######## program_counter_flat ########
Fig. 1: program_counter_flat, track usage over the die
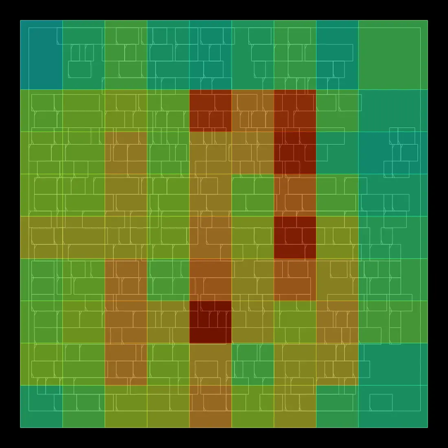

==> config.mk <==
export PLATFORM = sky130hd
export DESIGN_NAME = program_counter_flat
export DESIGN_NICKNAME = d
export VERILOG_FILES = /design/src/rtl/program_counter_if.sv /design/src/rtl/program_counter.sv /design/src/flat_wrapper.sv
export SDC_FILE = /design/constraint.sdc
export NUM_CORES = 1
export LEC_CHECK = 0
export CAP_MARGIN = 20
export CORE_UTILIZATION = 35
export CTS_CLUSTER_DIAMETER = 150
export DETAILED_ROUTE_END_ITERATION = 7
export GPL_TIMING_DRIVEN = 0
export HOLD_SLACK_MARGIN = 0.15
export PLACE_DENSITY_LB_ADDON = 0.3
export SLEW_MARGIN = 10
export SYNTH_ARGS = -nofsm -noshare
export SYNTH_HDL_FRONTEND = slang
export SYNTH_SLANG_ARGS = --single-unit
export TNS_END_PERCENT = 30
==> constraint.sdc <==
create_clock -name Clk -period 2.2 [get_ports Clk]
set_clock_uncertainty 0.2 [all_clocks]
set_input_delay 0.44 -clock Clk [delete_from_list [all_inputs] [get_ports Clk]]
set_output_delay 0.44 -clock Clk [all_outputs]
set_load 0.01 [all_outputs]
==> src/rtl/program_counter_if.sv <==
// Next-PC / PC bus between the next-PC mux side and the PC register.
interface program_counter_if #(
  parameter int unsigned WIDTH = 32
);

  logic [WIDTH-1:0] Address;
  logic [WIDTH-1:0] PCResult;
  logic [WIDTH-1:0] PCPlus4;
  logic             Misaligned;

  // Datapath side: supplies the next address, consumes the PC.
  modport master (
    output Address,
    input  PCResult,
    input  PCPlus4,
    input  Misaligned
  );

  // PC register side.
  modport slave (
    input  Address,
    output PCResult,
    output PCPlus4,
    output Misaligned
  );

endinterface : program_counter_if

==> src/rtl/program_counter.sv <==
// Program counter register for the single-cycle datapath.
// Loads Address every rising edge; synchronous active-high Reset wins over
// any load. A non-word-aligned Address raises Misaligned for that load.
// Build option PC_HOLD_ON_MISALIGN_EN: a misaligned Address is rejected and
// the PC holds; without it the address is loaded with bits [1:0] cleared.
module program_counter #(
  parameter int unsigned      WIDTH        = 32,
  parameter logic [WIDTH-1:0] RESET_VECTOR = WIDTH'(32'h0000_0000)
) (
  input logic             Clk,
  input logic             Reset,
  program_counter_if.slave bus
);

  localparam int unsigned PC_STEP = 4;

  logic [WIDTH-1:0] pc_q;
  logic [WIDTH-1:0] pc_d;
  logic             mis_q;
  logic             mis_d;

  // Next-state selection for the PC and the misalignment flag.
  always_comb begin
    mis_d = |bus.Address[1:0];
    pc_d  = {bus.Address[WIDTH-1:2], 2'b00};
`ifdef PC_HOLD_ON_MISALIGN_EN
    if (mis_d) begin
      pc_d = pc_q;
    end
`endif
  end

  // PC and flag registers; reset is synchronous and has priority.
  always_ff @(posedge Clk) begin
    if (Reset) begin
      pc_q  <= RESET_VECTOR;
      mis_q <= 1'b0;
    end else begin
      pc_q  <= pc_d;
      mis_q <= mis_d;
    end
  end

  assign bus.PCResult   = pc_q;
  assign bus.Misaligned = mis_q;
  // Sequential-fetch address; wraps modulo 2^WIDTH.
  assign bus.PCPlus4    = pc_q + WIDTH'(PC_STEP);

endmodule : program_counter

==> src/flat_wrapper.sv <==
// flat-port wrapper written by rule: the top's interface ports become plain ports
module program_counter_flat 
#(
  parameter int unsigned      WIDTH        = 32,
  parameter logic [WIDTH-1:0] RESET_VECTOR = WIDTH'(32'h0000_0000)
)
  (Clk, Reset, bus_Address, bus_PCResult, bus_PCPlus4, bus_Misaligned);
  program_counter_if #(.WIDTH(WIDTH)) bus_i ();
  input logic Clk;
  input logic Reset;
  input wire logic [$bits(bus_i.Address)-1:0] bus_Address;
  output wire logic [$bits(bus_i.PCResult)-1:0] bus_PCResult;
  output wire logic [$bits(bus_i.PCPlus4)-1:0] bus_PCPlus4;
  output wire logic [$bits(bus_i.Misaligned)-1:0] bus_Misaligned;
  assign bus_i.Address = bus_Address;
  assign bus_PCResult = bus_i.PCResult;
  assign bus_PCPlus4 = bus_i.PCPlus4;
  assign bus_Misaligned = bus_i.Misaligned;
  program_counter #(.WIDTH(WIDTH), .RESET_VECTOR(RESET_VECTOR)) u_core (.Clk(Clk), .Reset(Reset), .bus(bus_i));
endmodule
######## spi_pwm_reg_if ########
--- src/rtl/pwm_io_pkg.sv ---
// Shared constants and frame-state encoding for the SPI register interface
// that feeds the PWM duty/enable registers.
package pwm_io_pkg;
   localparam int         DEF_NUM_CH   = 4;
   localparam int         DEF_DUTY_W   = 8;
   localparam logic [7:0] DEF_ID_VALUE = 8'hA5;

   localparam logic [2:0] ADDR_EN = 3'd4;
   localparam logic [2:0] ADDR_ID = 3'd5;

   typedef enum logic [1:0] {ST_IDLE, ST_CMD, ST_DATA} frame_st_e;
endpackage

--- src/rtl/spi_sync_edge.sv ---
// Two-flop synchronizer for one SPI pin plus a third flop for edge detection.
// RST_VAL is the pin's idle level so reset never produces a false edge.
module spi_sync_edge #(
   parameter logic RST_VAL = 1'b0
) (
   input  logic clk,
   input  logic rst,
   input  logic din,
   output logic q,
   output logic rise,
   output logic fall
);
   logic [2:0] sr;

   always_ff @(posedge clk or posedge rst)
      if (rst) sr <= {3{RST_VAL}};
      else     sr <= {sr[1:0], din};

   assign q    = sr[1];
   assign rise = sr[1] & ~sr[2];
   assign fall = ~sr[1] & sr[2];
endmodule

--- src/rtl/spi_pwm_reg_if.sv ---
// SPI mode-0 slave giving register access to the PWM duty and enable
// registers; all SPI pins are oversampled in the CLK domain.
module spi_pwm_reg_if
   import pwm_io_pkg::*;
#(
   parameter int         NUM_CH   = DEF_NUM_CH,
   parameter int         DUTY_W   = DEF_DUTY_W,
   parameter logic [7:0] ID_VALUE = DEF_ID_VALUE
) (
   input  logic                     CLK,
   input  logic                     RST,
   input  logic                     CS,
   input  logic                     SCLK,
   input  logic                     MOSI,
   output logic                     MISO,
   output logic [NUM_CH*DUTY_W-1:0] duty,
   output logic [NUM_CH-1:0]        en_mask,
   output logic                     update,
   output logic                     frame_err
);
   localparam int         STAGES    = 1;
   localparam logic [2:0] SYNC_IDLE = 3'b001;   // {mosi, sclk, cs}

   logic [2:0] sync_in, sync_q, sync_rise, sync_fall;
   assign sync_in = {MOSI, SCLK, CS};

   for (genvar i = 0; i < 3; i++) begin : g_sync
      spi_sync_edge #(.RST_VAL(SYNC_IDLE[i])) u_sync (
         .clk (CLK),
         .rst (RST),
         .din (sync_in[i]),
         .q   (sync_q[i]),
         .rise(sync_rise[i]),
         .fall(sync_fall[i])
      );
   end

   logic cs_rise, cs_fall, sclk_rise, sclk_fall, mosi_s;
   assign cs_rise   = sync_rise[0];
   assign cs_fall   = sync_fall[0];
   assign sclk_rise = sync_rise[1];
   assign sclk_fall = sync_fall[1];
   assign mosi_s    = sync_q[2];

   logic unused_sync;
   assign unused_sync = ^{sync_q[1:0], sync_rise[2], sync_fall[2]};

   frame_st_e                        st;
   logic [2:0]                       bitcnt, addr, wr_addr, rd_addr;
   logic [6:0]                       shreg;
   logic [7:0]                       byte_in, tx_sr, wr_data, rd_byte;
   logic                             rw, tx_skip, wr_ok;
   logic [STAGES:0]                  vld_pipe;
   logic [NUM_CH-1:0][DUTY_W-1:0]    duty_r;

   assign duty    = duty_r;
   assign byte_in = {shreg, mosi_s};
   assign wr_ok   = (int'(addr) < NUM_CH) || (addr == ADDR_EN);

   // Read source: the command's address on the command byte, else the next burst address.
   always_comb begin
      rd_addr = (st == ST_CMD) ? byte_in[2:0] : addr + 3'd1;
      rd_byte = '0;
      for (int k = 0; k < NUM_CH; k++)
         if (rd_addr == 3'(k)) rd_byte = 8'(duty_r[k]);
      if (rd_addr == ADDR_EN) rd_byte = 8'(en_mask);
      if (rd_addr == ADDR_ID) rd_byte = ID_VALUE;
   end

   always_ff @(posedge CLK or posedge RST)
      if (RST) begin
         st        <= ST_IDLE;
         bitcnt    <= '0;
         shreg     <= '0;
         rw        <= 1'b0;
         addr      <= '0;
         tx_sr     <= '0;
         tx_skip   <= 1'b0;
         MISO      <= 1'b0;
         frame_err <= 1'b0;
         vld_pipe  <= '0;
         wr_data   <= '0;
         wr_addr   <= '0;
      end else begin
         frame_err <= 1'b0;
         vld_pipe  <= {vld_pipe[STAGES-1:0], 1'b0};

         if (st == ST_IDLE) begin
            if (cs_fall) begin
               st      <= ST_CMD;
               bitcnt  <= '0;
               tx_sr   <= '0;
               tx_skip <= 1'b0;
               MISO    <= 1'b0;
            end
         end else if (sclk_rise) begin
            shreg  <= byte_in[6:0];
            bitcnt <= bitcnt + 3'd1;
            if (bitcnt == 3'd7) begin
               if (st == ST_CMD) begin
                  rw   <= byte_in[7];
                  addr <= byte_in[2:0];
                  st   <= ST_DATA;
               end else begin
                  if (rw && wr_ok) begin
                     vld_pipe[0] <= 1'b1;
                     wr_data     <= byte_in;
                     wr_addr     <= addr;
                  end
                  addr <= addr + 3'd1;
               end
               // Read frames load the next byte so its MSB is on MISO before the next rise.
               if ((st == ST_CMD && !byte_in[7]) || (st == ST_DATA && !rw)) begin
                  tx_sr   <= rd_byte;
                  MISO    <= rd_byte[7];
                  tx_skip <= 1'b1;
               end
            end
         end else if (sclk_fall && st == ST_DATA && !rw) begin
            if (tx_skip) tx_skip <= 1'b0;
            else begin
               tx_sr <= {tx_sr[6:0], 1'b0};
               MISO  <= tx_sr[6];
            end
         end

         // A byte completing in the same cycle as CS rise still counts as whole.
         if (st != ST_IDLE && cs_rise) begin
            st        <= ST_IDLE;
            bitcnt    <= '0;
            tx_sr     <= '0;
            tx_skip   <= 1'b0;
            MISO      <= 1'b0;
            frame_err <= (bitcnt != 3'd0) && !(sclk_rise && bitcnt == 3'd7);
         end
      end

   always_ff @(posedge CLK or posedge RST)
      if (RST) begin
         duty_r  <= '0;
         en_mask <= '0;
         update  <= 1'b0;
      end else begin
         update <= vld_pipe[STAGES];
         if (vld_pipe[STAGES]) begin
            if (wr_addr == ADDR_EN) en_mask <= wr_data[NUM_CH-1:0];
            for (int k = 0; k < NUM_CH; k++)
               if (wr_addr == 3'(k)) duty_r[k] <= DUTY_W'(wr_data);
         end
      end
endmodule

--- config.mk ---
export PLATFORM = sky130hd
export DESIGN_NAME = spi_pwm_reg_if
export DESIGN_NICKNAME = d
export VERILOG_FILES = /design/src/rtl/pwm_io_pkg.sv /design/src/rtl/spi_sync_edge.sv /design/src/rtl/spi_pwm_reg_if.sv
export SDC_FILE = /design/constraint.sdc
export NUM_CORES = 1
export LEC_CHECK = 0
export ABC_AREA = 1
export CORE_MARGIN = 5
export CORE_UTILIZATION = 35
export CTS_BUF_LIST = sky130_fd_sc_hd__clkbuf_8
export DETAILED_ROUTE_END_ITERATION = 10
export PLACE_DENSITY = 0.65
export REMOVE_ABC_BUFFERS = 1
export SETUP_SLACK_MARGIN = 0.02
export SLEW_MARGIN = 5
export SYNTH_ARGS = -nofsm -noshare
export SYNTH_HDL_FRONTEND = slang
export SYNTH_SLANG_ARGS = --single-unit
export TNS_END_PERCENT = 100
--- constraint.sdc ---
create_clock -name CLK -period 3.9 [get_ports CLK]
set_clock_uncertainty 0.15 [all_clocks]
set_input_delay 0.975 -clock CLK [delete_from_list [all_inputs] [get_ports CLK]]
set_output_delay 0.975 -clock CLK [all_outputs]
set_load 0.005 [all_outputs]

## Gallery

Metal 3.
The bar under the picture is 20 um long.
shot_01.png
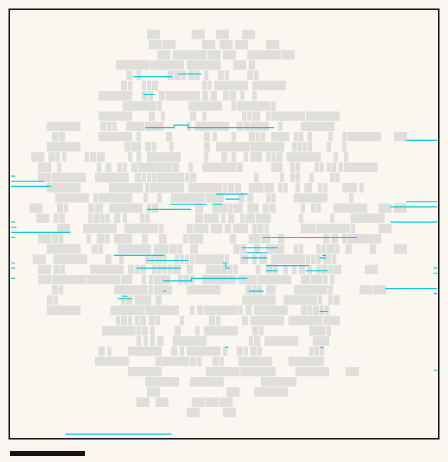
shot_02.png
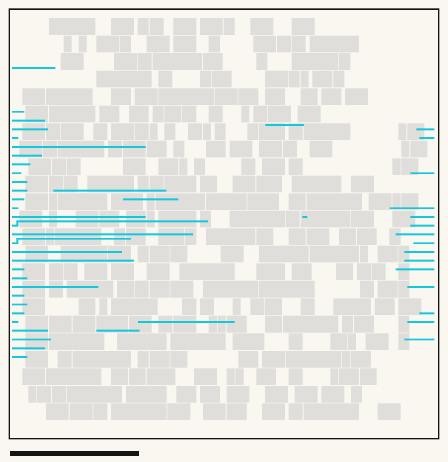
For program_counter_flat, see shot_02.png.
For spi_pwm_reg_if, see shot_01.png.
- largest die: shot_01.png

Fig. 2: program_counter_flat, metal 1
The bar under the picture is 20 um long.
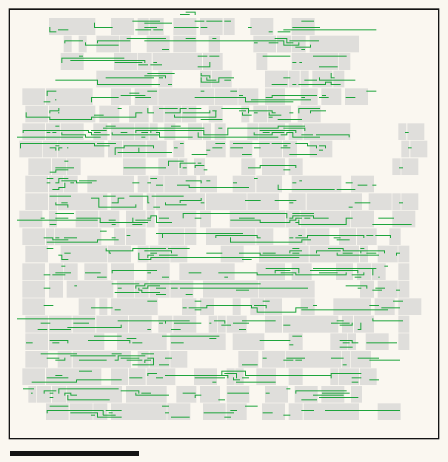
share of all routed wire	37%
nets with wire on the layer	258
longest straight run	23.0 um
wire length on this layer	1550 um

About Fig. 1:
GRT busiest layer: met2
met3 Use GR: 8.90%
met1 Use GR: 20.3%
GRT Total Usage: 19.7%
fin util: 69.1%

==> impl_metrics.csv, program_counter_flat <==
group,metric,value,unit
outcome,status,"finished with violations",
outcome,violations,"negative setup slack",
power_and_ir_drop,pwr-share-seq,47.9,%
job,cap_violations,0,
place,placed_cell_area,0.00250,mm2
logic_synthesis,ys.flops,31,
worst_setup_path,required,1560,ps
place,dp_hpwl,2970,um
layout,num_antenna_cells,0,
logic_synthesis,yosys-mux-area-fraction,0,%
sta,period_minus_slack,2420,ps
sta,final_max_slew_viol_count,0,
sta,finalSetupTns,-2240,ps
worst_setup_path,crit_slowest_cell,"nor4_4",
floorplan,io-pin-count,99,
sta,finalSetupViolCount,19,
logic_synthesis,synth.distinct_cells,22,
power_and_ir_drop,pg_clk,0.416,mW
floorplan,core,0.00400,mm2
logic_synthesis,synthTopCellsByArea,"dfxtp_1 (43%), nor2b_1 (13%), xnor2_1 (11%)",
sta,layout_setup_ws,-217,ps
[program_counter_flat: metal layers]
layer  track usage [%]  share of wire, %  vias up
met5                 0                 0        -
met4              5.32              0.78        0
met3              8.90               8.0        4
met2              35.7                54       54
met1              20.3                37      664
li1                  -                 -      737
[program_counter_flat: area by class of cell]
class,count,area (um2),area share (%)
Buffer,7,41.3,1.49
Clock buffer,7,76.3,2.76
Clock inverter,1,5.00,0.181
Inverter,3,11.3,0.407
Multi-Input combinational cell,113,892,32.3
Sequential cell,31,683,24.7
Tap cell,50,62.6,2.26
Timing Repair Buffer,115,992,35.9
Fig. 3: spi_pwm_reg_if, metal 2
The bar under the picture is 20 um long.
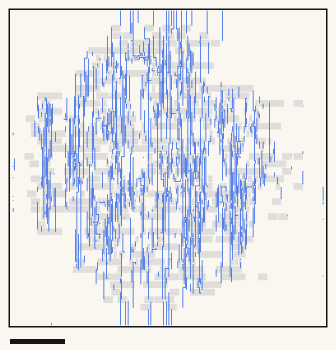
nets with wire on the layer	393
wire length on this layer	4420 um
longest straight run	48.6 um
main direction	vertical
share of all routed wire	48%

==> impl_metrics.csv, spi_pwm_reg_if <==
group,metric,value,unit
logic_synthesis,ys_seq_share,55.7,%
power_and_ir_drop,clkPwrFrac,26.5,%
logic_synthesis,syn_area,0.00378,mm2
routing,routed_wl,9280,um
floorplan,io-pin-count,44,
logic_synthesis,ys_async_sr_fraction,100,%
worst_setup_path,required,2770,ps
clock_tree,clkSinkCount,84,
worst_setup_path,critPathTopFamily,"buffers and inverters",
sta,final_max_slew_viol_count,0,
logic_synthesis,ys_cells,435,
worst_setup_path,cp_num_buf_inv,1,
grt,track_usage,15.3,%
power_and_ir_drop,pwr-share-seq,48.3,%
layout,fillCellCount,1080,
worst_setup_path,regToRegStartpoint,"bitcnt[1]",
logic_synthesis,yosys-mux-area-fraction,0,%
floorplan,die_y,114,um
clock_tree,cts_tree,"built",
logic_synthesis,synthAdderAreaFrac,1.65,%
worst_setup_path,path_cells,"clkdlybuf4s50_1",
logic_synthesis,edf_count,0,
clock_tree,htree_levels,3,
outcome,status,"complete, no violations",
sta,finalSetupTns,0,ps
sta,finalSetupViolCount,0,
grt,first_global_vias,2981,
min_path,hp-start,"vld_pipe[0]",
worst_setup_path,critPathMaxFanout,3,
## spi_pwm_reg_if: layer usage
metal,up-vias,track usage (%),wire length [um]
met3,13,3.08,351
met5,-,0,0
met4,0,5.07,174
met2,76,24.1,4420
li1,1493,-,-
met1,1462,21.0,4340
## spi_pwm_reg_if: final cells by class
cell class	count	area [um2]	share of cell area [%]
Sequential cell	84	2110	46.4
Multi-Input combinational cell	298	1460	32.2
Timing Repair Buffer	44	450	9.91
Inverter	45	175	3.86
Tap cell	140	175	3.86
Clock buffer	9	124	2.73
Clock inverter	7	51.3	1.13

######## universal_shift_reg_n_flat ########
Fig. 4: universal_shift_reg_n_flat, metal 1
The bar under the picture is 10 um long.
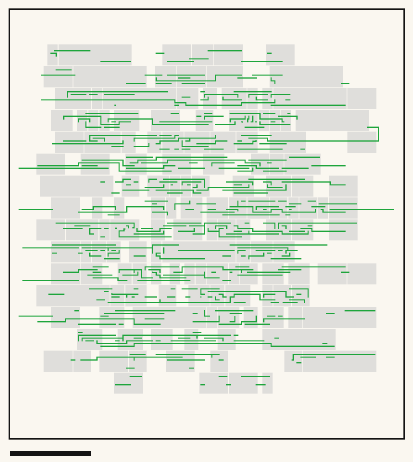

--- src/rtl/universal_shift_reg_n_if.sv ---
// Bus bundle for universal_shift_reg_n: control/data inputs and register outputs.
// The master side drives the operation; the slave side is the shift register itself.
interface universal_shift_reg_n_if #(
    parameter int WIDTH = 8
);
    localparam int CNT_W = $clog2(WIDTH);

    logic             en;
    logic [2:0]       mode;
    logic             r_serialin;
    logic             l_serialin;
    logic [WIDTH-1:0] parallel_in;
    logic [WIDTH-1:0] q;
    logic             out;
    logic [CNT_W-1:0] shift_cnt;
    logic             frame_done;

    modport master (
        output en, mode, r_serialin, l_serialin, parallel_in,
        input  q, out, shift_cnt, frame_done
    );

    modport slave (
        input  en, mode, r_serialin, l_serialin, parallel_in,
        output q, out, shift_cnt, frame_done
    );
endinterface

--- src/rtl/universal_shift_reg_n.sv ---
// Universal WIDTH-bit shift register with clock enable, registered shift-out bit
// and a frame counter that pulses frame_done after every WIDTH shift-class operations.
module universal_shift_reg_n #(
    parameter int WIDTH = 8
) (
    input  logic                      clk,
    input  logic                      rst,
    universal_shift_reg_n_if.slave    bus
);
    localparam int CNT_W = $clog2(WIDTH);
    localparam logic [CNT_W-1:0] LAST_CNT = CNT_W'(WIDTH - 1);

    typedef enum logic [2:0] {
        MODE_HOLD = 3'b000,
        MODE_SHR  = 3'b001,
        MODE_SHL  = 3'b010,
        MODE_LOAD = 3'b011,
        MODE_ROR  = 3'b100,
        MODE_ROL  = 3'b101,
        MODE_ASR  = 3'b110,
        MODE_RSVD = 3'b111
    } mode_e;

    logic [WIDTH-1:0] data_q, data_d;
    logic             out_q, out_d;
    logic [CNT_W-1:0] cnt_q, cnt_d;
    logic             frame_done_q, frame_done_d;
    logic             shift_op;

    always_comb begin
        data_d       = data_q;
        out_d        = out_q;
        cnt_d        = cnt_q;
        frame_done_d = 1'b0;
        shift_op     = 1'b0;

        if (bus.en) begin
            case (mode_e'(bus.mode))
                MODE_SHR: begin
                    data_d   = {bus.r_serialin, data_q[WIDTH-1:1]};
                    out_d    = data_q[0];
                    shift_op = 1'b1;
                end
                MODE_SHL: begin
                    data_d   = {data_q[WIDTH-2:0], bus.l_serialin};
                    out_d    = data_q[WIDTH-1];
                    shift_op = 1'b1;
                end
                MODE_LOAD: begin
                    data_d = bus.parallel_in;
                    cnt_d  = '0;
                end
                MODE_ROR: begin
                    data_d   = {data_q[0], data_q[WIDTH-1:1]};
                    out_d    = data_q[0];
                    shift_op = 1'b1;
                end
                MODE_ROL: begin
                    data_d   = {data_q[WIDTH-2:0], data_q[WIDTH-1]};
                    out_d    = data_q[WIDTH-1];
                    shift_op = 1'b1;
                end
                MODE_ASR: begin
                    data_d   = {data_q[WIDTH-1], data_q[WIDTH-1:1]};
                    out_d    = data_q[0];
                    shift_op = 1'b1;
                end
                default: ; // hold and reserved leave everything as is
            endcase
        end

        // Every shift-class op advances the frame, regardless of direction.
        if (shift_op) begin
            if (cnt_q == LAST_CNT) begin
                cnt_d        = '0;
                frame_done_d = 1'b1;
            end else begin
                cnt_d = cnt_q + 1'b1;
            end
        end
    end

    always_ff @(posedge clk or posedge rst) begin
        if (rst) begin
            data_q       <= '0;
            out_q        <= 1'b0;
            cnt_q        <= '0;
            frame_done_q <= 1'b0;
        end else begin
            data_q       <= data_d;
            out_q        <= out_d;
            cnt_q        <= cnt_d;
            frame_done_q <= frame_done_d;
        end
    end

    assign bus.q          = data_q;
    assign bus.out        = out_q;
    assign bus.shift_cnt  = cnt_q;
    assign bus.frame_done = frame_done_q;
endmodule

--- src/flat_wrapper.sv ---
// flat-port wrapper written by rule: the top's interface ports become plain ports
module universal_shift_reg_n_flat 
#(
    parameter int WIDTH = 8
)
  (clk, rst, bus_en, bus_mode, bus_r_serialin, bus_l_serialin, bus_parallel_in, bus_q, bus_out, bus_shift_cnt, bus_frame_done);
  universal_shift_reg_n_if #(.WIDTH(WIDTH)) bus_i ();
  input  logic clk;
  input  logic rst;
  input wire logic [$bits(bus_i.en)-1:0] bus_en;
  input wire logic [$bits(bus_i.mode)-1:0] bus_mode;
  input wire logic [$bits(bus_i.r_serialin)-1:0] bus_r_serialin;
  input wire logic [$bits(bus_i.l_serialin)-1:0] bus_l_serialin;
  input wire logic [$bits(bus_i.parallel_in)-1:0] bus_parallel_in;
  output wire logic [$bits(bus_i.q)-1:0] bus_q;
  output wire logic [$bits(bus_i.out)-1:0] bus_out;
  output wire logic [$bits(bus_i.shift_cnt)-1:0] bus_shift_cnt;
  output wire logic [$bits(bus_i.frame_done)-1:0] bus_frame_done;
  assign bus_i.en = bus_en;
  assign bus_i.mode = bus_mode;
  assign bus_i.r_serialin = bus_r_serialin;
  assign bus_i.l_serialin = bus_l_serialin;
  assign bus_i.parallel_in = bus_parallel_in;
  assign bus_q = bus_i.q;
  assign bus_out = bus_i.out;
  assign bus_shift_cnt = bus_i.shift_cnt;
  assign bus_frame_done = bus_i.frame_done;
  universal_shift_reg_n #(.WIDTH(WIDTH)) u_core (.clk(clk), .rst(rst), .bus(bus_i));
endmodule
--- config.mk ---
export PLATFORM = sky130hd
export DESIGN_NAME = universal_shift_reg_n_flat
export DESIGN_NICKNAME = d
export VERILOG_FILES = /design/src/rtl/universal_shift_reg_n_if.sv /design/src/rtl/universal_shift_reg_n.sv /design/src/flat_wrapper.sv
export SDC_FILE = /design/constraint.sdc
export NUM_CORES = 1
export LEC_CHECK = 0
export CAP_MARGIN = 15
export CORE_ASPECT_RATIO = 1.1
export CORE_MARGIN = 3
export CORE_UTILIZATION = 51
export CTS_CLUSTER_SIZE = 10
export DETAILED_ROUTE_END_ITERATION = 12
export PLACE_DENSITY = 0.87
export SYNTH_ARGS = -nofsm -noshare
export SYNTH_HDL_FRONTEND = slang
export SYNTH_SLANG_ARGS = --single-unit
--- constraint.sdc ---
create_clock -name clk -period 2.58 [get_ports clk]
set_input_delay 0.258 -clock clk [delete_from_list [all_inputs] [get_ports clk]]
set_output_delay 0.258 -clock clk [all_outputs]
set_load 0.02 [all_outputs]
######## spi_slave_duplex ########
[src/rtl/spi_slave_duplex.sv]
// Full-duplex SPI slave: oversampled, glitch-filtered SPI clock, all four modes, any word width.
// Define SPI_SLAVE_DUPLEX_TX_EN to build the transmit path (TX buffer, shift register, MISO, OE).
module spi_slave_duplex #(
  parameter int WIDTH  = 8,
  parameter int FILTER = 3,
  parameter bit CPOL   = 1'b0,
  parameter bit CPHA   = 1'b0
) (
  input  logic             CLK,
  input  logic             RST_N,
  input  logic             SPI_CLK,
  input  logic             SPI_MOSI,
  input  logic             SPI_CS,
  output logic             SPI_MISO,
  output logic             SPI_MISO_OE,
  output logic [WIDTH-1:0] RX_DATA,
  output logic             RX_VALID,
  input  logic [WIDTH-1:0] TX_DATA,
  input  logic             TX_LOAD,
  output logic             TX_READY
);
  localparam int CW  = $clog2(WIDTH);
  localparam int FCW = $clog2(FILTER + 1);

  logic [1:0]        sclk_sync_reg, mosi_sync_reg, cs_sync_reg;
  logic [FILTER-1:0] mosi_pipe_reg, cs_pipe_reg;
  logic              filt_state_reg, lead_stb_reg, trail_stb_reg;
  logic [FCW-1:0]    filt_cnt_reg;
  logic [CW-1:0]     bit_cnt_reg;
  logic [WIDTH-1:0]  rx_shift_reg, rx_data_reg;
  logic              rx_valid_reg;
  logic              cs_aligned, mosi_aligned, selected, sample_stb, word_done;

  // MOSI/CS get FILTER extra stages so they line up with the filtered clock strobes.
  always_ff @(posedge CLK) begin
    if (!RST_N) begin
      sclk_sync_reg <= {2{CPOL}};
      mosi_sync_reg <= 2'b00;
      cs_sync_reg   <= 2'b11;
      mosi_pipe_reg <= '0;
      cs_pipe_reg   <= '1;
    end else begin
      sclk_sync_reg <= {sclk_sync_reg[0], SPI_CLK};
      mosi_sync_reg <= {mosi_sync_reg[0], SPI_MOSI};
      cs_sync_reg   <= {cs_sync_reg[0], SPI_CS};
      mosi_pipe_reg[0] <= mosi_sync_reg[1];
      cs_pipe_reg[0]   <= cs_sync_reg[1];
      for (int i = 1; i < FILTER; i++) begin
        mosi_pipe_reg[i] <= mosi_pipe_reg[i-1];
        cs_pipe_reg[i]   <= cs_pipe_reg[i-1];
      end
    end
  end

  always_ff @(posedge CLK) begin
    if (!RST_N) begin
      filt_state_reg <= CPOL;
      filt_cnt_reg   <= '0;
      lead_stb_reg   <= 1'b0;
      trail_stb_reg  <= 1'b0;
    end else begin
      lead_stb_reg  <= 1'b0;
      trail_stb_reg <= 1'b0;
      if (sclk_sync_reg[1] == filt_state_reg) begin
        filt_cnt_reg <= '0;
      end else if (filt_cnt_reg == FCW'(FILTER - 1)) begin
        filt_state_reg <= sclk_sync_reg[1];
        filt_cnt_reg   <= '0;
        lead_stb_reg   <= (sclk_sync_reg[1] != CPOL);
        trail_stb_reg  <= (sclk_sync_reg[1] == CPOL);
      end else begin
        filt_cnt_reg <= filt_cnt_reg + 1'b1;
      end
    end
  end

  assign cs_aligned   = cs_pipe_reg[FILTER-1];
  assign mosi_aligned = mosi_pipe_reg[FILTER-1];
  assign selected     = !cs_aligned;
  assign sample_stb   = selected && (CPHA ? trail_stb_reg : lead_stb_reg);
  assign word_done    = sample_stb && (bit_cnt_reg == CW'(WIDTH - 1));

  always_ff @(posedge CLK) begin
    if (!RST_N) begin
      bit_cnt_reg  <= '0;
      rx_shift_reg <= '0;
      rx_data_reg  <= '0;
      rx_valid_reg <= 1'b0;
    end else begin
      rx_valid_reg <= word_done;
      if (!selected) begin
        bit_cnt_reg  <= '0;
        rx_shift_reg <= '0;
      end else if (sample_stb) begin
        rx_shift_reg <= {rx_shift_reg[WIDTH-2:0], mosi_aligned};
        if (word_done) begin
          rx_data_reg <= {rx_shift_reg[WIDTH-2:0], mosi_aligned};
          bit_cnt_reg <= '0;
        end else begin
          bit_cnt_reg <= bit_cnt_reg + 1'b1;
        end
      end
    end
  end

  assign RX_DATA  = rx_data_reg;
  assign RX_VALID = rx_valid_reg;

`ifdef SPI_SLAVE_DUPLEX_TX_EN
  logic [WIDTH-1:0] tx_buf_reg, tx_shift_reg;
  logic             tx_full_reg, skip_reg, cs_prev_reg;
  logic             shift_stb, word_start;

  assign shift_stb  = selected && (CPHA ? lead_stb_reg : trail_stb_reg);
  assign word_start = (cs_prev_reg && !cs_aligned) || word_done;

  // skip_reg suppresses one shift: the first leading edge (CPHA=1) or the
  // trailing edge right after a completed word (CPHA=0), both of which would drop the fresh MSB.
  always_ff @(posedge CLK) begin
    if (!RST_N) begin
      tx_buf_reg   <= '0;
      tx_shift_reg <= '0;
      tx_full_reg  <= 1'b0;
      skip_reg     <= 1'b0;
      cs_prev_reg  <= 1'b1;
    end else begin
      cs_prev_reg <= cs_aligned;
      if (word_start) begin
        if (tx_full_reg) begin
          tx_shift_reg <= tx_buf_reg;
          tx_full_reg  <= 1'b0;
        end else begin
          tx_shift_reg <= TX_LOAD ? TX_DATA : '0;
        end
        skip_reg <= CPHA ? 1'b1 : word_done;
      end else if (shift_stb) begin
        if (!skip_reg) tx_shift_reg <= {tx_shift_reg[WIDTH-2:0], 1'b0};
        skip_reg <= 1'b0;
      end
      if (TX_LOAD && !tx_full_reg && !word_start) begin
        tx_buf_reg  <= TX_DATA;
        tx_full_reg <= 1'b1;
      end
    end
  end

  assign SPI_MISO    = tx_shift_reg[WIDTH-1];
  assign SPI_MISO_OE = selected;
  assign TX_READY    = !tx_full_reg;
`else
  logic unused_tx;
  assign unused_tx   = ^{TX_DATA, TX_LOAD};
  assign SPI_MISO    = 1'b0;
  assign SPI_MISO_OE = 1'b0;
  assign TX_READY    = 1'b0;
`endif
endmodule
[config.mk]
export PLATFORM = sky130hd
export DESIGN_NAME = spi_slave_duplex
export DESIGN_NICKNAME = d
export VERILOG_FILES = /design/src/rtl/spi_slave_duplex.sv
export SDC_FILE = /design/constraint.sdc
export NUM_CORES = 1
export LEC_CHECK = 0
export ABC_AREA = 1
export CAP_MARGIN = 10
export CORE_MARGIN = 8
export CORE_UTILIZATION = 44
export CTS_BUF_LIST = sky130_fd_sc_hd__clkbuf_16
export DETAILED_ROUTE_END_ITERATION = 16
export HOLD_SLACK_MARGIN = 0.05
export PLACE_DENSITY = 0.73
export REMOVE_ABC_BUFFERS = 1
export SETUP_SLACK_MARGIN = 0.05
export SLEW_MARGIN = 20
export SYNTH_ARGS = -nofsm -noshare
export SYNTH_HDL_FRONTEND = slang
export SYNTH_SLANG_ARGS = --single-unit
[constraint.sdc]
create_clock -name CLK -period 1.1 [get_ports CLK]
set_input_delay 0.275 -clock CLK [delete_from_list [all_inputs] [get_ports CLK]]
set_output_delay 0.275 -clock CLK [all_outputs]
set_load 0.02 [all_outputs]
######## hit_judge ########
===== config.mk =====
export PLATFORM = sky130hd
export DESIGN_NAME = hit_judge
export DESIGN_NICKNAME = d
export VERILOG_FILES = /design/src/rtl/hit_judge_pkg.sv /design/src/rtl/hit_judge_player.sv /design/src/rtl/hit_judge.sv
export SDC_FILE = /design/constraint.sdc
export NUM_CORES = 1
export LEC_CHECK = 0
export CORE_MARGIN = 2
export CORE_UTILIZATION = 61
export CTS_BUF_LIST = sky130_fd_sc_hd__clkbuf_4 sky130_fd_sc_hd__clkbuf_8
export CTS_CLUSTER_DIAMETER = 200
export DETAILED_ROUTE_END_ITERATION = 16
export PLACE_DENSITY = 0.84
export SLEW_MARGIN = 5
export SYNTH_ARGS = -nofsm -noshare
export SYNTH_HDL_FRONTEND = slang
export SYNTH_SLANG_ARGS = --single-unit

===== constraint.sdc =====
create_clock -name clk -period 2.8 [get_ports clk]
set_clock_uncertainty 0.05 [all_clocks]
set_input_delay 0.42 -clock clk [delete_from_list [all_inputs] [get_ports clk]]
set_output_delay 0.42 -clock clk [all_outputs]
set_load 0.02 [all_outputs]

===== src/rtl/hit_judge_pkg.sv =====
// Shared types and constants for the two-player hit judge: score width,
// saturation limit and the per-player judgement state encoding.
package hit_judge_pkg;

  localparam int SCORE_W = 5;
  localparam logic [SCORE_W-1:0] SCORE_MAX = 5'd31;

  typedef enum logic [1:0] {
    IDLE  = 2'd0,
    ARMED = 2'd1,
    DONE  = 2'd2
  } player_state_e;

  // Scores stick at SCORE_MAX so the winner comparator never sees a wrap.
  function automatic logic [SCORE_W-1:0] sat_inc(input logic [SCORE_W-1:0] s);
    return (s == SCORE_MAX) ? s : s + SCORE_W'(1);
  endfunction

endpackage


===== src/rtl/hit_judge_player.sv =====
// One player's judgement: button edge register, IDLE/ARMED/DONE state,
// saturating score and registered hit/miss pulses.
module player_judge
  import hit_judge_pkg::*;
(
  input  logic               clk_i,
  input  logic               rst_ni,
  input  logic               strobe_i,
  input  logic               close_i,
  input  logic               freeze_i,
  input  logic               clear_i,
  input  logic               btn_i,
  output logic [SCORE_W-1:0] score_o,
  output logic               hit_o,
  output logic               miss_o
);

  player_state_e      state_q, state_d;
  logic [SCORE_W-1:0] score_q, score_d;
  logic               btn_q, btn_d;
  logic               hit_q, hit_d;
  logic               miss_q, miss_d;
  logic               rise;

  assign rise = btn_i & ~btn_q;

  always_comb begin
    btn_d   = btn_i;
    state_d = state_q;
    score_d = score_q;
    hit_d   = 1'b0;
    miss_d  = 1'b0;
    if (clear_i) begin
      state_d = IDLE;
      score_d = '0;
    end else if (!freeze_i) begin
      if (strobe_i) begin
        // A press coinciding with a new note counts for the new note and
        // swallows any miss still owed for the old one.
        if (rise) begin
          state_d = DONE;
          hit_d   = 1'b1;
          score_d = sat_inc(score_q);
        end else begin
          state_d = ARMED;
          miss_d  = (state_q == ARMED);
        end
      end else begin
        unique case (state_q)
          ARMED: begin
            if (rise) begin
              state_d = DONE;
              hit_d   = 1'b1;
              score_d = sat_inc(score_q);
            end else if (close_i) begin
              state_d = IDLE;
              miss_d  = 1'b1;
            end
          end
          DONE: begin
            miss_d = rise;
            if (close_i) state_d = IDLE;
          end
          default: begin
            state_d = IDLE;
            miss_d  = rise;
          end
        endcase
      end
    end
  end

  always_ff @(posedge clk_i or negedge rst_ni) begin
    if (!rst_ni) begin
      state_q <= IDLE;
      score_q <= '0;
      btn_q   <= 1'b0;
      hit_q   <= 1'b0;
      miss_q  <= 1'b0;
    end else begin
      state_q <= state_d;
      score_q <= score_d;
      btn_q   <= btn_d;
      hit_q   <= hit_d;
      miss_q  <= miss_d;
    end
  end

  assign score_o = score_q;
  assign hit_o   = hit_q;
  assign miss_o  = miss_q;

endmodule


===== src/rtl/hit_judge.sv =====
// Two-player hit judge: a shared judgement window opened by note_strobe,
// with one player_judge per player producing scores and hit/miss pulses.
module hit_judge
  import hit_judge_pkg::*;
#(
  parameter int WIN_CYCLES = 25_000_000,
  parameter int CNT_W      = 25
) (
  input  logic               clk,
  input  logic               reset_n,
  input  logic               clear,
  input  logic               freeze,
  input  logic               note_strobe,
  input  logic               btn1,
  input  logic               btn2,
  output logic [SCORE_W-1:0] result1,
  output logic [SCORE_W-1:0] result2,
  output logic               hit1,
  output logic               hit2,
  output logic               miss1,
  output logic               miss2,
  output logic               window_open
);

  localparam logic [CNT_W-1:0] CNT_LOAD = CNT_W'(WIN_CYCLES - 1);

  logic [CNT_W-1:0] cnt_q, cnt_d;
  logic             open_q, open_d;
  logic             close;

  // The last open cycle is the one where the counter has reached zero.
  assign close = open_q & (cnt_q == '0);

  always_comb begin
    cnt_d  = cnt_q;
    open_d = open_q;
    if (clear) begin
      cnt_d  = '0;
      open_d = 1'b0;
    end else if (!freeze) begin
      if (note_strobe) begin
        cnt_d  = CNT_LOAD;
        open_d = 1'b1;
      end else if (close) begin
        open_d = 1'b0;
      end else if (open_q) begin
        cnt_d = cnt_q - CNT_W'(1);
      end
    end
  end

  always_ff @(posedge clk or negedge reset_n) begin
    if (!reset_n) begin
      cnt_q  <= '0;
      open_q <= 1'b0;
    end else begin
      cnt_q  <= cnt_d;
      open_q <= open_d;
    end
  end

  assign window_open = open_q;

  player_judge u_p1 (
    .clk_i    (clk),
    .rst_ni   (reset_n),
    .strobe_i (note_strobe),
    .close_i  (close),
    .freeze_i (freeze),
    .clear_i  (clear),
    .btn_i    (btn1),
    .score_o  (result1),
    .hit_o    (hit1),
    .miss_o   (miss1)
  );

  player_judge u_p2 (
    .clk_i    (clk),
    .rst_ni   (reset_n),
    .strobe_i (note_strobe),
    .close_i  (close),
    .freeze_i (freeze),
    .clear_i  (clear),
    .btn_i    (btn2),
    .score_o  (result2),
    .hit_o    (hit2),
    .miss_o   (miss2)
  );

endmodule


## Gallery

Metal 3.
image #1
The bar under the picture is 20 um long.
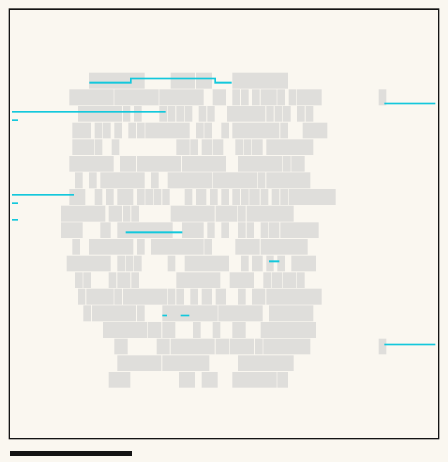
image #2
The bar under the picture is 20 um long.
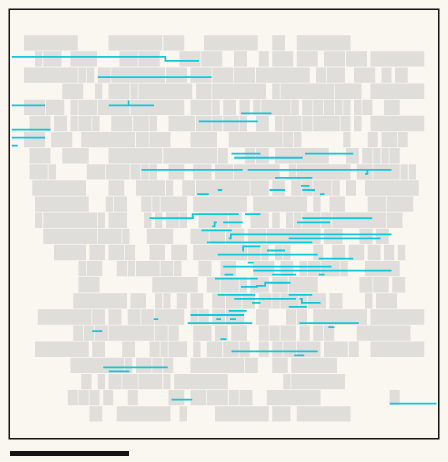
image #3
The bar under the picture is 10 um long.
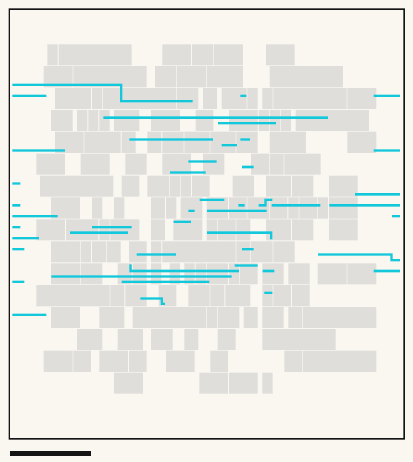
Image #2 comes from hit_judge.
Image #1 comes from spi_slave_duplex.
Image #3 comes from universal_shift_reg_n_flat.
The one with the smallest die is image #3.

Fig. 5: hit_judge, metal 1
The bar under the picture is 20 um long.
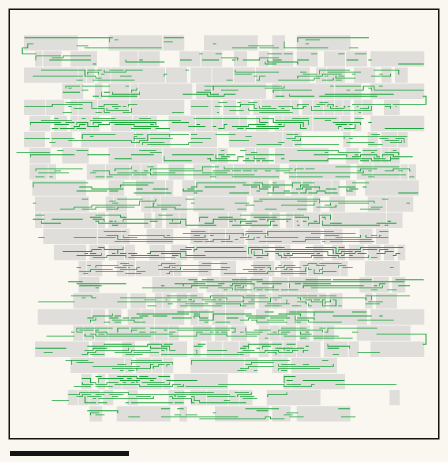
wire length on this layer	2970 um
main direction	horizontal
nets with wire on the layer	323
share of all routed wire	42%

Fig. 6: hit_judge, metal 2
The bar under the picture is 20 um long.
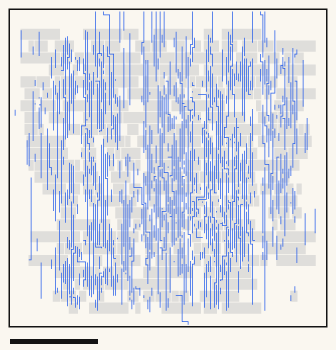
share of all routed wire	48%
wire length on this layer	3410 um
longest straight run	32.6 um
via count: 2567
DRT Wirelength: 7040 um
met2 usage in global routing: 47.1%

==> impl_metrics.csv, hit_judge <==
group,metric,value,unit
outcome,status,"complete, no violations",
layout,largest_register_ffs,25,
power_and_ir_drop,p_leak,1.33,nW
logic_synthesis,ys_cells,304,
worst_setup_path,critPathTopFamily,"AND-OR/OR-AND gates",
routing,wl_met3,467,um
grt,first_global_vias,2468,
sta,worst_slew_margin_rel,52.7,%
logic_synthesis,edf_count,0,
logic_synthesis,top_area_share,40.6,%
worst_setup_path,reg2reg_setup_slack,240,ps
place,placed_cell_area,0.00311,mm2
grt,met1_usage,40.7,%
logic_synthesis,yosys.area.top_type,"dfrtp_1",
layout,final_common_cell,"dfrtp_1",
worst_setup_path,critPathMaxStageDelay,730,ps
-- hit_judge: final cells by class --
class | instances | area, um2
multi-input cells | 222 | 1510
fillers | 329 | 1210
flip-flops and latches | 46 | 1150
repair buffers | 35 | 310
inverters | 21 | 78.8
clock buffers | 5 | 68.8
well taps | 52 | 65.1
clock inverters | 3 | 23.8
-- hit_judge: logic make-up (layout without fill, tap and decap cells) --
group,count (synthesis),after routing
AOI/OAI and AO/OA,72,72
DFF,46,46
and+or+nand+nor,128,128
muxes,6,6
xor gates and xnor gates,6,6
adders and majority gates,10,10
buffers and inverters,36,64
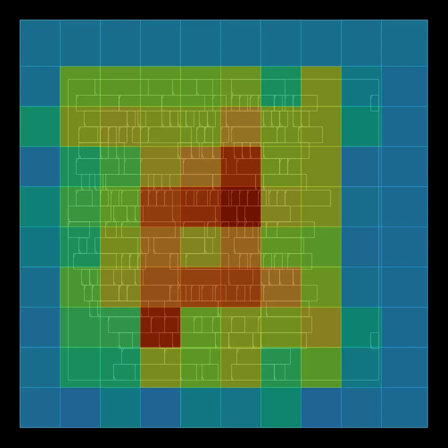
Fig. 7. Track usage over the die (spi_slave_duplex).
met2 usage in global routing: 19.6%
GRT busiest layer: met2
GRT Total Usage: 11.1%

Fig. 8: spi_slave_duplex, metal 1
The bar under the picture is 20 um long.
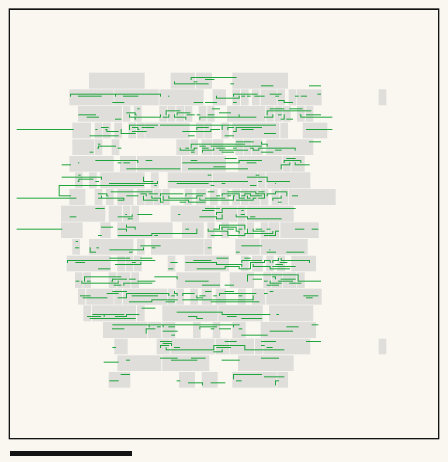
nets with wire on the layer	169
wire length on this layer	996 um
share of all routed wire	40%
longest straight run	20.7 um
DRT Wirelength: 2480 um
via count: 973
met1 Use GR: 9.75%

==> impl_metrics.csv, spi_slave_duplex <==
group,metric,value,unit
floorplan,floorplan.core_util,46.6,%
layout,num_antenna_cells,0,
power_and_ir_drop,p_total,2.63,mW
worst_setup_path,cp_num_cells,5,
place,dp_cells,198,
routing,wl_met1,995,um
layout,dominant_cells,"registers",
outcome,violations,"negative setup slack",
sta,layout_setup_ws,-3.02,ps
logic_synthesis,simple_gate_share,25.8,%
sta,finalSetupTns,-3.02,ps
clock_tree,numCtsBuffers,5,
layout,seq_cells,35,
routing,wl_met3,88,um
outcome,status,"finished with violations",
layout,buf_share,7.95,%
sta,finalSetupViolCount,1,
min_path,min_to,"cs_sync_reg[1]",
layout,num-nonclk-inverters,23,
-- spi_slave_duplex: what timing repair did --
action	4_1_cts	5_1_grt
gates cloned	3	0
endpoints found under the setup margin	28	21
gates resized	57	16
pin swaps	5	6
hold buffers	0	0
-- spi_slave_duplex: power groups by stage --
stage | sequential (mW) | combinational, mW | clock [mW]
2_1_floorplan | 1.31 | 0.0277 | 0
4_1_cts | 1.29 | 0.0636 | 1.30
6_report | 1.29 | 0.0638 | 1.27
5_1_grt | 1.29 | 0.0717 | 1.37
3_3_place_gp | 1.32 | 0.0581 | 0
3_5_place_dp | 1.32 | 0.0599 | 0
Fig. 9: universal_shift_reg_n_flat, ports around the boundary
The bar under the picture is 10 um long. Pins as bars across the die edge, other pins in grey.
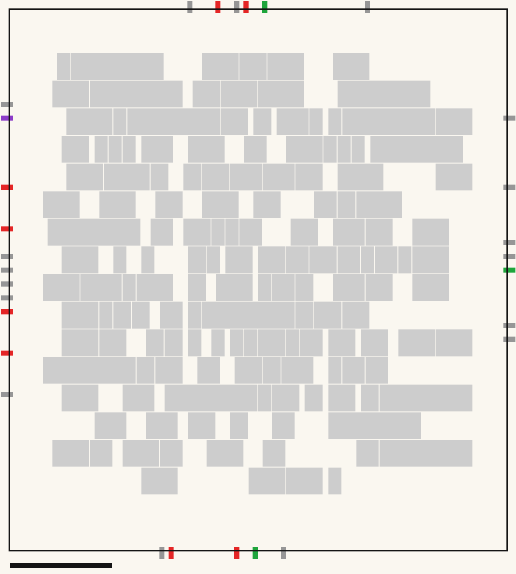
port	colour	pins	direction	edge
`rst`	purple	1	input	left
`bus_q`	red	8	output	4 left, 2 top, 2 bottom
`bus_mode`	green	3	input	1 right, 1 top, 1 bottom
all pins by edge	11 left, 7 right, 6 top, 5 bottom
port buffer count: 28
Horiz. Die Dim: 48.9 um
Die Ht: 53.2 um

Notes on Fig. 4 above:
wire length on this layer	1150 um
nets with wire on the layer	150

==> impl_metrics.csv, universal_shift_reg_n_flat <==
group,metric,value,unit
outcome,status,"complete, no violations",
logic_synthesis,top_cell,"dfrtp_1",
layout,logic_gates,92,
worst_setup_path,crit_end,"u_core.bus.q[5]",
logic_synthesis,synthTopCellsByArea,"dfrtp_1 (32%), nand2_1 (4.4%), a21o_1 (3.6%)",
logic_synthesis,ys_cells,123,
layout,logic_area,603,um2
routing,drtPass1Iterations,4,
place,dp_cells,173,
routing,routed_wl,2760,um
job,cap_violations,0,
worst_setup_path,reg2reg_setup_slack,1050,ps
logic_synthesis,synthAdderAreaFrac,2.43,%
power_and_ir_drop,peakVddDrop,421,uV
layout,num-nonclk-inverters,9,
power_and_ir_drop,power_density,617,mW/mm2
routing,drtIter0Drc,67,
logic_synthesis,ff_type,"dfrtp_1",
## universal_shift_reg_n_flat: routing by layer
metal	share of wire (%)	vias to the layer above	global-route usage (%)
met3	8.7	13	3.94
met4	2.6	0	13.7
met1	42	495	27.8
met2	47	64	39.4
met5	0	-	0
li1	-	509	-
## universal_shift_reg_n_flat: power breakdown
part,switching (mW),total (mW),internal [mW]
registers,0.0641,0.314,0.250
clock network,0.0668,0.127,0.0599
logic,0.191,0.381,0.191
## universal_shift_reg_n_flat: critical path: stages
cell and delay (ps):
clkdlybuf4s50_1 730, buf_4 270, nor2b_1 360, o21ai_0 160, o211ai_1 130, a32o_1 180

######## permutation_round_core ########
Fig. 10: permutation_round_core, metal 2
The bar under the picture is 100 um long.
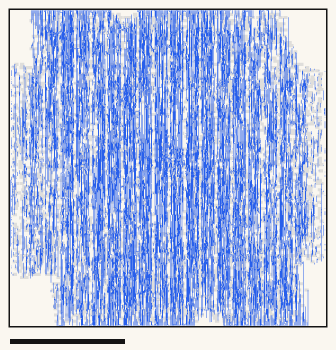

$ cat config.mk
export PLATFORM = sky130hd
export DESIGN_NAME = permutation_round_core
export DESIGN_NICKNAME = d
export VERILOG_FILES = /design/src/rtl/permutation_round_core.sv
export SDC_FILE = /design/constraint.sdc
export NUM_CORES = 2
export LEC_CHECK = 0
export CELL_PAD_IN_SITES_DETAIL_PLACEMENT = 0
export CELL_PAD_IN_SITES_GLOBAL_PLACEMENT = 1
export CORE_MARGIN = 2
export CORE_UTILIZATION = 39
export DETAILED_ROUTE_END_ITERATION = 7
export PLACE_DENSITY_LB_ADDON = 0.25
export SLEW_MARGIN = 20
export SYNTH_ARGS = -nofsm -noshare
export SYNTH_HDL_FRONTEND = slang
export SYNTH_SLANG_ARGS = --single-unit
$ cat constraint.sdc
create_clock -name clk_i -period 4.45 [get_ports clk_i]
set_clock_uncertainty 0.2 [all_clocks]
set_input_delay 0.89 -clock clk_i [delete_from_list [all_inputs] [get_ports clk_i]]
set_output_delay 0.89 -clock clk_i [all_outputs]
set_load 0.005 [all_outputs]
$ cat src/rtl/permutation_round_core.sv
// Iterative Ascon-p[rnd] permutation engine: constant addition, bitsliced
// S-box layer and linear diffusion, UNROLL (1 or 2) rounds per clock.

package ascon_pkg;
  localparam int WORD_WIDTH = 64;
  localparam logic [3:0] MAX_ROUNDS = 4'd12;

  typedef logic [WORD_WIDTH-1:0] word_t;

  // S0 is the most significant word, so it is also the MSB of every S-box slice.
  typedef struct packed {
    word_t s0;
    word_t s1;
    word_t s2;
    word_t s3;
    word_t s4;
  } ascon_state_t;

  function automatic word_t ror(input word_t x, input int unsigned n);
    return (x >> n) | (x << (WORD_WIDTH - n));
  endfunction

  function automatic ascon_state_t linear_layer(input ascon_state_t s);
    ascon_state_t o;
    o.s0 = s.s0 ^ ror(s.s0, 19) ^ ror(s.s0, 28);
    o.s1 = s.s1 ^ ror(s.s1, 61) ^ ror(s.s1, 39);
    o.s2 = s.s2 ^ ror(s.s2, 1)  ^ ror(s.s2, 6);
    o.s3 = s.s3 ^ ror(s.s3, 10) ^ ror(s.s3, 17);
    o.s4 = s.s4 ^ ror(s.s4, 7)  ^ ror(s.s4, 41);
    return o;
  endfunction

  function automatic logic [7:0] round_const(input logic [3:0] r);
    return {4'd15 - r, r};
  endfunction
endpackage

module substitution_layer
  import ascon_pkg::*;
(
  input  ascon_state_t din,
  output ascon_state_t dout
);
  word_t a0, a2, a4;
  word_t b0, b1, b2, b3, b4;

  // Bitsliced 5-bit S-box: pre-mix, chi-like nonlinear step, post-mix.
  assign a0 = din.s0 ^ din.s4;
  assign a2 = din.s2 ^ din.s1;
  assign a4 = din.s4 ^ din.s3;

  assign b0 = a0     ^ (~din.s1 & a2);
  assign b1 = din.s1 ^ (~a2     & din.s3);
  assign b2 = a2     ^ (~din.s3 & a4);
  assign b3 = din.s3 ^ (~a4     & a0);
  assign b4 = a4     ^ (~a0     & din.s1);

  assign dout.s0 = b0 ^ b4;
  assign dout.s1 = b1 ^ b0;
  assign dout.s2 = ~b2;
  assign dout.s3 = b3 ^ b2;
  assign dout.s4 = b4;
endmodule

module permutation_round_core
  import ascon_pkg::*;
#(
  parameter int UNROLL = 1
) (
  input  logic         clk_i,
  input  logic         rst_i,
  input  logic         start_i,
  output logic         ready_o,
  input  logic [3:0]   rounds_i,
  input  ascon_state_t state_i,
  output ascon_state_t state_o,
  output logic         valid_o,
  input  logic         ready_i
);
  typedef enum logic [1:0] {
    IDLE = 2'd0,
    RUN  = 2'd1,
    DONE = 2'd2
  } fsm_t;

  fsm_t         fsm_q, fsm_d;
  ascon_state_t state_q;
  logic [3:0]   rnd_q, i_q, i_next, rnd_in, remaining;
  logic         accept, use_two;
  ascon_state_t stage_in  [UNROLL];
  ascon_state_t stage_out [UNROLL];
  ascon_state_t round_out;

  assign accept    = start_i && ready_o;
  assign rnd_in    = (rounds_i > MAX_ROUNDS) ? MAX_ROUNDS : rounds_i;
  assign remaining = rnd_q - i_q;

  // With one round left, the second chained datapath is bypassed.
  assign use_two   = (UNROLL == 2) && (remaining != 4'd1);
  assign i_next    = i_q + (use_two ? 4'd2 : 4'd1);
  assign round_out = use_two ? stage_out[UNROLL-1] : stage_out[0];

  for (genvar g = 0; g < UNROLL; g++) begin : g_round
    ascon_state_t added, sboxed;
    logic [3:0]   r;

    if (g == 0) begin : g_first
      assign stage_in[g] = state_q;
    end else begin : g_chain
      assign stage_in[g] = stage_out[g-1];
    end

    // r <= 11 for every applied round, so 4-bit arithmetic never wraps.
    assign r = MAX_ROUNDS - rnd_q + i_q + 4'(g);

    always_comb begin
      added          = stage_in[g];
      added.s2[7:0]  = stage_in[g].s2[7:0] ^ round_const(r);
    end

    substitution_layer u_sbox (
      .din  (added),
      .dout (sboxed)
    );

    assign stage_out[g] = linear_layer(sboxed);
  end

  always_ff @(posedge clk_i) begin
    if (rst_i) begin
      // NOTE: the wide state register is reset too, so state_o reads zero after reset.
      fsm_q   <= IDLE;
      state_q <= '0;
      rnd_q   <= '0;
      i_q     <= '0;
      valid_o <= 1'b0;
    end else begin
      fsm_q   <= fsm_d;
      valid_o <= (fsm_d == DONE);
      case (fsm_q)
        IDLE: if (accept) begin
          state_q <= state_i;
          rnd_q   <= rnd_in;
          i_q     <= '0;
        end
        RUN: begin
          state_q <= round_out;
          i_q     <= i_next;
        end
        default: ;
      endcase
    end
  end

  always_comb begin
    fsm_d = fsm_q;
    case (fsm_q)
      IDLE:    if (accept) fsm_d = (rnd_in != 4'd0) ? RUN : DONE;
      RUN:     if (i_next == rnd_q) fsm_d = DONE;
      DONE:    if (ready_i) fsm_d = IDLE;
      default: fsm_d = IDLE;
    endcase
  end

  // ready_o is held low during the reset cycle even if the FSM is already idle.
  always_comb begin
    ready_o = (fsm_q == IDLE) && !rst_i;
    state_o = state_q;
  end
endmodule

######## reg_file_wb ########
`config.mk`:
```
export PLATFORM = sky130hd
export DESIGN_NAME = reg_file_wb
export DESIGN_NICKNAME = d
export VERILOG_FILES = /design/src/rtl/reg_file_wb.sv
export SDC_FILE = /design/constraint.sdc
export NUM_CORES = 2
export LEC_CHECK = 0
export CAP_MARGIN = 20
export CORE_UTILIZATION = 45
export CTS_BUF_LIST = sky130_fd_sc_hd__clkbuf_4
export DETAILED_ROUTE_END_ITERATION = 10
export HOLD_SLACK_MARGIN = 0.05
export MAX_ROUTING_LAYER = met4
export PLACE_DENSITY_LB_ADDON = 0.3
export SYNTH_ARGS = -nofsm -noshare
export SYNTH_HDL_FRONTEND = slang
export SYNTH_SLANG_ARGS = --single-unit
export TNS_END_PERCENT = 1
```
`constraint.sdc`:
```
create_clock -name Clk -period 4.1 [get_ports Clk]
set_input_delay 0.82 -clock Clk [delete_from_list [all_inputs] [get_ports Clk]]
set_output_delay 0.82 -clock Clk [all_outputs]
set_load 0.005 [all_outputs]
```
`src/rtl/reg_file_wb.sv`:
```
// 32 x 32-bit register file: two registered read ports, one write port, saturating write counter.
// Define WRITE_BYPASS_EN for write-before-read on same-edge collisions; the default is read-before-write.
module reg_file_wb (
    input  logic        Clk,
    input  logic        Reset,
    input  logic [4:0]  ReadRegister1,
    input  logic [4:0]  ReadRegister2,
    input  logic [4:0]  WriteRegister,
    input  logic [31:0] WriteData,
    input  logic        RegWrite,
    output logic [31:0] ReadData1,
    output logic [31:0] ReadData2,
    output logic [15:0] WriteCount
);

    logic [31:0] regs_q [32];
    logic [31:0] regs_d [32];
    logic [31:0] read_data1_q, read_data1_d;
    logic [31:0] read_data2_q, read_data2_d;
    logic [15:0] write_count_q, write_count_d;
    logic        write_en;

    // Writes to R0 are dropped; RegWrite gates first, so an unknown address with RegWrite=0 has no effect.
    assign write_en = RegWrite && (WriteRegister != 5'd0);

    always_comb begin
        regs_d = regs_q;
        if (write_en) begin
            regs_d[WriteRegister] = WriteData;
        end
        regs_d[0] = '0;
    end

    always_comb begin
        read_data1_d = (ReadRegister1 == 5'd0) ? 32'd0 : regs_q[ReadRegister1];
        read_data2_d = (ReadRegister2 == 5'd0) ? 32'd0 : regs_q[ReadRegister2];
`ifdef WRITE_BYPASS_EN
        if (write_en && (ReadRegister1 == WriteRegister)) begin
            read_data1_d = WriteData;
        end
        if (write_en && (ReadRegister2 == WriteRegister)) begin
            read_data2_d = WriteData;
        end
`endif
    end

    always_comb begin
        write_count_d = write_count_q;
        if (write_en && (write_count_q != 16'hFFFF)) begin
            write_count_d = write_count_q + 16'd1;
        end
    end

    always_ff @(posedge Clk) begin
        if (Reset) begin
            for (int i = 0; i < 32; i++) begin
                regs_q[i] <= '0;
            end
            read_data1_q  <= '0;
            read_data2_q  <= '0;
            write_count_q <= '0;
        end else begin
            for (int i = 0; i < 32; i++) begin
                regs_q[i] <= regs_d[i];
            end
            read_data1_q  <= read_data1_d;
            read_data2_q  <= read_data2_d;
            write_count_q <= write_count_d;
        end
    end

    assign ReadData1  = read_data1_q;
    assign ReadData2  = read_data2_q;
    assign WriteCount = write_count_q;

endmodule

```
######## multicycle_ctrl ########
<file path="config.mk">
export PLATFORM = sky130hd
export DESIGN_NAME = multicycle_ctrl
export DESIGN_NICKNAME = d
export VERILOG_FILES = /design/src/rtl/multicycle_pkg.sv /design/src/rtl/multicycle_decode.sv /design/src/rtl/multicycle_ctrl.sv
export SDC_FILE = /design/constraint.sdc
export NUM_CORES = 1
export LEC_CHECK = 0
export ABC_AREA = 0
export ABC_CLOCK_PERIOD_IN_PS = 4050
export CORE_MARGIN = 2
export CORE_UTILIZATION = 53
export CTS_BUF_LIST = sky130_fd_sc_hd__clkbuf_8
export CTS_CLUSTER_SIZE = 30
export DETAILED_ROUTE_END_ITERATION = 8
export HOLD_SLACK_MARGIN = 0.02
export MAX_ROUTING_LAYER = met4
export PLACE_DENSITY = 0.88
export REMOVE_ABC_BUFFERS = 1
export SKIP_CTS_REPAIR_TIMING = 1
export SLEW_MARGIN = 30
export SYNTH_ARGS = -nofsm -noshare
export SYNTH_HDL_FRONTEND = slang
export SYNTH_SLANG_ARGS = --single-unit
</file>
<file path="constraint.sdc">
create_clock -name clk -period 4.05 [get_ports clk]
set_clock_uncertainty 0.2 [all_clocks]
set_input_delay 1.0125 -clock clk [delete_from_list [all_inputs] [get_ports clk]]
set_output_delay 1.0125 -clock clk [all_outputs]
set_load 0.05 [all_outputs]
</file>
<file path="src/rtl/multicycle_pkg.sv">
// Shared types and encodings for the multi-cycle MIPS controller.
// MULTICYCLE_ADDI_EN adds the ADDIEX/ADDIWB states and makes opcode 001000 legal.
package multicycle_pkg;

  typedef enum logic [3:0] {
    S_IDLE   = 4'd0,
    S_FETCH  = 4'd1,
    S_DECODE = 4'd2,
    S_MEMADR = 4'd3,
    S_MEMRD  = 4'd4,
    S_MEMWB  = 4'd5,
    S_MEMWR  = 4'd6,
    S_EXEC   = 4'd7,
    S_ALUWB  = 4'd8,
    S_BRANCH = 4'd9,
    S_JUMP   = 4'd10
`ifdef MULTICYCLE_ADDI_EN
    ,
    S_ADDIEX = 4'd11,
    S_ADDIWB = 4'd12
`endif
  } state_t;

  localparam logic [5:0] OP_RTYPE = 6'b000000;
  localparam logic [5:0] OP_LW    = 6'b100011;
  localparam logic [5:0] OP_SW    = 6'b101011;
  localparam logic [5:0] OP_BEQ   = 6'b000100;
  localparam logic [5:0] OP_J     = 6'b000010;
  localparam logic [5:0] OP_ADDI  = 6'b001000;

  localparam logic [1:0] ALU_ADD   = 2'b00;
  localparam logic [1:0] ALU_SUB   = 2'b01;
  localparam logic [1:0] ALU_FUNCT = 2'b10;

  localparam logic [1:0] SRCB_B       = 2'b00;
  localparam logic [1:0] SRCB_FOUR    = 2'b01;
  localparam logic [1:0] SRCB_IMM     = 2'b10;
  localparam logic [1:0] SRCB_IMM_SH2 = 2'b11;

  localparam logic [1:0] PCSRC_ALU    = 2'b00;
  localparam logic [1:0] PCSRC_ALUOUT = 2'b01;
  localparam logic [1:0] PCSRC_JUMP   = 2'b10;

  typedef struct packed {
    logic       pc_write;
    logic       pc_write_cond;
    logic       iord;
    logic       mem_read;
    logic       mem_write;
    logic       ir_write;
    logic       mem_to_reg;
    logic       reg_dst;
    logic       reg_write;
    logic       alu_src_a;
    logic [1:0] alu_src_b;
    logic [1:0] alu_op;
    logic [1:0] pc_src;
    logic       busy;
  } ctrl_t;

  function automatic logic op_supported(input logic [5:0] op);
    logic ok;
    ok = (op == OP_RTYPE) || (op == OP_LW) || (op == OP_SW) ||
         (op == OP_BEQ) || (op == OP_J);
`ifdef MULTICYCLE_ADDI_EN
    ok = ok || (op == OP_ADDI);
`endif
    return ok;
  endfunction

endpackage

</file>
<file path="src/rtl/multicycle_decode.sv">
// Combinational map from controller state (and memory handshake) to datapath controls.
// MULTICYCLE_ADDI_EN adds the addi execute/writeback rows.
module multicycle_decode
  import multicycle_pkg::*;
(
  input  state_t state_i,
  input  logic   mem_ready_i,
  output ctrl_t  ctrl_o
);

  always_comb begin
    ctrl_o      = '0;
    ctrl_o.busy = (state_i != S_IDLE);
    case (state_i)
      S_FETCH: begin
        // IR and PC+4 are captured only on the cycle the memory delivers.
        ctrl_o.mem_read  = 1'b1;
        ctrl_o.iord      = 1'b0;
        ctrl_o.alu_src_a = 1'b0;
        ctrl_o.alu_src_b = SRCB_FOUR;
        ctrl_o.alu_op    = ALU_ADD;
        ctrl_o.pc_src    = PCSRC_ALU;
        ctrl_o.ir_write  = mem_ready_i;
        ctrl_o.pc_write  = mem_ready_i;
      end
      S_DECODE: begin
        ctrl_o.alu_src_a = 1'b0;
        ctrl_o.alu_src_b = SRCB_IMM_SH2;
        ctrl_o.alu_op    = ALU_ADD;
      end
      S_MEMADR: begin
        ctrl_o.alu_src_a = 1'b1;
        ctrl_o.alu_src_b = SRCB_IMM;
        ctrl_o.alu_op    = ALU_ADD;
      end
      S_MEMRD: begin
        ctrl_o.mem_read = 1'b1;
        ctrl_o.iord     = 1'b1;
      end
      S_MEMWB: begin
        ctrl_o.reg_write  = 1'b1;
        ctrl_o.mem_to_reg = 1'b1;
        ctrl_o.reg_dst    = 1'b0;
      end
      S_MEMWR: begin
        ctrl_o.mem_write = 1'b1;
        ctrl_o.iord      = 1'b1;
      end
      S_EXEC: begin
        ctrl_o.alu_src_a = 1'b1;
        ctrl_o.alu_src_b = SRCB_B;
        ctrl_o.alu_op    = ALU_FUNCT;
      end
      S_ALUWB: begin
        ctrl_o.reg_write  = 1'b1;
        ctrl_o.reg_dst    = 1'b1;
        ctrl_o.mem_to_reg = 1'b0;
      end
      S_BRANCH: begin
        ctrl_o.alu_src_a     = 1'b1;
        ctrl_o.alu_src_b     = SRCB_B;
        ctrl_o.alu_op        = ALU_SUB;
        ctrl_o.pc_write_cond = 1'b1;
        ctrl_o.pc_src        = PCSRC_ALUOUT;
      end
      S_JUMP: begin
        ctrl_o.pc_write = 1'b1;
        ctrl_o.pc_src   = PCSRC_JUMP;
      end
`ifdef MULTICYCLE_ADDI_EN
      S_ADDIEX: begin
        ctrl_o.alu_src_a = 1'b1;
        ctrl_o.alu_src_b = SRCB_IMM;
        ctrl_o.alu_op    = ALU_ADD;
      end
      S_ADDIWB: begin
        ctrl_o.reg_write  = 1'b1;
        ctrl_o.reg_dst    = 1'b0;
        ctrl_o.mem_to_reg = 1'b0;
      end
`endif
      default: ;
    endcase
  end

endmodule

</file>
<file path="src/rtl/multicycle_ctrl.sv">
// Multi-cycle MIPS sequencing controller: state register, next-state logic and retire counter.
// MULTICYCLE_ADDI_EN enables addi execution; otherwise opcode 001000 decodes as illegal.
module multicycle_ctrl
  import multicycle_pkg::*;
#(
  parameter int CNT_W = 32
) (
  input  logic             clk,
  input  logic             reset,
  input  logic             run,
  input  logic [5:0]       opcode,
  input  logic             zero,
  input  logic             mem_ready,
  output logic             pc_write,
  output logic             pc_write_cond,
  output logic             iord,
  output logic             mem_read,
  output logic             mem_write,
  output logic             ir_write,
  output logic             mem_to_reg,
  output logic             reg_dst,
  output logic             reg_write,
  output logic             alu_src_a,
  output logic [1:0]       alu_src_b,
  output logic [1:0]       alu_op,
  output logic [1:0]       pc_src,
  output logic             busy,
  output logic             illegal,
  output logic [CNT_W-1:0] instr_count
);

  state_t           state_q, state_d;
  logic [CNT_W-1:0] cnt_q, cnt_d;
  logic             retire;
  state_t           boundary;
  ctrl_t            ctrl;

  // The branch decision is made in the datapath from pc_write_cond and zero.
  logic unused_zero;
  assign unused_zero = zero;

  always_ff @(posedge clk) begin
    if (reset) begin
      state_q <= S_IDLE;
      cnt_q   <= '0;
    end else begin
      state_q <= state_d;
      cnt_q   <= cnt_d;
    end
  end

  // run is only consulted here and in IDLE, so an instruction always completes.
  assign boundary = run ? S_FETCH : S_IDLE;

  always_comb begin
    state_d = state_q;
    retire  = 1'b0;
    case (state_q)
      S_IDLE:   if (run) state_d = S_FETCH;
      S_FETCH:  if (mem_ready) state_d = S_DECODE;
      S_DECODE: begin
        case (opcode)
          OP_LW, OP_SW: state_d = S_MEMADR;
          OP_RTYPE:     state_d = S_EXEC;
          OP_BEQ:       state_d = S_BRANCH;
          OP_J:         state_d = S_JUMP;
`ifdef MULTICYCLE_ADDI_EN
          OP_ADDI:      state_d = S_ADDIEX;
`endif
          default:      state_d = boundary;
        endcase
      end
      S_MEMADR: state_d = (opcode == OP_SW) ? S_MEMWR : S_MEMRD;
      S_MEMRD:  if (mem_ready) state_d = S_MEMWB;
      S_MEMWR: begin
        if (mem_ready) begin
          retire  = 1'b1;
          state_d = boundary;
        end
      end
      S_EXEC:   state_d = S_ALUWB;
      S_MEMWB, S_ALUWB, S_BRANCH, S_JUMP: begin
        retire  = 1'b1;
        state_d = boundary;
      end
`ifdef MULTICYCLE_ADDI_EN
      S_ADDIEX: state_d = S_ADDIWB;
      S_ADDIWB: begin
        retire  = 1'b1;
        state_d = boundary;
      end
`endif
      default:  state_d = S_IDLE;
    endcase
    cnt_d = cnt_q + CNT_W'(retire);
  end

  multicycle_decode u_decode (
    .state_i     (state_q),
    .mem_ready_i (mem_ready),
    .ctrl_o      (ctrl)
  );

  always_comb begin
    pc_write      = ctrl.pc_write;
    pc_write_cond = ctrl.pc_write_cond;
    iord          = ctrl.iord;
    mem_read      = ctrl.mem_read;
    mem_write     = ctrl.mem_write;
    ir_write      = ctrl.ir_write;
    mem_to_reg    = ctrl.mem_to_reg;
    reg_dst       = ctrl.reg_dst;
    reg_write     = ctrl.reg_write;
    alu_src_a     = ctrl.alu_src_a;
    alu_src_b     = ctrl.alu_src_b;
    alu_op        = ctrl.alu_op;
    pc_src        = ctrl.pc_src;
    busy          = ctrl.busy;
    illegal       = (state_q == S_DECODE) && !op_supported(opcode);
    instr_count   = cnt_q;
  end

endmodule

</file>
######## gf128_mul_ds ########
==> config.mk <==
export PLATFORM = sky130hd
export DESIGN_NAME = gf128_mul_ds
export DESIGN_NICKNAME = d
export VERILOG_FILES = /design/src/rtl/gf128_mul_ds.sv
export SDC_FILE = /design/constraint.sdc
export NUM_CORES = 2
export LEC_CHECK = 0
export CAP_MARGIN = 20
export CORE_UTILIZATION = 35
export DETAILED_ROUTE_END_ITERATION = 12
export HOLD_SLACK_MARGIN = 0.05
export PLACE_DENSITY = 0.57
export SLEW_MARGIN = 5
export SYNTH_ARGS = -nofsm -noshare
export SYNTH_HDL_FRONTEND = slang
export SYNTH_SLANG_ARGS = --single-unit
==> constraint.sdc <==
create_clock -name clk -period 2.7 [get_ports clk]
set_input_delay 0.54 -clock clk [delete_from_list [all_inputs] [get_ports clk]]
set_output_delay 0.54 -clock clk [all_outputs]
set_load 0.005 [all_outputs]
==> src/rtl/gf128_mul_ds.sv <==
// Digit-serial carry-less 128x128 multiplier (GHASH), DIGIT bits of b per cycle, MSB-first.
// Define GF128_MUL_REDUCE_EN to add the mod (x^128+x^7+x^2+x+1) result on port r.
module gf128_mul_ds #(
    parameter int DIGIT = 4
) (
    input  logic         clk,
    input  logic         rst_n,
    input  logic         in_valid,
    output logic         in_ready,
    input  logic [127:0] a,
    input  logic [127:0] b,
    output logic         out_valid,
    input  logic         out_ready,
    output logic         busy,
    output logic [255:0] p
`ifdef GF128_MUL_REDUCE_EN
    ,
    output logic [127:0] r
`endif
);

    localparam int NCYC = 128 / DIGIT;
    localparam int CW   = (NCYC > 1) ? $clog2(NCYC) : 1;
    localparam logic [CW-1:0] LAST = CW'(NCYC - 1);

    if (!(DIGIT == 1 || DIGIT == 2 || DIGIT == 4 || DIGIT == 8 ||
          DIGIT == 16 || DIGIT == 32 || DIGIT == 64 || DIGIT == 128)) begin : g_bad_digit
        $error("gf128_mul_ds: DIGIT must be a power of two dividing 128");
    end

    typedef enum logic [1:0] {IDLE, MUL, DONE} state_t;

    state_t          state_q, state_d;
    logic [127:0]    a_q, a_d;
    logic [127:0]    b_q, b_d;
    logic [255:0]    acc_q, acc_d;
    logic [CW-1:0]   cnt_q, cnt_d;
    logic [255:0]    p_q, p_d;
    logic [255:0]    acc_nxt;

    function automatic logic [255:0] clmul_digit(input logic [127:0] av,
                                                 input logic [DIGIT-1:0] d);
        logic [255:0] res;
        res = '0;
        for (int j = 0; j < DIGIT; j++) begin
            if (d[j]) res = res ^ ({128'b0, av} << j);
        end
        return res;
    endfunction

`ifdef GF128_MUL_REDUCE_EN
    logic [127:0] r_q, r_d;

    // Two folds of the upper half: the first leaves at most 7 bits above x^127.
    function automatic logic [127:0] gf_reduce(input logic [254:0] v);
        logic [134:0] t;
        logic [6:0]   h2;
        t = {7'b0, v[127:0]} ^ {8'b0, v[254:128]} ^ {7'b0, v[254:128], 1'b0}
          ^ {6'b0, v[254:128], 2'b0} ^ {1'b0, v[254:128], 7'b0};
        h2 = t[134:128];
        return t[127:0] ^ {121'b0, h2} ^ {120'b0, h2, 1'b0}
             ^ {119'b0, h2, 2'b0} ^ {114'b0, h2, 7'b0};
    endfunction

    assign r = r_q;
`endif

    assign p       = p_q;
    assign acc_nxt = (acc_q << DIGIT) ^ clmul_digit(a_q, b_q[127 -: DIGIT]);

    always_ff @(posedge clk) begin
        if (!rst_n) begin
            state_q <= IDLE;
            a_q     <= '0;
            b_q     <= '0;
            acc_q   <= '0;
            cnt_q   <= '0;
            p_q     <= '0;
`ifdef GF128_MUL_REDUCE_EN
            r_q     <= '0;
`endif
        end else begin
            state_q <= state_d;
            a_q     <= a_d;
            b_q     <= b_d;
            acc_q   <= acc_d;
            cnt_q   <= cnt_d;
            p_q     <= p_d;
`ifdef GF128_MUL_REDUCE_EN
            r_q     <= r_d;
`endif
        end
    end

    always_comb begin
        state_d   = state_q;
        a_d       = a_q;
        b_d       = b_q;
        acc_d     = acc_q;
        cnt_d     = cnt_q;
        p_d       = p_q;
`ifdef GF128_MUL_REDUCE_EN
        r_d       = r_q;
`endif
        in_ready  = 1'b0;
        out_valid = 1'b0;
        busy      = 1'b0;
        case (state_q)
            IDLE: begin
                in_ready = 1'b1;
                if (in_valid) begin
                    a_d     = a;
                    b_d     = b;
                    acc_d   = '0;
                    cnt_d   = '0;
                    state_d = MUL;
                end
            end
            MUL: begin
                busy  = 1'b1;
                acc_d = acc_nxt;
                b_d   = b_q << DIGIT;
                cnt_d = cnt_q + CW'(1);
                if (cnt_q == LAST) begin
                    p_d     = acc_nxt;
`ifdef GF128_MUL_REDUCE_EN
                    r_d     = gf_reduce(acc_nxt[254:0]);
`endif
                    state_d = DONE;
                end
            end
            DONE: begin
                busy      = 1'b1;
                out_valid = 1'b1;
                if (out_ready) state_d = IDLE;
            end
            default: state_d = IDLE;
        endcase
    end

endmodule

######## i2s_tx_controller ########
`src/rtl/i2s_tx_controller.sv`:
```
`default_nettype none
// ============================================================================
// i2s_tx_controller : 16-bit stereo I2S transmitter, 64-bit frame (2 x 32 slots)
//   Optional fallback tone on underrun: define I2S_TONE_GEN_EN
// Revision: 1.0
// ============================================================================
module i2s_tx_controller #(
   parameter int CLK_DIV   = 4,
   parameter int TONE_HALF = 64
) (
   input  logic        clk,
   input  logic        rst,
   input  logic        sample_valid,
   input  logic [15:0] sample_left,
   input  logic [15:0] sample_right,
   output logic        sample_ready,
   input  logic        underrun_clr,
   output logic        bck,
   output logic        lrck,
   output logic        data,
   output logic        frame_start,
   output logic        underrun
);
   if (CLK_DIV < 1 || CLK_DIV > 255 || TONE_HALF < 1) begin : g_param_check
      $error("i2s_tx_controller: CLK_DIV must be 1..255 and TONE_HALF >= 1");
   end

   localparam logic [7:0] DIV_LAST = 8'(CLK_DIV - 1);

   logic [7:0]  div_q;
   logic        bck_q, lrck_q, data_q, frame_start_q, underrun_q, hold_full_q;
   logic [5:0]  bit_cnt_q;
   logic [5:0]  bit_cnt_d;
   logic [15:0] hold_l_q, hold_r_q, shift_l_q, shift_r_q;
   logic [15:0] fallback;
   logic        tick, fall, load, xfer, in_word;

   assign tick         = (div_q == DIV_LAST);
   assign fall         = tick && bck_q;
   assign load         = fall && (bit_cnt_q == 6'd63);
   assign sample_ready = !hold_full_q && !rst;
   assign xfer         = sample_valid && sample_ready;
   assign bit_cnt_d    = bit_cnt_q + 6'd1;
   // Slot bit 0 is the one-bck I2S delay after lrck changes; bits 1..16 carry the word.
   assign in_word      = (bit_cnt_d[4:0] != 5'd0) && (bit_cnt_d[4:0] <= 5'd16);

   always_ff @(posedge clk) begin
      if (rst) begin
         div_q         <= '0;
         bck_q         <= 1'b0;
         lrck_q        <= 1'b0;
         data_q        <= 1'b0;
         frame_start_q <= 1'b0;
         underrun_q    <= 1'b0;
         hold_full_q   <= 1'b0;
         bit_cnt_q     <= 6'd63;
         hold_l_q      <= '0;
         hold_r_q      <= '0;
         shift_l_q     <= '0;
         shift_r_q     <= '0;
      end else begin
         frame_start_q <= load;
         if (tick) begin
            div_q <= '0;
            bck_q <= !bck_q;
         end else begin
            div_q <= div_q + 8'd1;
         end
         if (fall) begin
            bit_cnt_q <= bit_cnt_d;
            lrck_q    <= bit_cnt_d[5];
            data_q    <= in_word && (bit_cnt_d[5] ? shift_r_q[15] : shift_l_q[15]);
            if (in_word && !bit_cnt_d[5]) shift_l_q <= {shift_l_q[14:0], 1'b0};
            if (in_word && bit_cnt_d[5])  shift_r_q <= {shift_r_q[14:0], 1'b0};
         end
         if (load) begin
            shift_l_q <= hold_full_q ? hold_l_q : fallback;
            shift_r_q <= hold_full_q ? hold_r_q : fallback;
         end
         // A transfer can only coincide with a load when the holder is empty, so it refills it.
         if (xfer) begin
            hold_full_q <= 1'b1;
            hold_l_q    <= sample_left;
            hold_r_q    <= sample_right;
         end else if (load) begin
            hold_full_q <= 1'b0;
         end
         if (load && !hold_full_q) underrun_q <= 1'b1;
         else if (underrun_clr)    underrun_q <= 1'b0;
      end
   end

`ifdef I2S_TONE_GEN_EN
   localparam int TONE_W = (TONE_HALF > 1) ? $clog2(TONE_HALF) : 1;
   localparam logic [TONE_W-1:0] TONE_LAST = TONE_W'(TONE_HALF - 1);

   logic [TONE_W-1:0] tone_cnt_q;
   logic              tone_hi_q;

   // Tone phase advances every frame whatever the source, keeping the square wave periodic.
   always_ff @(posedge clk) begin
      if (rst) begin
         tone_cnt_q <= '0;
         tone_hi_q  <= 1'b0;
      end else if (load) begin
         if (tone_cnt_q == TONE_LAST) begin
            tone_cnt_q <= '0;
            tone_hi_q  <= !tone_hi_q;
         end else begin
            tone_cnt_q <= tone_cnt_q + TONE_W'(1);
         end
      end
   end

   assign fallback = tone_hi_q ? 16'h8001 : 16'h7FF5;
`else
   assign fallback = 16'h0000;
`endif

   assign bck         = bck_q;
   assign lrck        = lrck_q;
   assign data        = data_q;
   assign frame_start = frame_start_q;
   assign underrun    = underrun_q;

endmodule
`default_nettype wire
```
`config.mk`:
```
export PLATFORM = sky130hd
export DESIGN_NAME = i2s_tx_controller
export DESIGN_NICKNAME = d
export VERILOG_FILES = /design/src/rtl/i2s_tx_controller.sv
export SDC_FILE = /design/constraint.sdc
export NUM_CORES = 1
export LEC_CHECK = 0
export CORE_MARGIN = 2
export CORE_UTILIZATION = 55
export DETAILED_ROUTE_END_ITERATION = 8
export HOLD_SLACK_MARGIN = 0.15
export MAX_ROUTING_LAYER = met4
export PLACE_DENSITY = 0.79
export REMOVE_ABC_BUFFERS = 1
export SLEW_MARGIN = 10
export SYNTH_ARGS = -nofsm -noshare
export SYNTH_HDL_FRONTEND = slang
export SYNTH_SLANG_ARGS = --single-unit
```
`constraint.sdc`:
```
create_clock -name clk -period 4.2 [get_ports clk]
set_clock_uncertainty 0.05 [all_clocks]
set_input_delay 0.84 -clock clk [delete_from_list [all_inputs] [get_ports clk]]
set_output_delay 0.84 -clock clk [all_outputs]
set_load 0.05 [all_outputs]
```

==> layout pictures side by side <==
Metal 3.
panel A
The bar under the picture is 100 um long.
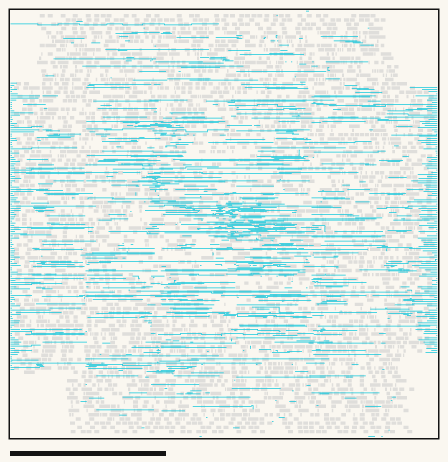
panel B
The bar under the picture is 100 um long.
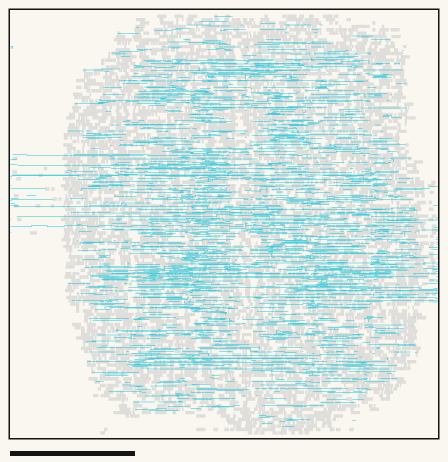
panel C
The bar under the picture is 20 um long.
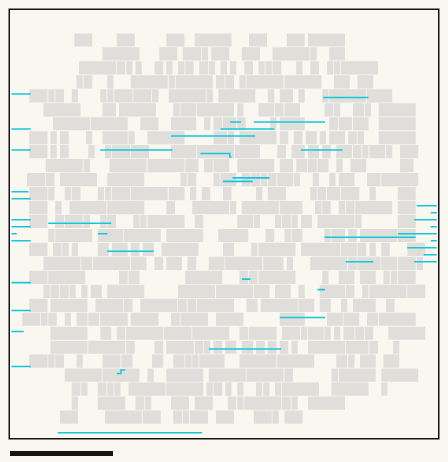
panel D
The bar under the picture is 100 um long.
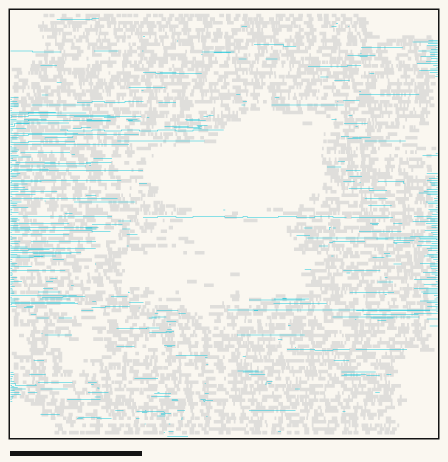
panel E
The bar under the picture is 20 um long.
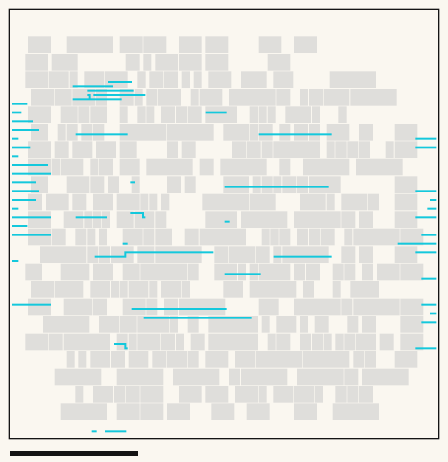
i2s_tx_controller -> panel C
multicycle_ctrl -> panel E
permutation_round_core -> panel A
reg_file_wb -> panel B
gf128_mul_ds -> panel D
Of these, smallest die: panel E

Key to panel D:
main direction	horizontal
wire length on this layer	6480 um
longest straight run	159 um
share of all routed wire	6.0%

Fig. 11: permutation_round_core, met4 routing
The bar under the picture is 100 um long.
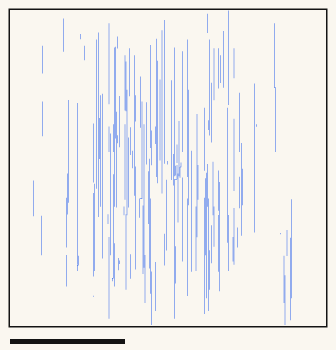
main direction	vertical
longest straight run	160 um
share of all routed wire	5.1%

About Fig. 10:
main direction	vertical
wire length on this layer	69.4 mm
share of all routed wire	46%
longest straight run	128 um

==> impl_metrics.csv, permutation_round_core <==
group,metric,value,unit
layout,fin_area,0.0380,mm2
layout,drive_above_1_share,7.93,%
worst_setup_path,critPathMostFrequentCell,"ha_1",
place,port_buffers,649,
logic_synthesis,yosys_warnings,0,
place,detailedPlace.worstSlack,558,ps
clock_tree,clkSinkCount,331,
routing,drc,0,
worst_setup_path,path_class,"flip-flop to flip-flop",
worst_setup_path,path_cells,"inv_1, ha_1, ha_1, fa_1, xnor2_1, xnor3_1, inv_1, ha_1, xor2_1, buf_4, xnor2_1, xnor3_1, o21a_1, nor2_1",
layout,final_nets,4122,
worst_setup_path,crit_start,"rnd_q[1]",
worst_setup_path,required,4780,ps
job,tool_warnings,38,
grt,antenna_found_initial,7,
grt,grt_pass1_wl,204000,um
logic_synthesis,synthCells,3034,
worst_setup_path,critPathMaxStageDelay,460,ps
logic_synthesis,top_cell,"xnor2_1",
place,placed_cell_area,0.0364,mm2
routing,post_drt_wl_per_cell,32.7,um
sta,worst_pin_slew,1280,ps
outcome,status,"complete, no violations",
clock_tree,root_buffer,"clkbuf_16",
sta,hold_viol,0,
sta,finalSetupTns,0,ps
grt,use_met2,62.3,%
logic_synthesis,synthTopCellsByArea,"dfxtp_1 (23%), xnor2_1 (17%), xnor3_1 (11%)",
## permutation_round_core: final cells by class
type	count	area (um2)
repair buffers	734	7280
clock inverters	23	332
diodes	3	7.51
well taps	959	1200
flip-flops and latches	331	6630
inverters	197	739
multi-input cells	2352	20600
fillers	6971	34700
clock buffers	56	1240
## permutation_round_core: critical path: cells and delay by family (launching register included)
kind,cells,cell delay [ps]
xor gates and xnor gates,5,1590
adders and majority gates,4,1160
DFF,1,370
buffers and inverters,3,320
AOI/OAI and AO/OA,1,170
and+or+nand+nor,1,70
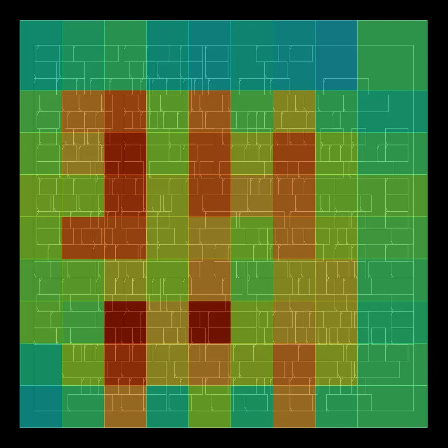
Fig. 12. Track usage over the die (multicycle_ctrl).
met3 Use GR: 4.73%
fin util: 73.3%
met2 usage in global routing: 37.1%

==> impl_metrics.csv, multicycle_ctrl <==
group,metric,value,unit
layout,logic_area,0.00124,mm2
routing,via_per_inst,5.63,
logic_synthesis,yosys.area.top_type,"dfxtp_1",
layout,seq_cells,36,
logic_synthesis,netlist_logic_family_top,"simple AND/OR/NAND/NOR gates",
logic_synthesis,ys_seq_share,34.7,%
routing,dr.max_layer_used,"met4",
worst_setup_path,critPathMaxFanout,5,
routing,drc,0,
place,port_buffers,59,
logic_synthesis,synthAdderAreaFrac,1.81,%
outcome,status,"complete, no violations",
job,cap_violations,0,
logic_synthesis,top_area_share,34.7,%
floorplan,die_w,66.6,um
sta,hold_viol,0,
layout,buf_share,22.2,%
sta,worst_slew_margin_rel,62.8,%
sta,layout_setup_ws,367,ps
routing,wl_met2,2250,um
routing,drtPass1Iterations,4,
grt,overflow,0,
## multicycle_ctrl: cell usage in the layout, fill, tap and decap left out, drive strengths merged, types with 2 or more instances in the layout
cell type       n
clkdlybuf4s50  56
or3             9
xor2           11
or2             4
inv             7
nor2           38
nand2b          5
nand3           9
and4            6
or4             2
dfxtp          36
clkbuf          5
buf             6
xnor2           4
a21oi          12
mux2            9
nor3           16
and3            2
nor2b          10
o21ai          11
and2            5
nand2          13
nor4            2
nand4          10
ha              3
## multicycle_ctrl: registers in the layout, indices dropped and copies added (netlist names)
name         flops
instr_count     32
state_q          4
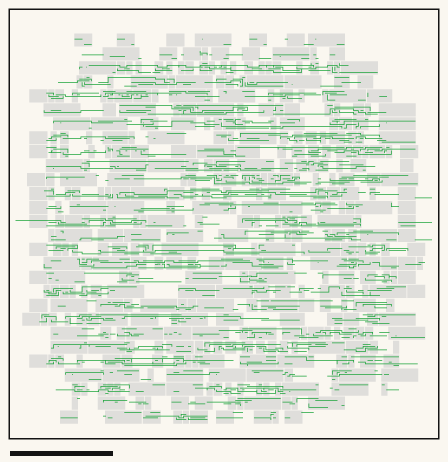
Fig. 13. Metal 1 (i2s_tx_controller).
The bar under the picture is 20 um long.
wire length on this layer	3250 um
nets with wire on the layer	433
share of all routed wire	47%
main direction	horizontal
longest straight run	24.8 um
DRT Wirelength: 6890 um
via count: 2826
met1 Use GR: 25.1%

==> impl_metrics.csv, i2s_tx_controller <==
group,metric,value,unit
grt,grt.busiest_layer,"met2",
routing,wl_met1,3250,um
layout,layout_top_cells,"nand2_1 (91), dfxtp_1 (84), o21ai_0 (52)",
logic_synthesis,syn_area,0.00346,mm2
sta,timing.fmax,305,MHz
job,tool_warnings,25,
layout,num-nonclk-inverters,3,
layout,sh_comb_area,40.7,%
floorplan,floorplan.core_util,57.8,%
clock_tree,holdBufCountCts,0,
logic_synthesis,simple_gate_share,20.9,%
logic_synthesis,ys_seq_share,48.6,%
worst_setup_path,critPathMostFrequentCell,"clkdlybuf4s50_1",
sta,finalSetupViolCount,0,
worst_setup_path,reg2reg_setup_slack,1670,ps
outcome,status,"complete, no violations",
sta,final_max_slew_viol_count,0,
## i2s_tx_controller: worst max-delay path: cells and delay by family
family	cells	cell delay [ps]
buffers and inverters	3	1420
AND/OR/NAND/NOR	1	130
## i2s_tx_controller: sequential cells by signal (all words and copies together) (netlist names)
name and flops:
shift_l_q 16, hold_l_q 16, hold_full_q 1, shift_r_q 16, lrck 1, data 1
underrun 1, div_q 8, frame_start 1, hold_r_q 16, bit_cnt_q 6, bck 1
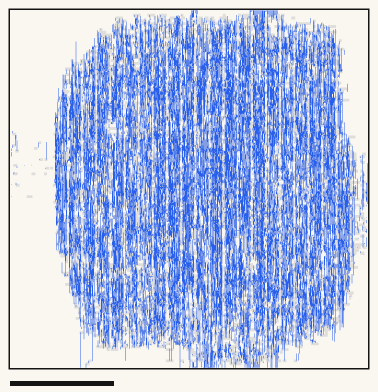
Fig. 14. Metal 2 (reg_file_wb).
The bar under the picture is 100 um long.
longest straight run	110 um
nets with wire on the layer	4547
main direction	vertical
share of all routed wire	44%
wire length on this layer	88.6 mm

==> impl_metrics.csv, reg_file_wb <==
group,metric,value,unit
routing,drtPass1Iterations,8,
clock_tree,postCtsSetupBuffers,0,
layout,final_common_cell,"nand2_1",
worst_setup_path,worstReg2RegEnd,"ReadData1[27]",
floorplan,die_y,344,um
logic_synthesis,yosys_warnings,0,
worst_setup_path,regToRegStartpoint,"regs_q[91]",
layout,num-nonclk-inverters,3,
floorplan,nWellTaps,1512,
logic_synthesis,simple_gate_share,16.5,%
floorplan,floorplan.core_util,45.7,%
clock_tree,clk_pin_slew,70,ps
place,port_buffers,129,
place,gp_congestion,0.963,
routing,routed_wl,202000,um
worst_setup_path,rr_worst_depth,5,
logic_synthesis,ys_chip_area,0.0525,mm2
outcome,status,"complete, no violations",
layout,register_area,0.0215,mm2
logic_synthesis,ys_seq_share,40.9,%
layout,logic_area,0.0288,mm2
job,cap_violations,0,
logic_synthesis,ff_type,"dfxtp_1",
clock_tree,ctsResizeCount,0,
routing,post_drt_wl_per_cell,26.0,um
clock_tree,numCtsBuffers,299,
worst_setup_path,path_cells,"clkdlybuf4s50_1",
worst_setup_path,crit_end,"ReadData1[6]",
logic_synthesis,netlist_logic_family_top,"multiplexers",
logic_synthesis,aoi_share,14.4,%
-- reg_file_wb: sequential cells by signal (all words and copies together) (netlist names) --
name	flops
regs_q	992
ReadData2	32
ReadData1	32
WriteCount	16
-- reg_file_wb: cells by family after synthesis --
group | count (synthesis)
adder cells (fa/ha/maj) | 1
AND-OR/OR-AND | 1323
buffers and inverters | 606
multiplexers | 702
flip-flops | 1072
AND/OR/NAND/NOR | 2245
XOR/XNOR | 13
Fig. 15: gf128_mul_ds, metal 1
The bar under the picture is 100 um long.
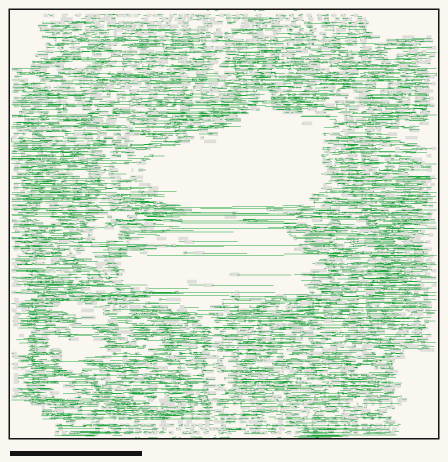
nets with wire on the layer	4267
longest straight run	115 um
wire length on this layer	49.8 mm
share of all routed wire	46%
DRT Wirelength: 108000 um
met1 Use GR: 27.3%

==> impl_metrics.csv, gf128_mul_ds <==
group,metric,value,unit
sta,finalCritPeriodShare,92.9,%
sta,finalSetupViolCount,0,
worst_setup_path,end_kind,"primary output",
logic_synthesis,netlist_logic_family_top,"AND-OR/OR-AND gates",
sta,finalSetupTns,0,ps
job,tool_warnings,36,
outcome,status,"complete, no violations",
layout,fin_util,44.6,%
logic_synthesis,syn_area_per_cell,8.82,um2
grt,track_usage,20.0,%
sta,layout_setup_ws,191,ps
clock_tree,holdBufCountCts,0,
clock_tree,clockBufferDepth,3,
sta,hold_viol,0,
grt,first_global_vias,28800,
floorplan,floorplan.core_util,35.5,%
worst_setup_path,worstReg2RegEnd,"acc_q[168]",
clock_tree,htree_levels,3,
floorplan,die_w,324,um
layout,largest_register_ffs,256,
logic_synthesis,synthCells,4110,
gf128_mul_ds: worst register-to-register path, delay by kind of cell (launching register included):
| family | cells | cell delay, ps |
|---|---|---|
| buffers and inverters | 3 | 670 |
| adder cells (fa/ha/maj) | 1 | 520 |
| AND-OR/OR-AND | 1 | 150 |
| flip-flops | 1 | 310 |
| AND/OR/NAND/NOR | 2 | 640 |

######## pipo_universal_shift_flat ########
## config.mk

```make
export PLATFORM = sky130hd
export DESIGN_NAME = pipo_universal_shift_flat
export DESIGN_NICKNAME = d
export VERILOG_FILES = /design/src/rtl/pipo_pkg.sv /design/src/rtl/pipo_universal_shift_if.sv /design/src/rtl/shift_bit_counter.sv /design/src/rtl/pipo_universal_shift.sv /design/src/flat_wrapper.sv
export SDC_FILE = /design/constraint.sdc
export NUM_CORES = 1
export LEC_CHECK = 0
export ABC_CLOCK_PERIOD_IN_PS = 1500
export CORE_ASPECT_RATIO = 2
export CORE_MARGIN = 2
export CORE_UTILIZATION = 45
export DETAILED_ROUTE_END_ITERATION = 6
export HOLD_SLACK_MARGIN = 0.06
export PLACE_DENSITY = 0.78
export SETUP_SLACK_MARGIN = 0.2
export SLEW_MARGIN = 0
export SYNTH_ARGS = -nofsm -noshare
export SYNTH_HDL_FRONTEND = slang
export SYNTH_SLANG_ARGS = --single-unit
```

## constraint.sdc

```tcl
create_clock -name clk -period 1.5 [get_ports clk]
set_input_delay 0.15 -clock clk [delete_from_list [all_inputs] [get_ports clk]]
set_output_delay 0.15 -clock clk [all_outputs]
set_load 0.02 [all_outputs]
```

## src/rtl/pipo_pkg.sv

```systemverilog
// Shared types for the universal PIPO shift register: register modes, FSM states, burst direction codes.
// Latency: n/a (types and constants only).
// Backpressure: n/a.
package pipo_pkg;

   typedef enum logic [2:0] {
      HOLD = 3'd0,
      LOAD = 3'd1,
      SHL  = 3'd2,
      SHR  = 3'd3,
      ROL  = 3'd4,
      ROR  = 3'd5,
      CLR  = 3'd6,
      RSVD = 3'd7
   } mode_e;

   typedef enum logic {
      IDLE  = 1'b0,
      SHIFT = 1'b1
   } state_e;

   localparam logic DIR_MSB_FIRST = 1'b0;
   localparam logic DIR_LSB_FIRST = 1'b1;

endpackage

```

## src/rtl/pipo_universal_shift_if.sv

```systemverilog
// Bus bundle for pipo_universal_shift: control/data inputs and register/serial outputs.
// Latency: n/a (wiring only); slave = the register, master = whoever drives it.
// Backpressure: none; all outputs come straight from registers in the slave.
//   MODE/DATA/SER_IN/START/DIR : to the register
//   OUT/SER_OUT/BUSY/DONE      : from the register
interface pipo_universal_shift_if #(
   parameter int WIDTH = 8
);
   import pipo_pkg::*;

   mode_e             MODE;
   logic [WIDTH-1:0]  DATA;
   logic              SER_IN;
   logic              START;
   logic              DIR;
   logic [WIDTH-1:0]  OUT;
   logic              SER_OUT;
   logic              BUSY;
   logic              DONE;

   modport master (
      output MODE, DATA, SER_IN, START, DIR,
      input  OUT, SER_OUT, BUSY, DONE
   );

   modport slave (
      input  MODE, DATA, SER_IN, START, DIR,
      output OUT, SER_OUT, BUSY, DONE
   );

endinterface

```

## src/rtl/shift_bit_counter.sv

```systemverilog
// Loadable down-counter tracking the remaining bits of a serializer burst; flags the last bit.
// Latency: load/decrement take effect at the next edge; o_is_last is registered-state derived.
// Backpressure: none; saturates at zero instead of wrapping.
//   i_load/i_load_val : load a new count (wins over decrement)
//   i_dec             : decrement by one
//   o_is_last         : count equals one
module shift_bit_counter #(
   parameter int CNT_W = 4
) (
   input  logic             clk,
   input  logic             rst,
   input  logic             i_load,
   input  logic [CNT_W-1:0] i_load_val,
   input  logic             i_dec,
   output logic             o_is_last
);

   logic [CNT_W-1:0] r_cnt;

   always_ff @(posedge clk or negedge rst) begin
      if (!rst) begin
         r_cnt <= '0;
      end else if (i_load) begin
         r_cnt <= i_load_val;
      end else if (i_dec && (r_cnt != '0)) begin
         r_cnt <= r_cnt - 1'b1;
      end
   end

   assign o_is_last = (r_cnt == CNT_W'(1));

endmodule

```

## src/rtl/pipo_universal_shift.sv

```systemverilog
// Parallel-in/parallel-out register with shift/rotate/clear modes and a WIDTH-bit serializer burst.
// Latency: every operation lands at the next rising edge; burst = WIDTH BUSY cycles then one DONE cycle.
// Backpressure: none; MODE/START/DIR are ignored while BUSY, START is honoured again in the DONE cycle.
//   clk, rst (async active-low) ; bus.slave carries MODE/DATA/SER_IN/START/DIR in, OUT/SER_OUT/BUSY/DONE out
module pipo_universal_shift
   import pipo_pkg::*;
#(
   parameter int WIDTH = 8
) (
   input  logic                  clk,
   input  logic                  rst,
   pipo_universal_shift_if.slave bus
);

   localparam int CNT_W = $clog2(WIDTH + 1);

   logic [WIDTH-1:0] r_out;
   logic             r_dir;
   logic             r_done;
   state_e           r_state;

   logic             w_start_acc;
   logic             w_is_last;

   assign w_start_acc = (r_state == IDLE) && bus.START;

   shift_bit_counter #(
      .CNT_W (CNT_W)
   ) u_cnt (
      .clk        (clk),
      .rst        (rst),
      .i_load     (w_start_acc),
      .i_load_val (CNT_W'(WIDTH)),
      .i_dec      (r_state == SHIFT),
      .o_is_last  (w_is_last)
   );

   always_ff @(posedge clk or negedge rst) begin
      if (!rst) begin
         r_out   <= '0;
         r_dir   <= DIR_MSB_FIRST;
         r_done  <= 1'b0;
         r_state <= IDLE;
      end else begin
         r_done <= 1'b0;
         case (r_state)
            IDLE: begin
               if (bus.START) begin
                  // START outranks MODE: load the word and arm the burst
                  r_out   <= bus.DATA;
                  r_dir   <= bus.DIR;
                  r_state <= SHIFT;
               end else begin
                  case (bus.MODE)
                     LOAD:    r_out <= bus.DATA;
                     SHL:     r_out <= {r_out[WIDTH-2:0], bus.SER_IN};
                     SHR:     r_out <= {bus.SER_IN, r_out[WIDTH-1:1]};
                     ROL:     r_out <= {r_out[WIDTH-2:0], r_out[WIDTH-1]};
                     ROR:     r_out <= {r_out[0], r_out[WIDTH-1:1]};
                     CLR:     r_out <= '0;
                     default: r_out <= r_out;
                  endcase
               end
            end
            SHIFT: begin
               if (r_dir == DIR_LSB_FIRST) begin
                  r_out <= {bus.SER_IN, r_out[WIDTH-1:1]};
               end else begin
                  r_out <= {r_out[WIDTH-2:0], bus.SER_IN};
               end
               if (w_is_last) begin
                  r_state <= IDLE;
                  r_done  <= 1'b1;
               end
            end
            default: r_state <= IDLE;
         endcase
      end
   end

   assign bus.OUT     = r_out;
   assign bus.SER_OUT = (r_dir == DIR_LSB_FIRST) ? r_out[0] : r_out[WIDTH-1];
   assign bus.BUSY    = (r_state == SHIFT);
   assign bus.DONE    = r_done;

endmodule

```

## src/flat_wrapper.sv

```systemverilog
// flat-port wrapper written by rule: the top's interface ports become plain ports
module pipo_universal_shift_flat import pipo_pkg::*;
#(
   parameter int WIDTH = 8
)
  (clk, rst, bus_MODE, bus_DATA, bus_SER_IN, bus_START, bus_DIR, bus_OUT, bus_SER_OUT, bus_BUSY, bus_DONE);
  pipo_universal_shift_if #(.WIDTH(WIDTH)) bus_i ();
  input  logic clk;
  input  logic rst;
  input wire logic [$bits(bus_i.MODE)-1:0] bus_MODE;
  input wire logic [$bits(bus_i.DATA)-1:0] bus_DATA;
  input wire logic [$bits(bus_i.SER_IN)-1:0] bus_SER_IN;
  input wire logic [$bits(bus_i.START)-1:0] bus_START;
  input wire logic [$bits(bus_i.DIR)-1:0] bus_DIR;
  output wire logic [$bits(bus_i.OUT)-1:0] bus_OUT;
  output wire logic [$bits(bus_i.SER_OUT)-1:0] bus_SER_OUT;
  output wire logic [$bits(bus_i.BUSY)-1:0] bus_BUSY;
  output wire logic [$bits(bus_i.DONE)-1:0] bus_DONE;
  assign bus_i.MODE = bus_MODE;
  assign bus_i.DATA = bus_DATA;
  assign bus_i.SER_IN = bus_SER_IN;
  assign bus_i.START = bus_START;
  assign bus_i.DIR = bus_DIR;
  assign bus_OUT = bus_i.OUT;
  assign bus_SER_OUT = bus_i.SER_OUT;
  assign bus_BUSY = bus_i.BUSY;
  assign bus_DONE = bus_i.DONE;
  pipo_universal_shift #(.WIDTH(WIDTH)) u_core (.clk(clk), .rst(rst), .bus(bus_i));
endmodule
```

######## pc_redirect_ctrl ########
`src/rtl/pc_redirect_ctrl.sv`:
```
// pc_redirect_ctrl: fetch PC register with redirect/halt/fault sequencing, pipeline
// enable/flush control and saturating redirect/stall counters.
module pc_redirect_ctrl #(
  parameter int WIDTH = 9,
  parameter logic [WIDTH-1:0] RESET_PC = '0,
  parameter int CNT_W = 16
) (
  input  logic             clk,
  input  logic             rst_n,
  input  logic             ex_valid,
  input  logic             pc_sel,
  input  logic [31:0]      branch_pc,
  input  logic             halt,
  input  logic             load_use,
  input  logic             resume,
  output logic [WIDTH-1:0] pc,
  output logic             if_id_en,
  output logic             if_id_flush,
  output logic             id_ex_flush,
  output logic             halted,
  output logic             fault,
  output logic [CNT_W-1:0] redirect_cnt,
  output logic [CNT_W-1:0] stall_cnt
);
  typedef enum logic [1:0] {RUN, HALTED, FAULT} state_t;
  state_t state, state_nx;
  logic run, legal, ex_ctl, do_halt, do_redir, do_fault, do_stall, do_adv;
  assign run      = state == RUN;
  assign legal    = branch_pc[1:0] == 2'b00 && (branch_pc >> WIDTH) == 32'd0;
  // halt and pc_sel only count when EX holds a real instruction
  assign ex_ctl   = ex_valid & (halt | pc_sel);
  assign do_halt  = run & ex_valid & halt;
  assign do_redir = run & ex_valid & ~halt & pc_sel & legal;
  assign do_fault = run & ex_valid & ~halt & pc_sel & ~legal;
  assign do_stall = run & ~ex_ctl & load_use;
  assign do_adv   = run & ~ex_ctl & ~load_use;
  assign if_id_en    = do_redir | do_adv;
  assign if_id_flush = (state == FAULT) | do_halt | do_redir | do_fault;
  assign id_ex_flush = ~do_adv;
  always_comb begin
    state_nx = do_halt ? HALTED : do_fault ? FAULT : (state == HALTED && resume) ? RUN : state;
  end
  always_ff @(posedge clk or negedge rst_n) begin
    if (!rst_n) begin
      state        <= RUN;
      halted       <= 1'b0;
      fault        <= 1'b0;
      pc           <= RESET_PC;
      redirect_cnt <= '0;
      stall_cnt    <= '0;
    end else begin
      state  <= state_nx;
      halted <= state_nx == HALTED;
      fault  <= state_nx == FAULT;
      pc     <= do_redir ? branch_pc[WIDTH-1:0] : do_adv ? pc + WIDTH'(4) : pc;
      if (do_redir && redirect_cnt != '1) redirect_cnt <= redirect_cnt + CNT_W'(1);
      if (do_stall && stall_cnt != '1) stall_cnt <= stall_cnt + CNT_W'(1);
    end
  end
endmodule

```
`config.mk`:
```
export PLATFORM = sky130hd
export DESIGN_NAME = pc_redirect_ctrl
export DESIGN_NICKNAME = d
export VERILOG_FILES = /design/src/rtl/pc_redirect_ctrl.sv
export SDC_FILE = /design/constraint.sdc
export NUM_CORES = 1
export LEC_CHECK = 0
export CAP_MARGIN = 40
export CELL_PAD_IN_SITES_DETAIL_PLACEMENT = 1
export CELL_PAD_IN_SITES_GLOBAL_PLACEMENT = 1
export CORE_AREA = 2 2 90 92
export CTS_CLUSTER_DIAMETER = 30
export DETAILED_ROUTE_END_ITERATION = 8
export DIE_AREA = 0 0 92 94
export PLACE_DENSITY_LB_ADDON = 0.1
export SYNTH_ARGS = -nofsm -noshare
export SYNTH_HDL_FRONTEND = slang
export SYNTH_SLANG_ARGS = --single-unit
```
`constraint.sdc`:
```
create_clock -name clk -period 1.65 [get_ports clk]
set_input_delay 0.33 -clock clk [delete_from_list [all_inputs] [get_ports clk]]
set_output_delay 0.33 -clock clk [all_outputs]
set_load 0.1 [all_outputs]
```
######## bus_copy_initiator ########
File: src/rtl/bus_copy_initiator_pkg.sv
// Shared femto bus definitions plus the encodings used by the copy initiator.
// Bus geometry, access-size codes, copy error codes and FSM states live here.
package bus_copy_initiator_pkg;

   localparam int XLEN        = 32;
   localparam int BUS_WIDTH   = 32;
   localparam int BUS_ACC_CNT = 3;
   localparam int ACC_W       = $clog2(BUS_ACC_CNT);

   localparam logic [ACC_W-1:0] ACC_1B = ACC_W'(0);
   localparam logic [ACC_W-1:0] ACC_2B = ACC_W'(1);
   localparam logic [ACC_W-1:0] ACC_4B = ACC_W'(2);

   typedef enum logic [1:0] {
      COPY_ERR_NONE    = 2'd0,
      COPY_ERR_FAULT   = 2'd1,
      COPY_ERR_TIMEOUT = 2'd2,
      COPY_ERR_ABORT   = 2'd3
   } copy_err_e;

   typedef enum logic [2:0] {
      ST_IDLE,
      ST_RD_REQ,
      ST_RD_WAIT,
      ST_WR_REQ,
      ST_WR_WAIT
   } copy_state_e;

   function automatic logic [XLEN-1:0] unit_bytes(input logic [ACC_W-1:0] acc);
      case (acc)
         ACC_4B:  return XLEN'(4);
         ACC_2B:  return XLEN'(2);
         default: return XLEN'(1);
      endcase
   endfunction

endpackage

File: src/rtl/bus_copy_initiator.sv
// Femto bus master that copies len bytes from src_addr to dst_addr as read/write pairs.
// Word accesses are used only when source, destination and length are all word aligned.
module bus_copy_initiator
   import bus_copy_initiator_pkg::*;
#(
   parameter int LEN_W   = 16,
   parameter int TIMEOUT = 255
) (
   input  logic                 clk,
   input  logic                 rst,
   input  logic                 start,
   input  logic                 abort,
   input  logic [XLEN-1:0]      src_addr,
   input  logic [XLEN-1:0]      dst_addr,
   input  logic [LEN_W-1:0]     len,
   output logic                 busy,
   output logic                 done,
   output logic                 err,
   output logic [1:0]           err_code,
   output logic [XLEN-1:0]      err_addr,
   output logic [XLEN-1:0]      addr,
   output logic                 w_rb,
   output logic [ACC_W-1:0]     acc,
   output logic [BUS_WIDTH-1:0] wdata,
   input  logic [BUS_WIDTH-1:0] rdata,
   output logic                 req,
   input  logic                 resp,
   input  logic                 fault
);

   localparam int               TMO_W    = $clog2(TIMEOUT + 1);
   localparam logic [TMO_W-1:0] TMO_LAST = TMO_W'(TIMEOUT - 1);

   copy_state_e          state_q, state_n;
   logic [LEN_W-1:0]     rem_q;
   logic [XLEN-1:0]      src_q, dst_q;
   logic [BUS_WIDTH-1:0] buf_q;
   logic [ACC_W-1:0]     acc_q;
   logic [TMO_W-1:0]     tmo_q;
   logic                 abort_q;
   logic                 done_q, err_q;
   copy_err_e            err_code_q, err_code_n;
   logic [XLEN-1:0]      err_addr_q, err_addr_n;

   logic                 abort_now;
   logic                 req_c;
   logic                 fin_done, fin_err;
   logic                 aligned;
   logic [XLEN-1:0]      step;
   logic [LEN_W-1:0]     step_len;
   logic                 last_unit;

   assign abort_now = abort_q | abort;
   assign aligned   = (src_addr[1:0] == 2'b00) && (dst_addr[1:0] == 2'b00) && (len[1:0] == 2'b00);
   assign step      = unit_bytes(acc_q);
   assign step_len  = LEN_W'(step);
   assign last_unit = (rem_q == step_len);

   // NOTE: every signal written here gets a default first, so no path can infer a latch.
   always_comb begin
      state_n    = state_q;
      req_c      = 1'b0;
      fin_done   = 1'b0;
      fin_err    = 1'b0;
      err_code_n = err_code_q;
      err_addr_n = err_addr_q;
      case (state_q)
         ST_IDLE: begin
            if (start) begin
               state_n    = ST_RD_REQ;
               err_code_n = COPY_ERR_NONE;
               err_addr_n = '0;
            end
         end
         ST_RD_REQ: begin
            if (rem_q == '0) begin
               state_n  = ST_IDLE;
               fin_done = 1'b1;
            end else if (abort_now) begin
               state_n    = ST_IDLE;
               fin_err    = 1'b1;
               err_code_n = COPY_ERR_ABORT;
               err_addr_n = src_q;
            end else begin
               req_c = 1'b1;
               if (fault) begin
                  state_n    = ST_IDLE;
                  fin_err    = 1'b1;
                  err_code_n = COPY_ERR_FAULT;
                  err_addr_n = src_q;
               end else begin
                  state_n = ST_RD_WAIT;
               end
            end
         end
         ST_RD_WAIT: begin
            // A pending abort is honoured only once the outstanding read has completed.
            if (resp) begin
               if (abort_now) begin
                  state_n    = ST_IDLE;
                  fin_err    = 1'b1;
                  err_code_n = COPY_ERR_ABORT;
                  err_addr_n = dst_q;
               end else begin
                  state_n = ST_WR_REQ;
               end
            end else if (tmo_q == TMO_LAST) begin
               state_n    = ST_IDLE;
               fin_err    = 1'b1;
               err_code_n = COPY_ERR_TIMEOUT;
               err_addr_n = src_q;
            end
         end
         ST_WR_REQ: begin
            if (abort_now) begin
               state_n    = ST_IDLE;
               fin_err    = 1'b1;
               err_code_n = COPY_ERR_ABORT;
               err_addr_n = dst_q;
            end else begin
               req_c = 1'b1;
               if (fault) begin
                  state_n    = ST_IDLE;
                  fin_err    = 1'b1;
                  err_code_n = COPY_ERR_FAULT;
                  err_addr_n = dst_q;
               end else begin
                  state_n = ST_WR_WAIT;
               end
            end
         end
         ST_WR_WAIT: begin
            // Finishing the last unit beats a coincident abort; src_q already points at the next read.
            if (resp) begin
               if (last_unit) begin
                  state_n  = ST_IDLE;
                  fin_done = 1'b1;
               end else if (abort_now) begin
                  state_n    = ST_IDLE;
                  fin_err    = 1'b1;
                  err_code_n = COPY_ERR_ABORT;
                  err_addr_n = src_q;
               end else begin
                  state_n = ST_RD_REQ;
               end
            end else if (tmo_q == TMO_LAST) begin
               state_n    = ST_IDLE;
               fin_err    = 1'b1;
               err_code_n = COPY_ERR_TIMEOUT;
               err_addr_n = dst_q;
            end
         end
         default: state_n = ST_IDLE;
      endcase
   end

   // NOTE: sequential state uses non-blocking assignments so every register samples pre-edge values.
   always_ff @(posedge clk) begin
      if (rst) begin
         state_q    <= ST_IDLE;
         rem_q      <= '0;
         src_q      <= '0;
         dst_q      <= '0;
         // NOTE: the data buffer is reset too, so wdata never carries stale data after reset.
         buf_q      <= '0;
         acc_q      <= ACC_1B;
         tmo_q      <= '0;
         abort_q    <= 1'b0;
         done_q     <= 1'b0;
         err_q      <= 1'b0;
         err_code_q <= COPY_ERR_NONE;
         err_addr_q <= '0;
      end else begin
         state_q    <= state_n;
         done_q     <= fin_done;
         err_q      <= fin_err;
         err_code_q <= err_code_n;
         err_addr_q <= err_addr_n;

         if (req_c) begin
            tmo_q <= '0;
         end else if (state_q == ST_RD_WAIT || state_q == ST_WR_WAIT) begin
            tmo_q <= tmo_q + TMO_W'(1);
         end

         if (state_q == ST_IDLE && start) begin
            src_q   <= src_addr;
            dst_q   <= dst_addr;
            rem_q   <= len;
            acc_q   <= aligned ? ACC_4B : ACC_1B;
            abort_q <= abort;
         end else begin
            abort_q <= (state_n != ST_IDLE) && abort_now;
            if (state_q == ST_RD_WAIT && resp) begin
               buf_q <= rdata;
               src_q <= src_q + step;
            end
            if (state_q == ST_WR_WAIT && resp) begin
               dst_q <= dst_q + step;
               rem_q <= rem_q - step_len;
            end
         end
      end
   end

   // Bus fields are pure functions of state and held registers, hence stable from req to resp.
   always_comb begin
      addr = '0;
      case (state_q)
         ST_RD_REQ, ST_RD_WAIT: addr = src_q;
         ST_WR_REQ, ST_WR_WAIT: addr = dst_q;
         default:               addr = '0;
      endcase
   end

   assign busy     = (state_q != ST_IDLE);
   assign w_rb     = (state_q == ST_WR_REQ) || (state_q == ST_WR_WAIT);
   assign acc      = busy ? acc_q : ACC_1B;
   assign wdata    = w_rb ? buf_q : '0;
   assign req      = req_c;
   assign done     = done_q;
   assign err      = err_q;
   assign err_code = err_code_q;
   assign err_addr = err_addr_q;

endmodule

File: config.mk
export PLATFORM = sky130hd
export DESIGN_NAME = bus_copy_initiator
export DESIGN_NICKNAME = d
export VERILOG_FILES = /design/src/rtl/bus_copy_initiator_pkg.sv /design/src/rtl/bus_copy_initiator.sv
export SDC_FILE = /design/constraint.sdc
export NUM_CORES = 1
export LEC_CHECK = 0
export ABC_AREA = 1
export CORE_MARGIN = 2
export CORE_UTILIZATION = 50
export CTS_CLUSTER_DIAMETER = 100
export DETAILED_ROUTE_END_ITERATION = 8
export DONT_BUFFER_PORTS = 1
export PLACE_DENSITY_LB_ADDON = 0.1
export SYNTH_ARGS = -nofsm -noshare
export SYNTH_HDL_FRONTEND = slang
export SYNTH_SLANG_ARGS = --single-unit
File: constraint.sdc
create_clock -name clk -period 1.9 [get_ports clk]
set_input_delay 0.19 -clock clk [delete_from_list [all_inputs] [get_ports clk]]
set_output_delay 0.19 -clock clk [all_outputs]
set_load 0.05 [all_outputs]
######## uart_mmio_responder ########
==> src/rtl/uart_pkg.sv <==
// Shared definitions for the memory-mapped UART responder: register map,
// STATUS bit positions, CPU access widths and serial FSM states.
package uart_pkg;
  localparam logic [1:0] REG_TXDATA  = 2'd0;
  localparam logic [1:0] REG_RXDATA  = 2'd1;
  localparam logic [1:0] REG_STATUS  = 2'd2;
  localparam logic [1:0] REG_DIVISOR = 2'd3;

  localparam int ST_TX_FULL      = 0;
  localparam int ST_TX_EMPTY     = 1;
  localparam int ST_RX_VALID     = 2;
  localparam int ST_RX_OVERRUN   = 3;
  localparam int ST_TX_OVERFLOW  = 4;
  localparam int ST_RX_FRAME_ERR = 5;
  localparam int ST_TX_BUSY      = 6;

  typedef enum logic [1:0] {
    WIDTH_NONE = 2'd0,
    WIDTH_BYTE = 2'd1,
    WIDTH_HALF = 2'd2,
    WIDTH_WORD = 2'd3
  } width_e;

  typedef enum logic [1:0] {S_IDLE, S_START, S_DATA, S_STOP} uart_state_e;

  localparam logic [15:0] MIN_DIV = 16'd4;

  function automatic logic [15:0] eff_div(input logic [15:0] div);
    return (div < MIN_DIV) ? MIN_DIV : div;
  endfunction

  // Lane-shift a register value, then truncate to the access width and extend.
  function automatic logic [31:0] format_load(input logic [31:0] value, input logic [1:0] lane,
                                              input width_e width, input logic zext);
    logic [31:0] shifted;
    shifted = value >> {lane, 3'b000};
    case (width)
      WIDTH_BYTE: return zext ? {24'h0, shifted[7:0]} : {{24{shifted[7]}}, shifted[7:0]};
      WIDTH_HALF: return zext ? {16'h0, shifted[15:0]} : {{16{shifted[15]}}, shifted[15:0]};
      default:    return shifted;
    endcase
  endfunction
endpackage

==> src/rtl/sync_fifo.sv <==
// Single-clock FIFO with combinational head read; push when full and pop when
// empty are ignored. DEPTH must be a power of two.
module sync_fifo #(
  parameter int WIDTH = 8,
  parameter int DEPTH = 8
) (
  input  logic             clk,
  input  logic             rst_n,
  input  logic             push,
  input  logic             pop,
  input  logic [WIDTH-1:0] wdata,
  output logic [WIDTH-1:0] rdata,
  output logic             full,
  output logic             empty
);
  localparam int AW = $clog2(DEPTH);

  logic [WIDTH-1:0] mem [DEPTH];
  logic [AW-1:0]    wr_ptr, rd_ptr;
  logic [AW:0]      count;
  logic             do_push, do_pop;

  assign full    = count[AW];
  assign empty   = (count == '0);
  assign do_push = push && !full;
  assign do_pop  = pop && !empty;
  assign rdata   = mem[rd_ptr];

  // NOTE: storage has no reset; the count alone defines which entries are valid.
  always_ff @(posedge clk) begin
    if (do_push) mem[wr_ptr] <= wdata;
  end

  // NOTE: sequential state uses non-blocking assignments so every flop samples pre-edge values.
  always_ff @(posedge clk or negedge rst_n) begin
    if (!rst_n) begin
      wr_ptr <= '0;
      rd_ptr <= '0;
      count  <= '0;
    end else begin
      if (do_push) wr_ptr <= wr_ptr + {{(AW-1){1'b0}}, 1'b1};
      if (do_pop)  rd_ptr <= rd_ptr + {{(AW-1){1'b0}}, 1'b1};
      case ({do_push, do_pop})
        2'b10:   count <= count + {{AW{1'b0}}, 1'b1};
        2'b01:   count <= count - {{AW{1'b0}}, 1'b1};
        default: count <= count;
      endcase
    end
  end
endmodule

==> src/rtl/uart_mmio_responder.sv <==
// UART peripheral on the CPU data port: TX FIFO + serializer, RX deserializer
// with a one-byte holding register, sticky error flags, registered load data.
module uart_mmio_responder
  import uart_pkg::*;
#(
  parameter int          TX_DEPTH  = 8,
  parameter logic [15:0] DIV_RESET = 16'd868
) (
  input  logic        i_clk,
  input  logic        i_rst_n,
  input  logic        i_sel,
  input  logic [31:0] i_data_addr,
  input  logic [31:0] i_data_data,
  input  logic [1:0]  i_data_width,
  input  logic        i_data_we,
  input  logic        i_data_zeroextend,
  output logic [31:0] o_data_data,
  input  logic        i_uart_rx,
  output logic        o_uart_tx
);
  width_e      width;
  logic [1:0]  lane, regsel;
  logic        access, wr, wr_tx, wr_rx, wr_status, wr_div;
  logic        unused_bits;

  assign width       = width_e'(i_data_width);
  assign lane        = i_data_addr[1:0];
  assign regsel      = i_data_addr[3:2];
  assign access      = i_sel && (width != WIDTH_NONE);
  assign wr          = access && i_data_we && (lane == 2'd0);
  assign wr_tx       = wr && (regsel == REG_TXDATA);
  assign wr_rx       = wr && (regsel == REG_RXDATA);
  assign wr_status   = wr && (regsel == REG_STATUS);
  assign wr_div      = wr && (regsel == REG_DIVISOR);
  assign unused_bits = ^{i_data_addr[31:4], i_data_data[31:16]};

  logic [15:0] divisor;
  logic        tx_full, tx_empty, tx_pop;
  logic [7:0]  tx_head;
  logic        rx_valid, rx_overrun, tx_overflow, rx_frame_err;
  logic [7:0]  rx_byte;
  logic [6:0]  status;
  logic [31:0] reg_val;

  uart_state_e tx_state, tx_state_n;
  logic [15:0] tx_cnt, tx_cnt_n, tx_div, tx_div_n;
  logic [2:0]  tx_bit, tx_bit_n;
  logic [7:0]  tx_shift, tx_shift_n;
  logic        tx_line, tx_line_n, tx_start;

  uart_state_e rx_state, rx_state_n;
  logic [15:0] rx_cnt, rx_cnt_n, rx_div, rx_div_n;
  logic [2:0]  rx_bit, rx_bit_n;
  logic [7:0]  rx_shift, rx_shift_n;
  logic        rx_s1, rx_s2, rx_s3, rx_deliver, rx_bad_stop;

  sync_fifo #(.WIDTH(8), .DEPTH(TX_DEPTH)) u_tx_fifo (
    .clk(i_clk), .rst_n(i_rst_n), .push(wr_tx), .pop(tx_pop), .wdata(i_data_data[7:0]),
    .rdata(tx_head), .full(tx_full), .empty(tx_empty)
  );

  always_comb begin
    status                  = '0;
    status[ST_TX_FULL]      = tx_full;
    status[ST_TX_EMPTY]     = tx_empty;
    status[ST_RX_VALID]     = rx_valid;
    status[ST_RX_OVERRUN]   = rx_overrun;
    status[ST_TX_OVERFLOW]  = tx_overflow;
    status[ST_RX_FRAME_ERR] = rx_frame_err;
    status[ST_TX_BUSY]      = !tx_empty || (tx_state != S_IDLE);
    case (regsel)
      REG_RXDATA:  reg_val = {23'h0, rx_valid, rx_byte};
      REG_STATUS:  reg_val = {25'h0, status};
      REG_DIVISOR: reg_val = {16'h0, divisor};
      default:     reg_val = '0;
    endcase
  end

  always_ff @(posedge i_clk or negedge i_rst_n) begin
    if (!i_rst_n) begin
      o_data_data  <= '0;
      divisor      <= DIV_RESET;
      tx_overflow  <= 1'b0;
      rx_overrun   <= 1'b0;
      rx_frame_err <= 1'b0;
      rx_valid     <= 1'b0;
      rx_byte      <= '0;
    end else begin
      if (access) o_data_data <= format_load(reg_val, lane, width, i_data_zeroextend);
      if (wr_div) begin
        if (width == WIDTH_BYTE) divisor[7:0] <= i_data_data[7:0];
        else                     divisor      <= i_data_data[15:0];
      end
      // A flag being set on the same edge as its write-1-clear stays set.
      tx_overflow  <= (wr_tx && tx_full) ||
                      (tx_overflow && !(wr_status && i_data_data[ST_TX_OVERFLOW]));
      rx_overrun   <= (rx_deliver && rx_valid && !wr_rx) ||
                      (rx_overrun && !(wr_status && i_data_data[ST_RX_OVERRUN]));
      rx_frame_err <= (rx_deliver && rx_bad_stop) ||
                      (rx_frame_err && !(wr_status && i_data_data[ST_RX_FRAME_ERR]));
      if (rx_deliver && (!rx_valid || wr_rx)) begin
        rx_byte  <= rx_shift;
        rx_valid <= 1'b1;
      end else if (wr_rx) begin
        rx_valid <= 1'b0;
      end
    end
  end

  // NOTE: every always_comb output gets a default first so no path infers a latch.
  always_comb begin
    tx_state_n = tx_state;
    tx_cnt_n   = tx_cnt + 16'd1;
    tx_div_n   = tx_div;
    tx_bit_n   = tx_bit;
    tx_shift_n = tx_shift;
    tx_start   = 1'b0;
    tx_pop     = 1'b0;
    case (tx_state)
      S_IDLE: begin
        tx_cnt_n = '0;
        tx_start = !tx_empty;
      end
      S_START: if (tx_cnt == tx_div - 16'd1) begin
        tx_state_n = S_DATA;
        tx_cnt_n   = '0;
        tx_bit_n   = '0;
      end
      S_DATA: if (tx_cnt == tx_div - 16'd1) begin
        tx_cnt_n   = '0;
        tx_shift_n = tx_shift >> 1;
        tx_bit_n   = tx_bit + 3'd1;
        if (tx_bit == 3'd7) tx_state_n = S_STOP;
      end
      default: if (tx_cnt == tx_div - 16'd1) begin
        tx_cnt_n   = '0;
        tx_state_n = S_IDLE;
        tx_start   = !tx_empty;
      end
    endcase
    // Divisor is latched per frame so a mid-frame DIVISOR write cannot distort it.
    if (tx_start) begin
      tx_state_n = S_START;
      tx_cnt_n   = '0;
      tx_pop     = 1'b1;
      tx_shift_n = tx_head;
      tx_div_n   = eff_div(divisor);
    end
    case (tx_state_n)
      S_START: tx_line_n = 1'b0;
      S_DATA:  tx_line_n = tx_shift_n[0];
      default: tx_line_n = 1'b1;
    endcase
  end

  always_comb begin
    rx_state_n  = rx_state;
    rx_cnt_n    = rx_cnt + 16'd1;
    rx_div_n    = rx_div;
    rx_bit_n    = rx_bit;
    rx_shift_n  = rx_shift;
    rx_deliver  = 1'b0;
    rx_bad_stop = 1'b0;
    case (rx_state)
      S_IDLE: begin
        rx_cnt_n = '0;
        if (rx_s3 && !rx_s2) begin
          rx_state_n = S_START;
          rx_div_n   = eff_div(divisor);
        end
      end
      S_START: if (rx_cnt == (rx_div >> 1) - 16'd1) begin
        rx_cnt_n   = '0;
        rx_bit_n   = '0;
        rx_state_n = rx_s2 ? S_IDLE : S_DATA;
      end
      S_DATA: if (rx_cnt == rx_div - 16'd1) begin
        rx_cnt_n   = '0;
        rx_shift_n = {rx_s2, rx_shift[7:1]};
        rx_bit_n   = rx_bit + 3'd1;
        if (rx_bit == 3'd7) rx_state_n = S_STOP;
      end
      default: if (rx_cnt == rx_div - 16'd1) begin
        rx_cnt_n    = '0;
        rx_state_n  = S_IDLE;
        rx_deliver  = 1'b1;
        rx_bad_stop = !rx_s2;
      end
    endcase
  end

  always_ff @(posedge i_clk or negedge i_rst_n) begin
    if (!i_rst_n) begin
      tx_state <= S_IDLE;
      tx_cnt   <= '0;
      tx_div   <= MIN_DIV;
      tx_bit   <= '0;
      tx_shift <= '0;
      tx_line  <= 1'b1;
      rx_state <= S_IDLE;
      rx_cnt   <= '0;
      rx_div   <= MIN_DIV;
      rx_bit   <= '0;
      rx_shift <= '0;
      {rx_s1, rx_s2, rx_s3} <= 3'b111;
    end else begin
      tx_state <= tx_state_n;
      tx_cnt   <= tx_cnt_n;
      tx_div   <= tx_div_n;
      tx_bit   <= tx_bit_n;
      tx_shift <= tx_shift_n;
      tx_line  <= tx_line_n;
      rx_state <= rx_state_n;
      rx_cnt   <= rx_cnt_n;
      rx_div   <= rx_div_n;
      rx_bit   <= rx_bit_n;
      rx_shift <= rx_shift_n;
      {rx_s1, rx_s2, rx_s3} <= {i_uart_rx, rx_s1, rx_s2};
    end
  end

  assign o_uart_tx = tx_line;
endmodule

==> config.mk <==
export PLATFORM = sky130hd
export DESIGN_NAME = uart_mmio_responder
export DESIGN_NICKNAME = d
export VERILOG_FILES = /design/src/rtl/uart_pkg.sv /design/src/rtl/sync_fifo.sv /design/src/rtl/uart_mmio_responder.sv
export SDC_FILE = /design/constraint.sdc
export NUM_CORES = 1
export LEC_CHECK = 0
export CAP_MARGIN = 20
export CORE_MARGIN = 2
export CORE_UTILIZATION = 52
export DETAILED_ROUTE_END_ITERATION = 8
export GPL_TIMING_DRIVEN = 0
export PLACE_DENSITY = 0.73
export SLEW_MARGIN = 20
export SYNTH_ARGS = -nofsm -noshare
export SYNTH_HDL_FRONTEND = slang
export SYNTH_SLANG_ARGS = --single-unit
==> constraint.sdc <==
create_clock -name i_clk -period 3.76 [get_ports i_clk]
set_input_delay 0.752 -clock i_clk [delete_from_list [all_inputs] [get_ports i_clk]]
set_output_delay 0.752 -clock i_clk [all_outputs]
set_load 0.01 [all_outputs]
Fig. 16: pc_redirect_ctrl, track usage over the die
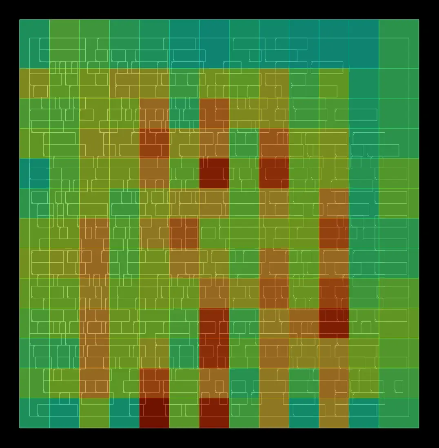
GRT Total Usage: 18.0%
GRT busiest layer: met2
fin util: 60.7%
met1 Use GR: 21.2%
met2 usage in global routing: 32.5%

==> impl_metrics.csv, pc_redirect_ctrl <==
group,metric,value,unit
logic_synthesis,synth.distinct_cells,41,
logic_synthesis,ff_type,"dfrtp_1",
sta,holdWs,-11.2,ps
sta,layout_setup_ws,-396,ps
layout,area_growth,108,%
power_and_ir_drop,combPwrFrac,53.9,%
sta,fin_skew,5.73,ps
clock_tree,numCtsBuffers,5,
logic_synthesis,synthCells,204,
clock_tree,clkSinkCount,45,
sta,hold_viol,6,
outcome,violations,"negative hold slack, negative setup slack",
clock_tree,cts_tree,"built",
sta,finalSetupTns,-5840,ps
sta,finalSetupViolCount,26,
layout,dominant_cells,"buffers",
worst_setup_path,critPathMaxStageDelay,450,ps
power_and_ir_drop,power_density,1060,mW/mm2
worst_setup_path,rr_worst_depth,10,
logic_synthesis,ys.flops,45,
outcome,status,"finished with violations",
power_and_ir_drop,internal_power,2.66,mW
pc_redirect_ctrl: sequential cells by signal (all words and copies together) (netlist names):
register      count
stall_cnt        16
fault             1
halted            1
pc                9
redirect_cnt     16
state             2
pc_redirect_ctrl: cell families after synthesis:
| family | synth area share (%) |
|---|---|
| flip-flops | 50.6 |
| multiplexers | 0.506 |
| AND/OR/NAND/NOR | 24.5 |
| buffers and inverters | 1.40 |
| AND-OR/OR-AND | 7.20 |
| adder cells (fa/ha/maj) | 1.69 |
| XOR/XNOR | 14.1 |
Fig. 17: bus_copy_initiator, metal 1
The bar under the picture is 50 um long.
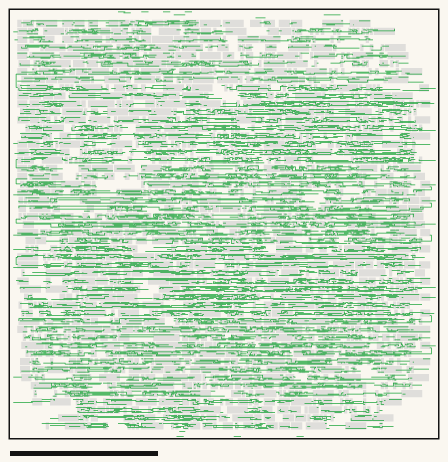
main direction	horizontal
wire length on this layer	14800 um
DRT Wirelength: 38400 um
met1 Use GR: 42.2%

Fig. 18: bus_copy_initiator, track usage over the die
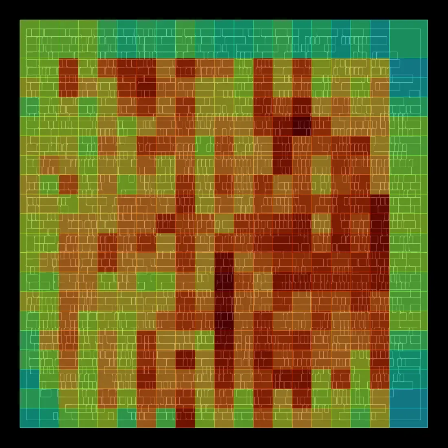
met3 Use GR: 6.06%
GRT busiest layer: met2
fin util: 73.9%
GRT Total Usage: 33.6%

==> impl_metrics.csv, bus_copy_initiator <==
group,metric,value,unit
outcome,status,"finished with violations",
outcome,violations,"negative setup slack",
clock_tree,clkSinkCount,161,
worst_setup_path,crit_slowest_cell,"dfxtp_4",
place,detailedPlace.worstSlack,-161,ps
layout,layout.cells.non_filler,2133,
routing,wl_met2,18600,um
layout,nClkBuffers,17,
layout,buf_share,20.5,%
layout,fin_area,0.0143,mm2
power_and_ir_drop,clkPwrFrac,36.8,%
sta,layout_setup_ws,-226,ps
layout,area_growth,45.0,%
sta,fin_skew,13.5,ps
layout,layout_top_cells,"nand2_1 (456), nor2_1 (218), inv_1 (169)",
floorplan,die_y,145,um
sta,period_minus_slack,2130,ps
routing,vias,11800,
logic_synthesis,ff_type,"dfxtp_1",
logic_synthesis,yosys.area.top_type,"dfxtp_1",
sta,finalSetupViolCount,66,
[bus_copy_initiator: worst max-delay path by stage]
stage	slack [ps]	from	endpoint
finish	-230	state_q[1]	addr[13]
global route	-220	state_q[0]	addr[13]
CTS	-160	state_q[1]	addr[2]
detailed placement	-160	acc_q[1]	src_q[20]
global placement	-120	acc_q[1]	src_q[20]
floorplan	-350	state_q[0]	addr[10]
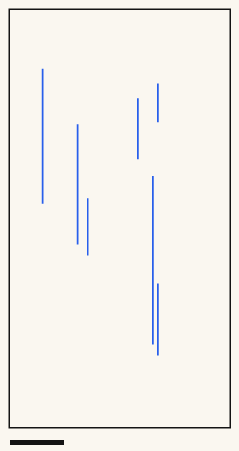
Fig. 19. Met4 routing (pipo_universal_shift_flat).
The bar under the picture is 10 um long.
nets with wire on the layer	7
main direction	vertical
wire length on this layer	118 um
longest straight run	30.6 um

Fig. 20: pipo_universal_shift_flat, metal 2
The bar under the picture is 10 um long.
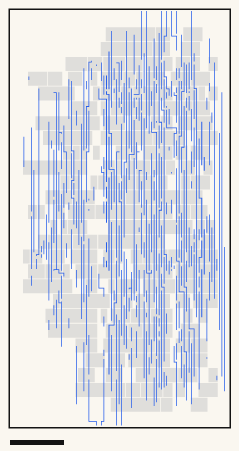
nets with wire on the layer	180
share of all routed wire	57%
wire length on this layer	2260 um
met2 usage in global routing: 47.9%
via count: 1350
DRT Wirelength: 3970 um

==> impl_metrics.csv, pipo_universal_shift_flat <==
group,metric,value,unit
power_and_ir_drop,p_total,3.46,mW
grt,met1_usage,23.6,%
sta,period_minus_slack,1340,ps
layout,logic_area,821,um2
sta,final_max_slew_viol_count,0,
worst_setup_path,path_cells,"buf_6, mux2i_1, o311a_1, a211o_1, a31oi_1",
layout,seq_cells,15,
clock_tree,numCtsBuffers,3,
place,dp_hpwl,2520,um
logic_synthesis,yosys-mux-area-fraction,12.2,%
power_and_ir_drop,combPwrFrac,65.3,%
power_and_ir_drop,swShare,41.4,%
worst_setup_path,critPathMaxStageDelay,370,ps
power_and_ir_drop,combinationalPower,2.26,mW
grt,gr-usage-met3,2.62,%
grt,overflow,0,
worst_setup_path,rr_worst_depth,5,
outcome,status,"complete, no violations",
sta,layout_setup_ws,157,ps
logic_synthesis,ff_type,"dfrtp_1",
logic_synthesis,ys_chip_area,0.00118,mm2
logic_synthesis,simple_gate_share,15.1,%
power_and_ir_drop,pg_seq,0.876,mW
clock_tree,postCtsSetupBuffers,5,
routing,wl_met1,1390,um
worst_setup_path,reg2reg_setup_slack,160,ps
sta,hold_viol,0,
place,detailedPlace.worstSlack,-323,ps
layout,fillCellCount,188,
clock_tree,root_buffer,"clkbuf_8",
==> pipo_universal_shift_flat: synthesized netlist by cell type (2+ instances only) <==
master	count	area (um2)
a21oi_1	15	75.1
nand2_1	11	41.3
a311o_1	6	60.1
nor2_1	12	45.0
clkbuf_1	5	18.8
buf_6	2	22.5
a211o_1	3	26.3
nand2b_1	7	43.8
buf_2	4	20.0
o21ai_0	12	60.1
nor3b_1	2	15.0
nand3_1	2	10.0
mux2i_1	2	20.0
dfrtp_1	15	375
a22o_1	3	26.3
mux2_2	11	124
a31oi_1	9	56.3
inv_1	4	15.0
a21o_1	6	45.0
ha_1	2	25.0
Fig. 21: uart_mmio_responder, metal 2
The bar under the picture is 50 um long.
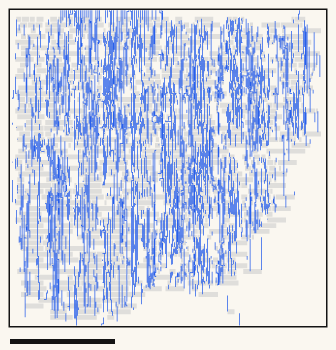
main direction	vertical
share of all routed wire	48%
wire length on this layer	12200 um
nets with wire on the layer	994
longest straight run	51.0 um

==> impl_metrics.csv, uart_mmio_responder <==
group,metric,value,unit
routing,via_per_inst,5.66,
layout,fin_area,0.0132,mm2
clock_tree,clkSinkCount,213,
sta,period_minus_slack,3680,ps
floorplan,die_w,150,um
place,placed_cell_area,0.0121,mm2
sta,rsz0062_at_grt,"yes",
worst_setup_path,rr_worst_depth,16,
place,port_buffers,60,
clock_tree,postCtsSetupBuffers,7,
sta,worst_pin_slew,941,ps
layout,clock_cell_area_share,6.33,%
job,tool_warnings,76,
power_and_ir_drop,peakVddDrop,533,uV
grt,use_met2,37.3,%
worst_setup_path,critPathTopFamily,"simple AND/OR/NAND/NOR gates",
layout,fillCellCount,1711,
outcome,status,"complete, no violations",
logic_synthesis,yosys.area.top_type,"dfrtp_1",
power_and_ir_drop,power_density,715,mW/mm2
uart_mmio_responder: flip-flops by register name, indices dropped and copies added, names as in the netlist, 3 cells and up:
name / count
u_tx_fifo.mem: 64
u_tx_fifo.wr_ptr: 3
u_tx_fifo.count: 4
rx_shift: 8
tx_div: 16
tx_shift: 8
tx_bit: 3
tx_cnt: 16
o_data_data: 17
u_tx_fifo.rd_ptr: 3
rx_bit: 3
rx_div: 16
divisor: 16
rx_cnt: 16
rx_byte: 8

==> screenshots <==
Metal 3.
Plate I
The bar under the picture is 50 um long.
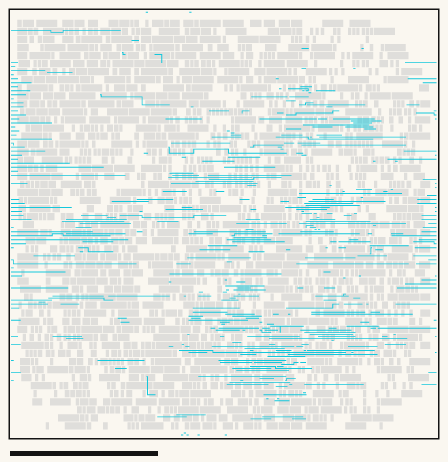
Plate II
The bar under the picture is 20 um long.
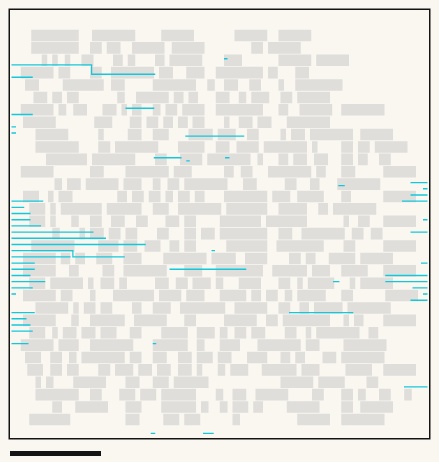
Plate III
The bar under the picture is 50 um long.
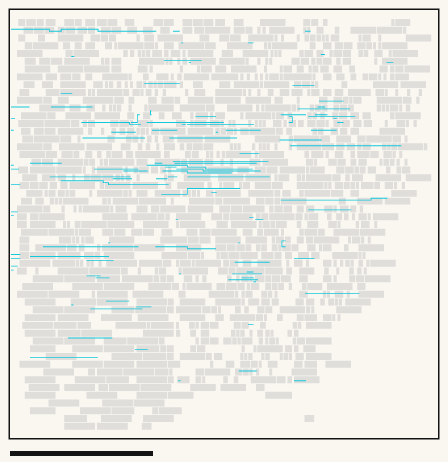
Plate IV
The bar under the picture is 10 um long.
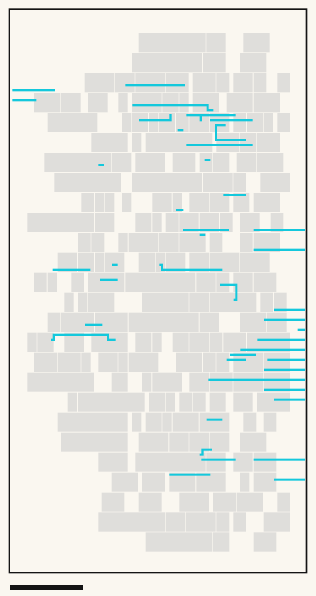
Plate IV comes from pipo_universal_shift_flat.
Plate II comes from pc_redirect_ctrl.
Plate I comes from bus_copy_initiator.
Plate III comes from uart_mmio_responder.
- smallest die: Plate IV

Key to Plate IV:
nets with wire on the layer	33
wire length on this layer	203 um
longest straight run	12.9 um


######## simple_bus_mem_slave ########
===== src/rtl/simple_bus_mem_slave.sv =====
// simple_bus_mem_slave: memory-side endpoint of simple_bus.
// Grants the bus on request, runs read/write/increment transactions against
// a 256 x 8 storage array and signals completion with a one-cycle rdy pulse
// after WAIT_STATES extra access cycles.
module simple_bus_mem_slave #(
  parameter int         WAIT_STATES = 2,
  parameter logic [7:0] INIT_VAL    = 8'h00
) (
  input  logic       clk,
  input  logic       rst_n,
  input  logic       req,
  output logic       gnt,
  input  logic       start,
  input  logic [7:0] addr,
  input  logic [1:0] mode,
  input  logic [7:0] wdata,
  output logic [7:0] rdata,
  output logic       rdy,
  output logic       err,
  output logic       busy
);

  localparam logic [1:0] MODE_READ  = 2'b00;
  localparam logic [1:0] MODE_WRITE = 2'b01;
  localparam logic [1:0] MODE_INCR  = 2'b10;
  localparam logic [1:0] MODE_RSVD  = 2'b11;

  typedef enum logic [1:0] {
    ST_IDLE,
    ST_GRANTED,
    ST_ACCESS,
    ST_DONE
  } state_t;

  state_t     r_state;
  state_t     w_nextState;

  logic [3:0] r_waitCnt;
  logic [7:0] r_addr;
  logic [1:0] r_mode;
  logic [7:0] r_wdata;
  logic [7:0] r_rdata;
  logic [7:0] r_mem [256];

  logic       w_capture;
  logic       w_accessEnd;
  logic [7:0] w_memRd;
  logic [7:0] w_incVal;
  logic [7:0] w_result;
  logic       w_memWe;

  // A transaction is accepted only while the bus is owned; the access phase
  // ends when the wait counter has run down to zero.
  assign w_capture   = (r_state == ST_GRANTED) && start;
  assign w_accessEnd = (r_state == ST_ACCESS) && (r_waitCnt == 4'd0);
  assign w_memRd     = r_mem[r_addr];
  assign w_incVal    = w_memRd + 8'd1;

  // State register; reset aborts any transaction in flight.
  always_ff @(posedge clk or negedge rst_n) begin
    if (!rst_n) begin
      r_state <= ST_IDLE;
    end else begin
      r_state <= w_nextState;
    end
  end

  // Next-state and output decode; gnt is held in every non-idle state so it
  // stays high across back-to-back transactions while req remains asserted.
  always_comb begin
    w_nextState = r_state;
    gnt         = 1'b0;
    busy        = 1'b0;
    rdy         = 1'b0;
    err         = 1'b0;
    case (r_state)
      ST_IDLE: begin
        if (req) begin
          w_nextState = ST_GRANTED;
        end
      end
      ST_GRANTED: begin
        gnt = 1'b1;
        if (start) begin
          w_nextState = ST_ACCESS;
        end else if (!req) begin
          w_nextState = ST_IDLE;
        end
      end
      ST_ACCESS: begin
        gnt  = 1'b1;
        busy = 1'b1;
        if (r_waitCnt == 4'd0) begin
          w_nextState = ST_DONE;
        end
      end
      ST_DONE: begin
        gnt  = 1'b1;
        busy = 1'b1;
        rdy  = 1'b1;
        err  = (r_mode == MODE_RSVD);
        if (req) begin
          w_nextState = ST_GRANTED;
        end else begin
          w_nextState = ST_IDLE;
        end
      end
      default: begin
        w_nextState = ST_IDLE;
      end
    endcase
  end

  // Latch the transaction fields on start so the master may change the bus
  // immediately afterwards; the counter is reloaded for every transaction.
  always_ff @(posedge clk or negedge rst_n) begin
    if (!rst_n) begin
      r_addr    <= 8'h00;
      r_mode    <= MODE_READ;
      r_wdata   <= 8'h00;
      r_waitCnt <= 4'd0;
    end else if (w_capture) begin
      r_addr    <= addr;
      r_mode    <= mode;
      r_wdata   <= wdata;
      r_waitCnt <= 4'(WAIT_STATES);
    end else if ((r_state == ST_ACCESS) && (r_waitCnt != 4'd0)) begin
      r_waitCnt <= r_waitCnt - 4'd1;
    end
  end

  // Result selection for the transaction finishing this cycle.
  always_comb begin
    w_result = 8'h00;
    w_memWe  = 1'b0;
    case (r_mode)
      MODE_READ: begin
        w_result = w_memRd;
      end
      MODE_WRITE: begin
        w_result = r_wdata;
        w_memWe  = w_accessEnd;
      end
      MODE_INCR: begin
        w_result = w_incVal;
        w_memWe  = w_accessEnd;
      end
      default: begin
        w_result = 8'h00;
      end
    endcase
  end

  // rdata is loaded on the edge entering DONE so it is valid with rdy, and
  // holds its value until the next completion.
  always_ff @(posedge clk or negedge rst_n) begin
    if (!rst_n) begin
      r_rdata <= 8'h00;
    end else if (w_accessEnd) begin
      r_rdata <= w_result;
    end
  end

  assign rdata = r_rdata;

  // Storage array; every location returns to INIT_VAL on reset, and the
  // store is committed together with the rdata update.
  always_ff @(posedge clk or negedge rst_n) begin
    if (!rst_n) begin
      for (int i = 0; i < 256; i++) begin
        r_mem[i] <= INIT_VAL;
      end
    end else if (w_memWe) begin
      r_mem[r_addr] <= w_result;
    end
  end

endmodule


===== config.mk =====
export PLATFORM = sky130hd
export DESIGN_NAME = simple_bus_mem_slave
export DESIGN_NICKNAME = d
export VERILOG_FILES = /design/src/rtl/simple_bus_mem_slave.sv
export SDC_FILE = /design/constraint.sdc
export NUM_CORES = 2
export LEC_CHECK = 0
export ABC_AREA = 1
export CAP_MARGIN = 20
export CELL_PAD_IN_SITES_DETAIL_PLACEMENT = 1
export CELL_PAD_IN_SITES_GLOBAL_PLACEMENT = 1
export CORE_MARGIN = 2
export CORE_UTILIZATION = 40
export CTS_CLUSTER_SIZE = 30
export DETAILED_ROUTE_END_ITERATION = 6
export GPL_ROUTABILITY_DRIVEN = 0
export PLACE_DENSITY = 0.8
export SLEW_MARGIN = 40
export SYNTH_ARGS = -nofsm -noshare
export SYNTH_HDL_FRONTEND = slang
export SYNTH_SLANG_ARGS = --single-unit

===== constraint.sdc =====
create_clock -name clk -period 9.85 [get_ports clk]
set_input_delay 1.97 -clock clk [delete_from_list [all_inputs] [get_ports clk]]
set_output_delay 1.97 -clock clk [all_outputs]
set_load 0.05 [all_outputs]

######## am2940_word_ctrl ########
<file path="src/rtl/am2940_word_ctrl.sv">
// rtl/am2940_word_ctrl.sv - Am2940 control register, word count and instruction decode
// Optional feature: AM2940_ADDR_CARRY_MODE_EN enables mode 10 termination on addr_carry.
module am2940_word_ctrl #(
  parameter int WIDTH = 8
) (
  input  logic             clk,
  input  logic             res,
  input  logic [2:0]       instr,
  input  logic [WIDTH-1:0] data_in,
  input  logic             cnten,
  input  logic             addr_carry,
  output logic             addr_load,
  output logic             addr_enable,
  output logic             addr_up,
  output logic [WIDTH-1:0] data_out,
  output logic             data_oe,
  output logic             done,
  output logic [2:0]       cr
);

  typedef enum logic [1:0] {IDLE, RUN, DONE} state_t;

`ifdef AM2940_ADDR_CARRY_MODE_EN
  localparam logic CARRY_MODE_EN = 1'b1;
`else
  localparam logic CARRY_MODE_EN = 1'b0;
`endif

  state_t           state, state_nxt;
  logic [2:0]       cr_nxt;
  logic [WIDTH-1:0] wcr, wcr_nxt;
  logic [WIDTH-1:0] wc, wc_nxt;
  logic [WIDTH-1:0] wc_inc;
  logic             terminal;

  assign wc_inc  = wc + WIDTH'(1);
  assign addr_up = ~cr[2];
  assign done    = (state == DONE);

  // With the carry feature off, mode 10 never terminates and so counts like free-run.
  always_comb begin
    terminal = 1'b0;
    case (cr[1:0])
      2'b00:   terminal = (wc == WIDTH'(1));
      2'b01:   terminal = (wc_inc == wcr);
      2'b10:   terminal = CARRY_MODE_EN & addr_carry;
      default: terminal = 1'b0;
    endcase
  end

  always_comb begin
    state_nxt   = state;
    cr_nxt      = cr;
    wcr_nxt     = wcr;
    wc_nxt      = wc;
    addr_load   = 1'b0;
    addr_enable = 1'b0;
    data_out    = '0;
    data_oe     = 1'b0;
    case (instr)
      3'd0: begin
        cr_nxt    = data_in[2:0];
        state_nxt = IDLE;
      end
      3'd1: begin
        data_out = {{(WIDTH-3){1'b0}}, cr};
        data_oe  = 1'b1;
      end
      3'd2: begin
        data_out = wc;
        data_oe  = 1'b1;
      end
      3'd3: begin
        data_out = wcr;
        data_oe  = 1'b1;
      end
      3'd4: begin
        wc_nxt    = (cr[1:0] == 2'b00) ? wcr : '0;
        state_nxt = RUN;
      end
      3'd5: addr_load = 1'b1;
      3'd6: begin
        wcr_nxt   = data_in;
        wc_nxt    = (cr[1:0] == 2'b00) ? data_in : '0;
        state_nxt = RUN;
      end
      default: begin
        if (cnten && state == RUN) begin
          addr_enable = 1'b1;
          wc_nxt      = (cr[1:0] == 2'b00) ? wc - WIDTH'(1) : wc_inc;
          if (terminal) state_nxt = DONE;
        end
      end
    endcase
  end

  always_ff @(posedge clk) begin
    if (res) begin
      state <= IDLE;
      cr    <= 3'b000;
      wcr   <= '0;
      wc    <= '0;
    end else begin
      state <= state_nxt;
      cr    <= cr_nxt;
      wcr   <= wcr_nxt;
      wc    <= wc_nxt;
    end
  end

endmodule

</file>
<file path="config.mk">
export PLATFORM = sky130hd
export DESIGN_NAME = am2940_word_ctrl
export DESIGN_NICKNAME = d
export VERILOG_FILES = /design/src/rtl/am2940_word_ctrl.sv
export SDC_FILE = /design/constraint.sdc
export NUM_CORES = 1
export LEC_CHECK = 0
export ABC_AREA = 1
export CORE_MARGIN = 3
export CORE_UTILIZATION = 35
export CTS_CLUSTER_DIAMETER = 40
export DETAILED_ROUTE_END_ITERATION = 10
export RECOVER_POWER = 50
export SETUP_SLACK_MARGIN = 0.2
export SYNTH_ARGS = -nofsm -noshare
export SYNTH_HDL_FRONTEND = slang
export SYNTH_SLANG_ARGS = --single-unit
</file>
<file path="constraint.sdc">
create_clock -name clk -period 4.71 [get_ports clk]
set_clock_uncertainty 0.1 [all_clocks]
set_input_delay 0.942 -clock clk [delete_from_list [all_inputs] [get_ports clk]]
set_output_delay 0.942 -clock clk [all_outputs]
set_load 0.03 [all_outputs]
</file>
######## ysyx_25030093_lsu_ctrl ########
## src/rtl/ysyx_25030093_lsu_pkg.sv

```systemverilog
// rtl/ysyx_25030093_lsu_pkg.sv - op encoding, FSM states and size helpers for the LSU sequencer
package ysyx_25030093_lsu_pkg;

    // Memory operation kinds as presented by the execute stage
    typedef enum logic [2:0] {
        OP_LB  = 3'd0,
        OP_LH  = 3'd1,
        OP_LW  = 3'd2,
        OP_LBU = 3'd3,
        OP_LHU = 3'd4,
        OP_SB  = 3'd5,
        OP_SH  = 3'd6,
        OP_SW  = 3'd7
    } op_kind_e;

    // Sequencer states
    typedef enum logic [1:0] {
        ST_IDLE = 2'd0,
        ST_REQ  = 2'd1,
        ST_WAIT = 2'd2,
        ST_DONE = 2'd3
    } state_e;

    // True for the five load kinds
    function automatic logic is_load(input op_kind_e k);
        logic r;
        case (k)
            OP_LB, OP_LH, OP_LW, OP_LBU, OP_LHU: r = 1'b1;
            default:                             r = 1'b0;
        endcase
        return r;
    endfunction

    // Access size in bytes: 1, 2 or 4
    function automatic logic [2:0] op_size(input op_kind_e k);
        logic [2:0] r;
        case (k)
            OP_LB, OP_LBU, OP_SB: r = 3'd1;
            OP_LH, OP_LHU, OP_SH: r = 3'd2;
            default:              r = 3'd4;
        endcase
        return r;
    endfunction

    // Loads whose result is sign-extended from the top bit of the lane
    function automatic logic is_signed_ld(input op_kind_e k);
        return (k == OP_LB) || (k == OP_LH);
    endfunction

endpackage

```

## src/rtl/ysyx_25030093_lsu_align.sv

```systemverilog
// rtl/ysyx_25030093_lsu_align.sv - byte-lane steering for stores and lane extraction for loads
module ysyx_25030093_lsu_align
    import ysyx_25030093_lsu_pkg::*;
(
    input  logic [1:0]  ea_lo_i,
    input  op_kind_e    op_kind_i,
    input  logic [31:0] wdata_i,
    input  logic [31:0] rdata_i,
    output logic [31:0] wdata_sh_o,
    output logic [3:0]  wstrb_o,
    output logic [31:0] load_data_o,
    output logic        misalign_o
);

    logic [4:0]  lane_shift;
    logic [31:0] lane;
    logic [2:0]  size;
    logic        load;
    logic        sext;
    logic [3:0]  strb_base;

    assign lane_shift = {ea_lo_i, 3'b000};
    assign lane       = rdata_i >> lane_shift;
    assign size       = op_size(op_kind_i);
    assign load       = is_load(op_kind_i);
    assign sext       = is_signed_ld(op_kind_i);

    // Alignment check, store strobe/data placement and load extension
    always_comb begin
        misalign_o  = 1'b0;
        strb_base   = 4'b1111;
        load_data_o = lane;
        case (size)
            3'd1: begin
                strb_base   = 4'b0001;
                load_data_o = {{24{sext & lane[7]}}, lane[7:0]};
            end
            3'd2: begin
                misalign_o  = ea_lo_i[0];
                strb_base   = 4'b0011;
                load_data_o = {{16{sext & lane[15]}}, lane[15:0]};
            end
            default: begin
                misalign_o  = |ea_lo_i;
                strb_base   = 4'b1111;
                load_data_o = lane;
            end
        endcase
        wstrb_o    = load ? 4'b0000 : (strb_base << ea_lo_i);
        wdata_sh_o = load ? 32'd0 : (wdata_i << lane_shift);
    end

endmodule

```

## src/rtl/ysyx_25030093_lsu_ctrl.sv

```systemverilog
// rtl/ysyx_25030093_lsu_ctrl.sv - multi-cycle load/store sequencer with request/response memory port
module ysyx_25030093_lsu_ctrl
    import ysyx_25030093_lsu_pkg::*;
#(
    parameter int unsigned TIMEOUT = 256
) (
    input  logic        clk,
    input  logic        rst,
    input  logic        op_valid,
    output logic        op_ready,
    input  logic [2:0]  op_kind,
    input  logic [31:0] base,
    input  logic [31:0] offset,
    input  logic [31:0] wdata,
    output logic        mem_req_valid,
    input  logic        mem_req_ready,
    output logic [31:0] mem_req_addr,
    output logic        mem_req_wen,
    output logic [31:0] mem_req_wdata,
    output logic [3:0]  mem_req_wstrb,
    input  logic        mem_resp_valid,
    input  logic [31:0] mem_resp_rdata,
    input  logic        mem_resp_err,
    output logic        wb_valid,
    output logic [31:0] wb_data,
    output logic        wb_err
);

    localparam int unsigned     CNT_W    = (TIMEOUT > 1) ? $clog2(TIMEOUT) : 1;
    localparam logic [CNT_W-1:0] CNT_LAST = CNT_W'(TIMEOUT - 1);

    state_e            state_q;
    op_kind_e          kind_q;
    logic [1:0]        ea_lo_q;
    logic [CNT_W-1:0]  cnt_q;

    logic              req_valid_q;
    logic [31:0]       req_addr_q;
    logic              req_wen_q;
    logic [31:0]       req_wdata_q;
    logic [3:0]        req_wstrb_q;

    logic              wb_valid_q;
    logic [31:0]       wb_data_q;
    logic              wb_err_q;

    logic [31:0]       ea;
    op_kind_e          kind_in;
    logic [1:0]        al_ea_lo;
    op_kind_e          al_kind;
    logic [31:0]       al_wdata;
    logic [3:0]        al_wstrb;
    logic [31:0]       al_load;
    logic              al_misalign;

    assign ea      = base + offset;
    assign kind_in = op_kind_e'(op_kind);

    // In IDLE the aligner sees the incoming op; afterwards it sees the captured one
    assign al_ea_lo = (state_q == ST_IDLE) ? ea[1:0] : ea_lo_q;
    assign al_kind  = (state_q == ST_IDLE) ? kind_in : kind_q;

    ysyx_25030093_lsu_align u_align (
        .ea_lo_i     (al_ea_lo),
        .op_kind_i   (al_kind),
        .wdata_i     (wdata),
        .rdata_i     (mem_resp_rdata),
        .wdata_sh_o  (al_wdata),
        .wstrb_o     (al_wstrb),
        .load_data_o (al_load),
        .misalign_o  (al_misalign)
    );

    // Sequencer FSM with registered request and writeback outputs
    always_ff @(posedge clk or posedge rst) begin
        if (rst) begin
            state_q     <= ST_IDLE;
            kind_q      <= OP_LB;
            ea_lo_q     <= 2'b00;
            cnt_q       <= '0;
            req_valid_q <= 1'b0;
            req_addr_q  <= 32'd0;
            req_wen_q   <= 1'b0;
            req_wdata_q <= 32'd0;
            req_wstrb_q <= 4'b0000;
            wb_valid_q  <= 1'b0;
            wb_data_q   <= 32'd0;
            wb_err_q    <= 1'b0;
        end else begin
            case (state_q)
                ST_IDLE: begin
                    wb_valid_q <= 1'b0;
                    if (op_valid) begin
                        kind_q  <= kind_in;
                        ea_lo_q <= ea[1:0];
                        cnt_q   <= '0;
                        if (al_misalign) begin
                            // Misaligned ops never reach the bus
                            state_q    <= ST_DONE;
                            wb_valid_q <= 1'b1;
                            wb_err_q   <= 1'b1;
                            wb_data_q  <= 32'd0;
                        end else begin
                            state_q     <= ST_REQ;
                            req_valid_q <= 1'b1;
                            req_addr_q  <= {ea[31:2], 2'b00};
                            req_wen_q   <= ~is_load(kind_in);
                            req_wdata_q <= al_wdata;
                            req_wstrb_q <= al_wstrb;
                        end
                    end
                end
                ST_REQ: begin
                    if (mem_req_ready) begin
                        req_valid_q <= 1'b0;
                        cnt_q       <= '0;
                        state_q     <= ST_WAIT;
                    end
                end
                ST_WAIT: begin
                    if (mem_resp_valid) begin
                        state_q    <= ST_DONE;
                        wb_valid_q <= 1'b1;
                        wb_err_q   <= mem_resp_err;
                        wb_data_q  <= (mem_resp_err || !is_load(kind_q)) ? 32'd0 : al_load;
                    end else if ((TIMEOUT != 0) && (cnt_q == CNT_LAST)) begin
                        state_q    <= ST_DONE;
                        wb_valid_q <= 1'b1;
                        wb_err_q   <= 1'b1;
                        wb_data_q  <= 32'd0;
                    end else begin
                        cnt_q <= cnt_q + CNT_W'(1);
                    end
                end
                default: begin
                    // DONE: the completion pulse lasts exactly one cycle
                    state_q    <= ST_IDLE;
                    wb_valid_q <= 1'b0;
                    wb_err_q   <= 1'b0;
                    wb_data_q  <= 32'd0;
                end
            endcase
        end
    end

    assign op_ready      = (state_q == ST_IDLE);
    assign mem_req_valid = req_valid_q;
    assign mem_req_addr  = req_addr_q;
    assign mem_req_wen   = req_wen_q;
    assign mem_req_wdata = req_wdata_q;
    assign mem_req_wstrb = req_wstrb_q;
    assign wb_valid      = wb_valid_q;
    assign wb_data       = wb_data_q;
    assign wb_err        = wb_err_q;

endmodule
```

## config.mk

```make
export PLATFORM = sky130hd
export DESIGN_NAME = ysyx_25030093_lsu_ctrl
export DESIGN_NICKNAME = d
export VERILOG_FILES = /design/src/rtl/ysyx_25030093_lsu_pkg.sv /design/src/rtl/ysyx_25030093_lsu_align.sv /design/src/rtl/ysyx_25030093_lsu_ctrl.sv
export SDC_FILE = /design/constraint.sdc
export NUM_CORES = 1
export LEC_CHECK = 0
export ABC_AREA = 1
export CORE_UTILIZATION = 55
export DETAILED_ROUTE_END_ITERATION = 7
export DONT_BUFFER_PORTS = 1
export PLACE_DENSITY = 0.66
export SLEW_MARGIN = 10
export SYNTH_ARGS = -nofsm -noshare
export SYNTH_HDL_FRONTEND = slang
export SYNTH_SLANG_ARGS = --single-unit
```

## constraint.sdc

```tcl
create_clock -name clk -period 5.4 [get_ports clk]
set_input_delay 1.08 -clock clk [delete_from_list [all_inputs] [get_ports clk]]
set_output_delay 1.08 -clock clk [all_outputs]
set_load 0.01 [all_outputs]
```

######## sar_phase_decider ########
[config.mk]
export PLATFORM = sky130hd
export DESIGN_NAME = sar_phase_decider
export DESIGN_NICKNAME = d
export VERILOG_FILES = /design/src/rtl/sar_phase_decider.sv
export SDC_FILE = /design/constraint.sdc
export NUM_CORES = 1
export LEC_CHECK = 0
export CAP_MARGIN = 20
export CORE_MARGIN = 2
export CORE_UTILIZATION = 45
export CTS_BUF_LIST = sky130_fd_sc_hd__clkbuf_16
export DETAILED_ROUTE_END_ITERATION = 6
export PLACE_DENSITY = 0.68
export SETUP_SLACK_MARGIN = 0.3
export SLEW_MARGIN = 10
export SYNTH_ARGS = -nofsm -noshare
export SYNTH_HDL_FRONTEND = slang
export SYNTH_SLANG_ARGS = --single-unit
[constraint.sdc]
create_clock -name clk4 -period 3 [get_ports clk4]
set_clock_uncertainty 0.15 [all_clocks]
set_input_delay 0.6 -clock clk4 [delete_from_list [all_inputs] [get_ports clk4]]
set_output_delay 0.6 -clock clk4 [all_outputs]
set_load 0.03 [all_outputs]
[src/rtl/sar_phase_decider.sv]
// Majority-vote front end for the FMDLL 10-bit SAR loop controller.
// Build option: SAR_LOCK_MON_EN adds post-conversion tracking and lock monitor.
module sar_phase_decider #(
  parameter int VOTES    = 8,
  parameter int LOSS_RUN = 4
) (
  input  logic       clk4,
  input  logic       rst,
  input  logic       start,
  input  logic       pd_valid,
  input  logic       pd_lead,
  output logic       COMP,
  output logic       step,
  output logic       sar_clr,
  output logic [3:0] bit_idx,
  output logic       busy,
  output logic       done,
  output logic       tie,
  output logic       lock
);

  localparam int CW = $clog2(VOTES) + 1;
  localparam logic [CW-1:0] LAST = CW'(VOTES - 1);
  localparam logic [CW-1:0] HALF = CW'(VOTES / 2);

`ifdef SAR_LOCK_MON_EN
  typedef enum logic [2:0] {
    S_IDLE, S_CLEAR, S_VOTE, S_DECIDE, S_DONE, S_TRACK
  } state_t;
`else
  typedef enum logic [2:0] {
    S_IDLE, S_CLEAR, S_VOTE, S_DECIDE, S_DONE
  } state_t;
`endif

  state_t          state_q, state_d;
  logic            comp_q, comp_d;
  logic            step_q, step_d;
  logic            clr_q, clr_d;
  logic [3:0]      bit_q, bit_d;
  logic            busy_q, busy_d;
  logic            done_q, done_d;
  logic            tie_q, tie_d;
  logic [CW-1:0]   smp_q, smp_d;
  logic [CW-1:0]   lead_q, lead_d;

  logic            dec_dir;
  logic            dec_tie;
  logic [CW-1:0]   smp_inc;
  logic [CW-1:0]   lead_inc;

  assign dec_dir  = (lead_q >= HALF);
  assign dec_tie  = (lead_q == HALF);
  assign smp_inc  = smp_q + CW'(1);
  assign lead_inc = lead_q + CW'(pd_lead);

`ifdef SAR_LOCK_MON_EN
  localparam logic [3:0] LOSS_N = 4'(LOSS_RUN);
  logic            lock_q, lock_d;
  logic            pend_q, pend_d;
  logic [3:0]      run_q, run_d;
`else
  logic            unused_loss;
  assign unused_loss = (LOSS_RUN > 0);
`endif

  always_ff @(posedge clk4) begin
    if (rst) begin
      state_q <= S_IDLE;
      comp_q  <= 1'b0;
      step_q  <= 1'b0;
      clr_q   <= 1'b0;
      bit_q   <= 4'd9;
      busy_q  <= 1'b0;
      done_q  <= 1'b0;
      tie_q   <= 1'b0;
      smp_q   <= '0;
      lead_q  <= '0;
`ifdef SAR_LOCK_MON_EN
      lock_q  <= 1'b0;
      pend_q  <= 1'b0;
      run_q   <= 4'd0;
`endif
    end else begin
      state_q <= state_d;
      comp_q  <= comp_d;
      step_q  <= step_d;
      clr_q   <= clr_d;
      bit_q   <= bit_d;
      busy_q  <= busy_d;
      done_q  <= done_d;
      tie_q   <= tie_d;
      smp_q   <= smp_d;
      lead_q  <= lead_d;
`ifdef SAR_LOCK_MON_EN
      lock_q  <= lock_d;
      pend_q  <= pend_d;
      run_q   <= run_d;
`endif
    end
  end

  always_comb begin
    state_d = state_q;
    comp_d  = comp_q;
    step_d  = 1'b0;
    clr_d   = 1'b0;
    bit_d   = bit_q;
    busy_d  = busy_q;
    done_d  = done_q;
    tie_d   = 1'b0;
    smp_d   = smp_q;
    lead_d  = lead_q;
`ifdef SAR_LOCK_MON_EN
    lock_d  = lock_q;
    pend_d  = pend_q;
    run_d   = run_q;
`endif
    unique case (state_q)
      S_IDLE: begin
        if (start) state_d = S_CLEAR;
      end
      S_CLEAR: begin
        clr_d   = 1'b1;
        busy_d  = 1'b1;
        done_d  = 1'b0;
        bit_d   = 4'd9;
        smp_d   = '0;
        lead_d  = '0;
        state_d = S_VOTE;
      end
      S_VOTE: begin
        if (pd_valid) begin
          smp_d  = smp_inc;
          lead_d = lead_inc;
          if (smp_q == LAST) state_d = S_DECIDE;
        end
      end
      S_DECIDE: begin
        comp_d = dec_dir;
        tie_d  = dec_tie;
        step_d = 1'b1;
        smp_d  = '0;
        lead_d = '0;
        if (bit_q == 4'd0) begin
          state_d = S_DONE;
        end else begin
          bit_d   = bit_q - 4'd1;
          state_d = S_VOTE;
        end
      end
      S_DONE: begin
        busy_d = 1'b0;
        done_d = 1'b1;
`ifdef SAR_LOCK_MON_EN
        lock_d  = 1'b1;
        pend_d  = 1'b0;
        run_d   = 4'd0;
        state_d = S_TRACK;
`else
        if (start) state_d = S_CLEAR;
`endif
      end
`ifdef SAR_LOCK_MON_EN
      S_TRACK: begin
        // pend_q marks the decide cycle; samples arriving then are dropped
        if (pend_q) begin
          comp_d = dec_dir;
          tie_d  = dec_tie;
          step_d = 1'b1;
          smp_d  = '0;
          lead_d = '0;
          pend_d = 1'b0;
          if (run_q != 4'd0 && dec_dir == comp_q) run_d = run_q + 4'd1;
          else run_d = 4'd1;
          if (run_d == LOSS_N) begin
            lock_d  = 1'b0;
            done_d  = 1'b0;
            state_d = S_CLEAR;
          end
        end else if (pd_valid) begin
          smp_d  = smp_inc;
          lead_d = lead_inc;
          if (smp_q == LAST) pend_d = 1'b1;
        end
      end
`endif
      default: state_d = S_IDLE;
    endcase
  end

  assign COMP    = comp_q;
  assign step    = step_q;
  assign sar_clr = clr_q;
  assign bit_idx = bit_q;
  assign busy    = busy_q;
  assign done    = done_q;
  assign tie     = tie_q;
`ifdef SAR_LOCK_MON_EN
  assign lock    = lock_q;
`else
  assign lock    = 1'b0;
`endif

endmodule


==> notes/layouts.md <==
Pictures saved along the way, in no particular order.

Track usage over the die.
(a)
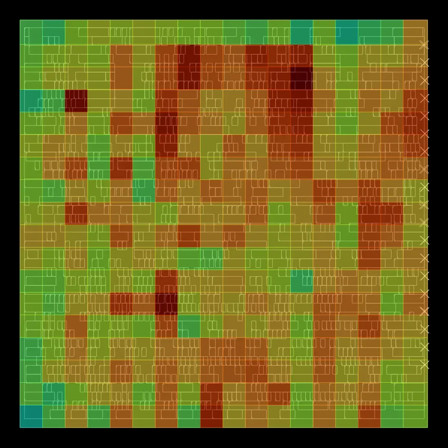
(b)
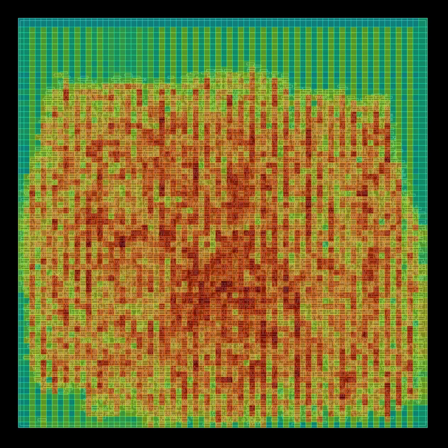
(c)
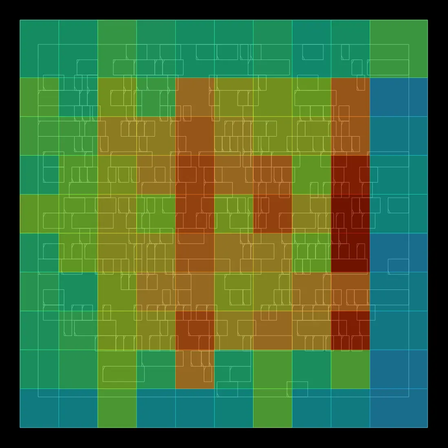
(d)
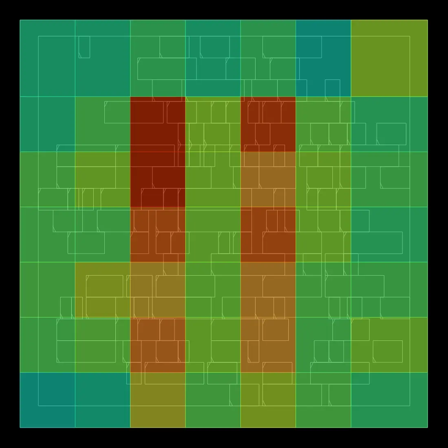
- am2940_word_ctrl = (c)
- sar_phase_decider = (d)
- ysyx_25030093_lsu_ctrl = (a)
- simple_bus_mem_slave = (b)
Of these, least wire per cell: (d)

Fig. 22: ysyx_25030093_lsu_ctrl, metal 1
The bar under the picture is 20 um long.
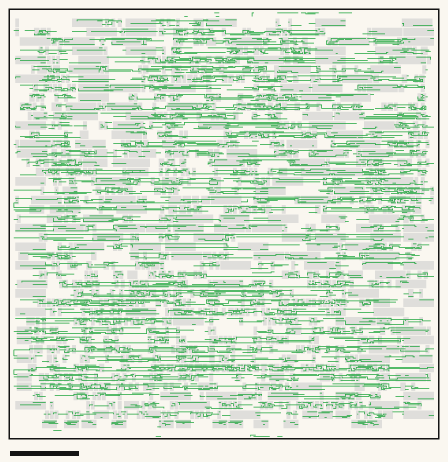
nets with wire on the layer	1340
longest straight run	84.2 um
DRT Wirelength: 23400 um
via count: 7779
met1 Use GR: 40.3%

Fig. 23: ysyx_25030093_lsu_ctrl, metal 3
The bar under the picture is 20 um long.
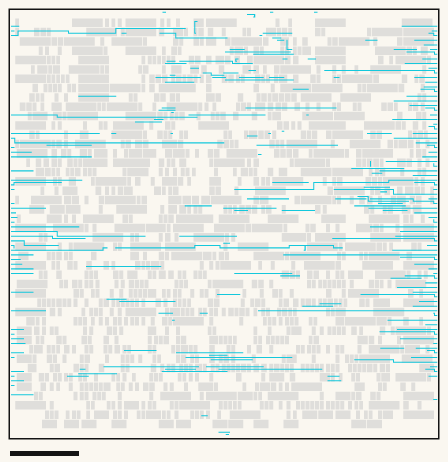
nets with wire on the layer	186
main direction	horizontal

==> impl_metrics.csv, ysyx_25030093_lsu_ctrl <==
group,metric,value,unit
worst_setup_path,critPathTopFamily,"simple AND/OR/NAND/NOR gates",
routing,drc,39,
power_and_ir_drop,p_switching,2.73,mW
logic_synthesis,synth.distinct_cells,42,
min_path,hp-start,"kind_q[2]",
worst_setup_path,crit_slowest_cell,"ha_1",
sta,worst_pin_slew,978,ps
clock_tree,clkLatencyLatePin,420,ps
grt,antenna_found_initial,0,
worst_setup_path,path_cells,"inv_1, ha_1, o21ai_0, or2_2, nand3_1, inv_1, ha_1, nand2_4, nand3_4, nor2_8, inv_2, buf_12, o21ai_0",
outcome,status,"finished with violations",
clock_tree,cts_tree,"built",
grt,overflow,0,
outcome,violations,"design-rule violations",
floorplan,core,0.0146,mm2
sta,worst_slew_margin_rel,34.8,%
sta,final_max_slew_viol_count,0,
worst_setup_path,crit_end,"mem_req_addr[7]",
[ysyx_25030093_lsu_ctrl: sequential cells by signal, indices dropped and copies added (netlist names), 2 cells and up]
name / count
mem_req_addr: 30
state_q: 2
ea_lo_q: 2
wb_data: 32
mem_req_wdata: 32
cnt_q: 8
mem_req_wstrb: 4
kind_q: 3
[ysyx_25030093_lsu_ctrl: cell type report]
type                       count  area, um2
inverter                     178        671
timing repair buffer           6       57.6
clock buffer                  20        457
fill                        1393       5640
tap                          184        230
multi-input combinational    934       4490
clock inverter                12        178
sequential                   117       2930
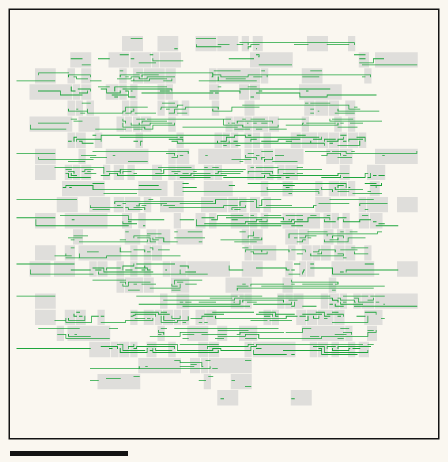
Fig. 24. Metal 1 (am2940_word_ctrl).
The bar under the picture is 20 um long.
share of all routed wire	46%
wire length on this layer	2230 um
DRT Wirelength: 4870 um
met1 Use GR: 27.5%
via count: 1761

==> impl_metrics.csv, am2940_word_ctrl <==
group,metric,value,unit
logic_synthesis,synthCells,249,
outcome,status,"complete, no violations",
power_and_ir_drop,p_leak,0.779,nW
logic_synthesis,yosys-mux-area-fraction,0,%
logic_synthesis,yosys_warnings,0,
clock_tree,numCtsBuffers,3,
layout,final_nets,297,
sta,finalCritPeriodShare,89.7,%
sta,finalSetupViolCount,0,
logic_synthesis,ys_chip_area,0.00154,mm2
routing,via_per_inst,5.37,
place,port_buffers,29,
worst_setup_path,crit_end,"data_out[2]",
worst_setup_path,cp_num_cells,6,
place,dp_hpwl,3580,um
sta,worst_pin_slew,704,ps
worst_setup_path,critPathMaxFanout,6,
min_path,min_to,"wcr[3]",
power_and_ir_drop,combPwrFrac,29.5,%
power_and_ir_drop,power.group.top,"sequential cells",
layout,fin_util,46.5,%
power_and_ir_drop,pwr-share-seq,43.4,%
power_and_ir_drop,peakVddDrop,168,uV
place,gp_congestion,0.891,
routing,dr.max_layer_used,"met4",
power_and_ir_drop,pg_seq,0.201,mW
layout,clock_cell_area_share,2.35,%
power_and_ir_drop,power_density,242,mW/mm2
job,cap_violations,0,
grt,antenna_found_initial,0,
am2940_word_ctrl: metrics by stage:
stage               hold WS [ps]  worst slack, ps  power (mW)  cells
floorplan                    345             1460       0.297    249
global placement             356              585       0.343    324
detailed placement           362              565       0.343    324
CTS                          375              549       0.470    328
global route                 396              280       0.494    328
finish                       371              486       0.464    328
am2940_word_ctrl: registers in the layout (all words and copies together), names as in the netlist:
register  count
cr            3
wcr           8
state         2
wc            8
Fig. 25: sar_phase_decider, metal 2
The bar under the picture is 20 um long.
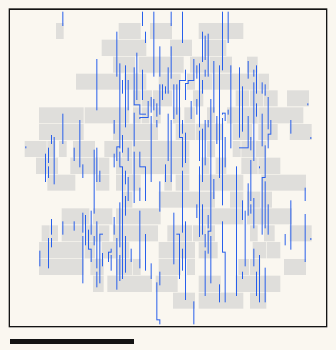
longest straight run	21.2 um
nets with wire on the layer	112
share of all routed wire	48%
via count: 821
met2 usage in global routing: 27.5%
DRT Wirelength: 1860 um

==> impl_metrics.csv, sar_phase_decider <==
group,metric,value,unit
logic_synthesis,fp_nets,119,
logic_synthesis,yosys-mux-area-fraction,3.02,%
layout,area_growth,21.0,%
layout,layout_top_cells,"dfxtp_1 (21), clkdlybuf4s50_1 (14), nor2_1 (10)",
layout,final_nets,131,
power_and_ir_drop,clkPwrFrac,44.5,%
worst_setup_path,reg2reg_setup_slack,1230,ps
routing,drtIter0Drc,3,
outcome,status,"complete, no violations",
sta,rsz0062_at_grt,"no",
place,gp_congestion,0.701,
clock_tree,cts_tree,"built",
logic_synthesis,synthTopCellsByArea,"dfxtp_1 (42%), ha_1 (5.0%), a21oi_1 (4.5%)",
clock_tree,ctsResizeCount,0,
sta,hold_viol,0,
routing,via_per_inst,5.51,
grt,first_global_vias,730,
logic_synthesis,netlist_logic_family_top,"simple AND/OR/NAND/NOR gates",
logic_synthesis,top_area_share,42.3,%
clock_tree,postCtsSetupBuffers,0,
worst_setup_path,worstPathArrival,1340,ps
place,dp_cells,145,
power_and_ir_drop,peakVddDrop,330,uV
logic_synthesis,ys_cells,110,
sta,finalSetupViolCount,0,
==> sar_phase_decider: routing by layer <==
layer | up-vias | global-route usage, % | wire (um)
met5 | - | 0 | 0
met4 | 0 | 5.41 | 9
met3 | 2 | 2.92 | 42
met2 | 7 | 27.5 | 890
met1 | 394 | 21.6 | 915
li1 | 418 | - | -
==> sar_phase_decider: area by class of cell <==
type	instances	area (um2)	area share, %
multi-input combinational	78	513	42.7
sequential	21	420	35.0
timing repair buffer	14	140	11.7
clock buffer	3	75.1	6.24
tap	28	35.0	2.91
inverter	4	15.0	1.25
clock inverter	1	3.75	0.312
Fig. 26: simple_bus_mem_slave, metal 1
The bar under the picture is 200 um long.
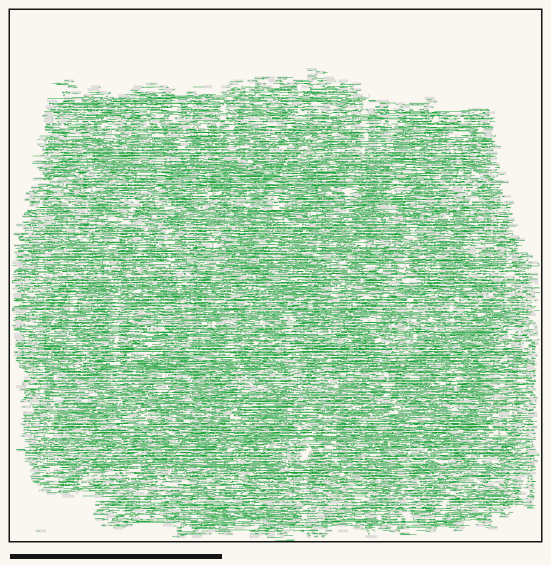
longest straight run	134 um
main direction	horizontal
share of all routed wire	42%
nets with wire on the layer	11801
via count: 93300
DRT Wirelength: 384000 um
met1 Use GR: 40.1%

Fig. 27: simple_bus_mem_slave, met4 routing
The bar under the picture is 200 um long.
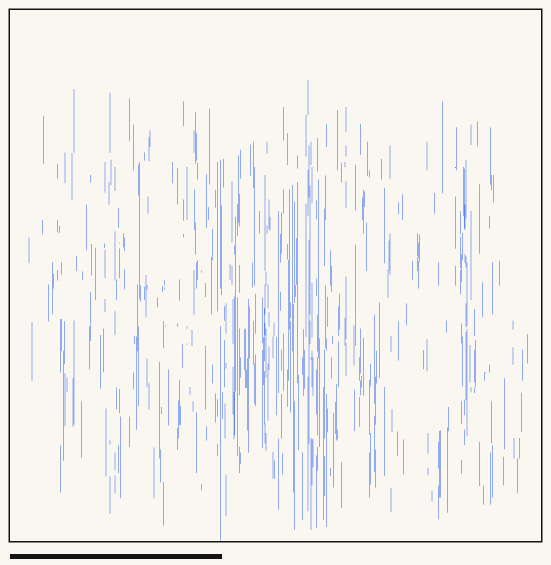
share of all routed wire	4.2%
nets with wire on the layer	216
longest straight run	202 um
main direction	vertical

==> impl_metrics.csv, simple_bus_mem_slave <==
group,metric,value,unit
outcome,status,"finished with violations",
outcome,violations,"design-rule violations",
logic_synthesis,aoi_share,7.33,%
sta,final_max_slew_viol_count,0,
sta,holdWs,479,ps
routing,drc,1,
floorplan,die_y,501,um
sta,rsz0062_at_grt,"no",
worst_setup_path,critPathTopFamily,"simple AND/OR/NAND/NOR gates",
layout,logic_gates,9786,
worst_setup_path,end_kind,"flip-flop",
sta,finalSetupViolCount,0,
logic_synthesis,synthAdderAreaFrac,0.0887,%
place,dp_cells,15600,
worst_setup_path,cp_num_cells,26,
logic_synthesis,ys.flops,2080,
routing,wl_met2,177000,um
power_and_ir_drop,p_total,23.9,mW
layout,fillCellCount,30100,
logic_synthesis,netlist_logic_family_top,"simple AND/OR/NAND/NOR gates",
power_and_ir_drop,peakVddDrop,352,uV
clock_tree,numCtsBuffers,221,
sta,hold_viol,0,
layout,seq_cells,2080,
place,detailedPlace.worstSlack,3080,ps
job,cap_violations,0,
simple_bus_mem_slave: where the power goes:
part | total, mW | switching (mW) | internal [mW]
Combinational | 6.49 | 5.78 | 0.707
Clock | 8.64 | 3.70 | 4.94
Sequential | 8.79 | 0.153 | 8.63
simple_bus_mem_slave: sequential cells by signal (all words and copies together), names as in the netlist, named ones only:
register   cells
r_state        1
r_mode         2
r_wdata        8
rdata          8
r_mem       2048
r_waitCnt      4
r_addr         8
simple_bus_mem_slave: tightest hold or removal path: stages (launching register included):
cell     delay [ps]
dfrtp_1         340
nand2_1          50
nand2_1          50

######## phase_host ########
[config.mk]
export PLATFORM = sky130hd
export DESIGN_NAME = phase_host
export DESIGN_NICKNAME = d
export VERILOG_FILES = /design/src/rtl/phase_host.sv
export SDC_FILE = /design/constraint.sdc
export NUM_CORES = 1
export LEC_CHECK = 0
export CORE_UTILIZATION = 54
export DETAILED_ROUTE_END_ITERATION = 16
export GPL_ROUTABILITY_DRIVEN = 0
export PLACE_DENSITY_LB_ADDON = 0.05
export SETUP_SLACK_MARGIN = 0.1
export SYNTH_ARGS = -nofsm -noshare
export SYNTH_HDL_FRONTEND = slang
export SYNTH_SLANG_ARGS = --single-unit
[constraint.sdc]
create_clock -name clk -period 8.49 [get_ports clk]
set_input_delay 2.547 -clock clk [delete_from_list [all_inputs] [get_ports clk]]
set_output_delay 2.547 -clock clk [all_outputs]
set_load 0.02 [all_outputs]
[src/rtl/phase_host.sv]
// Host-side sequencer for the phase engine: loads a slab, starts one phase, streams the result back.
// Optional WAIT watchdog enabled by defining PHASE_HOST_TIMEOUT_EN.
module phase_host #(
    parameter int N       = 4,
    parameter int M       = 2,
    parameter int L       = 8,
    parameter int K       = 16,
    parameter int TIMEOUT = 4096,
    localparam int W      = N * $clog2(M),
    localparam int DEPTH  = L * K / N,
    localparam int AW     = $clog2(DEPTH),
    localparam int SBW    = $clog2(K / N + 1)
) (
    input  logic           clk,
    input  logic           rst_n,
    input  logic           i_go,
    input  logic [SBW-1:0] i_go_block,
    input  logic           i_go_last,
    output logic           o_busy,
    input  logic           i_in_valid,
    output logic           o_in_ready,
    input  logic [W-1:0]   i_in_data,
    output logic           o_out_valid,
    input  logic           i_out_ready,
    output logic [W-1:0]   o_out_data,
    output logic           o_result_done,
    output logic           o_result_fail,
    output logic           o_ph_start,
    output logic           o_ph_last_phase,
    output logic [SBW-1:0] o_ph_start_block,
    input  logic           i_ph_done,
    input  logic           i_ph_fail,
    output logic           o_ph_wr_en,
    output logic [AW-1:0]  o_ph_wr_addr,
    output logic [W-1:0]   o_ph_data_in,
    output logic           o_ph_rd_en,
    output logic [AW-1:0]  o_ph_rd_addr,
    input  logic [W-1:0]   i_ph_data_out
);

    typedef enum logic [2:0] {S_IDLE, S_LOAD, S_KICK, S_WAIT, S_UNLOAD} state_t;

    localparam logic [AW:0] LAST_IDX = (AW + 1)'(DEPTH - 1);
    localparam logic [AW:0] DEPTH_C  = (AW + 1)'(DEPTH);

    state_t         r_state;
    state_t         w_next;
    logic [AW:0]    r_wr_cnt;
    logic [AW:0]    r_rd_cnt;
    logic [AW:0]    r_pop_cnt;
    logic [SBW-1:0] r_block;
    logic           r_last;
    logic [W-1:0]   r_q0;
    logic [W-1:0]   r_q1;
    logic [1:0]     r_cnt;
    logic           r_inflight;
    logic           r_result_done;
    logic           r_result_fail;

    logic           w_in_hs;
    logic           w_has;
    logic           w_pop;
    logic [2:0]     w_occ;
    logic           w_rd_en;
    logic           w_timeout;
    logic           w_fail_evt;

`ifdef PHASE_HOST_TIMEOUT_EN
    localparam int TW = $clog2(TIMEOUT + 1);
    logic [TW-1:0] r_to_cnt;

    always_ff @(posedge clk or negedge rst_n) begin
        if (!rst_n)
            r_to_cnt <= '0;
        else if (r_state != S_WAIT)
            r_to_cnt <= '0;
        else
            r_to_cnt <= r_to_cnt + 1'b1;
    end

    assign w_timeout = (r_state == S_WAIT) && (r_to_cnt == TW'(TIMEOUT - 1));
`else
    assign w_timeout = 1'b0;
`endif

    assign w_in_hs    = (r_state == S_LOAD) && i_in_valid;
    assign w_has      = (r_cnt != 2'd0);
    assign w_pop      = w_has && i_out_ready;
    assign w_fail_evt = (r_state == S_WAIT) && (i_ph_fail || w_timeout);

    // Occupancy net of this cycle's pop, so a steady drain keeps one read per cycle.
    assign w_occ   = {1'b0, r_cnt} + {2'b00, r_inflight} - {2'b00, w_pop};
    assign w_rd_en = (r_state == S_UNLOAD) && (w_occ < 3'd2) && (r_rd_cnt < DEPTH_C);

    always_ff @(posedge clk or negedge rst_n) begin
        if (!rst_n)
            r_state <= S_IDLE;
        else
            r_state <= w_next;
    end

    always_comb begin
        w_next = r_state;
        case (r_state)
            S_IDLE:   if (i_go) w_next = S_LOAD;
            S_LOAD:   if (w_in_hs && r_wr_cnt == LAST_IDX) w_next = S_KICK;
            S_KICK:   w_next = S_WAIT;
            S_WAIT: begin
                if (w_fail_evt)
                    w_next = S_IDLE;
                else if (i_ph_done)
                    w_next = S_UNLOAD;
            end
            S_UNLOAD: if (w_pop && r_pop_cnt == LAST_IDX) w_next = S_IDLE;
            default:  w_next = S_IDLE;
        endcase
    end

    always_comb begin
        o_busy       = (r_state != S_IDLE);
        o_in_ready   = (r_state == S_LOAD);
        o_ph_start   = (r_state == S_KICK);
        o_ph_wr_en   = 1'b0;
        o_ph_wr_addr = '0;
        o_ph_data_in = '0;
        o_ph_rd_en   = 1'b0;
        o_ph_rd_addr = '0;
        if (w_in_hs) begin
            o_ph_wr_en   = 1'b1;
            o_ph_wr_addr = r_wr_cnt[AW-1:0];
            o_ph_data_in = i_in_data;
        end
        if (w_rd_en) begin
            o_ph_rd_en   = 1'b1;
            o_ph_rd_addr = r_rd_cnt[AW-1:0];
        end
    end

    assign o_out_valid      = w_has;
    assign o_out_data       = r_q0;
    assign o_result_done    = r_result_done;
    assign o_result_fail    = r_result_fail;
    assign o_ph_start_block = r_block;
    assign o_ph_last_phase  = r_last;

    always_ff @(posedge clk or negedge rst_n) begin
        if (!rst_n) begin
            r_wr_cnt      <= '0;
            r_rd_cnt      <= '0;
            r_pop_cnt     <= '0;
            r_block       <= '0;
            r_last        <= 1'b0;
            r_q0          <= '0;
            r_q1          <= '0;
            r_cnt         <= 2'd0;
            r_inflight    <= 1'b0;
            r_result_done <= 1'b0;
            r_result_fail <= 1'b0;
        end else begin
            r_result_done <= (r_state == S_UNLOAD) && w_pop && (r_pop_cnt == LAST_IDX);
            r_result_fail <= w_fail_evt;
            r_inflight    <= w_rd_en;
            case (r_state)
                S_IDLE: begin
                    if (i_go) begin
                        r_block  <= i_go_block;
                        r_last   <= i_go_last;
                        r_wr_cnt <= '0;
                    end
                end
                S_LOAD: begin
                    if (w_in_hs)
                        r_wr_cnt <= r_wr_cnt + 1'b1;
                end
                S_WAIT: begin
                    if (!w_fail_evt && i_ph_done) begin
                        r_rd_cnt  <= '0;
                        r_pop_cnt <= '0;
                        r_cnt     <= 2'd0;
                        r_q0      <= '0;
                        r_q1      <= '0;
                    end
                end
                S_UNLOAD: begin
                    if (w_rd_en)
                        r_rd_cnt <= r_rd_cnt + 1'b1;
                    if (w_pop)
                        r_pop_cnt <= r_pop_cnt + 1'b1;
                    // r_inflight marks the read issued last cycle, whose data is on i_ph_data_out now.
                    case ({r_inflight, w_pop})
                        2'b10: begin
                            if (r_cnt == 2'd0)
                                r_q0 <= i_ph_data_out;
                            else
                                r_q1 <= i_ph_data_out;
                            r_cnt <= r_cnt + 2'd1;
                        end
                        2'b01: begin
                            r_q0  <= r_q1;
                            r_cnt <= r_cnt - 2'd1;
                        end
                        2'b11: begin
                            if (r_cnt == 2'd1) begin
                                r_q0 <= i_ph_data_out;
                            end else begin
                                r_q0 <= r_q1;
                                r_q1 <= i_ph_data_out;
                            end
                        end
                        default: ;
                    endcase
                end
                default: ;
            endcase
        end
    end

endmodule

######## pe_dot_accumulator ########
<file path="src/rtl/pe_dot_accumulator.sv">
// -----------------------------------------------------------------------------
// pe_dot_accumulator
//
// This is the accumulation stage of a systolic-array processing element. It sits
// directly after the radix-8 Booth multiplier. It sums exactly K consecutive
// accepted signed products into one dot-product term. Each completed term is
// presented through a one-entry output register that uses a valid/ready
// handshake.
//
// The running partial sum and the output register are independent. While a
// finished result waits for the consumer, the next dot product keeps
// accumulating. Only the K-th (final) product of a group can be stalled, and
// only while the previous result is still unconsumed.
//
// Parameters:
//   N      multiplier operand width; products are 2N bits signed
//   K      products per dot product (K >= 2)
//   ACC_W  accumulator/result width; must be >= 2N + clog2(K) + 1
//
// Ports:
//   clk         rising-edge clock
//   rst         synchronous, active-high reset
//   prod_valid  prod carries a valid product this cycle
//   prod        signed product from the multiplier (2N bits)
//   prod_ready  stage accepts prod this cycle (combinational on acc_ready)
//   acc_valid   acc_out holds a completed dot product
//   acc_ready   consumer takes acc_out this cycle
//   acc_out     signed dot-product result (holds its last value when not valid)
//   term_cnt    products accumulated into the current partial sum
// -----------------------------------------------------------------------------
module pe_dot_accumulator #(
  parameter int N     = 8,
  parameter int K     = 4,
  parameter int ACC_W = 2*N+4
) (
  input  logic                 clk,
  input  logic                 rst,
  input  logic                 prod_valid,
  input  logic [2*N-1:0]       prod,
  output logic                 prod_ready,
  output logic                 acc_valid,
  input  logic                 acc_ready,
  output logic [ACC_W-1:0]     acc_out,
  output logic [$clog2(K)-1:0] term_cnt
);

  localparam int CNT_W = $clog2(K);
  localparam logic [CNT_W-1:0] LAST_CNT = CNT_W'(K-1);
  localparam logic [CNT_W-1:0] ZERO_CNT = CNT_W'(0);
  localparam logic [CNT_W-1:0] ONE_CNT  = CNT_W'(1);
  localparam logic [ACC_W-1:0] ZERO_ACC = ACC_W'(0);

  // Accumulator FSM: IDLE means no products collected; ACCUM means 0 < count < K.
  typedef enum logic [0:0] {
    ACC_IDLE  = 1'b0,
    ACC_ACCUM = 1'b1
  } acc_state_e;

  // Output register FSM: the FULL state is exactly acc_valid.
  typedef enum logic [0:0] {
    OUT_EMPTY = 1'b0,
    OUT_FULL  = 1'b1
  } out_state_e;

  acc_state_e       acc_state_q, acc_state_d;
  out_state_e       out_state_q, out_state_d;
  logic [CNT_W-1:0] cnt_q, cnt_d;
  logic [ACC_W-1:0] partial_q, partial_d;
  logic [ACC_W-1:0] result_q, result_d;

  logic             last_term_s;
  logic             prod_ready_s;
  logic             accept_s;
  logic             final_s;
  logic             pop_s;
  logic [ACC_W-1:0] sum_s;

  // Sign-extend a 2N-bit product to the accumulator width.
  function automatic logic [ACC_W-1:0] sext_prod(input logic [2*N-1:0] p);
    return {{(ACC_W-2*N){p[2*N-1]}}, p};
  endfunction

  // Handshake decode and the shared adder.
  always_comb begin
    last_term_s  = (cnt_q == LAST_CNT);
    // A stall can only hit the final product. It happens when the output
    // register is still occupied and will not be drained this cycle. Because
    // of this, acc_ready rising releases the stall in the same cycle.
    prod_ready_s = !(last_term_s && (out_state_q == OUT_FULL) && !acc_ready);
    accept_s     = prod_valid && prod_ready_s;
    final_s      = accept_s && last_term_s;
    pop_s        = (out_state_q == OUT_FULL) && acc_ready;
    sum_s        = partial_q + sext_prod(prod);
  end

  // Accumulator next-state: collect K products, then hand the sum off and restart.
  always_comb begin
    acc_state_d = acc_state_q;
    cnt_d       = cnt_q;
    partial_d   = partial_q;
    case (acc_state_q)
      ACC_IDLE: begin
        // K >= 2, so the first product of a group is never the final one.
        if (accept_s) begin
          partial_d   = sum_s;
          cnt_d       = ONE_CNT;
          acc_state_d = ACC_ACCUM;
        end else begin
          acc_state_d = ACC_IDLE;
        end
      end
      ACC_ACCUM: begin
        if (final_s) begin
          partial_d   = ZERO_ACC;
          cnt_d       = ZERO_CNT;
          acc_state_d = ACC_IDLE;
        end else if (accept_s) begin
          partial_d   = sum_s;
          cnt_d       = cnt_q + ONE_CNT;
          acc_state_d = ACC_ACCUM;
        end else begin
          acc_state_d = ACC_ACCUM;
        end
      end
      default: begin
        acc_state_d = ACC_IDLE;
        cnt_d       = ZERO_CNT;
        partial_d   = ZERO_ACC;
      end
    endcase
  end

  // Output register next-state: load on the final accept, drain on pop.
  always_comb begin
    out_state_d = out_state_q;
    result_d    = result_q;
    case (out_state_q)
      OUT_EMPTY: begin
        if (final_s) begin
          result_d    = sum_s;
          out_state_d = OUT_FULL;
        end else begin
          out_state_d = OUT_EMPTY;
        end
      end
      OUT_FULL: begin
        // A pop in the same cycle as a final accept reloads the register
        // without an empty bubble.
        if (final_s) begin
          result_d    = sum_s;
          out_state_d = OUT_FULL;
        end else if (pop_s) begin
          out_state_d = OUT_EMPTY;
        end else begin
          out_state_d = OUT_FULL;
        end
      end
      default: begin
        out_state_d = OUT_EMPTY;
      end
    endcase
  end

  // State registers with synchronous reset. Reset drops any pending result.
  always_ff @(posedge clk) begin
    if (rst) begin
      acc_state_q <= ACC_IDLE;
      out_state_q <= OUT_EMPTY;
      cnt_q       <= ZERO_CNT;
      partial_q   <= ZERO_ACC;
      result_q    <= ZERO_ACC;
    end else begin
      acc_state_q <= acc_state_d;
      out_state_q <= out_state_d;
      cnt_q       <= cnt_d;
      partial_q   <= partial_d;
      result_q    <= result_d;
    end
  end

  // Output mapping.
  always_comb begin
    prod_ready = prod_ready_s;
    acc_valid  = (out_state_q == OUT_FULL);
    acc_out    = result_q;
    term_cnt   = cnt_q;
  end

endmodule

</file>
<file path="config.mk">
export PLATFORM = sky130hd
export DESIGN_NAME = pe_dot_accumulator
export DESIGN_NICKNAME = d
export VERILOG_FILES = /design/src/rtl/pe_dot_accumulator.sv
export SDC_FILE = /design/constraint.sdc
export NUM_CORES = 1
export LEC_CHECK = 0
export ABC_CLOCK_PERIOD_IN_PS = 3500
export CORE_UTILIZATION = 35
export DETAILED_ROUTE_END_ITERATION = 8
export DONT_BUFFER_PORTS = 1
export GPL_ROUTABILITY_DRIVEN = 0
export GPL_TIMING_DRIVEN = 1
export PLACE_DENSITY = 0.47
export RECOVER_POWER = 100
export REMOVE_ABC_BUFFERS = 1
export SLEW_MARGIN = 40
export SYNTH_ARGS = -nofsm -noshare
export SYNTH_HDL_FRONTEND = slang
export SYNTH_SLANG_ARGS = --single-unit
</file>
<file path="constraint.sdc">
create_clock -name clk -period 3.5 [get_ports clk]
set_clock_uncertainty 0.05 [all_clocks]
set_input_delay 0.7 -clock clk [delete_from_list [all_inputs] [get_ports clk]]
set_output_delay 0.7 -clock clk [all_outputs]
set_load 0.01 [all_outputs]
</file>
######## fetch_sequencer ########
--- src/rtl/tb04_pkg.sv ---
// Shared phase constants, state encoding and ROM address width for the fetch sequencer.
package tb04_pkg;

   localparam int unsigned ROM_ADDR_W = 12;
   localparam int unsigned PH_W       = 3;
   localparam int unsigned DATA_W     = 8;

   localparam logic [PH_W-1:0] PH_LATCH = 3'd0;
   localparam logic [PH_W-1:0] PH_JUMP  = 3'd3;
   localparam logic [PH_W-1:0] PH_FETCH = 3'd4;
   localparam logic [PH_W-1:0] PH_LAST  = 3'd4;

   typedef enum logic [2:0] {
      IDLE      = 3'd0,
      RUN       = 3'd1,
      HALT      = 3'd2,
      PEEK      = 3'd3,
      PEEK_WAIT = 3'd4
   } state_e;

   // Successor of a phase in the 0..PH_LAST ring.
   function automatic logic [PH_W-1:0] next_phase(input logic [PH_W-1:0] ph);
      return (ph == PH_LAST) ? '0 : ph + PH_W'(1);
   endfunction

endpackage

--- src/rtl/fetch_sequencer_phase_counter.sv ---
// Phase counter 0..PH_LAST with clear, force-to-last and step enable.
module phase_counter
   import tb04_pkg::*;
(
   input  logic            clk,
   input  logic            rst,
   input  logic            clr_i,
   input  logic            set_last_i,
   input  logic            en_i,
   output logic [PH_W-1:0] cycle_o
);

   logic [PH_W-1:0] cycle_q, cycle_d;

   // Next phase: clear beats force beats step.
   always_comb begin
      cycle_d = cycle_q;
      if (clr_i) begin
         cycle_d = '0;
      end else if (set_last_i) begin
         cycle_d = PH_LAST;
      end else if (en_i) begin
         cycle_d = next_phase(cycle_q);
      end
   end

   // Phase register.
   always_ff @(posedge clk) begin
      if (rst) begin
         cycle_q <= '0;
      end else begin
         cycle_q <= cycle_d;
      end
   end

   assign cycle_o = cycle_q;

endmodule

--- src/rtl/fetch_sequencer.sv ---
// Fetch sequencer: owns ROM phase/address, PC, jumps, stalls, halts and the fetched-byte latch.
// Optional ROM peek port enabled by defining DEBUG_PEEK_EN.
module fetch_sequencer
   import tb04_pkg::*;
#(
   parameter int unsigned ADDR_W    = ROM_ADDR_W,
   parameter int unsigned ROM_DEPTH = 2048,
   parameter int unsigned RESET_PC  = 0
) (
   input  logic              clk,
   input  logic              rst,
   input  logic              run,
   input  logic              halt_req,
   input  logic              stall,
   input  logic              jump_valid,
   input  logic [ADDR_W-1:0] jump_addr,
   input  logic [DATA_W-1:0] rom_data,
   output logic [PH_W-1:0]   cycle,
   output logic [ADDR_W-1:0] rom_addr,
   output logic [ADDR_W-1:0] pc,
   output logic [DATA_W-1:0] instr,
   output logic              instr_vld,
   output logic              halted,
   output logic              fault,
   input  logic              dbg_req,
   input  logic [ADDR_W-1:0] dbg_addr,
   output logic              dbg_ack,
   output logic [DATA_W-1:0] dbg_data
);

   state_e              state_q, state_d;
   logic [ADDR_W-1:0]   pc_q, pc_d;
   logic [ADDR_W-1:0]   rom_addr_q, rom_addr_d;
   logic [ADDR_W-1:0]   jmp_addr_q, jmp_addr_d;
   logic                jmp_pend_q, jmp_pend_d;
   logic [DATA_W-1:0]   instr_q, instr_d;
   logic                instr_vld_q, instr_vld_d;
   logic                halted_q, halted_d;
   logic                fault_q, fault_d;
   logic [PH_W-1:0]     cycle_w;
   logic                run_step;
   logic                fetch_oob;
   logic                ph_clr, ph_set_last;

   assign run_step  = (state_q == RUN) && !stall;
   assign fetch_oob = 32'(pc_q) >= ROM_DEPTH;

   // Phase ring advances only on unstalled RUN clocks; parked at 0 outside RUN, at PH_LAST for a peek.
   assign ph_clr      = (state_d != RUN) && (state_d != PEEK);
   assign ph_set_last = (state_d == PEEK);

   phase_counter u_phase (
      .clk        (clk),
      .rst        (rst),
      .clr_i      (ph_clr),
      .set_last_i (ph_set_last),
      .en_i       (run_step),
      .cycle_o    (cycle_w)
   );

`ifdef DEBUG_PEEK_EN
   state_e              ret_q, ret_d;
   logic                dbg_ack_q, dbg_ack_d;
   logic [DATA_W-1:0]   dbg_data_q, dbg_data_d;
`else
   logic unused_dbg;
   assign unused_dbg = ^{dbg_req, dbg_addr};
`endif

   // State register.
   always_ff @(posedge clk) begin
      if (rst) begin
         state_q <= IDLE;
      end else begin
         state_q <= state_d;
      end
   end

   // Next-state: fault/halt only at the end of phase 4; a peek request beats run.
   always_comb begin
      state_d = state_q;
      unique case (state_q)
         IDLE: begin
            if (run) state_d = RUN;
`ifdef DEBUG_PEEK_EN
            if (dbg_req) state_d = PEEK;
`endif
         end
         RUN: begin
            if (run_step && (cycle_w == PH_LAST) && (fetch_oob || halt_req)) state_d = HALT;
         end
         HALT: begin
            if (run && !halt_req && !fault_q) state_d = RUN;
`ifdef DEBUG_PEEK_EN
            if (dbg_req) state_d = PEEK;
`endif
         end
`ifdef DEBUG_PEEK_EN
         PEEK:      state_d = PEEK_WAIT;
         PEEK_WAIT: state_d = ret_q;
`endif
         default:   state_d = IDLE;
      endcase
   end

   // Datapath/output next values: jump capture, PC update, fetch fault, byte latch.
   always_comb begin
      pc_d        = pc_q;
      jmp_pend_d  = jmp_pend_q;
      jmp_addr_d  = jmp_addr_q;
      instr_d     = instr_q;
      instr_vld_d = 1'b0;
      fault_d     = fault_q;
      if (state_q == RUN) begin
         // Jumps are captured even while stalled; the newest target wins.
         if (jump_valid) begin
            jmp_pend_d = 1'b1;
            jmp_addr_d = jump_addr;
         end
         if (run_step) begin
            if (cycle_w == PH_LATCH) begin
               instr_d     = rom_data;
               instr_vld_d = 1'b1;
            end
            if ((cycle_w == PH_JUMP) && (jump_valid || jmp_pend_q)) begin
               pc_d       = jump_valid ? jump_addr : jmp_addr_q;
               jmp_pend_d = 1'b0;
            end
            if (cycle_w == PH_FETCH) begin
               if (fetch_oob) begin
                  fault_d = 1'b1;
               end else begin
                  pc_d = pc_q + ADDR_W'(1);
               end
            end
         end
      end
      halted_d   = (state_d == IDLE) || (state_d == HALT);
      rom_addr_d = pc_d;
`ifdef DEBUG_PEEK_EN
      if (state_d == PEEK) rom_addr_d = dbg_addr;
      ret_d      = (state_d == PEEK) ? state_q : ret_q;
      dbg_ack_d  = (state_q == PEEK_WAIT);
      dbg_data_d = (state_q == PEEK_WAIT) ? rom_data : dbg_data_q;
`endif
   end

   // Datapath/output registers.
   always_ff @(posedge clk) begin
      if (rst) begin
         pc_q        <= ADDR_W'(RESET_PC);
         rom_addr_q  <= ADDR_W'(RESET_PC);
         jmp_pend_q  <= 1'b0;
         jmp_addr_q  <= '0;
         instr_q     <= '0;
         instr_vld_q <= 1'b0;
         halted_q    <= 1'b1;
         fault_q     <= 1'b0;
      end else begin
         pc_q        <= pc_d;
         rom_addr_q  <= rom_addr_d;
         jmp_pend_q  <= jmp_pend_d;
         jmp_addr_q  <= jmp_addr_d;
         instr_q     <= instr_d;
         instr_vld_q <= instr_vld_d;
         halted_q    <= halted_d;
         fault_q     <= fault_d;
      end
   end

`ifdef DEBUG_PEEK_EN
   // Peek bookkeeping registers.
   always_ff @(posedge clk) begin
      if (rst) begin
         ret_q      <= IDLE;
         dbg_ack_q  <= 1'b0;
         dbg_data_q <= '0;
      end else begin
         ret_q      <= ret_d;
         dbg_ack_q  <= dbg_ack_d;
         dbg_data_q <= dbg_data_d;
      end
   end

   assign dbg_ack  = dbg_ack_q;
   assign dbg_data = dbg_data_q;
`else
   assign dbg_ack  = 1'b0;
   assign dbg_data = '0;
`endif

   assign cycle     = cycle_w;
   assign rom_addr  = rom_addr_q;
   assign pc        = pc_q;
   assign instr     = instr_q;
   assign instr_vld = instr_vld_q;
   assign halted    = halted_q;
   assign fault     = fault_q;

endmodule

--- config.mk ---
export PLATFORM = sky130hd
export DESIGN_NAME = fetch_sequencer
export DESIGN_NICKNAME = d
export VERILOG_FILES = /design/src/rtl/tb04_pkg.sv /design/src/rtl/fetch_sequencer_phase_counter.sv /design/src/rtl/fetch_sequencer.sv
export SDC_FILE = /design/constraint.sdc
export NUM_CORES = 1
export LEC_CHECK = 0
export ABC_CLOCK_PERIOD_IN_PS = 1900
export CORE_ASPECT_RATIO = 0.8
export CORE_MARGIN = 5
export CORE_UTILIZATION = 30
export DETAILED_ROUTE_END_ITERATION = 8
export GPL_ROUTABILITY_DRIVEN = 0
export PLACE_DENSITY_LB_ADDON = 0.3
export SYNTH_ARGS = -nofsm -noshare
export SYNTH_HDL_FRONTEND = slang
export SYNTH_SLANG_ARGS = --single-unit
--- constraint.sdc ---
create_clock -name clk -period 1.9 [get_ports clk]
set_input_delay 0.38 -clock clk [delete_from_list [all_inputs] [get_ports clk]]
set_output_delay 0.38 -clock clk [all_outputs]
set_load 0.02 [all_outputs]
######## ram_scanout_flat ########
File: config.mk
export PLATFORM = sky130hd
export DESIGN_NAME = ram_scanout_flat
export DESIGN_NICKNAME = d
export VERILOG_FILES = /design/src/rtl/ram_scanout_if.sv /design/src/rtl/ram_scanout.sv /design/src/flat_wrapper.sv
export SDC_FILE = /design/constraint.sdc
export NUM_CORES = 1
export LEC_CHECK = 0
export CORE_MARGIN = 10
export CORE_UTILIZATION = 49
export DETAILED_ROUTE_END_ITERATION = 8
export GPL_TIMING_DRIVEN = 0
export HOLD_SLACK_MARGIN = 0.02
export PLACE_DENSITY = 0.89
export SLEW_MARGIN = 20
export SYNTH_ARGS = -nofsm -noshare
export SYNTH_HDL_FRONTEND = slang
export SYNTH_SLANG_ARGS = --single-unit
export TNS_END_PERCENT = 100
File: constraint.sdc
create_clock -name clk -period 2.2 [get_ports clk]
set_clock_uncertainty 0.1 [all_clocks]
set_input_delay 0.44 -clock clk [delete_from_list [all_inputs] [get_ports clk]]
set_output_delay 0.44 -clock clk [all_outputs]
set_load 0.01 [all_outputs]
File: src/rtl/ram_scanout_if.sv
// ---------------------------------------------------------------------------
// ram_scanout_if
//   Bundles everything that crosses the ram_scanout boundary except clock and
//   reset: the request inputs, the screen-RAM port and the pixel stream.
//
//   master : the scanout engine (drives RAM address/data/load, pixel stream,
//            status; receives requests, RAM read data and pixel_ready).
//   slave  : the environment (requesting logic, RAM, pixel sink).
// ---------------------------------------------------------------------------
interface ram_scanout_if;
  // requests
  logic        start;
  logic        clear;
  logic [15:0] fill;

  // screen RAM port (read data is combinational from ram_address)
  logic [11:0] ram_address;
  logic [15:0] ram_in;
  logic        ram_load;
  logic [15:0] ram_out;

  // serial pixel stream
  logic        pixel;
  logic        pixel_valid;
  logic        pixel_ready;
  logic        line_start;
  logic        frame_start;

  // status
  logic        busy;
  logic        done;

  modport master (
    input  start, clear, fill, ram_out, pixel_ready,
    output ram_address, ram_in, ram_load,
           pixel, pixel_valid, line_start, frame_start,
           busy, done
  );

  modport slave (
    output start, clear, fill, ram_out, pixel_ready,
    input  ram_address, ram_in, ram_load,
           pixel, pixel_valid, line_start, frame_start,
           busy, done
  );
endinterface

File: src/rtl/ram_scanout.sv
// ---------------------------------------------------------------------------
// ram_scanout
//   Read-side initiator for the screen RAM. Streams the frame out as a serial
//   1-bit pixel stream (LSB first within each 16-bit word) under a
//   valid/ready handshake, or bulk-fills every word with one value.
//
// Ports
//   clk            system clock, rising edge
//   rst_n          asynchronous active-low reset
//   bus (master)   start/clear/fill requests, RAM address/write port,
//                  pixel/pixel_valid/pixel_ready stream with line_start and
//                  frame_start markers, busy and done status
//
// Parameters
//   WORDS_PER_LINE words per display line
//   LINES          lines per frame; WORDS_PER_LINE*LINES must be 1..4096
// ---------------------------------------------------------------------------
module ram_scanout #(
  parameter int WORDS_PER_LINE = 16,
  parameter int LINES          = 240
) (
  input  logic          clk,
  input  logic          rst_n,
  ram_scanout_if.master bus
);

  localparam int          DEPTH     = WORDS_PER_LINE * LINES;
  localparam logic [11:0] LAST_WORD = 12'(DEPTH - 1);

  generate
    if (DEPTH < 1 || DEPTH > 4096) begin : g_depth_check
      $error("ram_scanout: WORDS_PER_LINE*LINES must be within 1..4096");
    end
  endgenerate

  typedef enum logic [2:0] {
    IDLE,
    CLEAR,
    FETCH,
    SHIFT,
    DONE
  } state_t;

  state_t      state_reg,    state_next;
  logic [11:0] word_cnt_reg, word_cnt_next;
  logic [3:0]  bit_cnt_reg,  bit_cnt_next;
  logic [15:0] shift_reg,    shift_next;
  logic [15:0] fill_reg,     fill_next;

  logic in_clear;
  logic in_fetch;
  logic in_shift;
  logic line_head;

  // -------------------------------------------------------------------------
  // State register
  // -------------------------------------------------------------------------
  always_ff @(posedge clk or negedge rst_n) begin
    if (!rst_n) begin
      state_reg    <= IDLE;
      word_cnt_reg <= '0;
      bit_cnt_reg  <= '0;
      shift_reg    <= '0;
      fill_reg     <= '0;
    end else begin
      state_reg    <= state_next;
      word_cnt_reg <= word_cnt_next;
      bit_cnt_reg  <= bit_cnt_next;
      shift_reg    <= shift_next;
      fill_reg     <= fill_next;
    end
  end

  // -------------------------------------------------------------------------
  // Next-state logic
  // -------------------------------------------------------------------------
  always_comb begin
    state_next    = state_reg;
    word_cnt_next = word_cnt_reg;
    bit_cnt_next  = bit_cnt_reg;
    shift_next    = shift_reg;
    fill_next     = fill_reg;

    case (state_reg)
      IDLE: begin
        // clear has priority when both requests arrive together
        if (bus.clear) begin
          state_next    = CLEAR;
          word_cnt_next = '0;
          fill_next     = bus.fill;
        end else if (bus.start) begin
          state_next    = FETCH;
          word_cnt_next = '0;
        end
      end

      CLEAR: begin
        // counter parks on the last address instead of wrapping
        if (word_cnt_reg == LAST_WORD) begin
          state_next = DONE;
        end else begin
          word_cnt_next = word_cnt_reg + 12'd1;
        end
      end

      FETCH: begin
        // RAM read is combinational, so the word is valid this cycle
        shift_next   = bus.ram_out;
        bit_cnt_next = '0;
        state_next   = SHIFT;
      end

      SHIFT: begin
        // shift and bit counter only move on a transfer, which keeps
        // pixel and the markers stable while the sink stalls
        if (bus.pixel_ready) begin
          shift_next   = {1'b0, shift_reg[15:1]};
          bit_cnt_next = bit_cnt_reg + 4'd1;
          if (bit_cnt_reg == 4'd15) begin
            if (word_cnt_reg == LAST_WORD) begin
              state_next = DONE;
            end else begin
              word_cnt_next = word_cnt_reg + 12'd1;
              state_next    = FETCH;
            end
          end
        end
      end

      DONE: begin
        state_next = IDLE;
      end

      default: begin
        state_next = IDLE;
      end
    endcase
  end

  // -------------------------------------------------------------------------
  // Outputs, decoded from registered state only
  // -------------------------------------------------------------------------
  assign in_clear  = (state_reg == CLEAR);
  assign in_fetch  = (state_reg == FETCH);
  assign in_shift  = (state_reg == SHIFT);
  assign line_head = ((32'(word_cnt_reg) % WORDS_PER_LINE) == 0);

  assign bus.ram_load    = in_clear;
  assign bus.ram_in      = in_clear ? fill_reg : 16'h0000;
  assign bus.ram_address = (in_clear || in_fetch) ? word_cnt_reg : 12'h000;

  assign bus.pixel_valid = in_shift;
  assign bus.pixel       = in_shift & shift_reg[0];
  assign bus.line_start  = in_shift && (bit_cnt_reg == 4'd0) && line_head;
  assign bus.frame_start = in_shift && (bit_cnt_reg == 4'd0) && (word_cnt_reg == 12'h000);

  assign bus.busy = in_clear || in_fetch || in_shift;
  assign bus.done = (state_reg == DONE);

endmodule

File: src/flat_wrapper.sv
// flat-port wrapper written by rule: the top's interface ports become plain ports
module ram_scanout_flat 
#(
  parameter int WORDS_PER_LINE = 16,
  parameter int LINES          = 240
)
  (clk, rst_n, bus_start, bus_clear, bus_fill, bus_ram_out, bus_pixel_ready, bus_ram_address, bus_ram_in, bus_ram_load, bus_pixel, bus_pixel_valid, bus_line_start, bus_frame_start, bus_busy, bus_done);
  ram_scanout_if bus_i ();
  input  logic clk;
  input  logic rst_n;
  input wire logic [$bits(bus_i.start)-1:0] bus_start;
  input wire logic [$bits(bus_i.clear)-1:0] bus_clear;
  input wire logic [$bits(bus_i.fill)-1:0] bus_fill;
  input wire logic [$bits(bus_i.ram_out)-1:0] bus_ram_out;
  input wire logic [$bits(bus_i.pixel_ready)-1:0] bus_pixel_ready;
  output wire logic [$bits(bus_i.ram_address)-1:0] bus_ram_address;
  output wire logic [$bits(bus_i.ram_in)-1:0] bus_ram_in;
  output wire logic [$bits(bus_i.ram_load)-1:0] bus_ram_load;
  output wire logic [$bits(bus_i.pixel)-1:0] bus_pixel;
  output wire logic [$bits(bus_i.pixel_valid)-1:0] bus_pixel_valid;
  output wire logic [$bits(bus_i.line_start)-1:0] bus_line_start;
  output wire logic [$bits(bus_i.frame_start)-1:0] bus_frame_start;
  output wire logic [$bits(bus_i.busy)-1:0] bus_busy;
  output wire logic [$bits(bus_i.done)-1:0] bus_done;
  assign bus_i.start = bus_start;
  assign bus_i.clear = bus_clear;
  assign bus_i.fill = bus_fill;
  assign bus_i.ram_out = bus_ram_out;
  assign bus_i.pixel_ready = bus_pixel_ready;
  assign bus_ram_address = bus_i.ram_address;
  assign bus_ram_in = bus_i.ram_in;
  assign bus_ram_load = bus_i.ram_load;
  assign bus_pixel = bus_i.pixel;
  assign bus_pixel_valid = bus_i.pixel_valid;
  assign bus_line_start = bus_i.line_start;
  assign bus_frame_start = bus_i.frame_start;
  assign bus_busy = bus_i.busy;
  assign bus_done = bus_i.done;
  ram_scanout #(.WORDS_PER_LINE(WORDS_PER_LINE), .LINES(LINES)) u_core (.clk(clk), .rst_n(rst_n), .bus(bus_i));
endmodule
Fig. 28: fetch_sequencer, metal 1
The bar under the picture is 20 um long.
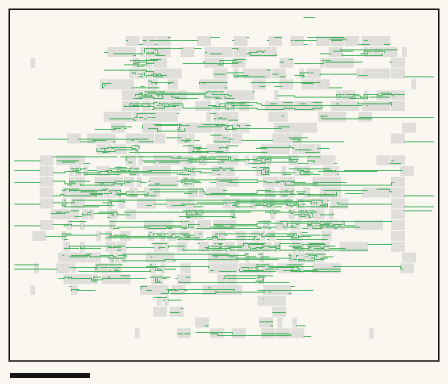
nets with wire on the layer	339
share of all routed wire	52%

Fig. 29: fetch_sequencer, metal 2
The bar under the picture is 20 um long.
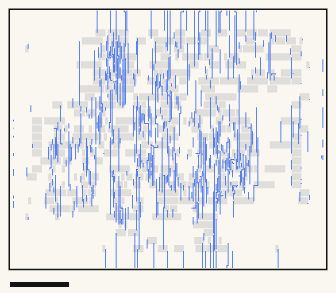
nets with wire on the layer	306
main direction	vertical
via count: 2113
met2 usage in global routing: 19.7%
DRT Wirelength: 6100 um

==> impl_metrics.csv, fetch_sequencer <==
group,metric,value,unit
layout,dominant_cells,"multi-input combinational cells",
min_path,min_to,"jmp_addr_q[5]",
logic_synthesis,ys_chip_area,0.00228,mm2
floorplan,die_y,88.1,um
min_path,min_path_cells,2,
logic_synthesis,synthAdderAreaFrac,2.74,%
logic_synthesis,netlist_logic_family_top,"simple AND/OR/NAND/NOR gates",
sta,fin_skew,4.76,ps
outcome,status,"complete, no violations",
power_and_ir_drop,p_total,1.75,mW
floorplan,nWellTaps,105,
logic_synthesis,yosys.area.top_type,"dfxtp_1",
sta,timing.fmax,543,MHz
place,dp_cells,451,
clock_tree,ctsResizeCount,0,
routing,wl_met3,304,um
job,tool_warnings,42,
grt,met1_usage,19.4,%
layout,fillCellCount,739,
logic_synthesis,synthTopCellsByArea,"dfxtp_1 (37%), mux2i_1 (7.0%), buf_4 (6.9%)",
routing,post_drt_wl_per_cell,13.3,um
worst_setup_path,reg2reg_setup_slack,120,ps
worst_setup_path,worstReg2RegEnd,"rom_addr[4]",
layout,layout_top_cells,"clkdlybuf4s50_1 (63), dfxtp_1 (41), nand2_1 (38)",
routing,drtIter0Drc,76,
logic_synthesis,syn_area_per_cell,8.43,um2
fetch_sequencer: registers in the layout, indices dropped and copies added (netlist names):
signal	cells
fault	1
halted	1
instr	8
instr_vld	1
jmp_addr_q	12
jmp_pend_q	1
rom_addr	12
state_q	3
u_phase.cycle_o	3
fetch_sequencer: power by group through the flow:
stage               clock, mW  combinational, mW  sequential, mW
finish                  0.684              0.171           0.892
global route            0.770              0.185           0.893
CTS                     0.721              0.170           0.892
detailed placement          0              0.170           0.913
global placement            0              0.169           0.913
floorplan                   0             0.0842           0.915
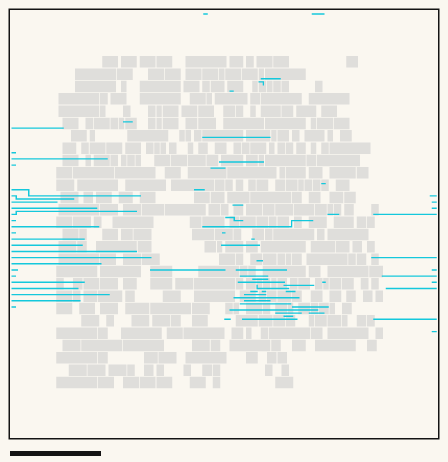
Fig. 30. Metal 3 (ram_scanout_flat).
The bar under the picture is 20 um long.
nets with wire on the layer	64
wire length on this layer	639 um

==> impl_metrics.csv, ram_scanout_flat <==
group,metric,value,unit
outcome,status,"complete, no violations",
power_and_ir_drop,power_density,751,mW/mm2
logic_synthesis,yosys_warnings,0,
place,port_buffers,71,
routing,drtPass1Iterations,4,
routing,drtIter0Drc,197,
power_and_ir_drop,p_total,2.92,mW
floorplan,io-pin-count,72,
grt,grt_max_degree,52,
logic_synthesis,xor_share,0.323,%
layout,fillCellCount,395,
logic_synthesis,yosys-mux-area-fraction,12.6,%
power_and_ir_drop,peakVddDrop,436,uV
worst_setup_path,cp_num_cells,6,
layout,logic_gates,195,
logic_synthesis,fp_nets,312,
logic_synthesis,aoi_share,14.1,%
layout,logic_area,0.00143,mm2
routing,post_drt_wl_per_cell,17.4,um
sta,layout_setup_ws,7.93,ps
clock_tree,postCtsSetupBuffers,16,
clock_tree,ctsResizeCount,129,
worst_setup_path,critPathTopFamily,"buffers and inverters",
grt,antenna_found_initial,0,
power_and_ir_drop,power.group.top,"sequential cells",
routing,ant_nets,0,
routing,wl_met2,3880,um
routing,vias,2509,
grt,use_met2,28.3,%
[ram_scanout_flat: Yosys cell counts (4+ instances only)]
library cell	n	area share [%]
a21oi_1	7	1.3
and2_1	29	6.7
and3_1	4	0.92
buf_2	5	0.92
clkbuf_1	11	1.5
dfrtp_1	51	47
ha_1	4	1.8
inv_1	6	0.83
mux2_2	16	6.6
mux2i_1	16	5.9
nand2_1	25	3.5
nand3_1	8	1.5
nor2_1	7	0.97
nor3_1	6	1.1
o21ai_0	27	5.0
o31ai_1	16	4.4
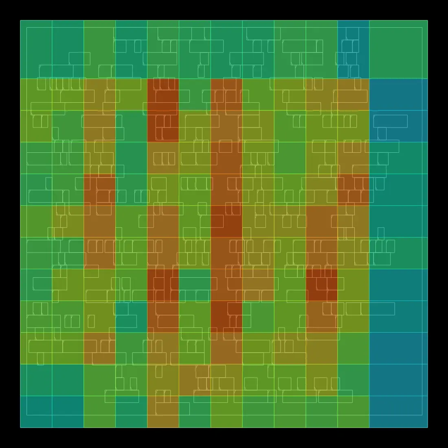
Fig. 31. Track usage over the die (pe_dot_accumulator).
GRT Total Usage: 18.0%
GRT busiest layer: met2

==> impl_metrics.csv, pe_dot_accumulator <==
group,metric,value,unit
logic_synthesis,ys_cells,335,
worst_setup_path,critPathTopFamily,"AND-OR/OR-AND gates",
floorplan,io-pin-count,44,
worst_setup_path,rr_worst_depth,8,
worst_setup_path,worstPathArrival,3060,ps
worst_setup_path,reg2reg_setup_slack,720,ps
outcome,status,"complete, no violations",
routing,via_per_inst,5.48,
layout,logic_area,0.00165,mm2
logic_synthesis,yosys.area.top_type,"dfxtp_1",
worst_setup_path,path_class,"primary input to flip-flop",
job,cap_violations,0,
logic_synthesis,common_cells,"nand2_1 (65), dfxtp_1 (44), a21oi_1 (41)",
sta,worst_pin_slew,1400,ps
routing,drtPass1Iterations,5,
logic_synthesis,netlist_logic_family_top,"simple AND/OR/NAND/NOR gates",
place,detailedPlace.worstSlack,552,ps
clock_tree,htree_levels,2,
layout,buf_share,1.07,%
layout,clock_cell_area_share,3.83,%
[pe_dot_accumulator: worst min path at each step]
stage	start	to	slack [ps]	cells past startpoint
6_report	rst	acc_out[0]	410	1
5_1_grt	rst	acc_out[3]	390	1
4_1_cts	rst	acc_out[3]	400	1
3_5_place_dp	partial_q[16]	partial_q[16]	410	2
3_3_place_gp	partial_q[11]	partial_q[11]	400	2
2_1_floorplan	partial_q[16]	partial_q[16]	390	2
[pe_dot_accumulator: layer usage]
layer	vias up	share of wire, %
li1	1206	-
met1	1114	47
met2	31	49
met3	5	3.5
met4	0	1.1
met5	-	0
Fig. 32: phase_host, metal 3
The bar under the picture is 20 um long.
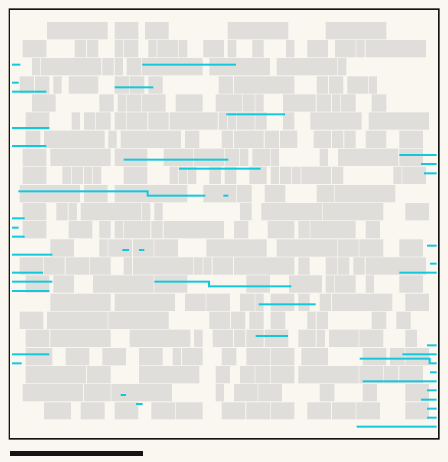
main direction	horizontal
nets with wire on the layer	37
DRT Wirelength: 4270 um
met3 Use GR: 5.89%
via count: 1685

Fig. 33: phase_host, ports around the boundary
The bar under the picture is 20 um long. Pins as bars across the die edge, other pins in grey.
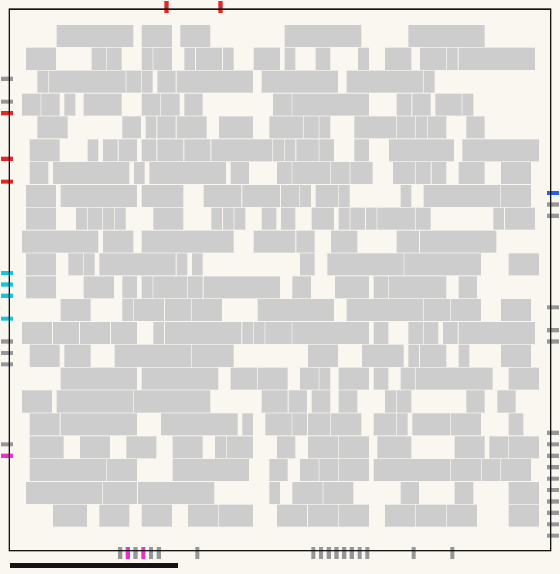
port	colour	pins	direction	edge
`i_ph_data_out`	cyan	4	input	left
`o_ph_rd_addr`	red	5	output	3 left, 2 top
`i_out_ready`	blue	1	input	right
`i_go_block`	magenta	3	input	2 bottom, 1 left
all pins by edge	17 bottom, 16 right, 14 left, 2 top

==> impl_metrics.csv, phase_host <==
group,metric,value,unit
job,tool_warnings,27,
logic_synthesis,ys_cells,210,
worst_setup_path,path_cells,"clkdlybuf4s50_1, nor2b_1, inv_1, ha_1, nand2b_1, fa_1, xnor2_1, nand3_2, inv_1, and2_1, clkdlybuf4s50_1",
grt,track_usage,23.0,%
sta,finalCritPeriodShare,96.1,%
logic_synthesis,ys_seq_share,45.4,%
routing,wl_met1,2050,um
worst_setup_path,cp-start-kind,"primary input",
sta,period_minus_slack,8160,ps
sta,finalSetupTns,0,ps
routing,drtIter0Drc,72,
layout,area_growth,29.8,%
logic_synthesis,fp_nets,236,
layout,fillCellCount,290,
clock_tree,clkLatencyLatePin,290,ps
worst_setup_path,regToRegStartpoint,"r_cnt[1]",
grt,met1_usage,31.9,%
power_and_ir_drop,combPwrFrac,34.1,%
clock_tree,ctsResizeCount,0,
sta,finalSetupViolCount,0,
logic_synthesis,yosys.area.top_type,"dfrtp_1",
layout,layout_top_cells,"clkdlybuf4s50_1 (47), dfrtp_1 (38), nand2_1 (23)",
logic_synthesis,synthCells,210,
clock_tree,htree_levels,2,
floorplan,nWellTaps,48,
outcome,status,"complete, no violations",
floorplan,die_w,64.3,um
worst_setup_path,reg2reg_setup_slack,5650,ps
layout,sh_comb_area,39.3,%
power_and_ir_drop,internal_power,0.406,mW
[phase_host: stage by stage]
| step | std cells | setup slack, ps | hold WS [ps] |
|---|---|---|---|
| floorplan | 210 | 1190 | 454 |
| global placement | 302 | 345 | 478 |
| detailed placement | 302 | 283 | 474 |
| CTS | 310 | 274 | 500 |
| global route | 310 | 128 | 518 |
| finish | 310 | 327 | 496 |
[phase_host: power by group through the flow]
stage	Sequential (mW)	Clock (mW)	Combinational, mW
floorplan	0.255	0	0.126
global placement	0.255	0	0.205
detailed placement	0.256	0	0.209
CTS	0.254	0.153	0.210
global route	0.261	0.162	0.232
finish	0.254	0.149	0.209

######## ir_queue ########
--- config.mk ---
export PLATFORM = sky130hd
export DESIGN_NAME = ir_queue
export DESIGN_NICKNAME = d
export VERILOG_FILES = /design/src/rtl/ir_pkg.sv /design/src/rtl/ir_queue_mem.sv /design/src/rtl/ir_queue.sv
export SDC_FILE = /design/constraint.sdc
export NUM_CORES = 1
export LEC_CHECK = 0
export ABC_CLOCK_PERIOD_IN_PS = 2200
export CORE_UTILIZATION = 30
export CTS_CLUSTER_SIZE = 8
export DETAILED_ROUTE_END_ITERATION = 10
export REMOVE_ABC_BUFFERS = 1
export SYNTH_ARGS = -nofsm -noshare
export SYNTH_HDL_FRONTEND = slang
export SYNTH_SLANG_ARGS = --single-unit
--- constraint.sdc ---
create_clock -name Clock -period 2.2 [get_ports Clock]
set_clock_uncertainty 0.05 [all_clocks]
set_input_delay 0.22 -clock Clock [delete_from_list [all_inputs] [get_ports Clock]]
set_output_delay 0.22 -clock Clock [all_outputs]
set_load 0.05 [all_outputs]
--- src/rtl/ir_pkg.sv ---
// Shared definitions for the 16-bit CPU instruction path.
// Holds the default instruction width, instruction field positions and the
// instruction word type used by fetch, the instruction queue and the decoder.
package ir_pkg;

  localparam int unsigned DATA_W = 16;

  // Instruction field positions
  localparam int unsigned OPC_MSB = 15;
  localparam int unsigned OPC_LSB = 12;
  localparam int unsigned RD_MSB  = 11;
  localparam int unsigned RD_LSB  = 8;
  localparam int unsigned RS1_MSB = 7;
  localparam int unsigned RS1_LSB = 4;
  localparam int unsigned RS2_MSB = 3;
  localparam int unsigned RS2_LSB = 0;

  typedef logic [DATA_W-1:0] instr_t;

  // Extract the opcode field of an instruction word
  function automatic logic [OPC_MSB-OPC_LSB:0] get_opcode(input instr_t ins);
    return ins[OPC_MSB:OPC_LSB];
  endfunction

endpackage

--- src/rtl/ir_queue_mem.sv ---
// Storage array for ir_queue: DEPTH x DATA_W registers, synchronous write,
// asynchronous read. Contents are never reset.
// Ports:
//   Clock    - rising-edge clock
//   i_we     - write enable
//   i_waddr  - write index
//   i_wdata  - write data
//   i_raddr  - read index
//   o_rdata  - read data (combinational from i_raddr)
module ir_queue_mem #(
  parameter int unsigned DATA_W = 16,
  parameter int unsigned DEPTH  = 4,
  parameter int unsigned PTR_W  = $clog2(DEPTH)
) (
  input  logic              Clock,
  input  logic              i_we,
  input  logic [PTR_W-1:0]  i_waddr,
  input  logic [DATA_W-1:0] i_wdata,
  input  logic [PTR_W-1:0]  i_raddr,
  output logic [DATA_W-1:0] o_rdata
);

  logic [DATA_W-1:0] r_mem [DEPTH];

  // Write port
  always_ff @(posedge Clock) begin
    if (i_we) begin
      r_mem[i_waddr] <= i_wdata;
    end
  end

  // Read port
  assign o_rdata = r_mem[i_raddr];

endmodule

--- src/rtl/ir_queue.sv ---
// Instruction register queue between instruction fetch and decode.
// Buffers up to DEPTH words in program order, presents the oldest one under a
// Valid/Rd handshake, and drops everything on Flush (branch/jump) or Reset.
// Optional feature macro: IR_QUEUE_BYPASS_EN -- when defined, a word loaded
// into an empty queue falls through to instructionOut in the same cycle.
// Ports:
//   Clock, Reset    - rising-edge clock, synchronous active-high reset
//   Ld, instruction - push request and word; accepted when LdReady
//   LdReady         - queue not full
//   Rd              - decoder accepts head word; pops when Valid
//   Flush           - discard all entries at this edge
//   instructionOut  - head word, 0 when !Valid
//   Valid, Full     - head valid / Count == DEPTH
//   Count           - number of stored entries
module ir_queue #(
  parameter int unsigned DATA_W = ir_pkg::DATA_W,
  parameter int unsigned DEPTH  = 4
) (
  input  logic                       Clock,
  input  logic                       Reset,
  input  logic                       Ld,
  input  logic [DATA_W-1:0]          instruction,
  output logic                       LdReady,
  input  logic                       Rd,
  input  logic                       Flush,
  output logic [DATA_W-1:0]          instructionOut,
  output logic                       Valid,
  output logic                       Full,
  output logic [$clog2(DEPTH+1)-1:0] Count
);

  import ir_pkg::*;

  localparam int unsigned PTR_W = $clog2(DEPTH);
  localparam int unsigned CNT_W = $clog2(DEPTH + 1);

  logic [PTR_W-1:0]  r_wr_ptr;
  logic [PTR_W-1:0]  r_rd_ptr;
  logic [CNT_W-1:0]  r_count;

  logic              w_empty;
  logic              w_full;
  logic              w_push;
  logic              w_pop;
  logic              w_valid;
  logic [DATA_W-1:0] w_head;
  logic [DATA_W-1:0] w_rd_data;

  assign w_empty = (r_count == '0);
  assign w_full  = (r_count == CNT_W'(DEPTH));

  // A full queue rejects a push even if a pop frees a slot in the same cycle
  assign w_push  = Ld && !w_full;

`ifdef IR_QUEUE_BYPASS_EN
  // Empty queue: the incoming word is presented immediately; if it is also
  // popped, push and pop cancel and Count stays 0.
  assign w_valid = !w_empty || (Ld && !Flush);
  assign w_head  = w_empty ? instruction : w_rd_data;
`else
  assign w_valid = !w_empty;
  assign w_head  = w_rd_data;
`endif

  assign w_pop   = Rd && w_valid;

  ir_queue_mem #(
    .DATA_W (DATA_W),
    .DEPTH  (DEPTH),
    .PTR_W  (PTR_W)
  ) u_mem (
    .Clock   (Clock),
    .i_we    (w_push),
    .i_waddr (r_wr_ptr),
    .i_wdata (instruction),
    .i_raddr (r_rd_ptr),
    .o_rdata (w_rd_data)
  );

  // Pointer and occupancy state; Reset and Flush both empty the queue
  always_ff @(posedge Clock) begin
    if (Reset || Flush) begin
      r_wr_ptr <= '0;
      r_rd_ptr <= '0;
      r_count  <= '0;
    end else begin
      if (w_push) begin
        r_wr_ptr <= r_wr_ptr + PTR_W'(1);
      end
      if (w_pop) begin
        r_rd_ptr <= r_rd_ptr + PTR_W'(1);
      end
      r_count <= r_count + CNT_W'(w_push) - CNT_W'(w_pop);
    end
  end

  assign LdReady        = !w_full;
  assign Full           = w_full;
  assign Count          = r_count;
  assign Valid          = w_valid;
  assign instructionOut = w_valid ? w_head : '0;

endmodule

######## picorv_memarb ########
### config.mk
export PLATFORM = sky130hd
export DESIGN_NAME = picorv_memarb
export DESIGN_NICKNAME = d
export VERILOG_FILES = /design/src/rtl/picorv_pkg.sv /design/src/rtl/picorv_memarb_pick.sv /design/src/rtl/picorv_memarb.sv
export SDC_FILE = /design/constraint.sdc
export NUM_CORES = 1
export LEC_CHECK = 0
export CAP_MARGIN = 40
export CORE_AREA = 5 5 107 109
export CTS_CLUSTER_DIAMETER = 150
export DETAILED_ROUTE_END_ITERATION = 8
export DIE_AREA = 0 0 112 114
export PLACE_DENSITY = 0.61
export SYNTH_ARGS = -nofsm -noshare
export SYNTH_HDL_FRONTEND = slang
export SYNTH_HIERARCHICAL = 1
export SYNTH_SLANG_ARGS = --single-unit
### constraint.sdc
create_clock -name clock -period 2.6 [get_ports clock]
set_input_delay 0.52 -clock clock [delete_from_list [all_inputs] [get_ports clock]]
set_output_delay 0.52 -clock clock [all_outputs]
set_load 0.005 [all_outputs]
### src/rtl/picorv_pkg.sv
// Shared types for the PicoRV memory-port arbiter: FSM state encoding and
// the owner-index width helper.
package picorv_pkg;

  typedef enum logic {
    ARB_IDLE,
    ARB_OWNED
  } arb_state_e;

  // Owner index is at least one bit wide, even for a two-requester build.
  function automatic int owner_width(input int nreq);
    return (nreq <= 2) ? 1 : $clog2(nreq);
  endfunction

endpackage

### src/rtl/picorv_memarb_pick.sv
// Stateless request picker: scans the request vector starting at 'start',
// wrapping around, and returns the first set index.
module picorv_memarb_pick
  import picorv_pkg::*;
#(
  parameter int NREQ = 2,
  parameter int OW   = owner_width(NREQ)
) (
  input  logic [NREQ-1:0] reqs,
  input  logic [OW-1:0]   start,
  output logic            found,
  output logic [OW-1:0]   winner
);

  always_comb begin
    int idx;
    // NOTE: every output gets a default before any branch, so no path can
    // leave a value unassigned and infer a latch.
    found  = 1'b0;
    winner = '0;
    idx    = 0;
    for (int k = 0; k < NREQ; k++) begin
      idx = (int'(start) + k) % NREQ;
      if (!found && reqs[idx]) begin
        found  = 1'b1;
        winner = idx[OW-1:0];
      end
    end
  end

endmodule

### src/rtl/picorv_memarb.sv
// Arbiter sharing one PicoRV memory port between NREQ requesters.
// Define PICORV_MEMARB_RR_EN for round-robin; default is fixed priority (0 highest).
module picorv_memarb
  import picorv_pkg::*;
#(
  parameter int XLEN = 32,
  parameter int NREQ = 2
) (
  input  logic                 clock,
  input  logic                 reset,
  input  logic [NREQ-1:0]      req_reqst,
  output logic [NREQ-1:0]      req_grant,
  input  logic [NREQ-1:0]      req_valid,
  output logic [NREQ-1:0]      req_ready,
  input  logic [NREQ*XLEN-1:0] req_addr,
  input  logic [NREQ*32-1:0]   req_wdata,
  input  logic [NREQ*4-1:0]    req_wstrb,
  output logic [31:0]          req_rdata,
  output logic                 mem_valid,
  input  logic                 mem_ready,
  output logic [XLEN-1:0]      mem_addr,
  output logic [31:0]          mem_wdata,
  output logic [3:0]           mem_wstrb,
  input  logic [31:0]          mem_rdata,
  output logic                 proto_err
);

  localparam int OW = owner_width(NREQ);

  arb_state_e      state_q, state_d;
  logic [OW-1:0]   owner_q, owner_d;
  logic [NREQ-1:0] grant_q, grant_d;
  logic            err_q, err_d;
  logic            owned, owner_reqst, release_now, take;
  logic            pick_found;
  logic [OW-1:0]   pick_winner, pick_start;

  assign owned     = (state_q == ARB_OWNED);
  assign req_grant = grant_q;
  assign proto_err = err_q;
  assign req_rdata = mem_rdata;
  assign req_ready = grant_q & req_valid & {NREQ{mem_ready}};

  // Forward the owner's channel; everything reads as zero while idle.
  always_comb begin
    mem_valid   = 1'b0;
    mem_addr    = '0;
    mem_wdata   = '0;
    mem_wstrb   = '0;
    owner_reqst = 1'b0;
    for (int i = 0; i < NREQ; i++) begin
      if (owned && owner_q == i[OW-1:0]) begin
        mem_valid   = req_valid[i];
        mem_addr    = req_addr[i*XLEN +: XLEN];
        mem_wdata   = req_wdata[i*32 +: 32];
        mem_wstrb   = req_wstrb[i*4 +: 4];
        owner_reqst = req_reqst[i];
      end
    end
  end

  // A pending valid keeps ownership even after reqst drops.
  assign release_now = owned && !owner_reqst && !mem_valid;

`ifdef PICORV_MEMARB_RR_EN
  logic [OW-1:0] ptr_q, ptr_d;
  assign pick_start = ptr_q;
  assign ptr_d = !take ? ptr_q :
                 (pick_winner == OW'(NREQ - 1)) ? '0 : pick_winner + 1'b1;

  always_ff @(posedge clock or posedge reset) begin
    if (reset) ptr_q <= '0;
    else       ptr_q <= ptr_d;
  end
`else
  assign pick_start = '0;
`endif

  picorv_memarb_pick #(.NREQ(NREQ), .OW(OW)) u_pick (
    .reqs   (req_reqst),
    .start  (pick_start),
    .found  (pick_found),
    .winner (pick_winner)
  );

  always_comb begin
    state_d = state_q;
    owner_d = owner_q;
    grant_d = grant_q;
    take    = 1'b0;
    case (state_q)
      ARB_IDLE:  take = pick_found;
      ARB_OWNED: begin
        if (release_now) begin
          take = pick_found;
          if (!pick_found) begin
            state_d = ARB_IDLE;
            grant_d = '0;
          end
        end
      end
      default:   state_d = ARB_IDLE;
    endcase
    if (take) begin
      state_d              = ARB_OWNED;
      owner_d              = pick_winner;
      grant_d              = '0;
      grant_d[pick_winner] = 1'b1;
    end
  end

  // Sticky: stray valid from a non-owner, or owner abandoning an unaccepted beat.
  assign err_d = err_q | (|(req_valid & ~grant_q))
               | (owned && !owner_reqst && mem_valid && !mem_ready);

  // NOTE: state registers use non-blocking assignments so every flop samples
  // pre-edge values regardless of process evaluation order.
  always_ff @(posedge clock or posedge reset) begin
    if (reset) begin
      state_q <= ARB_IDLE;
      owner_q <= '0;
      grant_q <= '0;
      err_q   <= 1'b0;
    end else begin
      state_q <= state_d;
      owner_q <= owner_d;
      grant_q <= grant_d;
      err_q   <= err_d;
    end
  end

endmodule


## Gallery

Track usage over the die.
picture 1
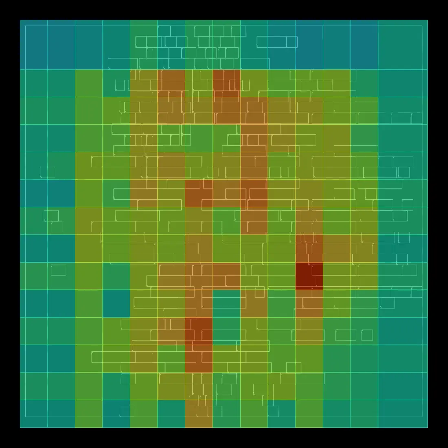
picture 2
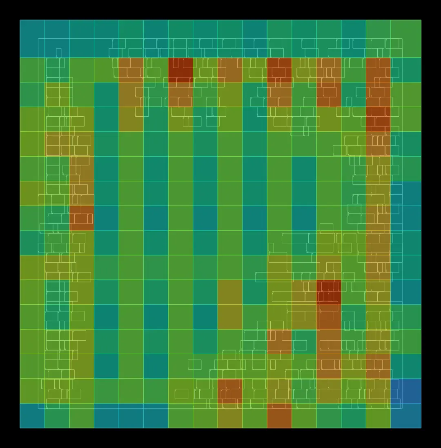
picorv_memarb -> picture 2
ir_queue -> picture 1

Fig. 34: picorv_memarb, metal 2
The bar under the picture is 20 um long.
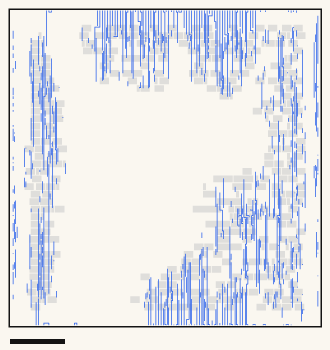
longest straight run	46.6 um
wire length on this layer	3640 um
main direction	vertical
share of all routed wire	48%
nets with wire on the layer	456

==> impl_metrics.csv, picorv_memarb <==
group,metric,value,unit
sta,finalSetupTns,0,ps
logic_synthesis,top_cell,"nor2_1",
place,port_buffers,216,
floorplan,die_w,112,um
sta,holdWs,504,ps
place,dp_hpwl,6300,um
sta,rsz0062_at_grt,"no",
logic_synthesis,ys_async_sr_fraction,100,%
outcome,status,"complete, no violations",
clock_tree,clockBufferDepth,2,
worst_setup_path,critPathMaxFanout,5,
job,tool_warnings,26,
power_and_ir_drop,peakVddDrop,231,uV
logic_synthesis,synthTopCellsByArea,"mux2i_1 (45%), nor2_1 (17%), buf_4 (16%)",
power_and_ir_drop,pg_clk,0.143,mW
picorv_memarb: path summary, 6_finish.rpt:
path / end / slack (ps) / cells after the start
max: mem_valid / 230 / 4
min: proto_err / 500 / 1
max reg2reg: req_grant[1] / 1050 / 3
min reg2reg: proto_err / 500 / 1
max in group asynchronous: owner_q / 1900 / 2
min in group asynchronous: proto_err / 510 / 2
picorv_memarb: final cells by class:
class	count	area, um2	area share [%]
well taps	140	175	4.76
clock buffers	4	45.0	1.22
inverters	6	22.5	0.612
repair buffers	219	2220	60.4
multi-input cells	158	1090	29.5
flip-flops and latches	5	129	3.50
Fig. 35: ir_queue, metal 1
The bar under the picture is 20 um long.
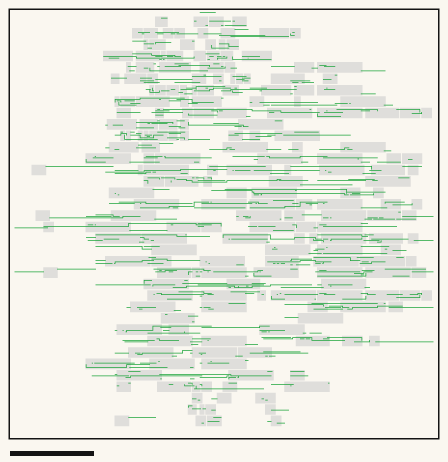
wire length on this layer	2390 um
main direction	horizontal
nets with wire on the layer	215
share of all routed wire	45%
longest straight run	29.0 um
DRT Wirelength: 5280 um
via count: 1475

Fig. 36: ir_queue, metal 2
The bar under the picture is 20 um long.
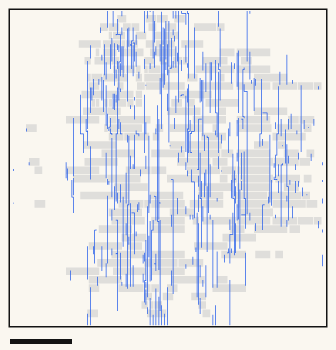
wire length on this layer	2660 um
share of all routed wire	50%
longest straight run	39.6 um
nets with wire on the layer	205
main direction	vertical

==> impl_metrics.csv, ir_queue <==
group,metric,value,unit
sta,rsz0062_at_grt,"yes",
layout,buf_share,12.5,%
clock_tree,postCtsSetupBuffers,0,
floorplan,floorplan.core_util,30.9,%
layout,register_area,0.00210,mm2
sta,period_minus_slack,2110,ps
place,detailedPlace.worstSlack,-9.63,ps
layout,dominant_cells,"registers",
clock_tree,numCtsBuffers,9,
worst_setup_path,critPathMaxFanout,5,
grt,use_met2,17.4,%
sta,finalCritPeriodShare,95.9,%
layout,fillCellCount,892,
outcome,status,"complete, no violations",
layout,fin_util,39.4,%
min_path,min_path_cells,2,
grt,first_global_vias,1475,
sta,hold_viol,0,
logic_synthesis,yosys_warnings,0,
logic_synthesis,synthTopCellsByArea,"edfxtp_1 (64%), mux4_2 (12%), dfxtp_1 (6.0%)",
worst_setup_path,crit_start,"Count[1]",
layout,nClkBuffers,9,
## ir_queue: kinds of logic after synthesis
| logic type | Yosys count | share of synthesized area [%] |
|---|---|---|
| AND-OR/OR-AND | 3 | 0.625 |
| XOR/XNOR | 3 | 0.874 |
| buffers and inverters | 13 | 2.79 |
| multiplexers | 18 | 12.7 |
| adder cells (fa/ha/maj) | 7 | 3.16 |
| flip-flops | 73 | 69.9 |
| AND/OR/NAND/NOR | 35 | 9.95 |
## ir_queue: sequential cells by signal, summed over array words and instances (netlist names), named ones only
name,flops
u_mem.r_mem,64
Count,3
r_rd_ptr,2
r_wr_ptr,2

######## ram_block_copier ########
Fig. 37: ram_block_copier, ports around the boundary
The bar under the picture is 20 um long. Pins as bars across the die edge, other pins in grey.
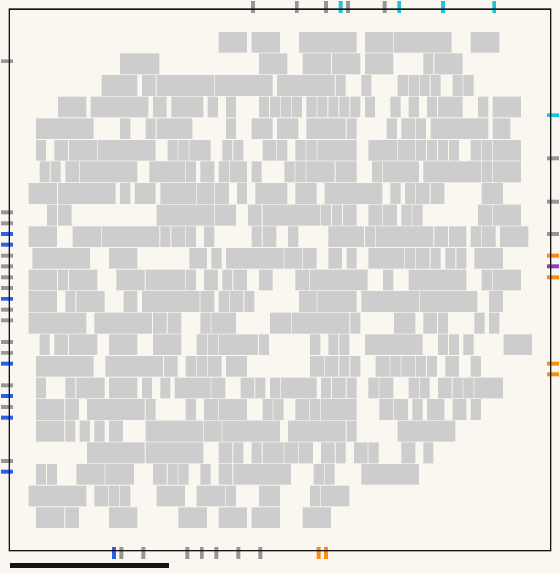

--- config.mk ---
export PLATFORM = sky130hd
export DESIGN_NAME = ram_block_copier
export DESIGN_NICKNAME = d
export VERILOG_FILES = /design/src/rtl/ram_block_copier.sv
export SDC_FILE = /design/constraint.sdc
export NUM_CORES = 1
export LEC_CHECK = 0
export ABC_AREA = 1
export CAP_MARGIN = 15
export CORE_MARGIN = 2
export CORE_UTILIZATION = 49
export DETAILED_ROUTE_END_ITERATION = 16
export PLACE_DENSITY = 0.79
export SYNTH_ARGS = -nofsm -noshare
export SYNTH_HDL_FRONTEND = slang
export SYNTH_SLANG_ARGS = --single-unit
--- constraint.sdc ---
create_clock -name clock -period 2.07 [get_ports clock]
set_clock_uncertainty 0.05 [all_clocks]
set_input_delay 0.5175 -clock clock [delete_from_list [all_inputs] [get_ports clock]]
set_output_delay 0.5175 -clock clock [all_outputs]
set_load 0.02 [all_outputs]
--- src/rtl/ram_block_copier.sv ---
// ram_block_copier: copies a block of RAM words from src to dst through RAM read port 1 and the write port
//
// Optional feature: define RAM_BLOCK_COPIER_FILL_EN to add block fill (fill, fill_value).
//
// Ports:
//   clock       rising-edge clock, shared with the RAM
//   reset_n     synchronous active-low reset
//   start       request pulse, accepted only when idle
//   src, dst    source / destination start addresses, captured on an accepted start
//   len         word count 0..2**AW (larger values clamp to 2**AW), captured on an accepted start
//   fill        (FILL_EN) write fill_value instead of copying, 1 cycle per word
//   fill_value  (FILL_EN) constant written in fill mode
//   busy        high from the cycle after an accepted start until the done cycle ends
//   done        one-cycle completion pulse
//   re1, raddr1 RAM read port 1 enable / address; rdata1 is its combinational data
//   we, waddr, wdata  RAM write port, committed by the RAM on the rising edge
module ram_block_copier #(
    parameter int AW = 5,
    parameter int DW = 8
) (
    input  logic          clock,
    input  logic          reset_n,
    input  logic          start,
    input  logic [AW-1:0] src,
    input  logic [AW-1:0] dst,
    input  logic [AW:0]   len,
`ifdef RAM_BLOCK_COPIER_FILL_EN
    input  logic          fill,
    input  logic [DW-1:0] fill_value,
`endif
    output logic          busy,
    output logic          done,
    output logic          re1,
    output logic [AW-1:0] raddr1,
    input  logic [DW-1:0] rdata1,
    output logic          we,
    output logic [AW-1:0] waddr,
    output logic [DW-1:0] wdata
);

    typedef enum logic [1:0] {IDLE, READ, WRITE, FIN} state_t;

    localparam logic [AW:0] FULL = {1'b1, {AW{1'b0}}};
    localparam logic [AW:0] ONE  = {{AW{1'b0}}, 1'b1};

    state_t        state;
    logic [AW-1:0] cur_src;
    logic [AW-1:0] cur_dst;
    logic [AW:0]   remaining;
    logic [AW:0]   len_c;
    logic          start_fill;
    logic [DW-1:0] fill_word;
    logic          fill_q;

    assign len_c = (len > FULL) ? FULL : len;

`ifdef RAM_BLOCK_COPIER_FILL_EN
    assign start_fill = fill;
    assign fill_word  = fill_value;
`else
    assign start_fill = 1'b0;
    assign fill_word  = '0;
    assign fill_q     = 1'b0;
`endif

    // All bus outputs are registered: each state's outputs are loaded on the edge that enters it.
    // wdata doubles as the hold register for the word read in READ, and keeps fill_value in fill mode.
    always_ff @(posedge clock) begin
        if (!reset_n) begin
            state     <= IDLE;
            busy      <= 1'b0;
            done      <= 1'b0;
            re1       <= 1'b0;
            we        <= 1'b0;
            raddr1    <= '0;
            waddr     <= '0;
            wdata     <= '0;
            cur_src   <= '0;
            cur_dst   <= '0;
            remaining <= '0;
`ifdef RAM_BLOCK_COPIER_FILL_EN
            fill_q    <= 1'b0;
`endif
        end else begin
            case (state)
                IDLE: begin
                    if (start) begin
                        cur_src   <= src;
                        cur_dst   <= dst;
                        remaining <= len_c;
                        busy      <= 1'b1;
`ifdef RAM_BLOCK_COPIER_FILL_EN
                        fill_q    <= fill;
`endif
                        if (len_c == '0) begin
                            state <= FIN;
                            done  <= 1'b1;
                        end else if (start_fill) begin
                            state <= WRITE;
                            we    <= 1'b1;
                            waddr <= dst;
                            wdata <= fill_word;
                        end else begin
                            state  <= READ;
                            re1    <= 1'b1;
                            raddr1 <= src;
                        end
                    end
                end
                READ: begin
                    state <= WRITE;
                    re1   <= 1'b0;
                    we    <= 1'b1;
                    waddr <= cur_dst;
                    wdata <= rdata1;
                end
                WRITE: begin
                    cur_src   <= cur_src + AW'(1);
                    cur_dst   <= cur_dst + AW'(1);
                    remaining <= remaining - ONE;
                    if (remaining == ONE) begin
                        state <= FIN;
                        we    <= 1'b0;
                        done  <= 1'b1;
                    end else if (fill_q) begin
                        waddr <= cur_dst + AW'(1);
                    end else begin
                        state  <= READ;
                        we     <= 1'b0;
                        re1    <= 1'b1;
                        raddr1 <= cur_src + AW'(1);
                    end
                end
                default: begin
                    state <= IDLE;
                    done  <= 1'b0;
                    busy  <= 1'b0;
                end
            endcase
        end
    end

endmodule

######## muldiv_sequencer ########
$ cat config.mk
export PLATFORM = sky130hd
export DESIGN_NAME = muldiv_sequencer
export DESIGN_NICKNAME = d
export VERILOG_FILES = /design/src/rtl/muldiv_sequencer.sv
export SDC_FILE = /design/constraint.sdc
export NUM_CORES = 1
export LEC_CHECK = 0
export CAP_MARGIN = 20
export CELL_PAD_IN_SITES_DETAIL_PLACEMENT = 0
export CELL_PAD_IN_SITES_GLOBAL_PLACEMENT = 1
export CORE_MARGIN = 10
export CORE_UTILIZATION = 40
export DETAILED_ROUTE_END_ITERATION = 8
export PLACE_DENSITY = 0.89
export SYNTH_ARGS = -nofsm -noshare
export SYNTH_HDL_FRONTEND = slang
export SYNTH_SLANG_ARGS = --single-unit
$ cat constraint.sdc
create_clock -name clk -period 3.3 [get_ports clk]
set_input_delay 0.99 -clock clk [delete_from_list [all_inputs] [get_ports clk]]
set_output_delay 0.99 -clock clk [all_outputs]
set_load 0.02 [all_outputs]
$ cat src/rtl/muldiv_sequencer.sv
// Multicycle multiply/divide unit with HI/LO result registers.
// A shift-add multiplier and a restoring divider share one 2*WIDTH working
// accumulator and retire one bit per cycle. Magnitudes are processed and the
// sign is restored at the end.
module muldiv_sequencer #(
  parameter int WIDTH = 32
) (
  input  logic             clk,
  input  logic             reset,
  input  logic             start,
  input  logic [1:0]       op,
  input  logic [WIDTH-1:0] a,
  input  logic [WIDTH-1:0] b,
  output logic             busy,
  output logic             done,
  output logic             div_zero,
  output logic [WIDTH-1:0] hi,
  output logic [WIDTH-1:0] lo
);

  localparam int CW = $clog2(WIDTH);

  typedef enum logic [1:0] {IDLE, PREP, RUN, FIX} state_t;

  state_t             state_q, state_d;
  logic [1:0]         op_q, op_d;
  logic [WIDTH-1:0]   a_q, a_d, b_q, b_d;
  logic [WIDTH-1:0]   opnd_q, opnd_d;     // multiplicand or divisor magnitude
  logic [2*WIDTH-1:0] acc_q, acc_d;       // {upper, lower} working pair
  logic [CW-1:0]      cnt_q, cnt_d;
  logic               sgnq_q, sgnq_d;     // result (product/quotient) sign
  logic               sgnr_q, sgnr_d;     // remainder sign
  logic               dz_q, dz_d;
  logic [WIDTH-1:0]   hi_q, hi_d, lo_q, lo_d;
  logic               done_q, done_d, divz_q, divz_d;

  logic               is_signed, is_div;
  logic [WIDTH:0]     mul_sum;
  logic [WIDTH:0]     div_rem_sh, div_trial;
  logic [2*WIDTH-1:0] prod_fix;

  // Absolute value for signed operands; 0x80..0 maps to itself, which is the
  // correct unsigned magnitude.
  function automatic logic [WIDTH-1:0] mag(input logic [WIDTH-1:0] v,
                                           input logic sgn);
    return (sgn && v[WIDTH-1]) ? -v : v;
  endfunction

  // Conditional two's-complement negation; negating zero stays zero.
  function automatic logic [WIDTH-1:0] cneg(input logic [WIDTH-1:0] v,
                                            input logic sgn);
    return sgn ? -v : v;
  endfunction

  assign is_signed = ~op_q[0];
  assign is_div    = op_q[1];

  // One multiply step: add multiplicand to the upper half when the multiplier
  // LSB is set (keeping the carry), then shift the pair right. One restoring
  // divide step: shift remainder/dividend left and trial-subtract the divisor.
  always_comb begin
    mul_sum    = {1'b0, acc_q[2*WIDTH-1:WIDTH]} +
                 (acc_q[0] ? {1'b0, opnd_q} : '0);
    div_rem_sh = acc_q[2*WIDTH-1:WIDTH-1];
    div_trial  = div_rem_sh - {1'b0, opnd_q};
    prod_fix   = sgnq_q ? -acc_q : acc_q;
  end

  // Next-state, datapath sequencing and result write-back.
  always_comb begin
    state_d = state_q;
    op_d    = op_q;
    a_d     = a_q;
    b_d     = b_q;
    opnd_d  = opnd_q;
    acc_d   = acc_q;
    cnt_d   = cnt_q;
    sgnq_d  = sgnq_q;
    sgnr_d  = sgnr_q;
    dz_d    = dz_q;
    hi_d    = hi_q;
    lo_d    = lo_q;
    done_d  = 1'b0;
    divz_d  = 1'b0;
    unique case (state_q)
      IDLE: begin
        if (start) begin
          op_d    = op;
          a_d     = a;
          b_d     = b;
          state_d = PREP;
        end
      end
      PREP: begin
        sgnq_d = is_signed & (a_q[WIDTH-1] ^ b_q[WIDTH-1]);
        sgnr_d = is_signed & a_q[WIDTH-1];
        if (is_div) begin
          opnd_d = mag(b_q, is_signed);
          acc_d  = {{WIDTH{1'b0}}, mag(a_q, is_signed)};
        end else begin
          opnd_d = mag(a_q, is_signed);
          acc_d  = {{WIDTH{1'b0}}, mag(b_q, is_signed)};
        end
        // Divide-by-zero leaves through FIX so both completions share one exit.
        if (is_div && (b_q == '0)) begin
          dz_d    = 1'b1;
          state_d = FIX;
        end else begin
          dz_d    = 1'b0;
          cnt_d   = CW'(WIDTH - 1);
          state_d = RUN;
        end
      end
      RUN: begin
        if (is_div) begin
          if (!div_trial[WIDTH])
            acc_d = {div_trial[WIDTH-1:0], acc_q[WIDTH-2:0], 1'b1};
          else
            acc_d = {div_rem_sh[WIDTH-1:0], acc_q[WIDTH-2:0], 1'b0};
        end else begin
          acc_d = {mul_sum, acc_q[WIDTH-1:1]};
        end
        if (cnt_q == '0) state_d = FIX;
        else             cnt_d   = cnt_q - CW'(1);
      end
      FIX: begin
        if (!dz_q) begin
          if (is_div) begin
            lo_d = cneg(acc_q[WIDTH-1:0], sgnq_q);
            hi_d = cneg(acc_q[2*WIDTH-1:WIDTH], sgnr_q);
          end else begin
            lo_d = prod_fix[WIDTH-1:0];
            hi_d = prod_fix[2*WIDTH-1:WIDTH];
          end
        end
        done_d  = 1'b1;
        divz_d  = dz_q;
        state_d = IDLE;
      end
      default: state_d = IDLE;
    endcase
  end

  // State and working registers; reset aborts any operation in flight.
  always_ff @(posedge clk) begin
    if (reset) begin
      state_q <= IDLE;
      op_q    <= '0;
      a_q     <= '0;
      b_q     <= '0;
      opnd_q  <= '0;
      acc_q   <= '0;
      cnt_q   <= '0;
      sgnq_q  <= 1'b0;
      sgnr_q  <= 1'b0;
      dz_q    <= 1'b0;
      hi_q    <= '0;
      lo_q    <= '0;
      done_q  <= 1'b0;
      divz_q  <= 1'b0;
    end else begin
      state_q <= state_d;
      op_q    <= op_d;
      a_q     <= a_d;
      b_q     <= b_d;
      opnd_q  <= opnd_d;
      acc_q   <= acc_d;
      cnt_q   <= cnt_d;
      sgnq_q  <= sgnq_d;
      sgnr_q  <= sgnr_d;
      dz_q    <= dz_d;
      hi_q    <= hi_d;
      lo_q    <= lo_d;
      done_q  <= done_d;
      divz_q  <= divz_d;
    end
  end

  assign busy     = (state_q != IDLE);
  assign done     = done_q;
  assign div_zero = divz_q;
  assign hi       = hi_q;
  assign lo       = lo_q;

endmodule

## Gallery

Metal 1.
image #1
The bar under the picture is 20 um long.
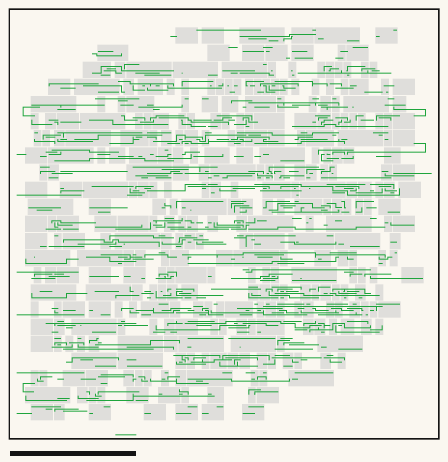
image #2
The bar under the picture is 50 um long.
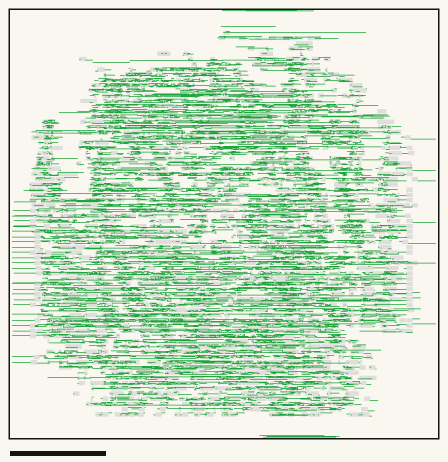
Of these, largest die: image #2
- ram_block_copier = image #1
- muldiv_sequencer = image #2

Key to image #2:
wire length on this layer	25.3 mm
main direction	horizontal
longest straight run	74.1 um
share of all routed wire	45%
nets with wire on the layer	2338

Fig. 38: muldiv_sequencer, metal 3
The bar under the picture is 50 um long.
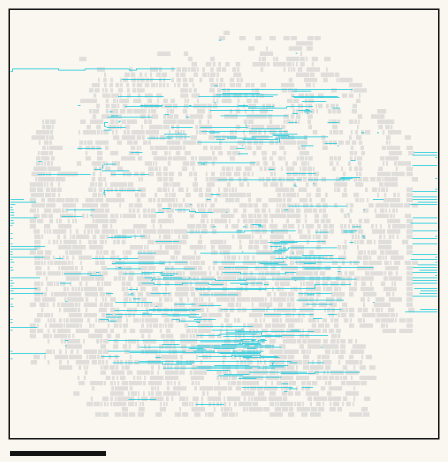
share of all routed wire	8.1%
main direction	horizontal
longest straight run	79.1 um
wire length on this layer	4620 um
nets with wire on the layer	253

Fig. 39: muldiv_sequencer, met4 routing
The bar under the picture is 50 um long.
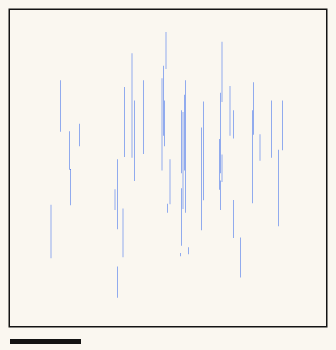
main direction	vertical
longest straight run	93.2 um

==> impl_metrics.csv, muldiv_sequencer <==
group,metric,value,unit
sta,hold_viol,0,
worst_setup_path,end_kind,"flip-flop",
routing,wl_met3,4620,um
floorplan,core,0.0407,mm2
layout,final_common_cell,"nand2_1",
logic_synthesis,synthAdderAreaFrac,5.95,%
layout,largest_register_ffs,64,
sta,period_minus_slack,3260,ps
layout,num_antenna_cells,0,
clock_tree,postCtsSetupBuffers,0,
clock_tree,htree_levels,1,
outcome,status,"complete, no violations",
place,port_buffers,135,
clock_tree,clk_pin_slew,60,ps
logic_synthesis,synthTopCellsByArea,"dfxtp_1 (29%), nand2_1 (6.3%), a21oi_1 (6.2%)",
layout,logic_gates,1679,
logic_synthesis,synthCells,2121,
floorplan,nWellTaps,532,
grt,grt_max_degree,80,
power_and_ir_drop,p_switching,6.90,mW
layout,sh_comb_area,54.1,%
place,placed_cell_area,0.0194,mm2
routing,drtPass1Iterations,6,
layout,fillCellCount,3917,
min_path,min_path_cells,2,
grt,use_met2,34.3,%
routing,drtIter0Drc,1413,
-- muldiv_sequencer: through the flow --
step / setup WS (ps) / util [%] / power [mW]
6_report: 38.9 / 50.8 / 16.1
3_3_place_gp: -14.6 / 47.6 / 12.2
5_1_grt: -49.5 / 50.8 / 17.1
3_5_place_dp: -83.0 / 47.6 / 12.3
2_1_floorplan: 41.1 / - / 9.25
4_1_cts: -1.11 / 50.0 / 15.6
-- muldiv_sequencer: tightest hold or removal path, stage by stage, from the launching register on --
cell and delay (ps):
dfxtp_1 300, nand2_1 50, a21oi_1 50
Fig. 40: ram_block_copier, track usage over the die
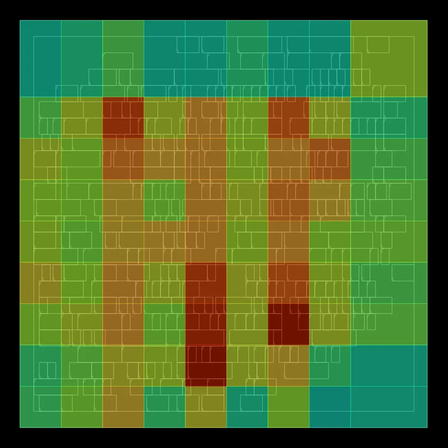
met3 Use GR: 6.41%
met2 usage in global routing: 39.9%

## Picture notes: Fig. 37
port	colour	pins	direction	edge
`done`	purple	1	output	right
`len`	orange	6	input	4 right, 2 bottom
`raddr1`	cyan	5	output	4 top, 1 right
`rdata1`	blue	8	input	7 left, 1 bottom
all pins by edge	21 left, 10 bottom, 9 top, 9 right

==> impl_metrics.csv, ram_block_copier <==
group,metric,value,unit
outcome,status,"complete, no violations",
layout,dominant_cells,"multi-input combinational cells",
sta,worst_slew_margin_rel,72.4,%
clock_tree,numCtsBuffers,5,
routing,post_drt_wl_per_cell,12.0,um
grt,track_usage,22.9,%
layout,fin_util,66.6,%
logic_synthesis,synthTopCellsByArea,"dfxtp_1 (40%), nor2_1 (11%), nand2_1 (9.7%)",
layout,seq_area_share,30.3,%
sta,hold_viol,0,
floorplan,die_w,68.0,um
place,detailedPlace.worstSlack,116,ps
grt,grt_max_degree,19,
power_and_ir_drop,power.group.top,"combinational cells",
worst_setup_path,path_cells,"clkdlybuf4s50_1",
-- ram_block_copier: cells by family (layout without fill, tap and decap cells) --
logic type	count (synthesis)	count (layout)	share of synthesized area, %
AND/OR/NAND/NOR	133	133	27.4
AND-OR/OR-AND	58	58	16.0
buffers and inverters	48	102	10.2
flip-flops	40	40	39.9
adder cells (fa/ha/maj)	8	8	4.99
XOR/XNOR	2	2	0.874
multiplexers	1	1	0.499
-- ram_block_copier: state kept, by name (all words and copies together) (netlist names) --
signal,cells
wdata,8
raddr1,5
re1,1
cur_dst,5
done,1
waddr,5
cur_src,5
remaining,6
we,1
state,2
busy,1


==> gallery <==
Met4 routing.
picture 1
The bar under the picture is 20 um long.
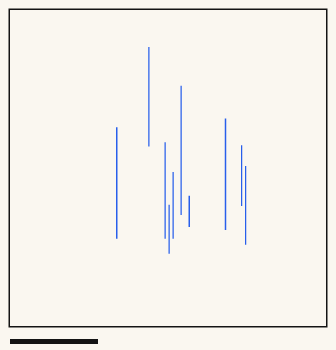
picture 2
The bar under the picture is 100 um long.
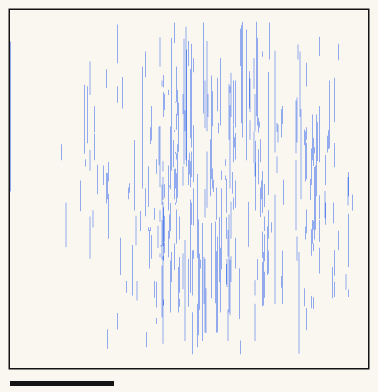
picture 3
The bar under the picture is 20 um long.
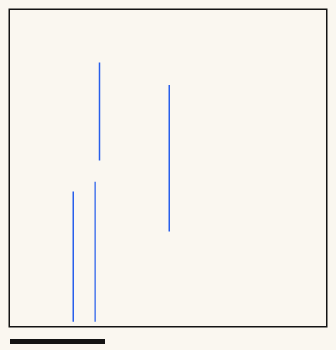
picture 4
The bar under the picture is 20 um long.
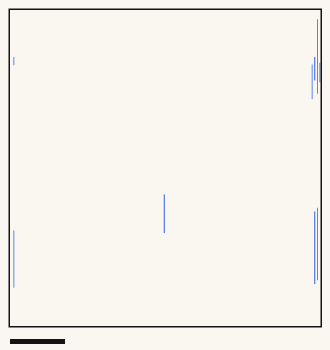
picture 5
The bar under the picture is 20 um long.
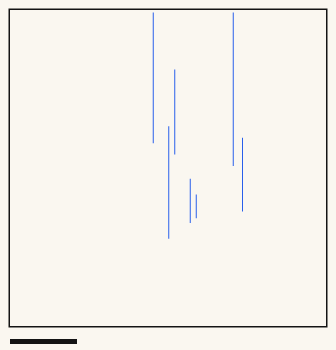
picture 6
The bar under the picture is 100 um long.
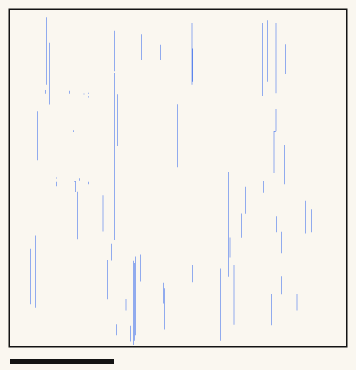
picture 1: hit_judge
picture 5: ram_scanout_flat
picture 3: multicycle_ctrl
picture 6: gf128_mul_ds
picture 2: reg_file_wb
picture 4: picorv_memarb
- smallest die: picture 3


==> notes/layouts.md <==
Pictures saved along the way, in no particular order.

Metal 3.
image #1
The bar under the picture is 20 um long.
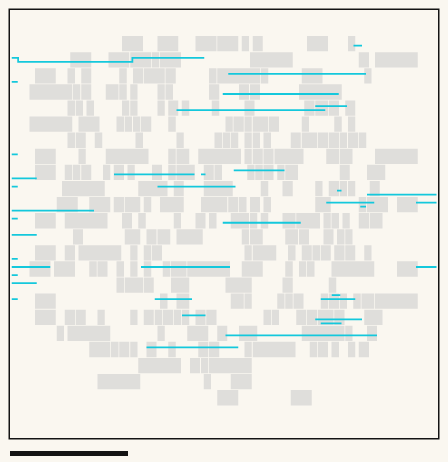
image #2
The bar under the picture is 200 um long.
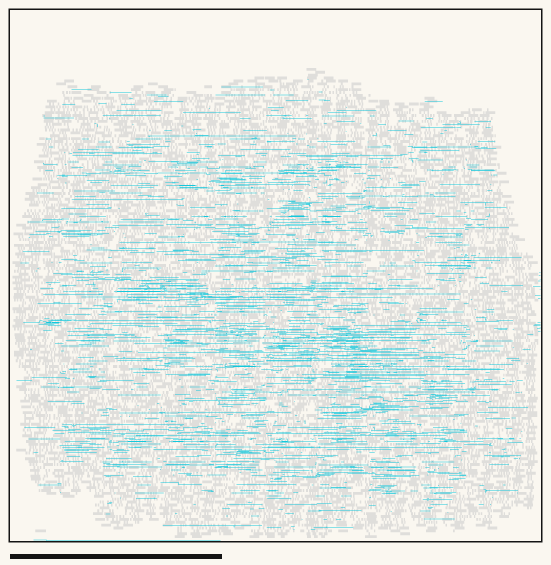
image #3
The bar under the picture is 20 um long.
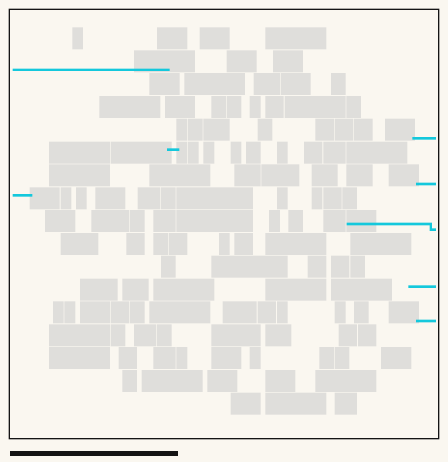
image #4
The bar under the picture is 20 um long.
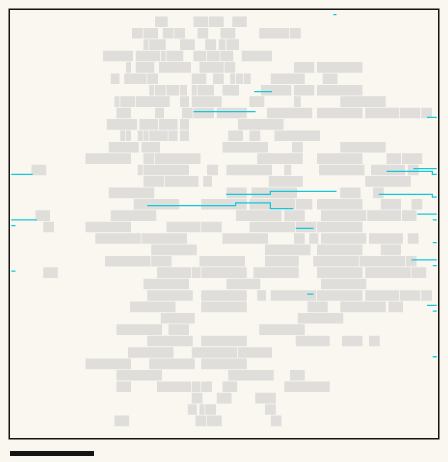
image #5
The bar under the picture is 20 um long.
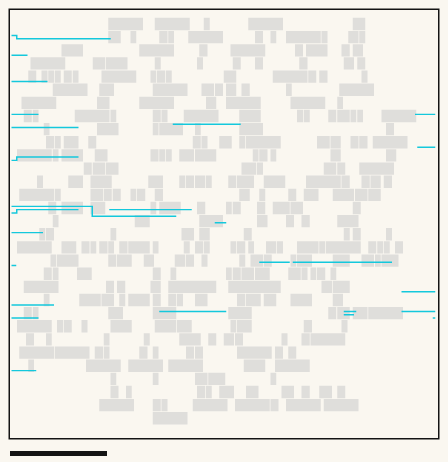
image #6
The bar under the picture is 20 um long.
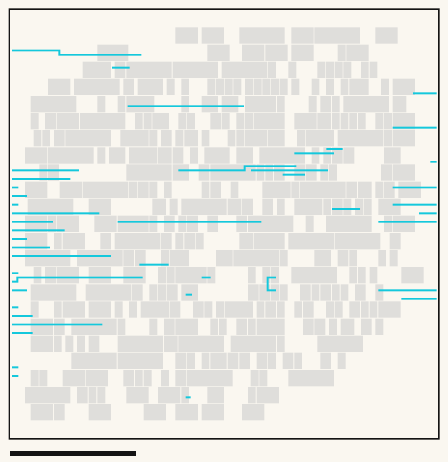
The one with the largest die is image #2.
sar_phase_decider is image #3.
ram_block_copier is image #6.
am2940_word_ctrl is image #1.
ir_queue is image #4.
pe_dot_accumulator is image #5.
simple_bus_mem_slave is image #2.

Power figures rest on the tool's default switching activity, not on a simulated workload.
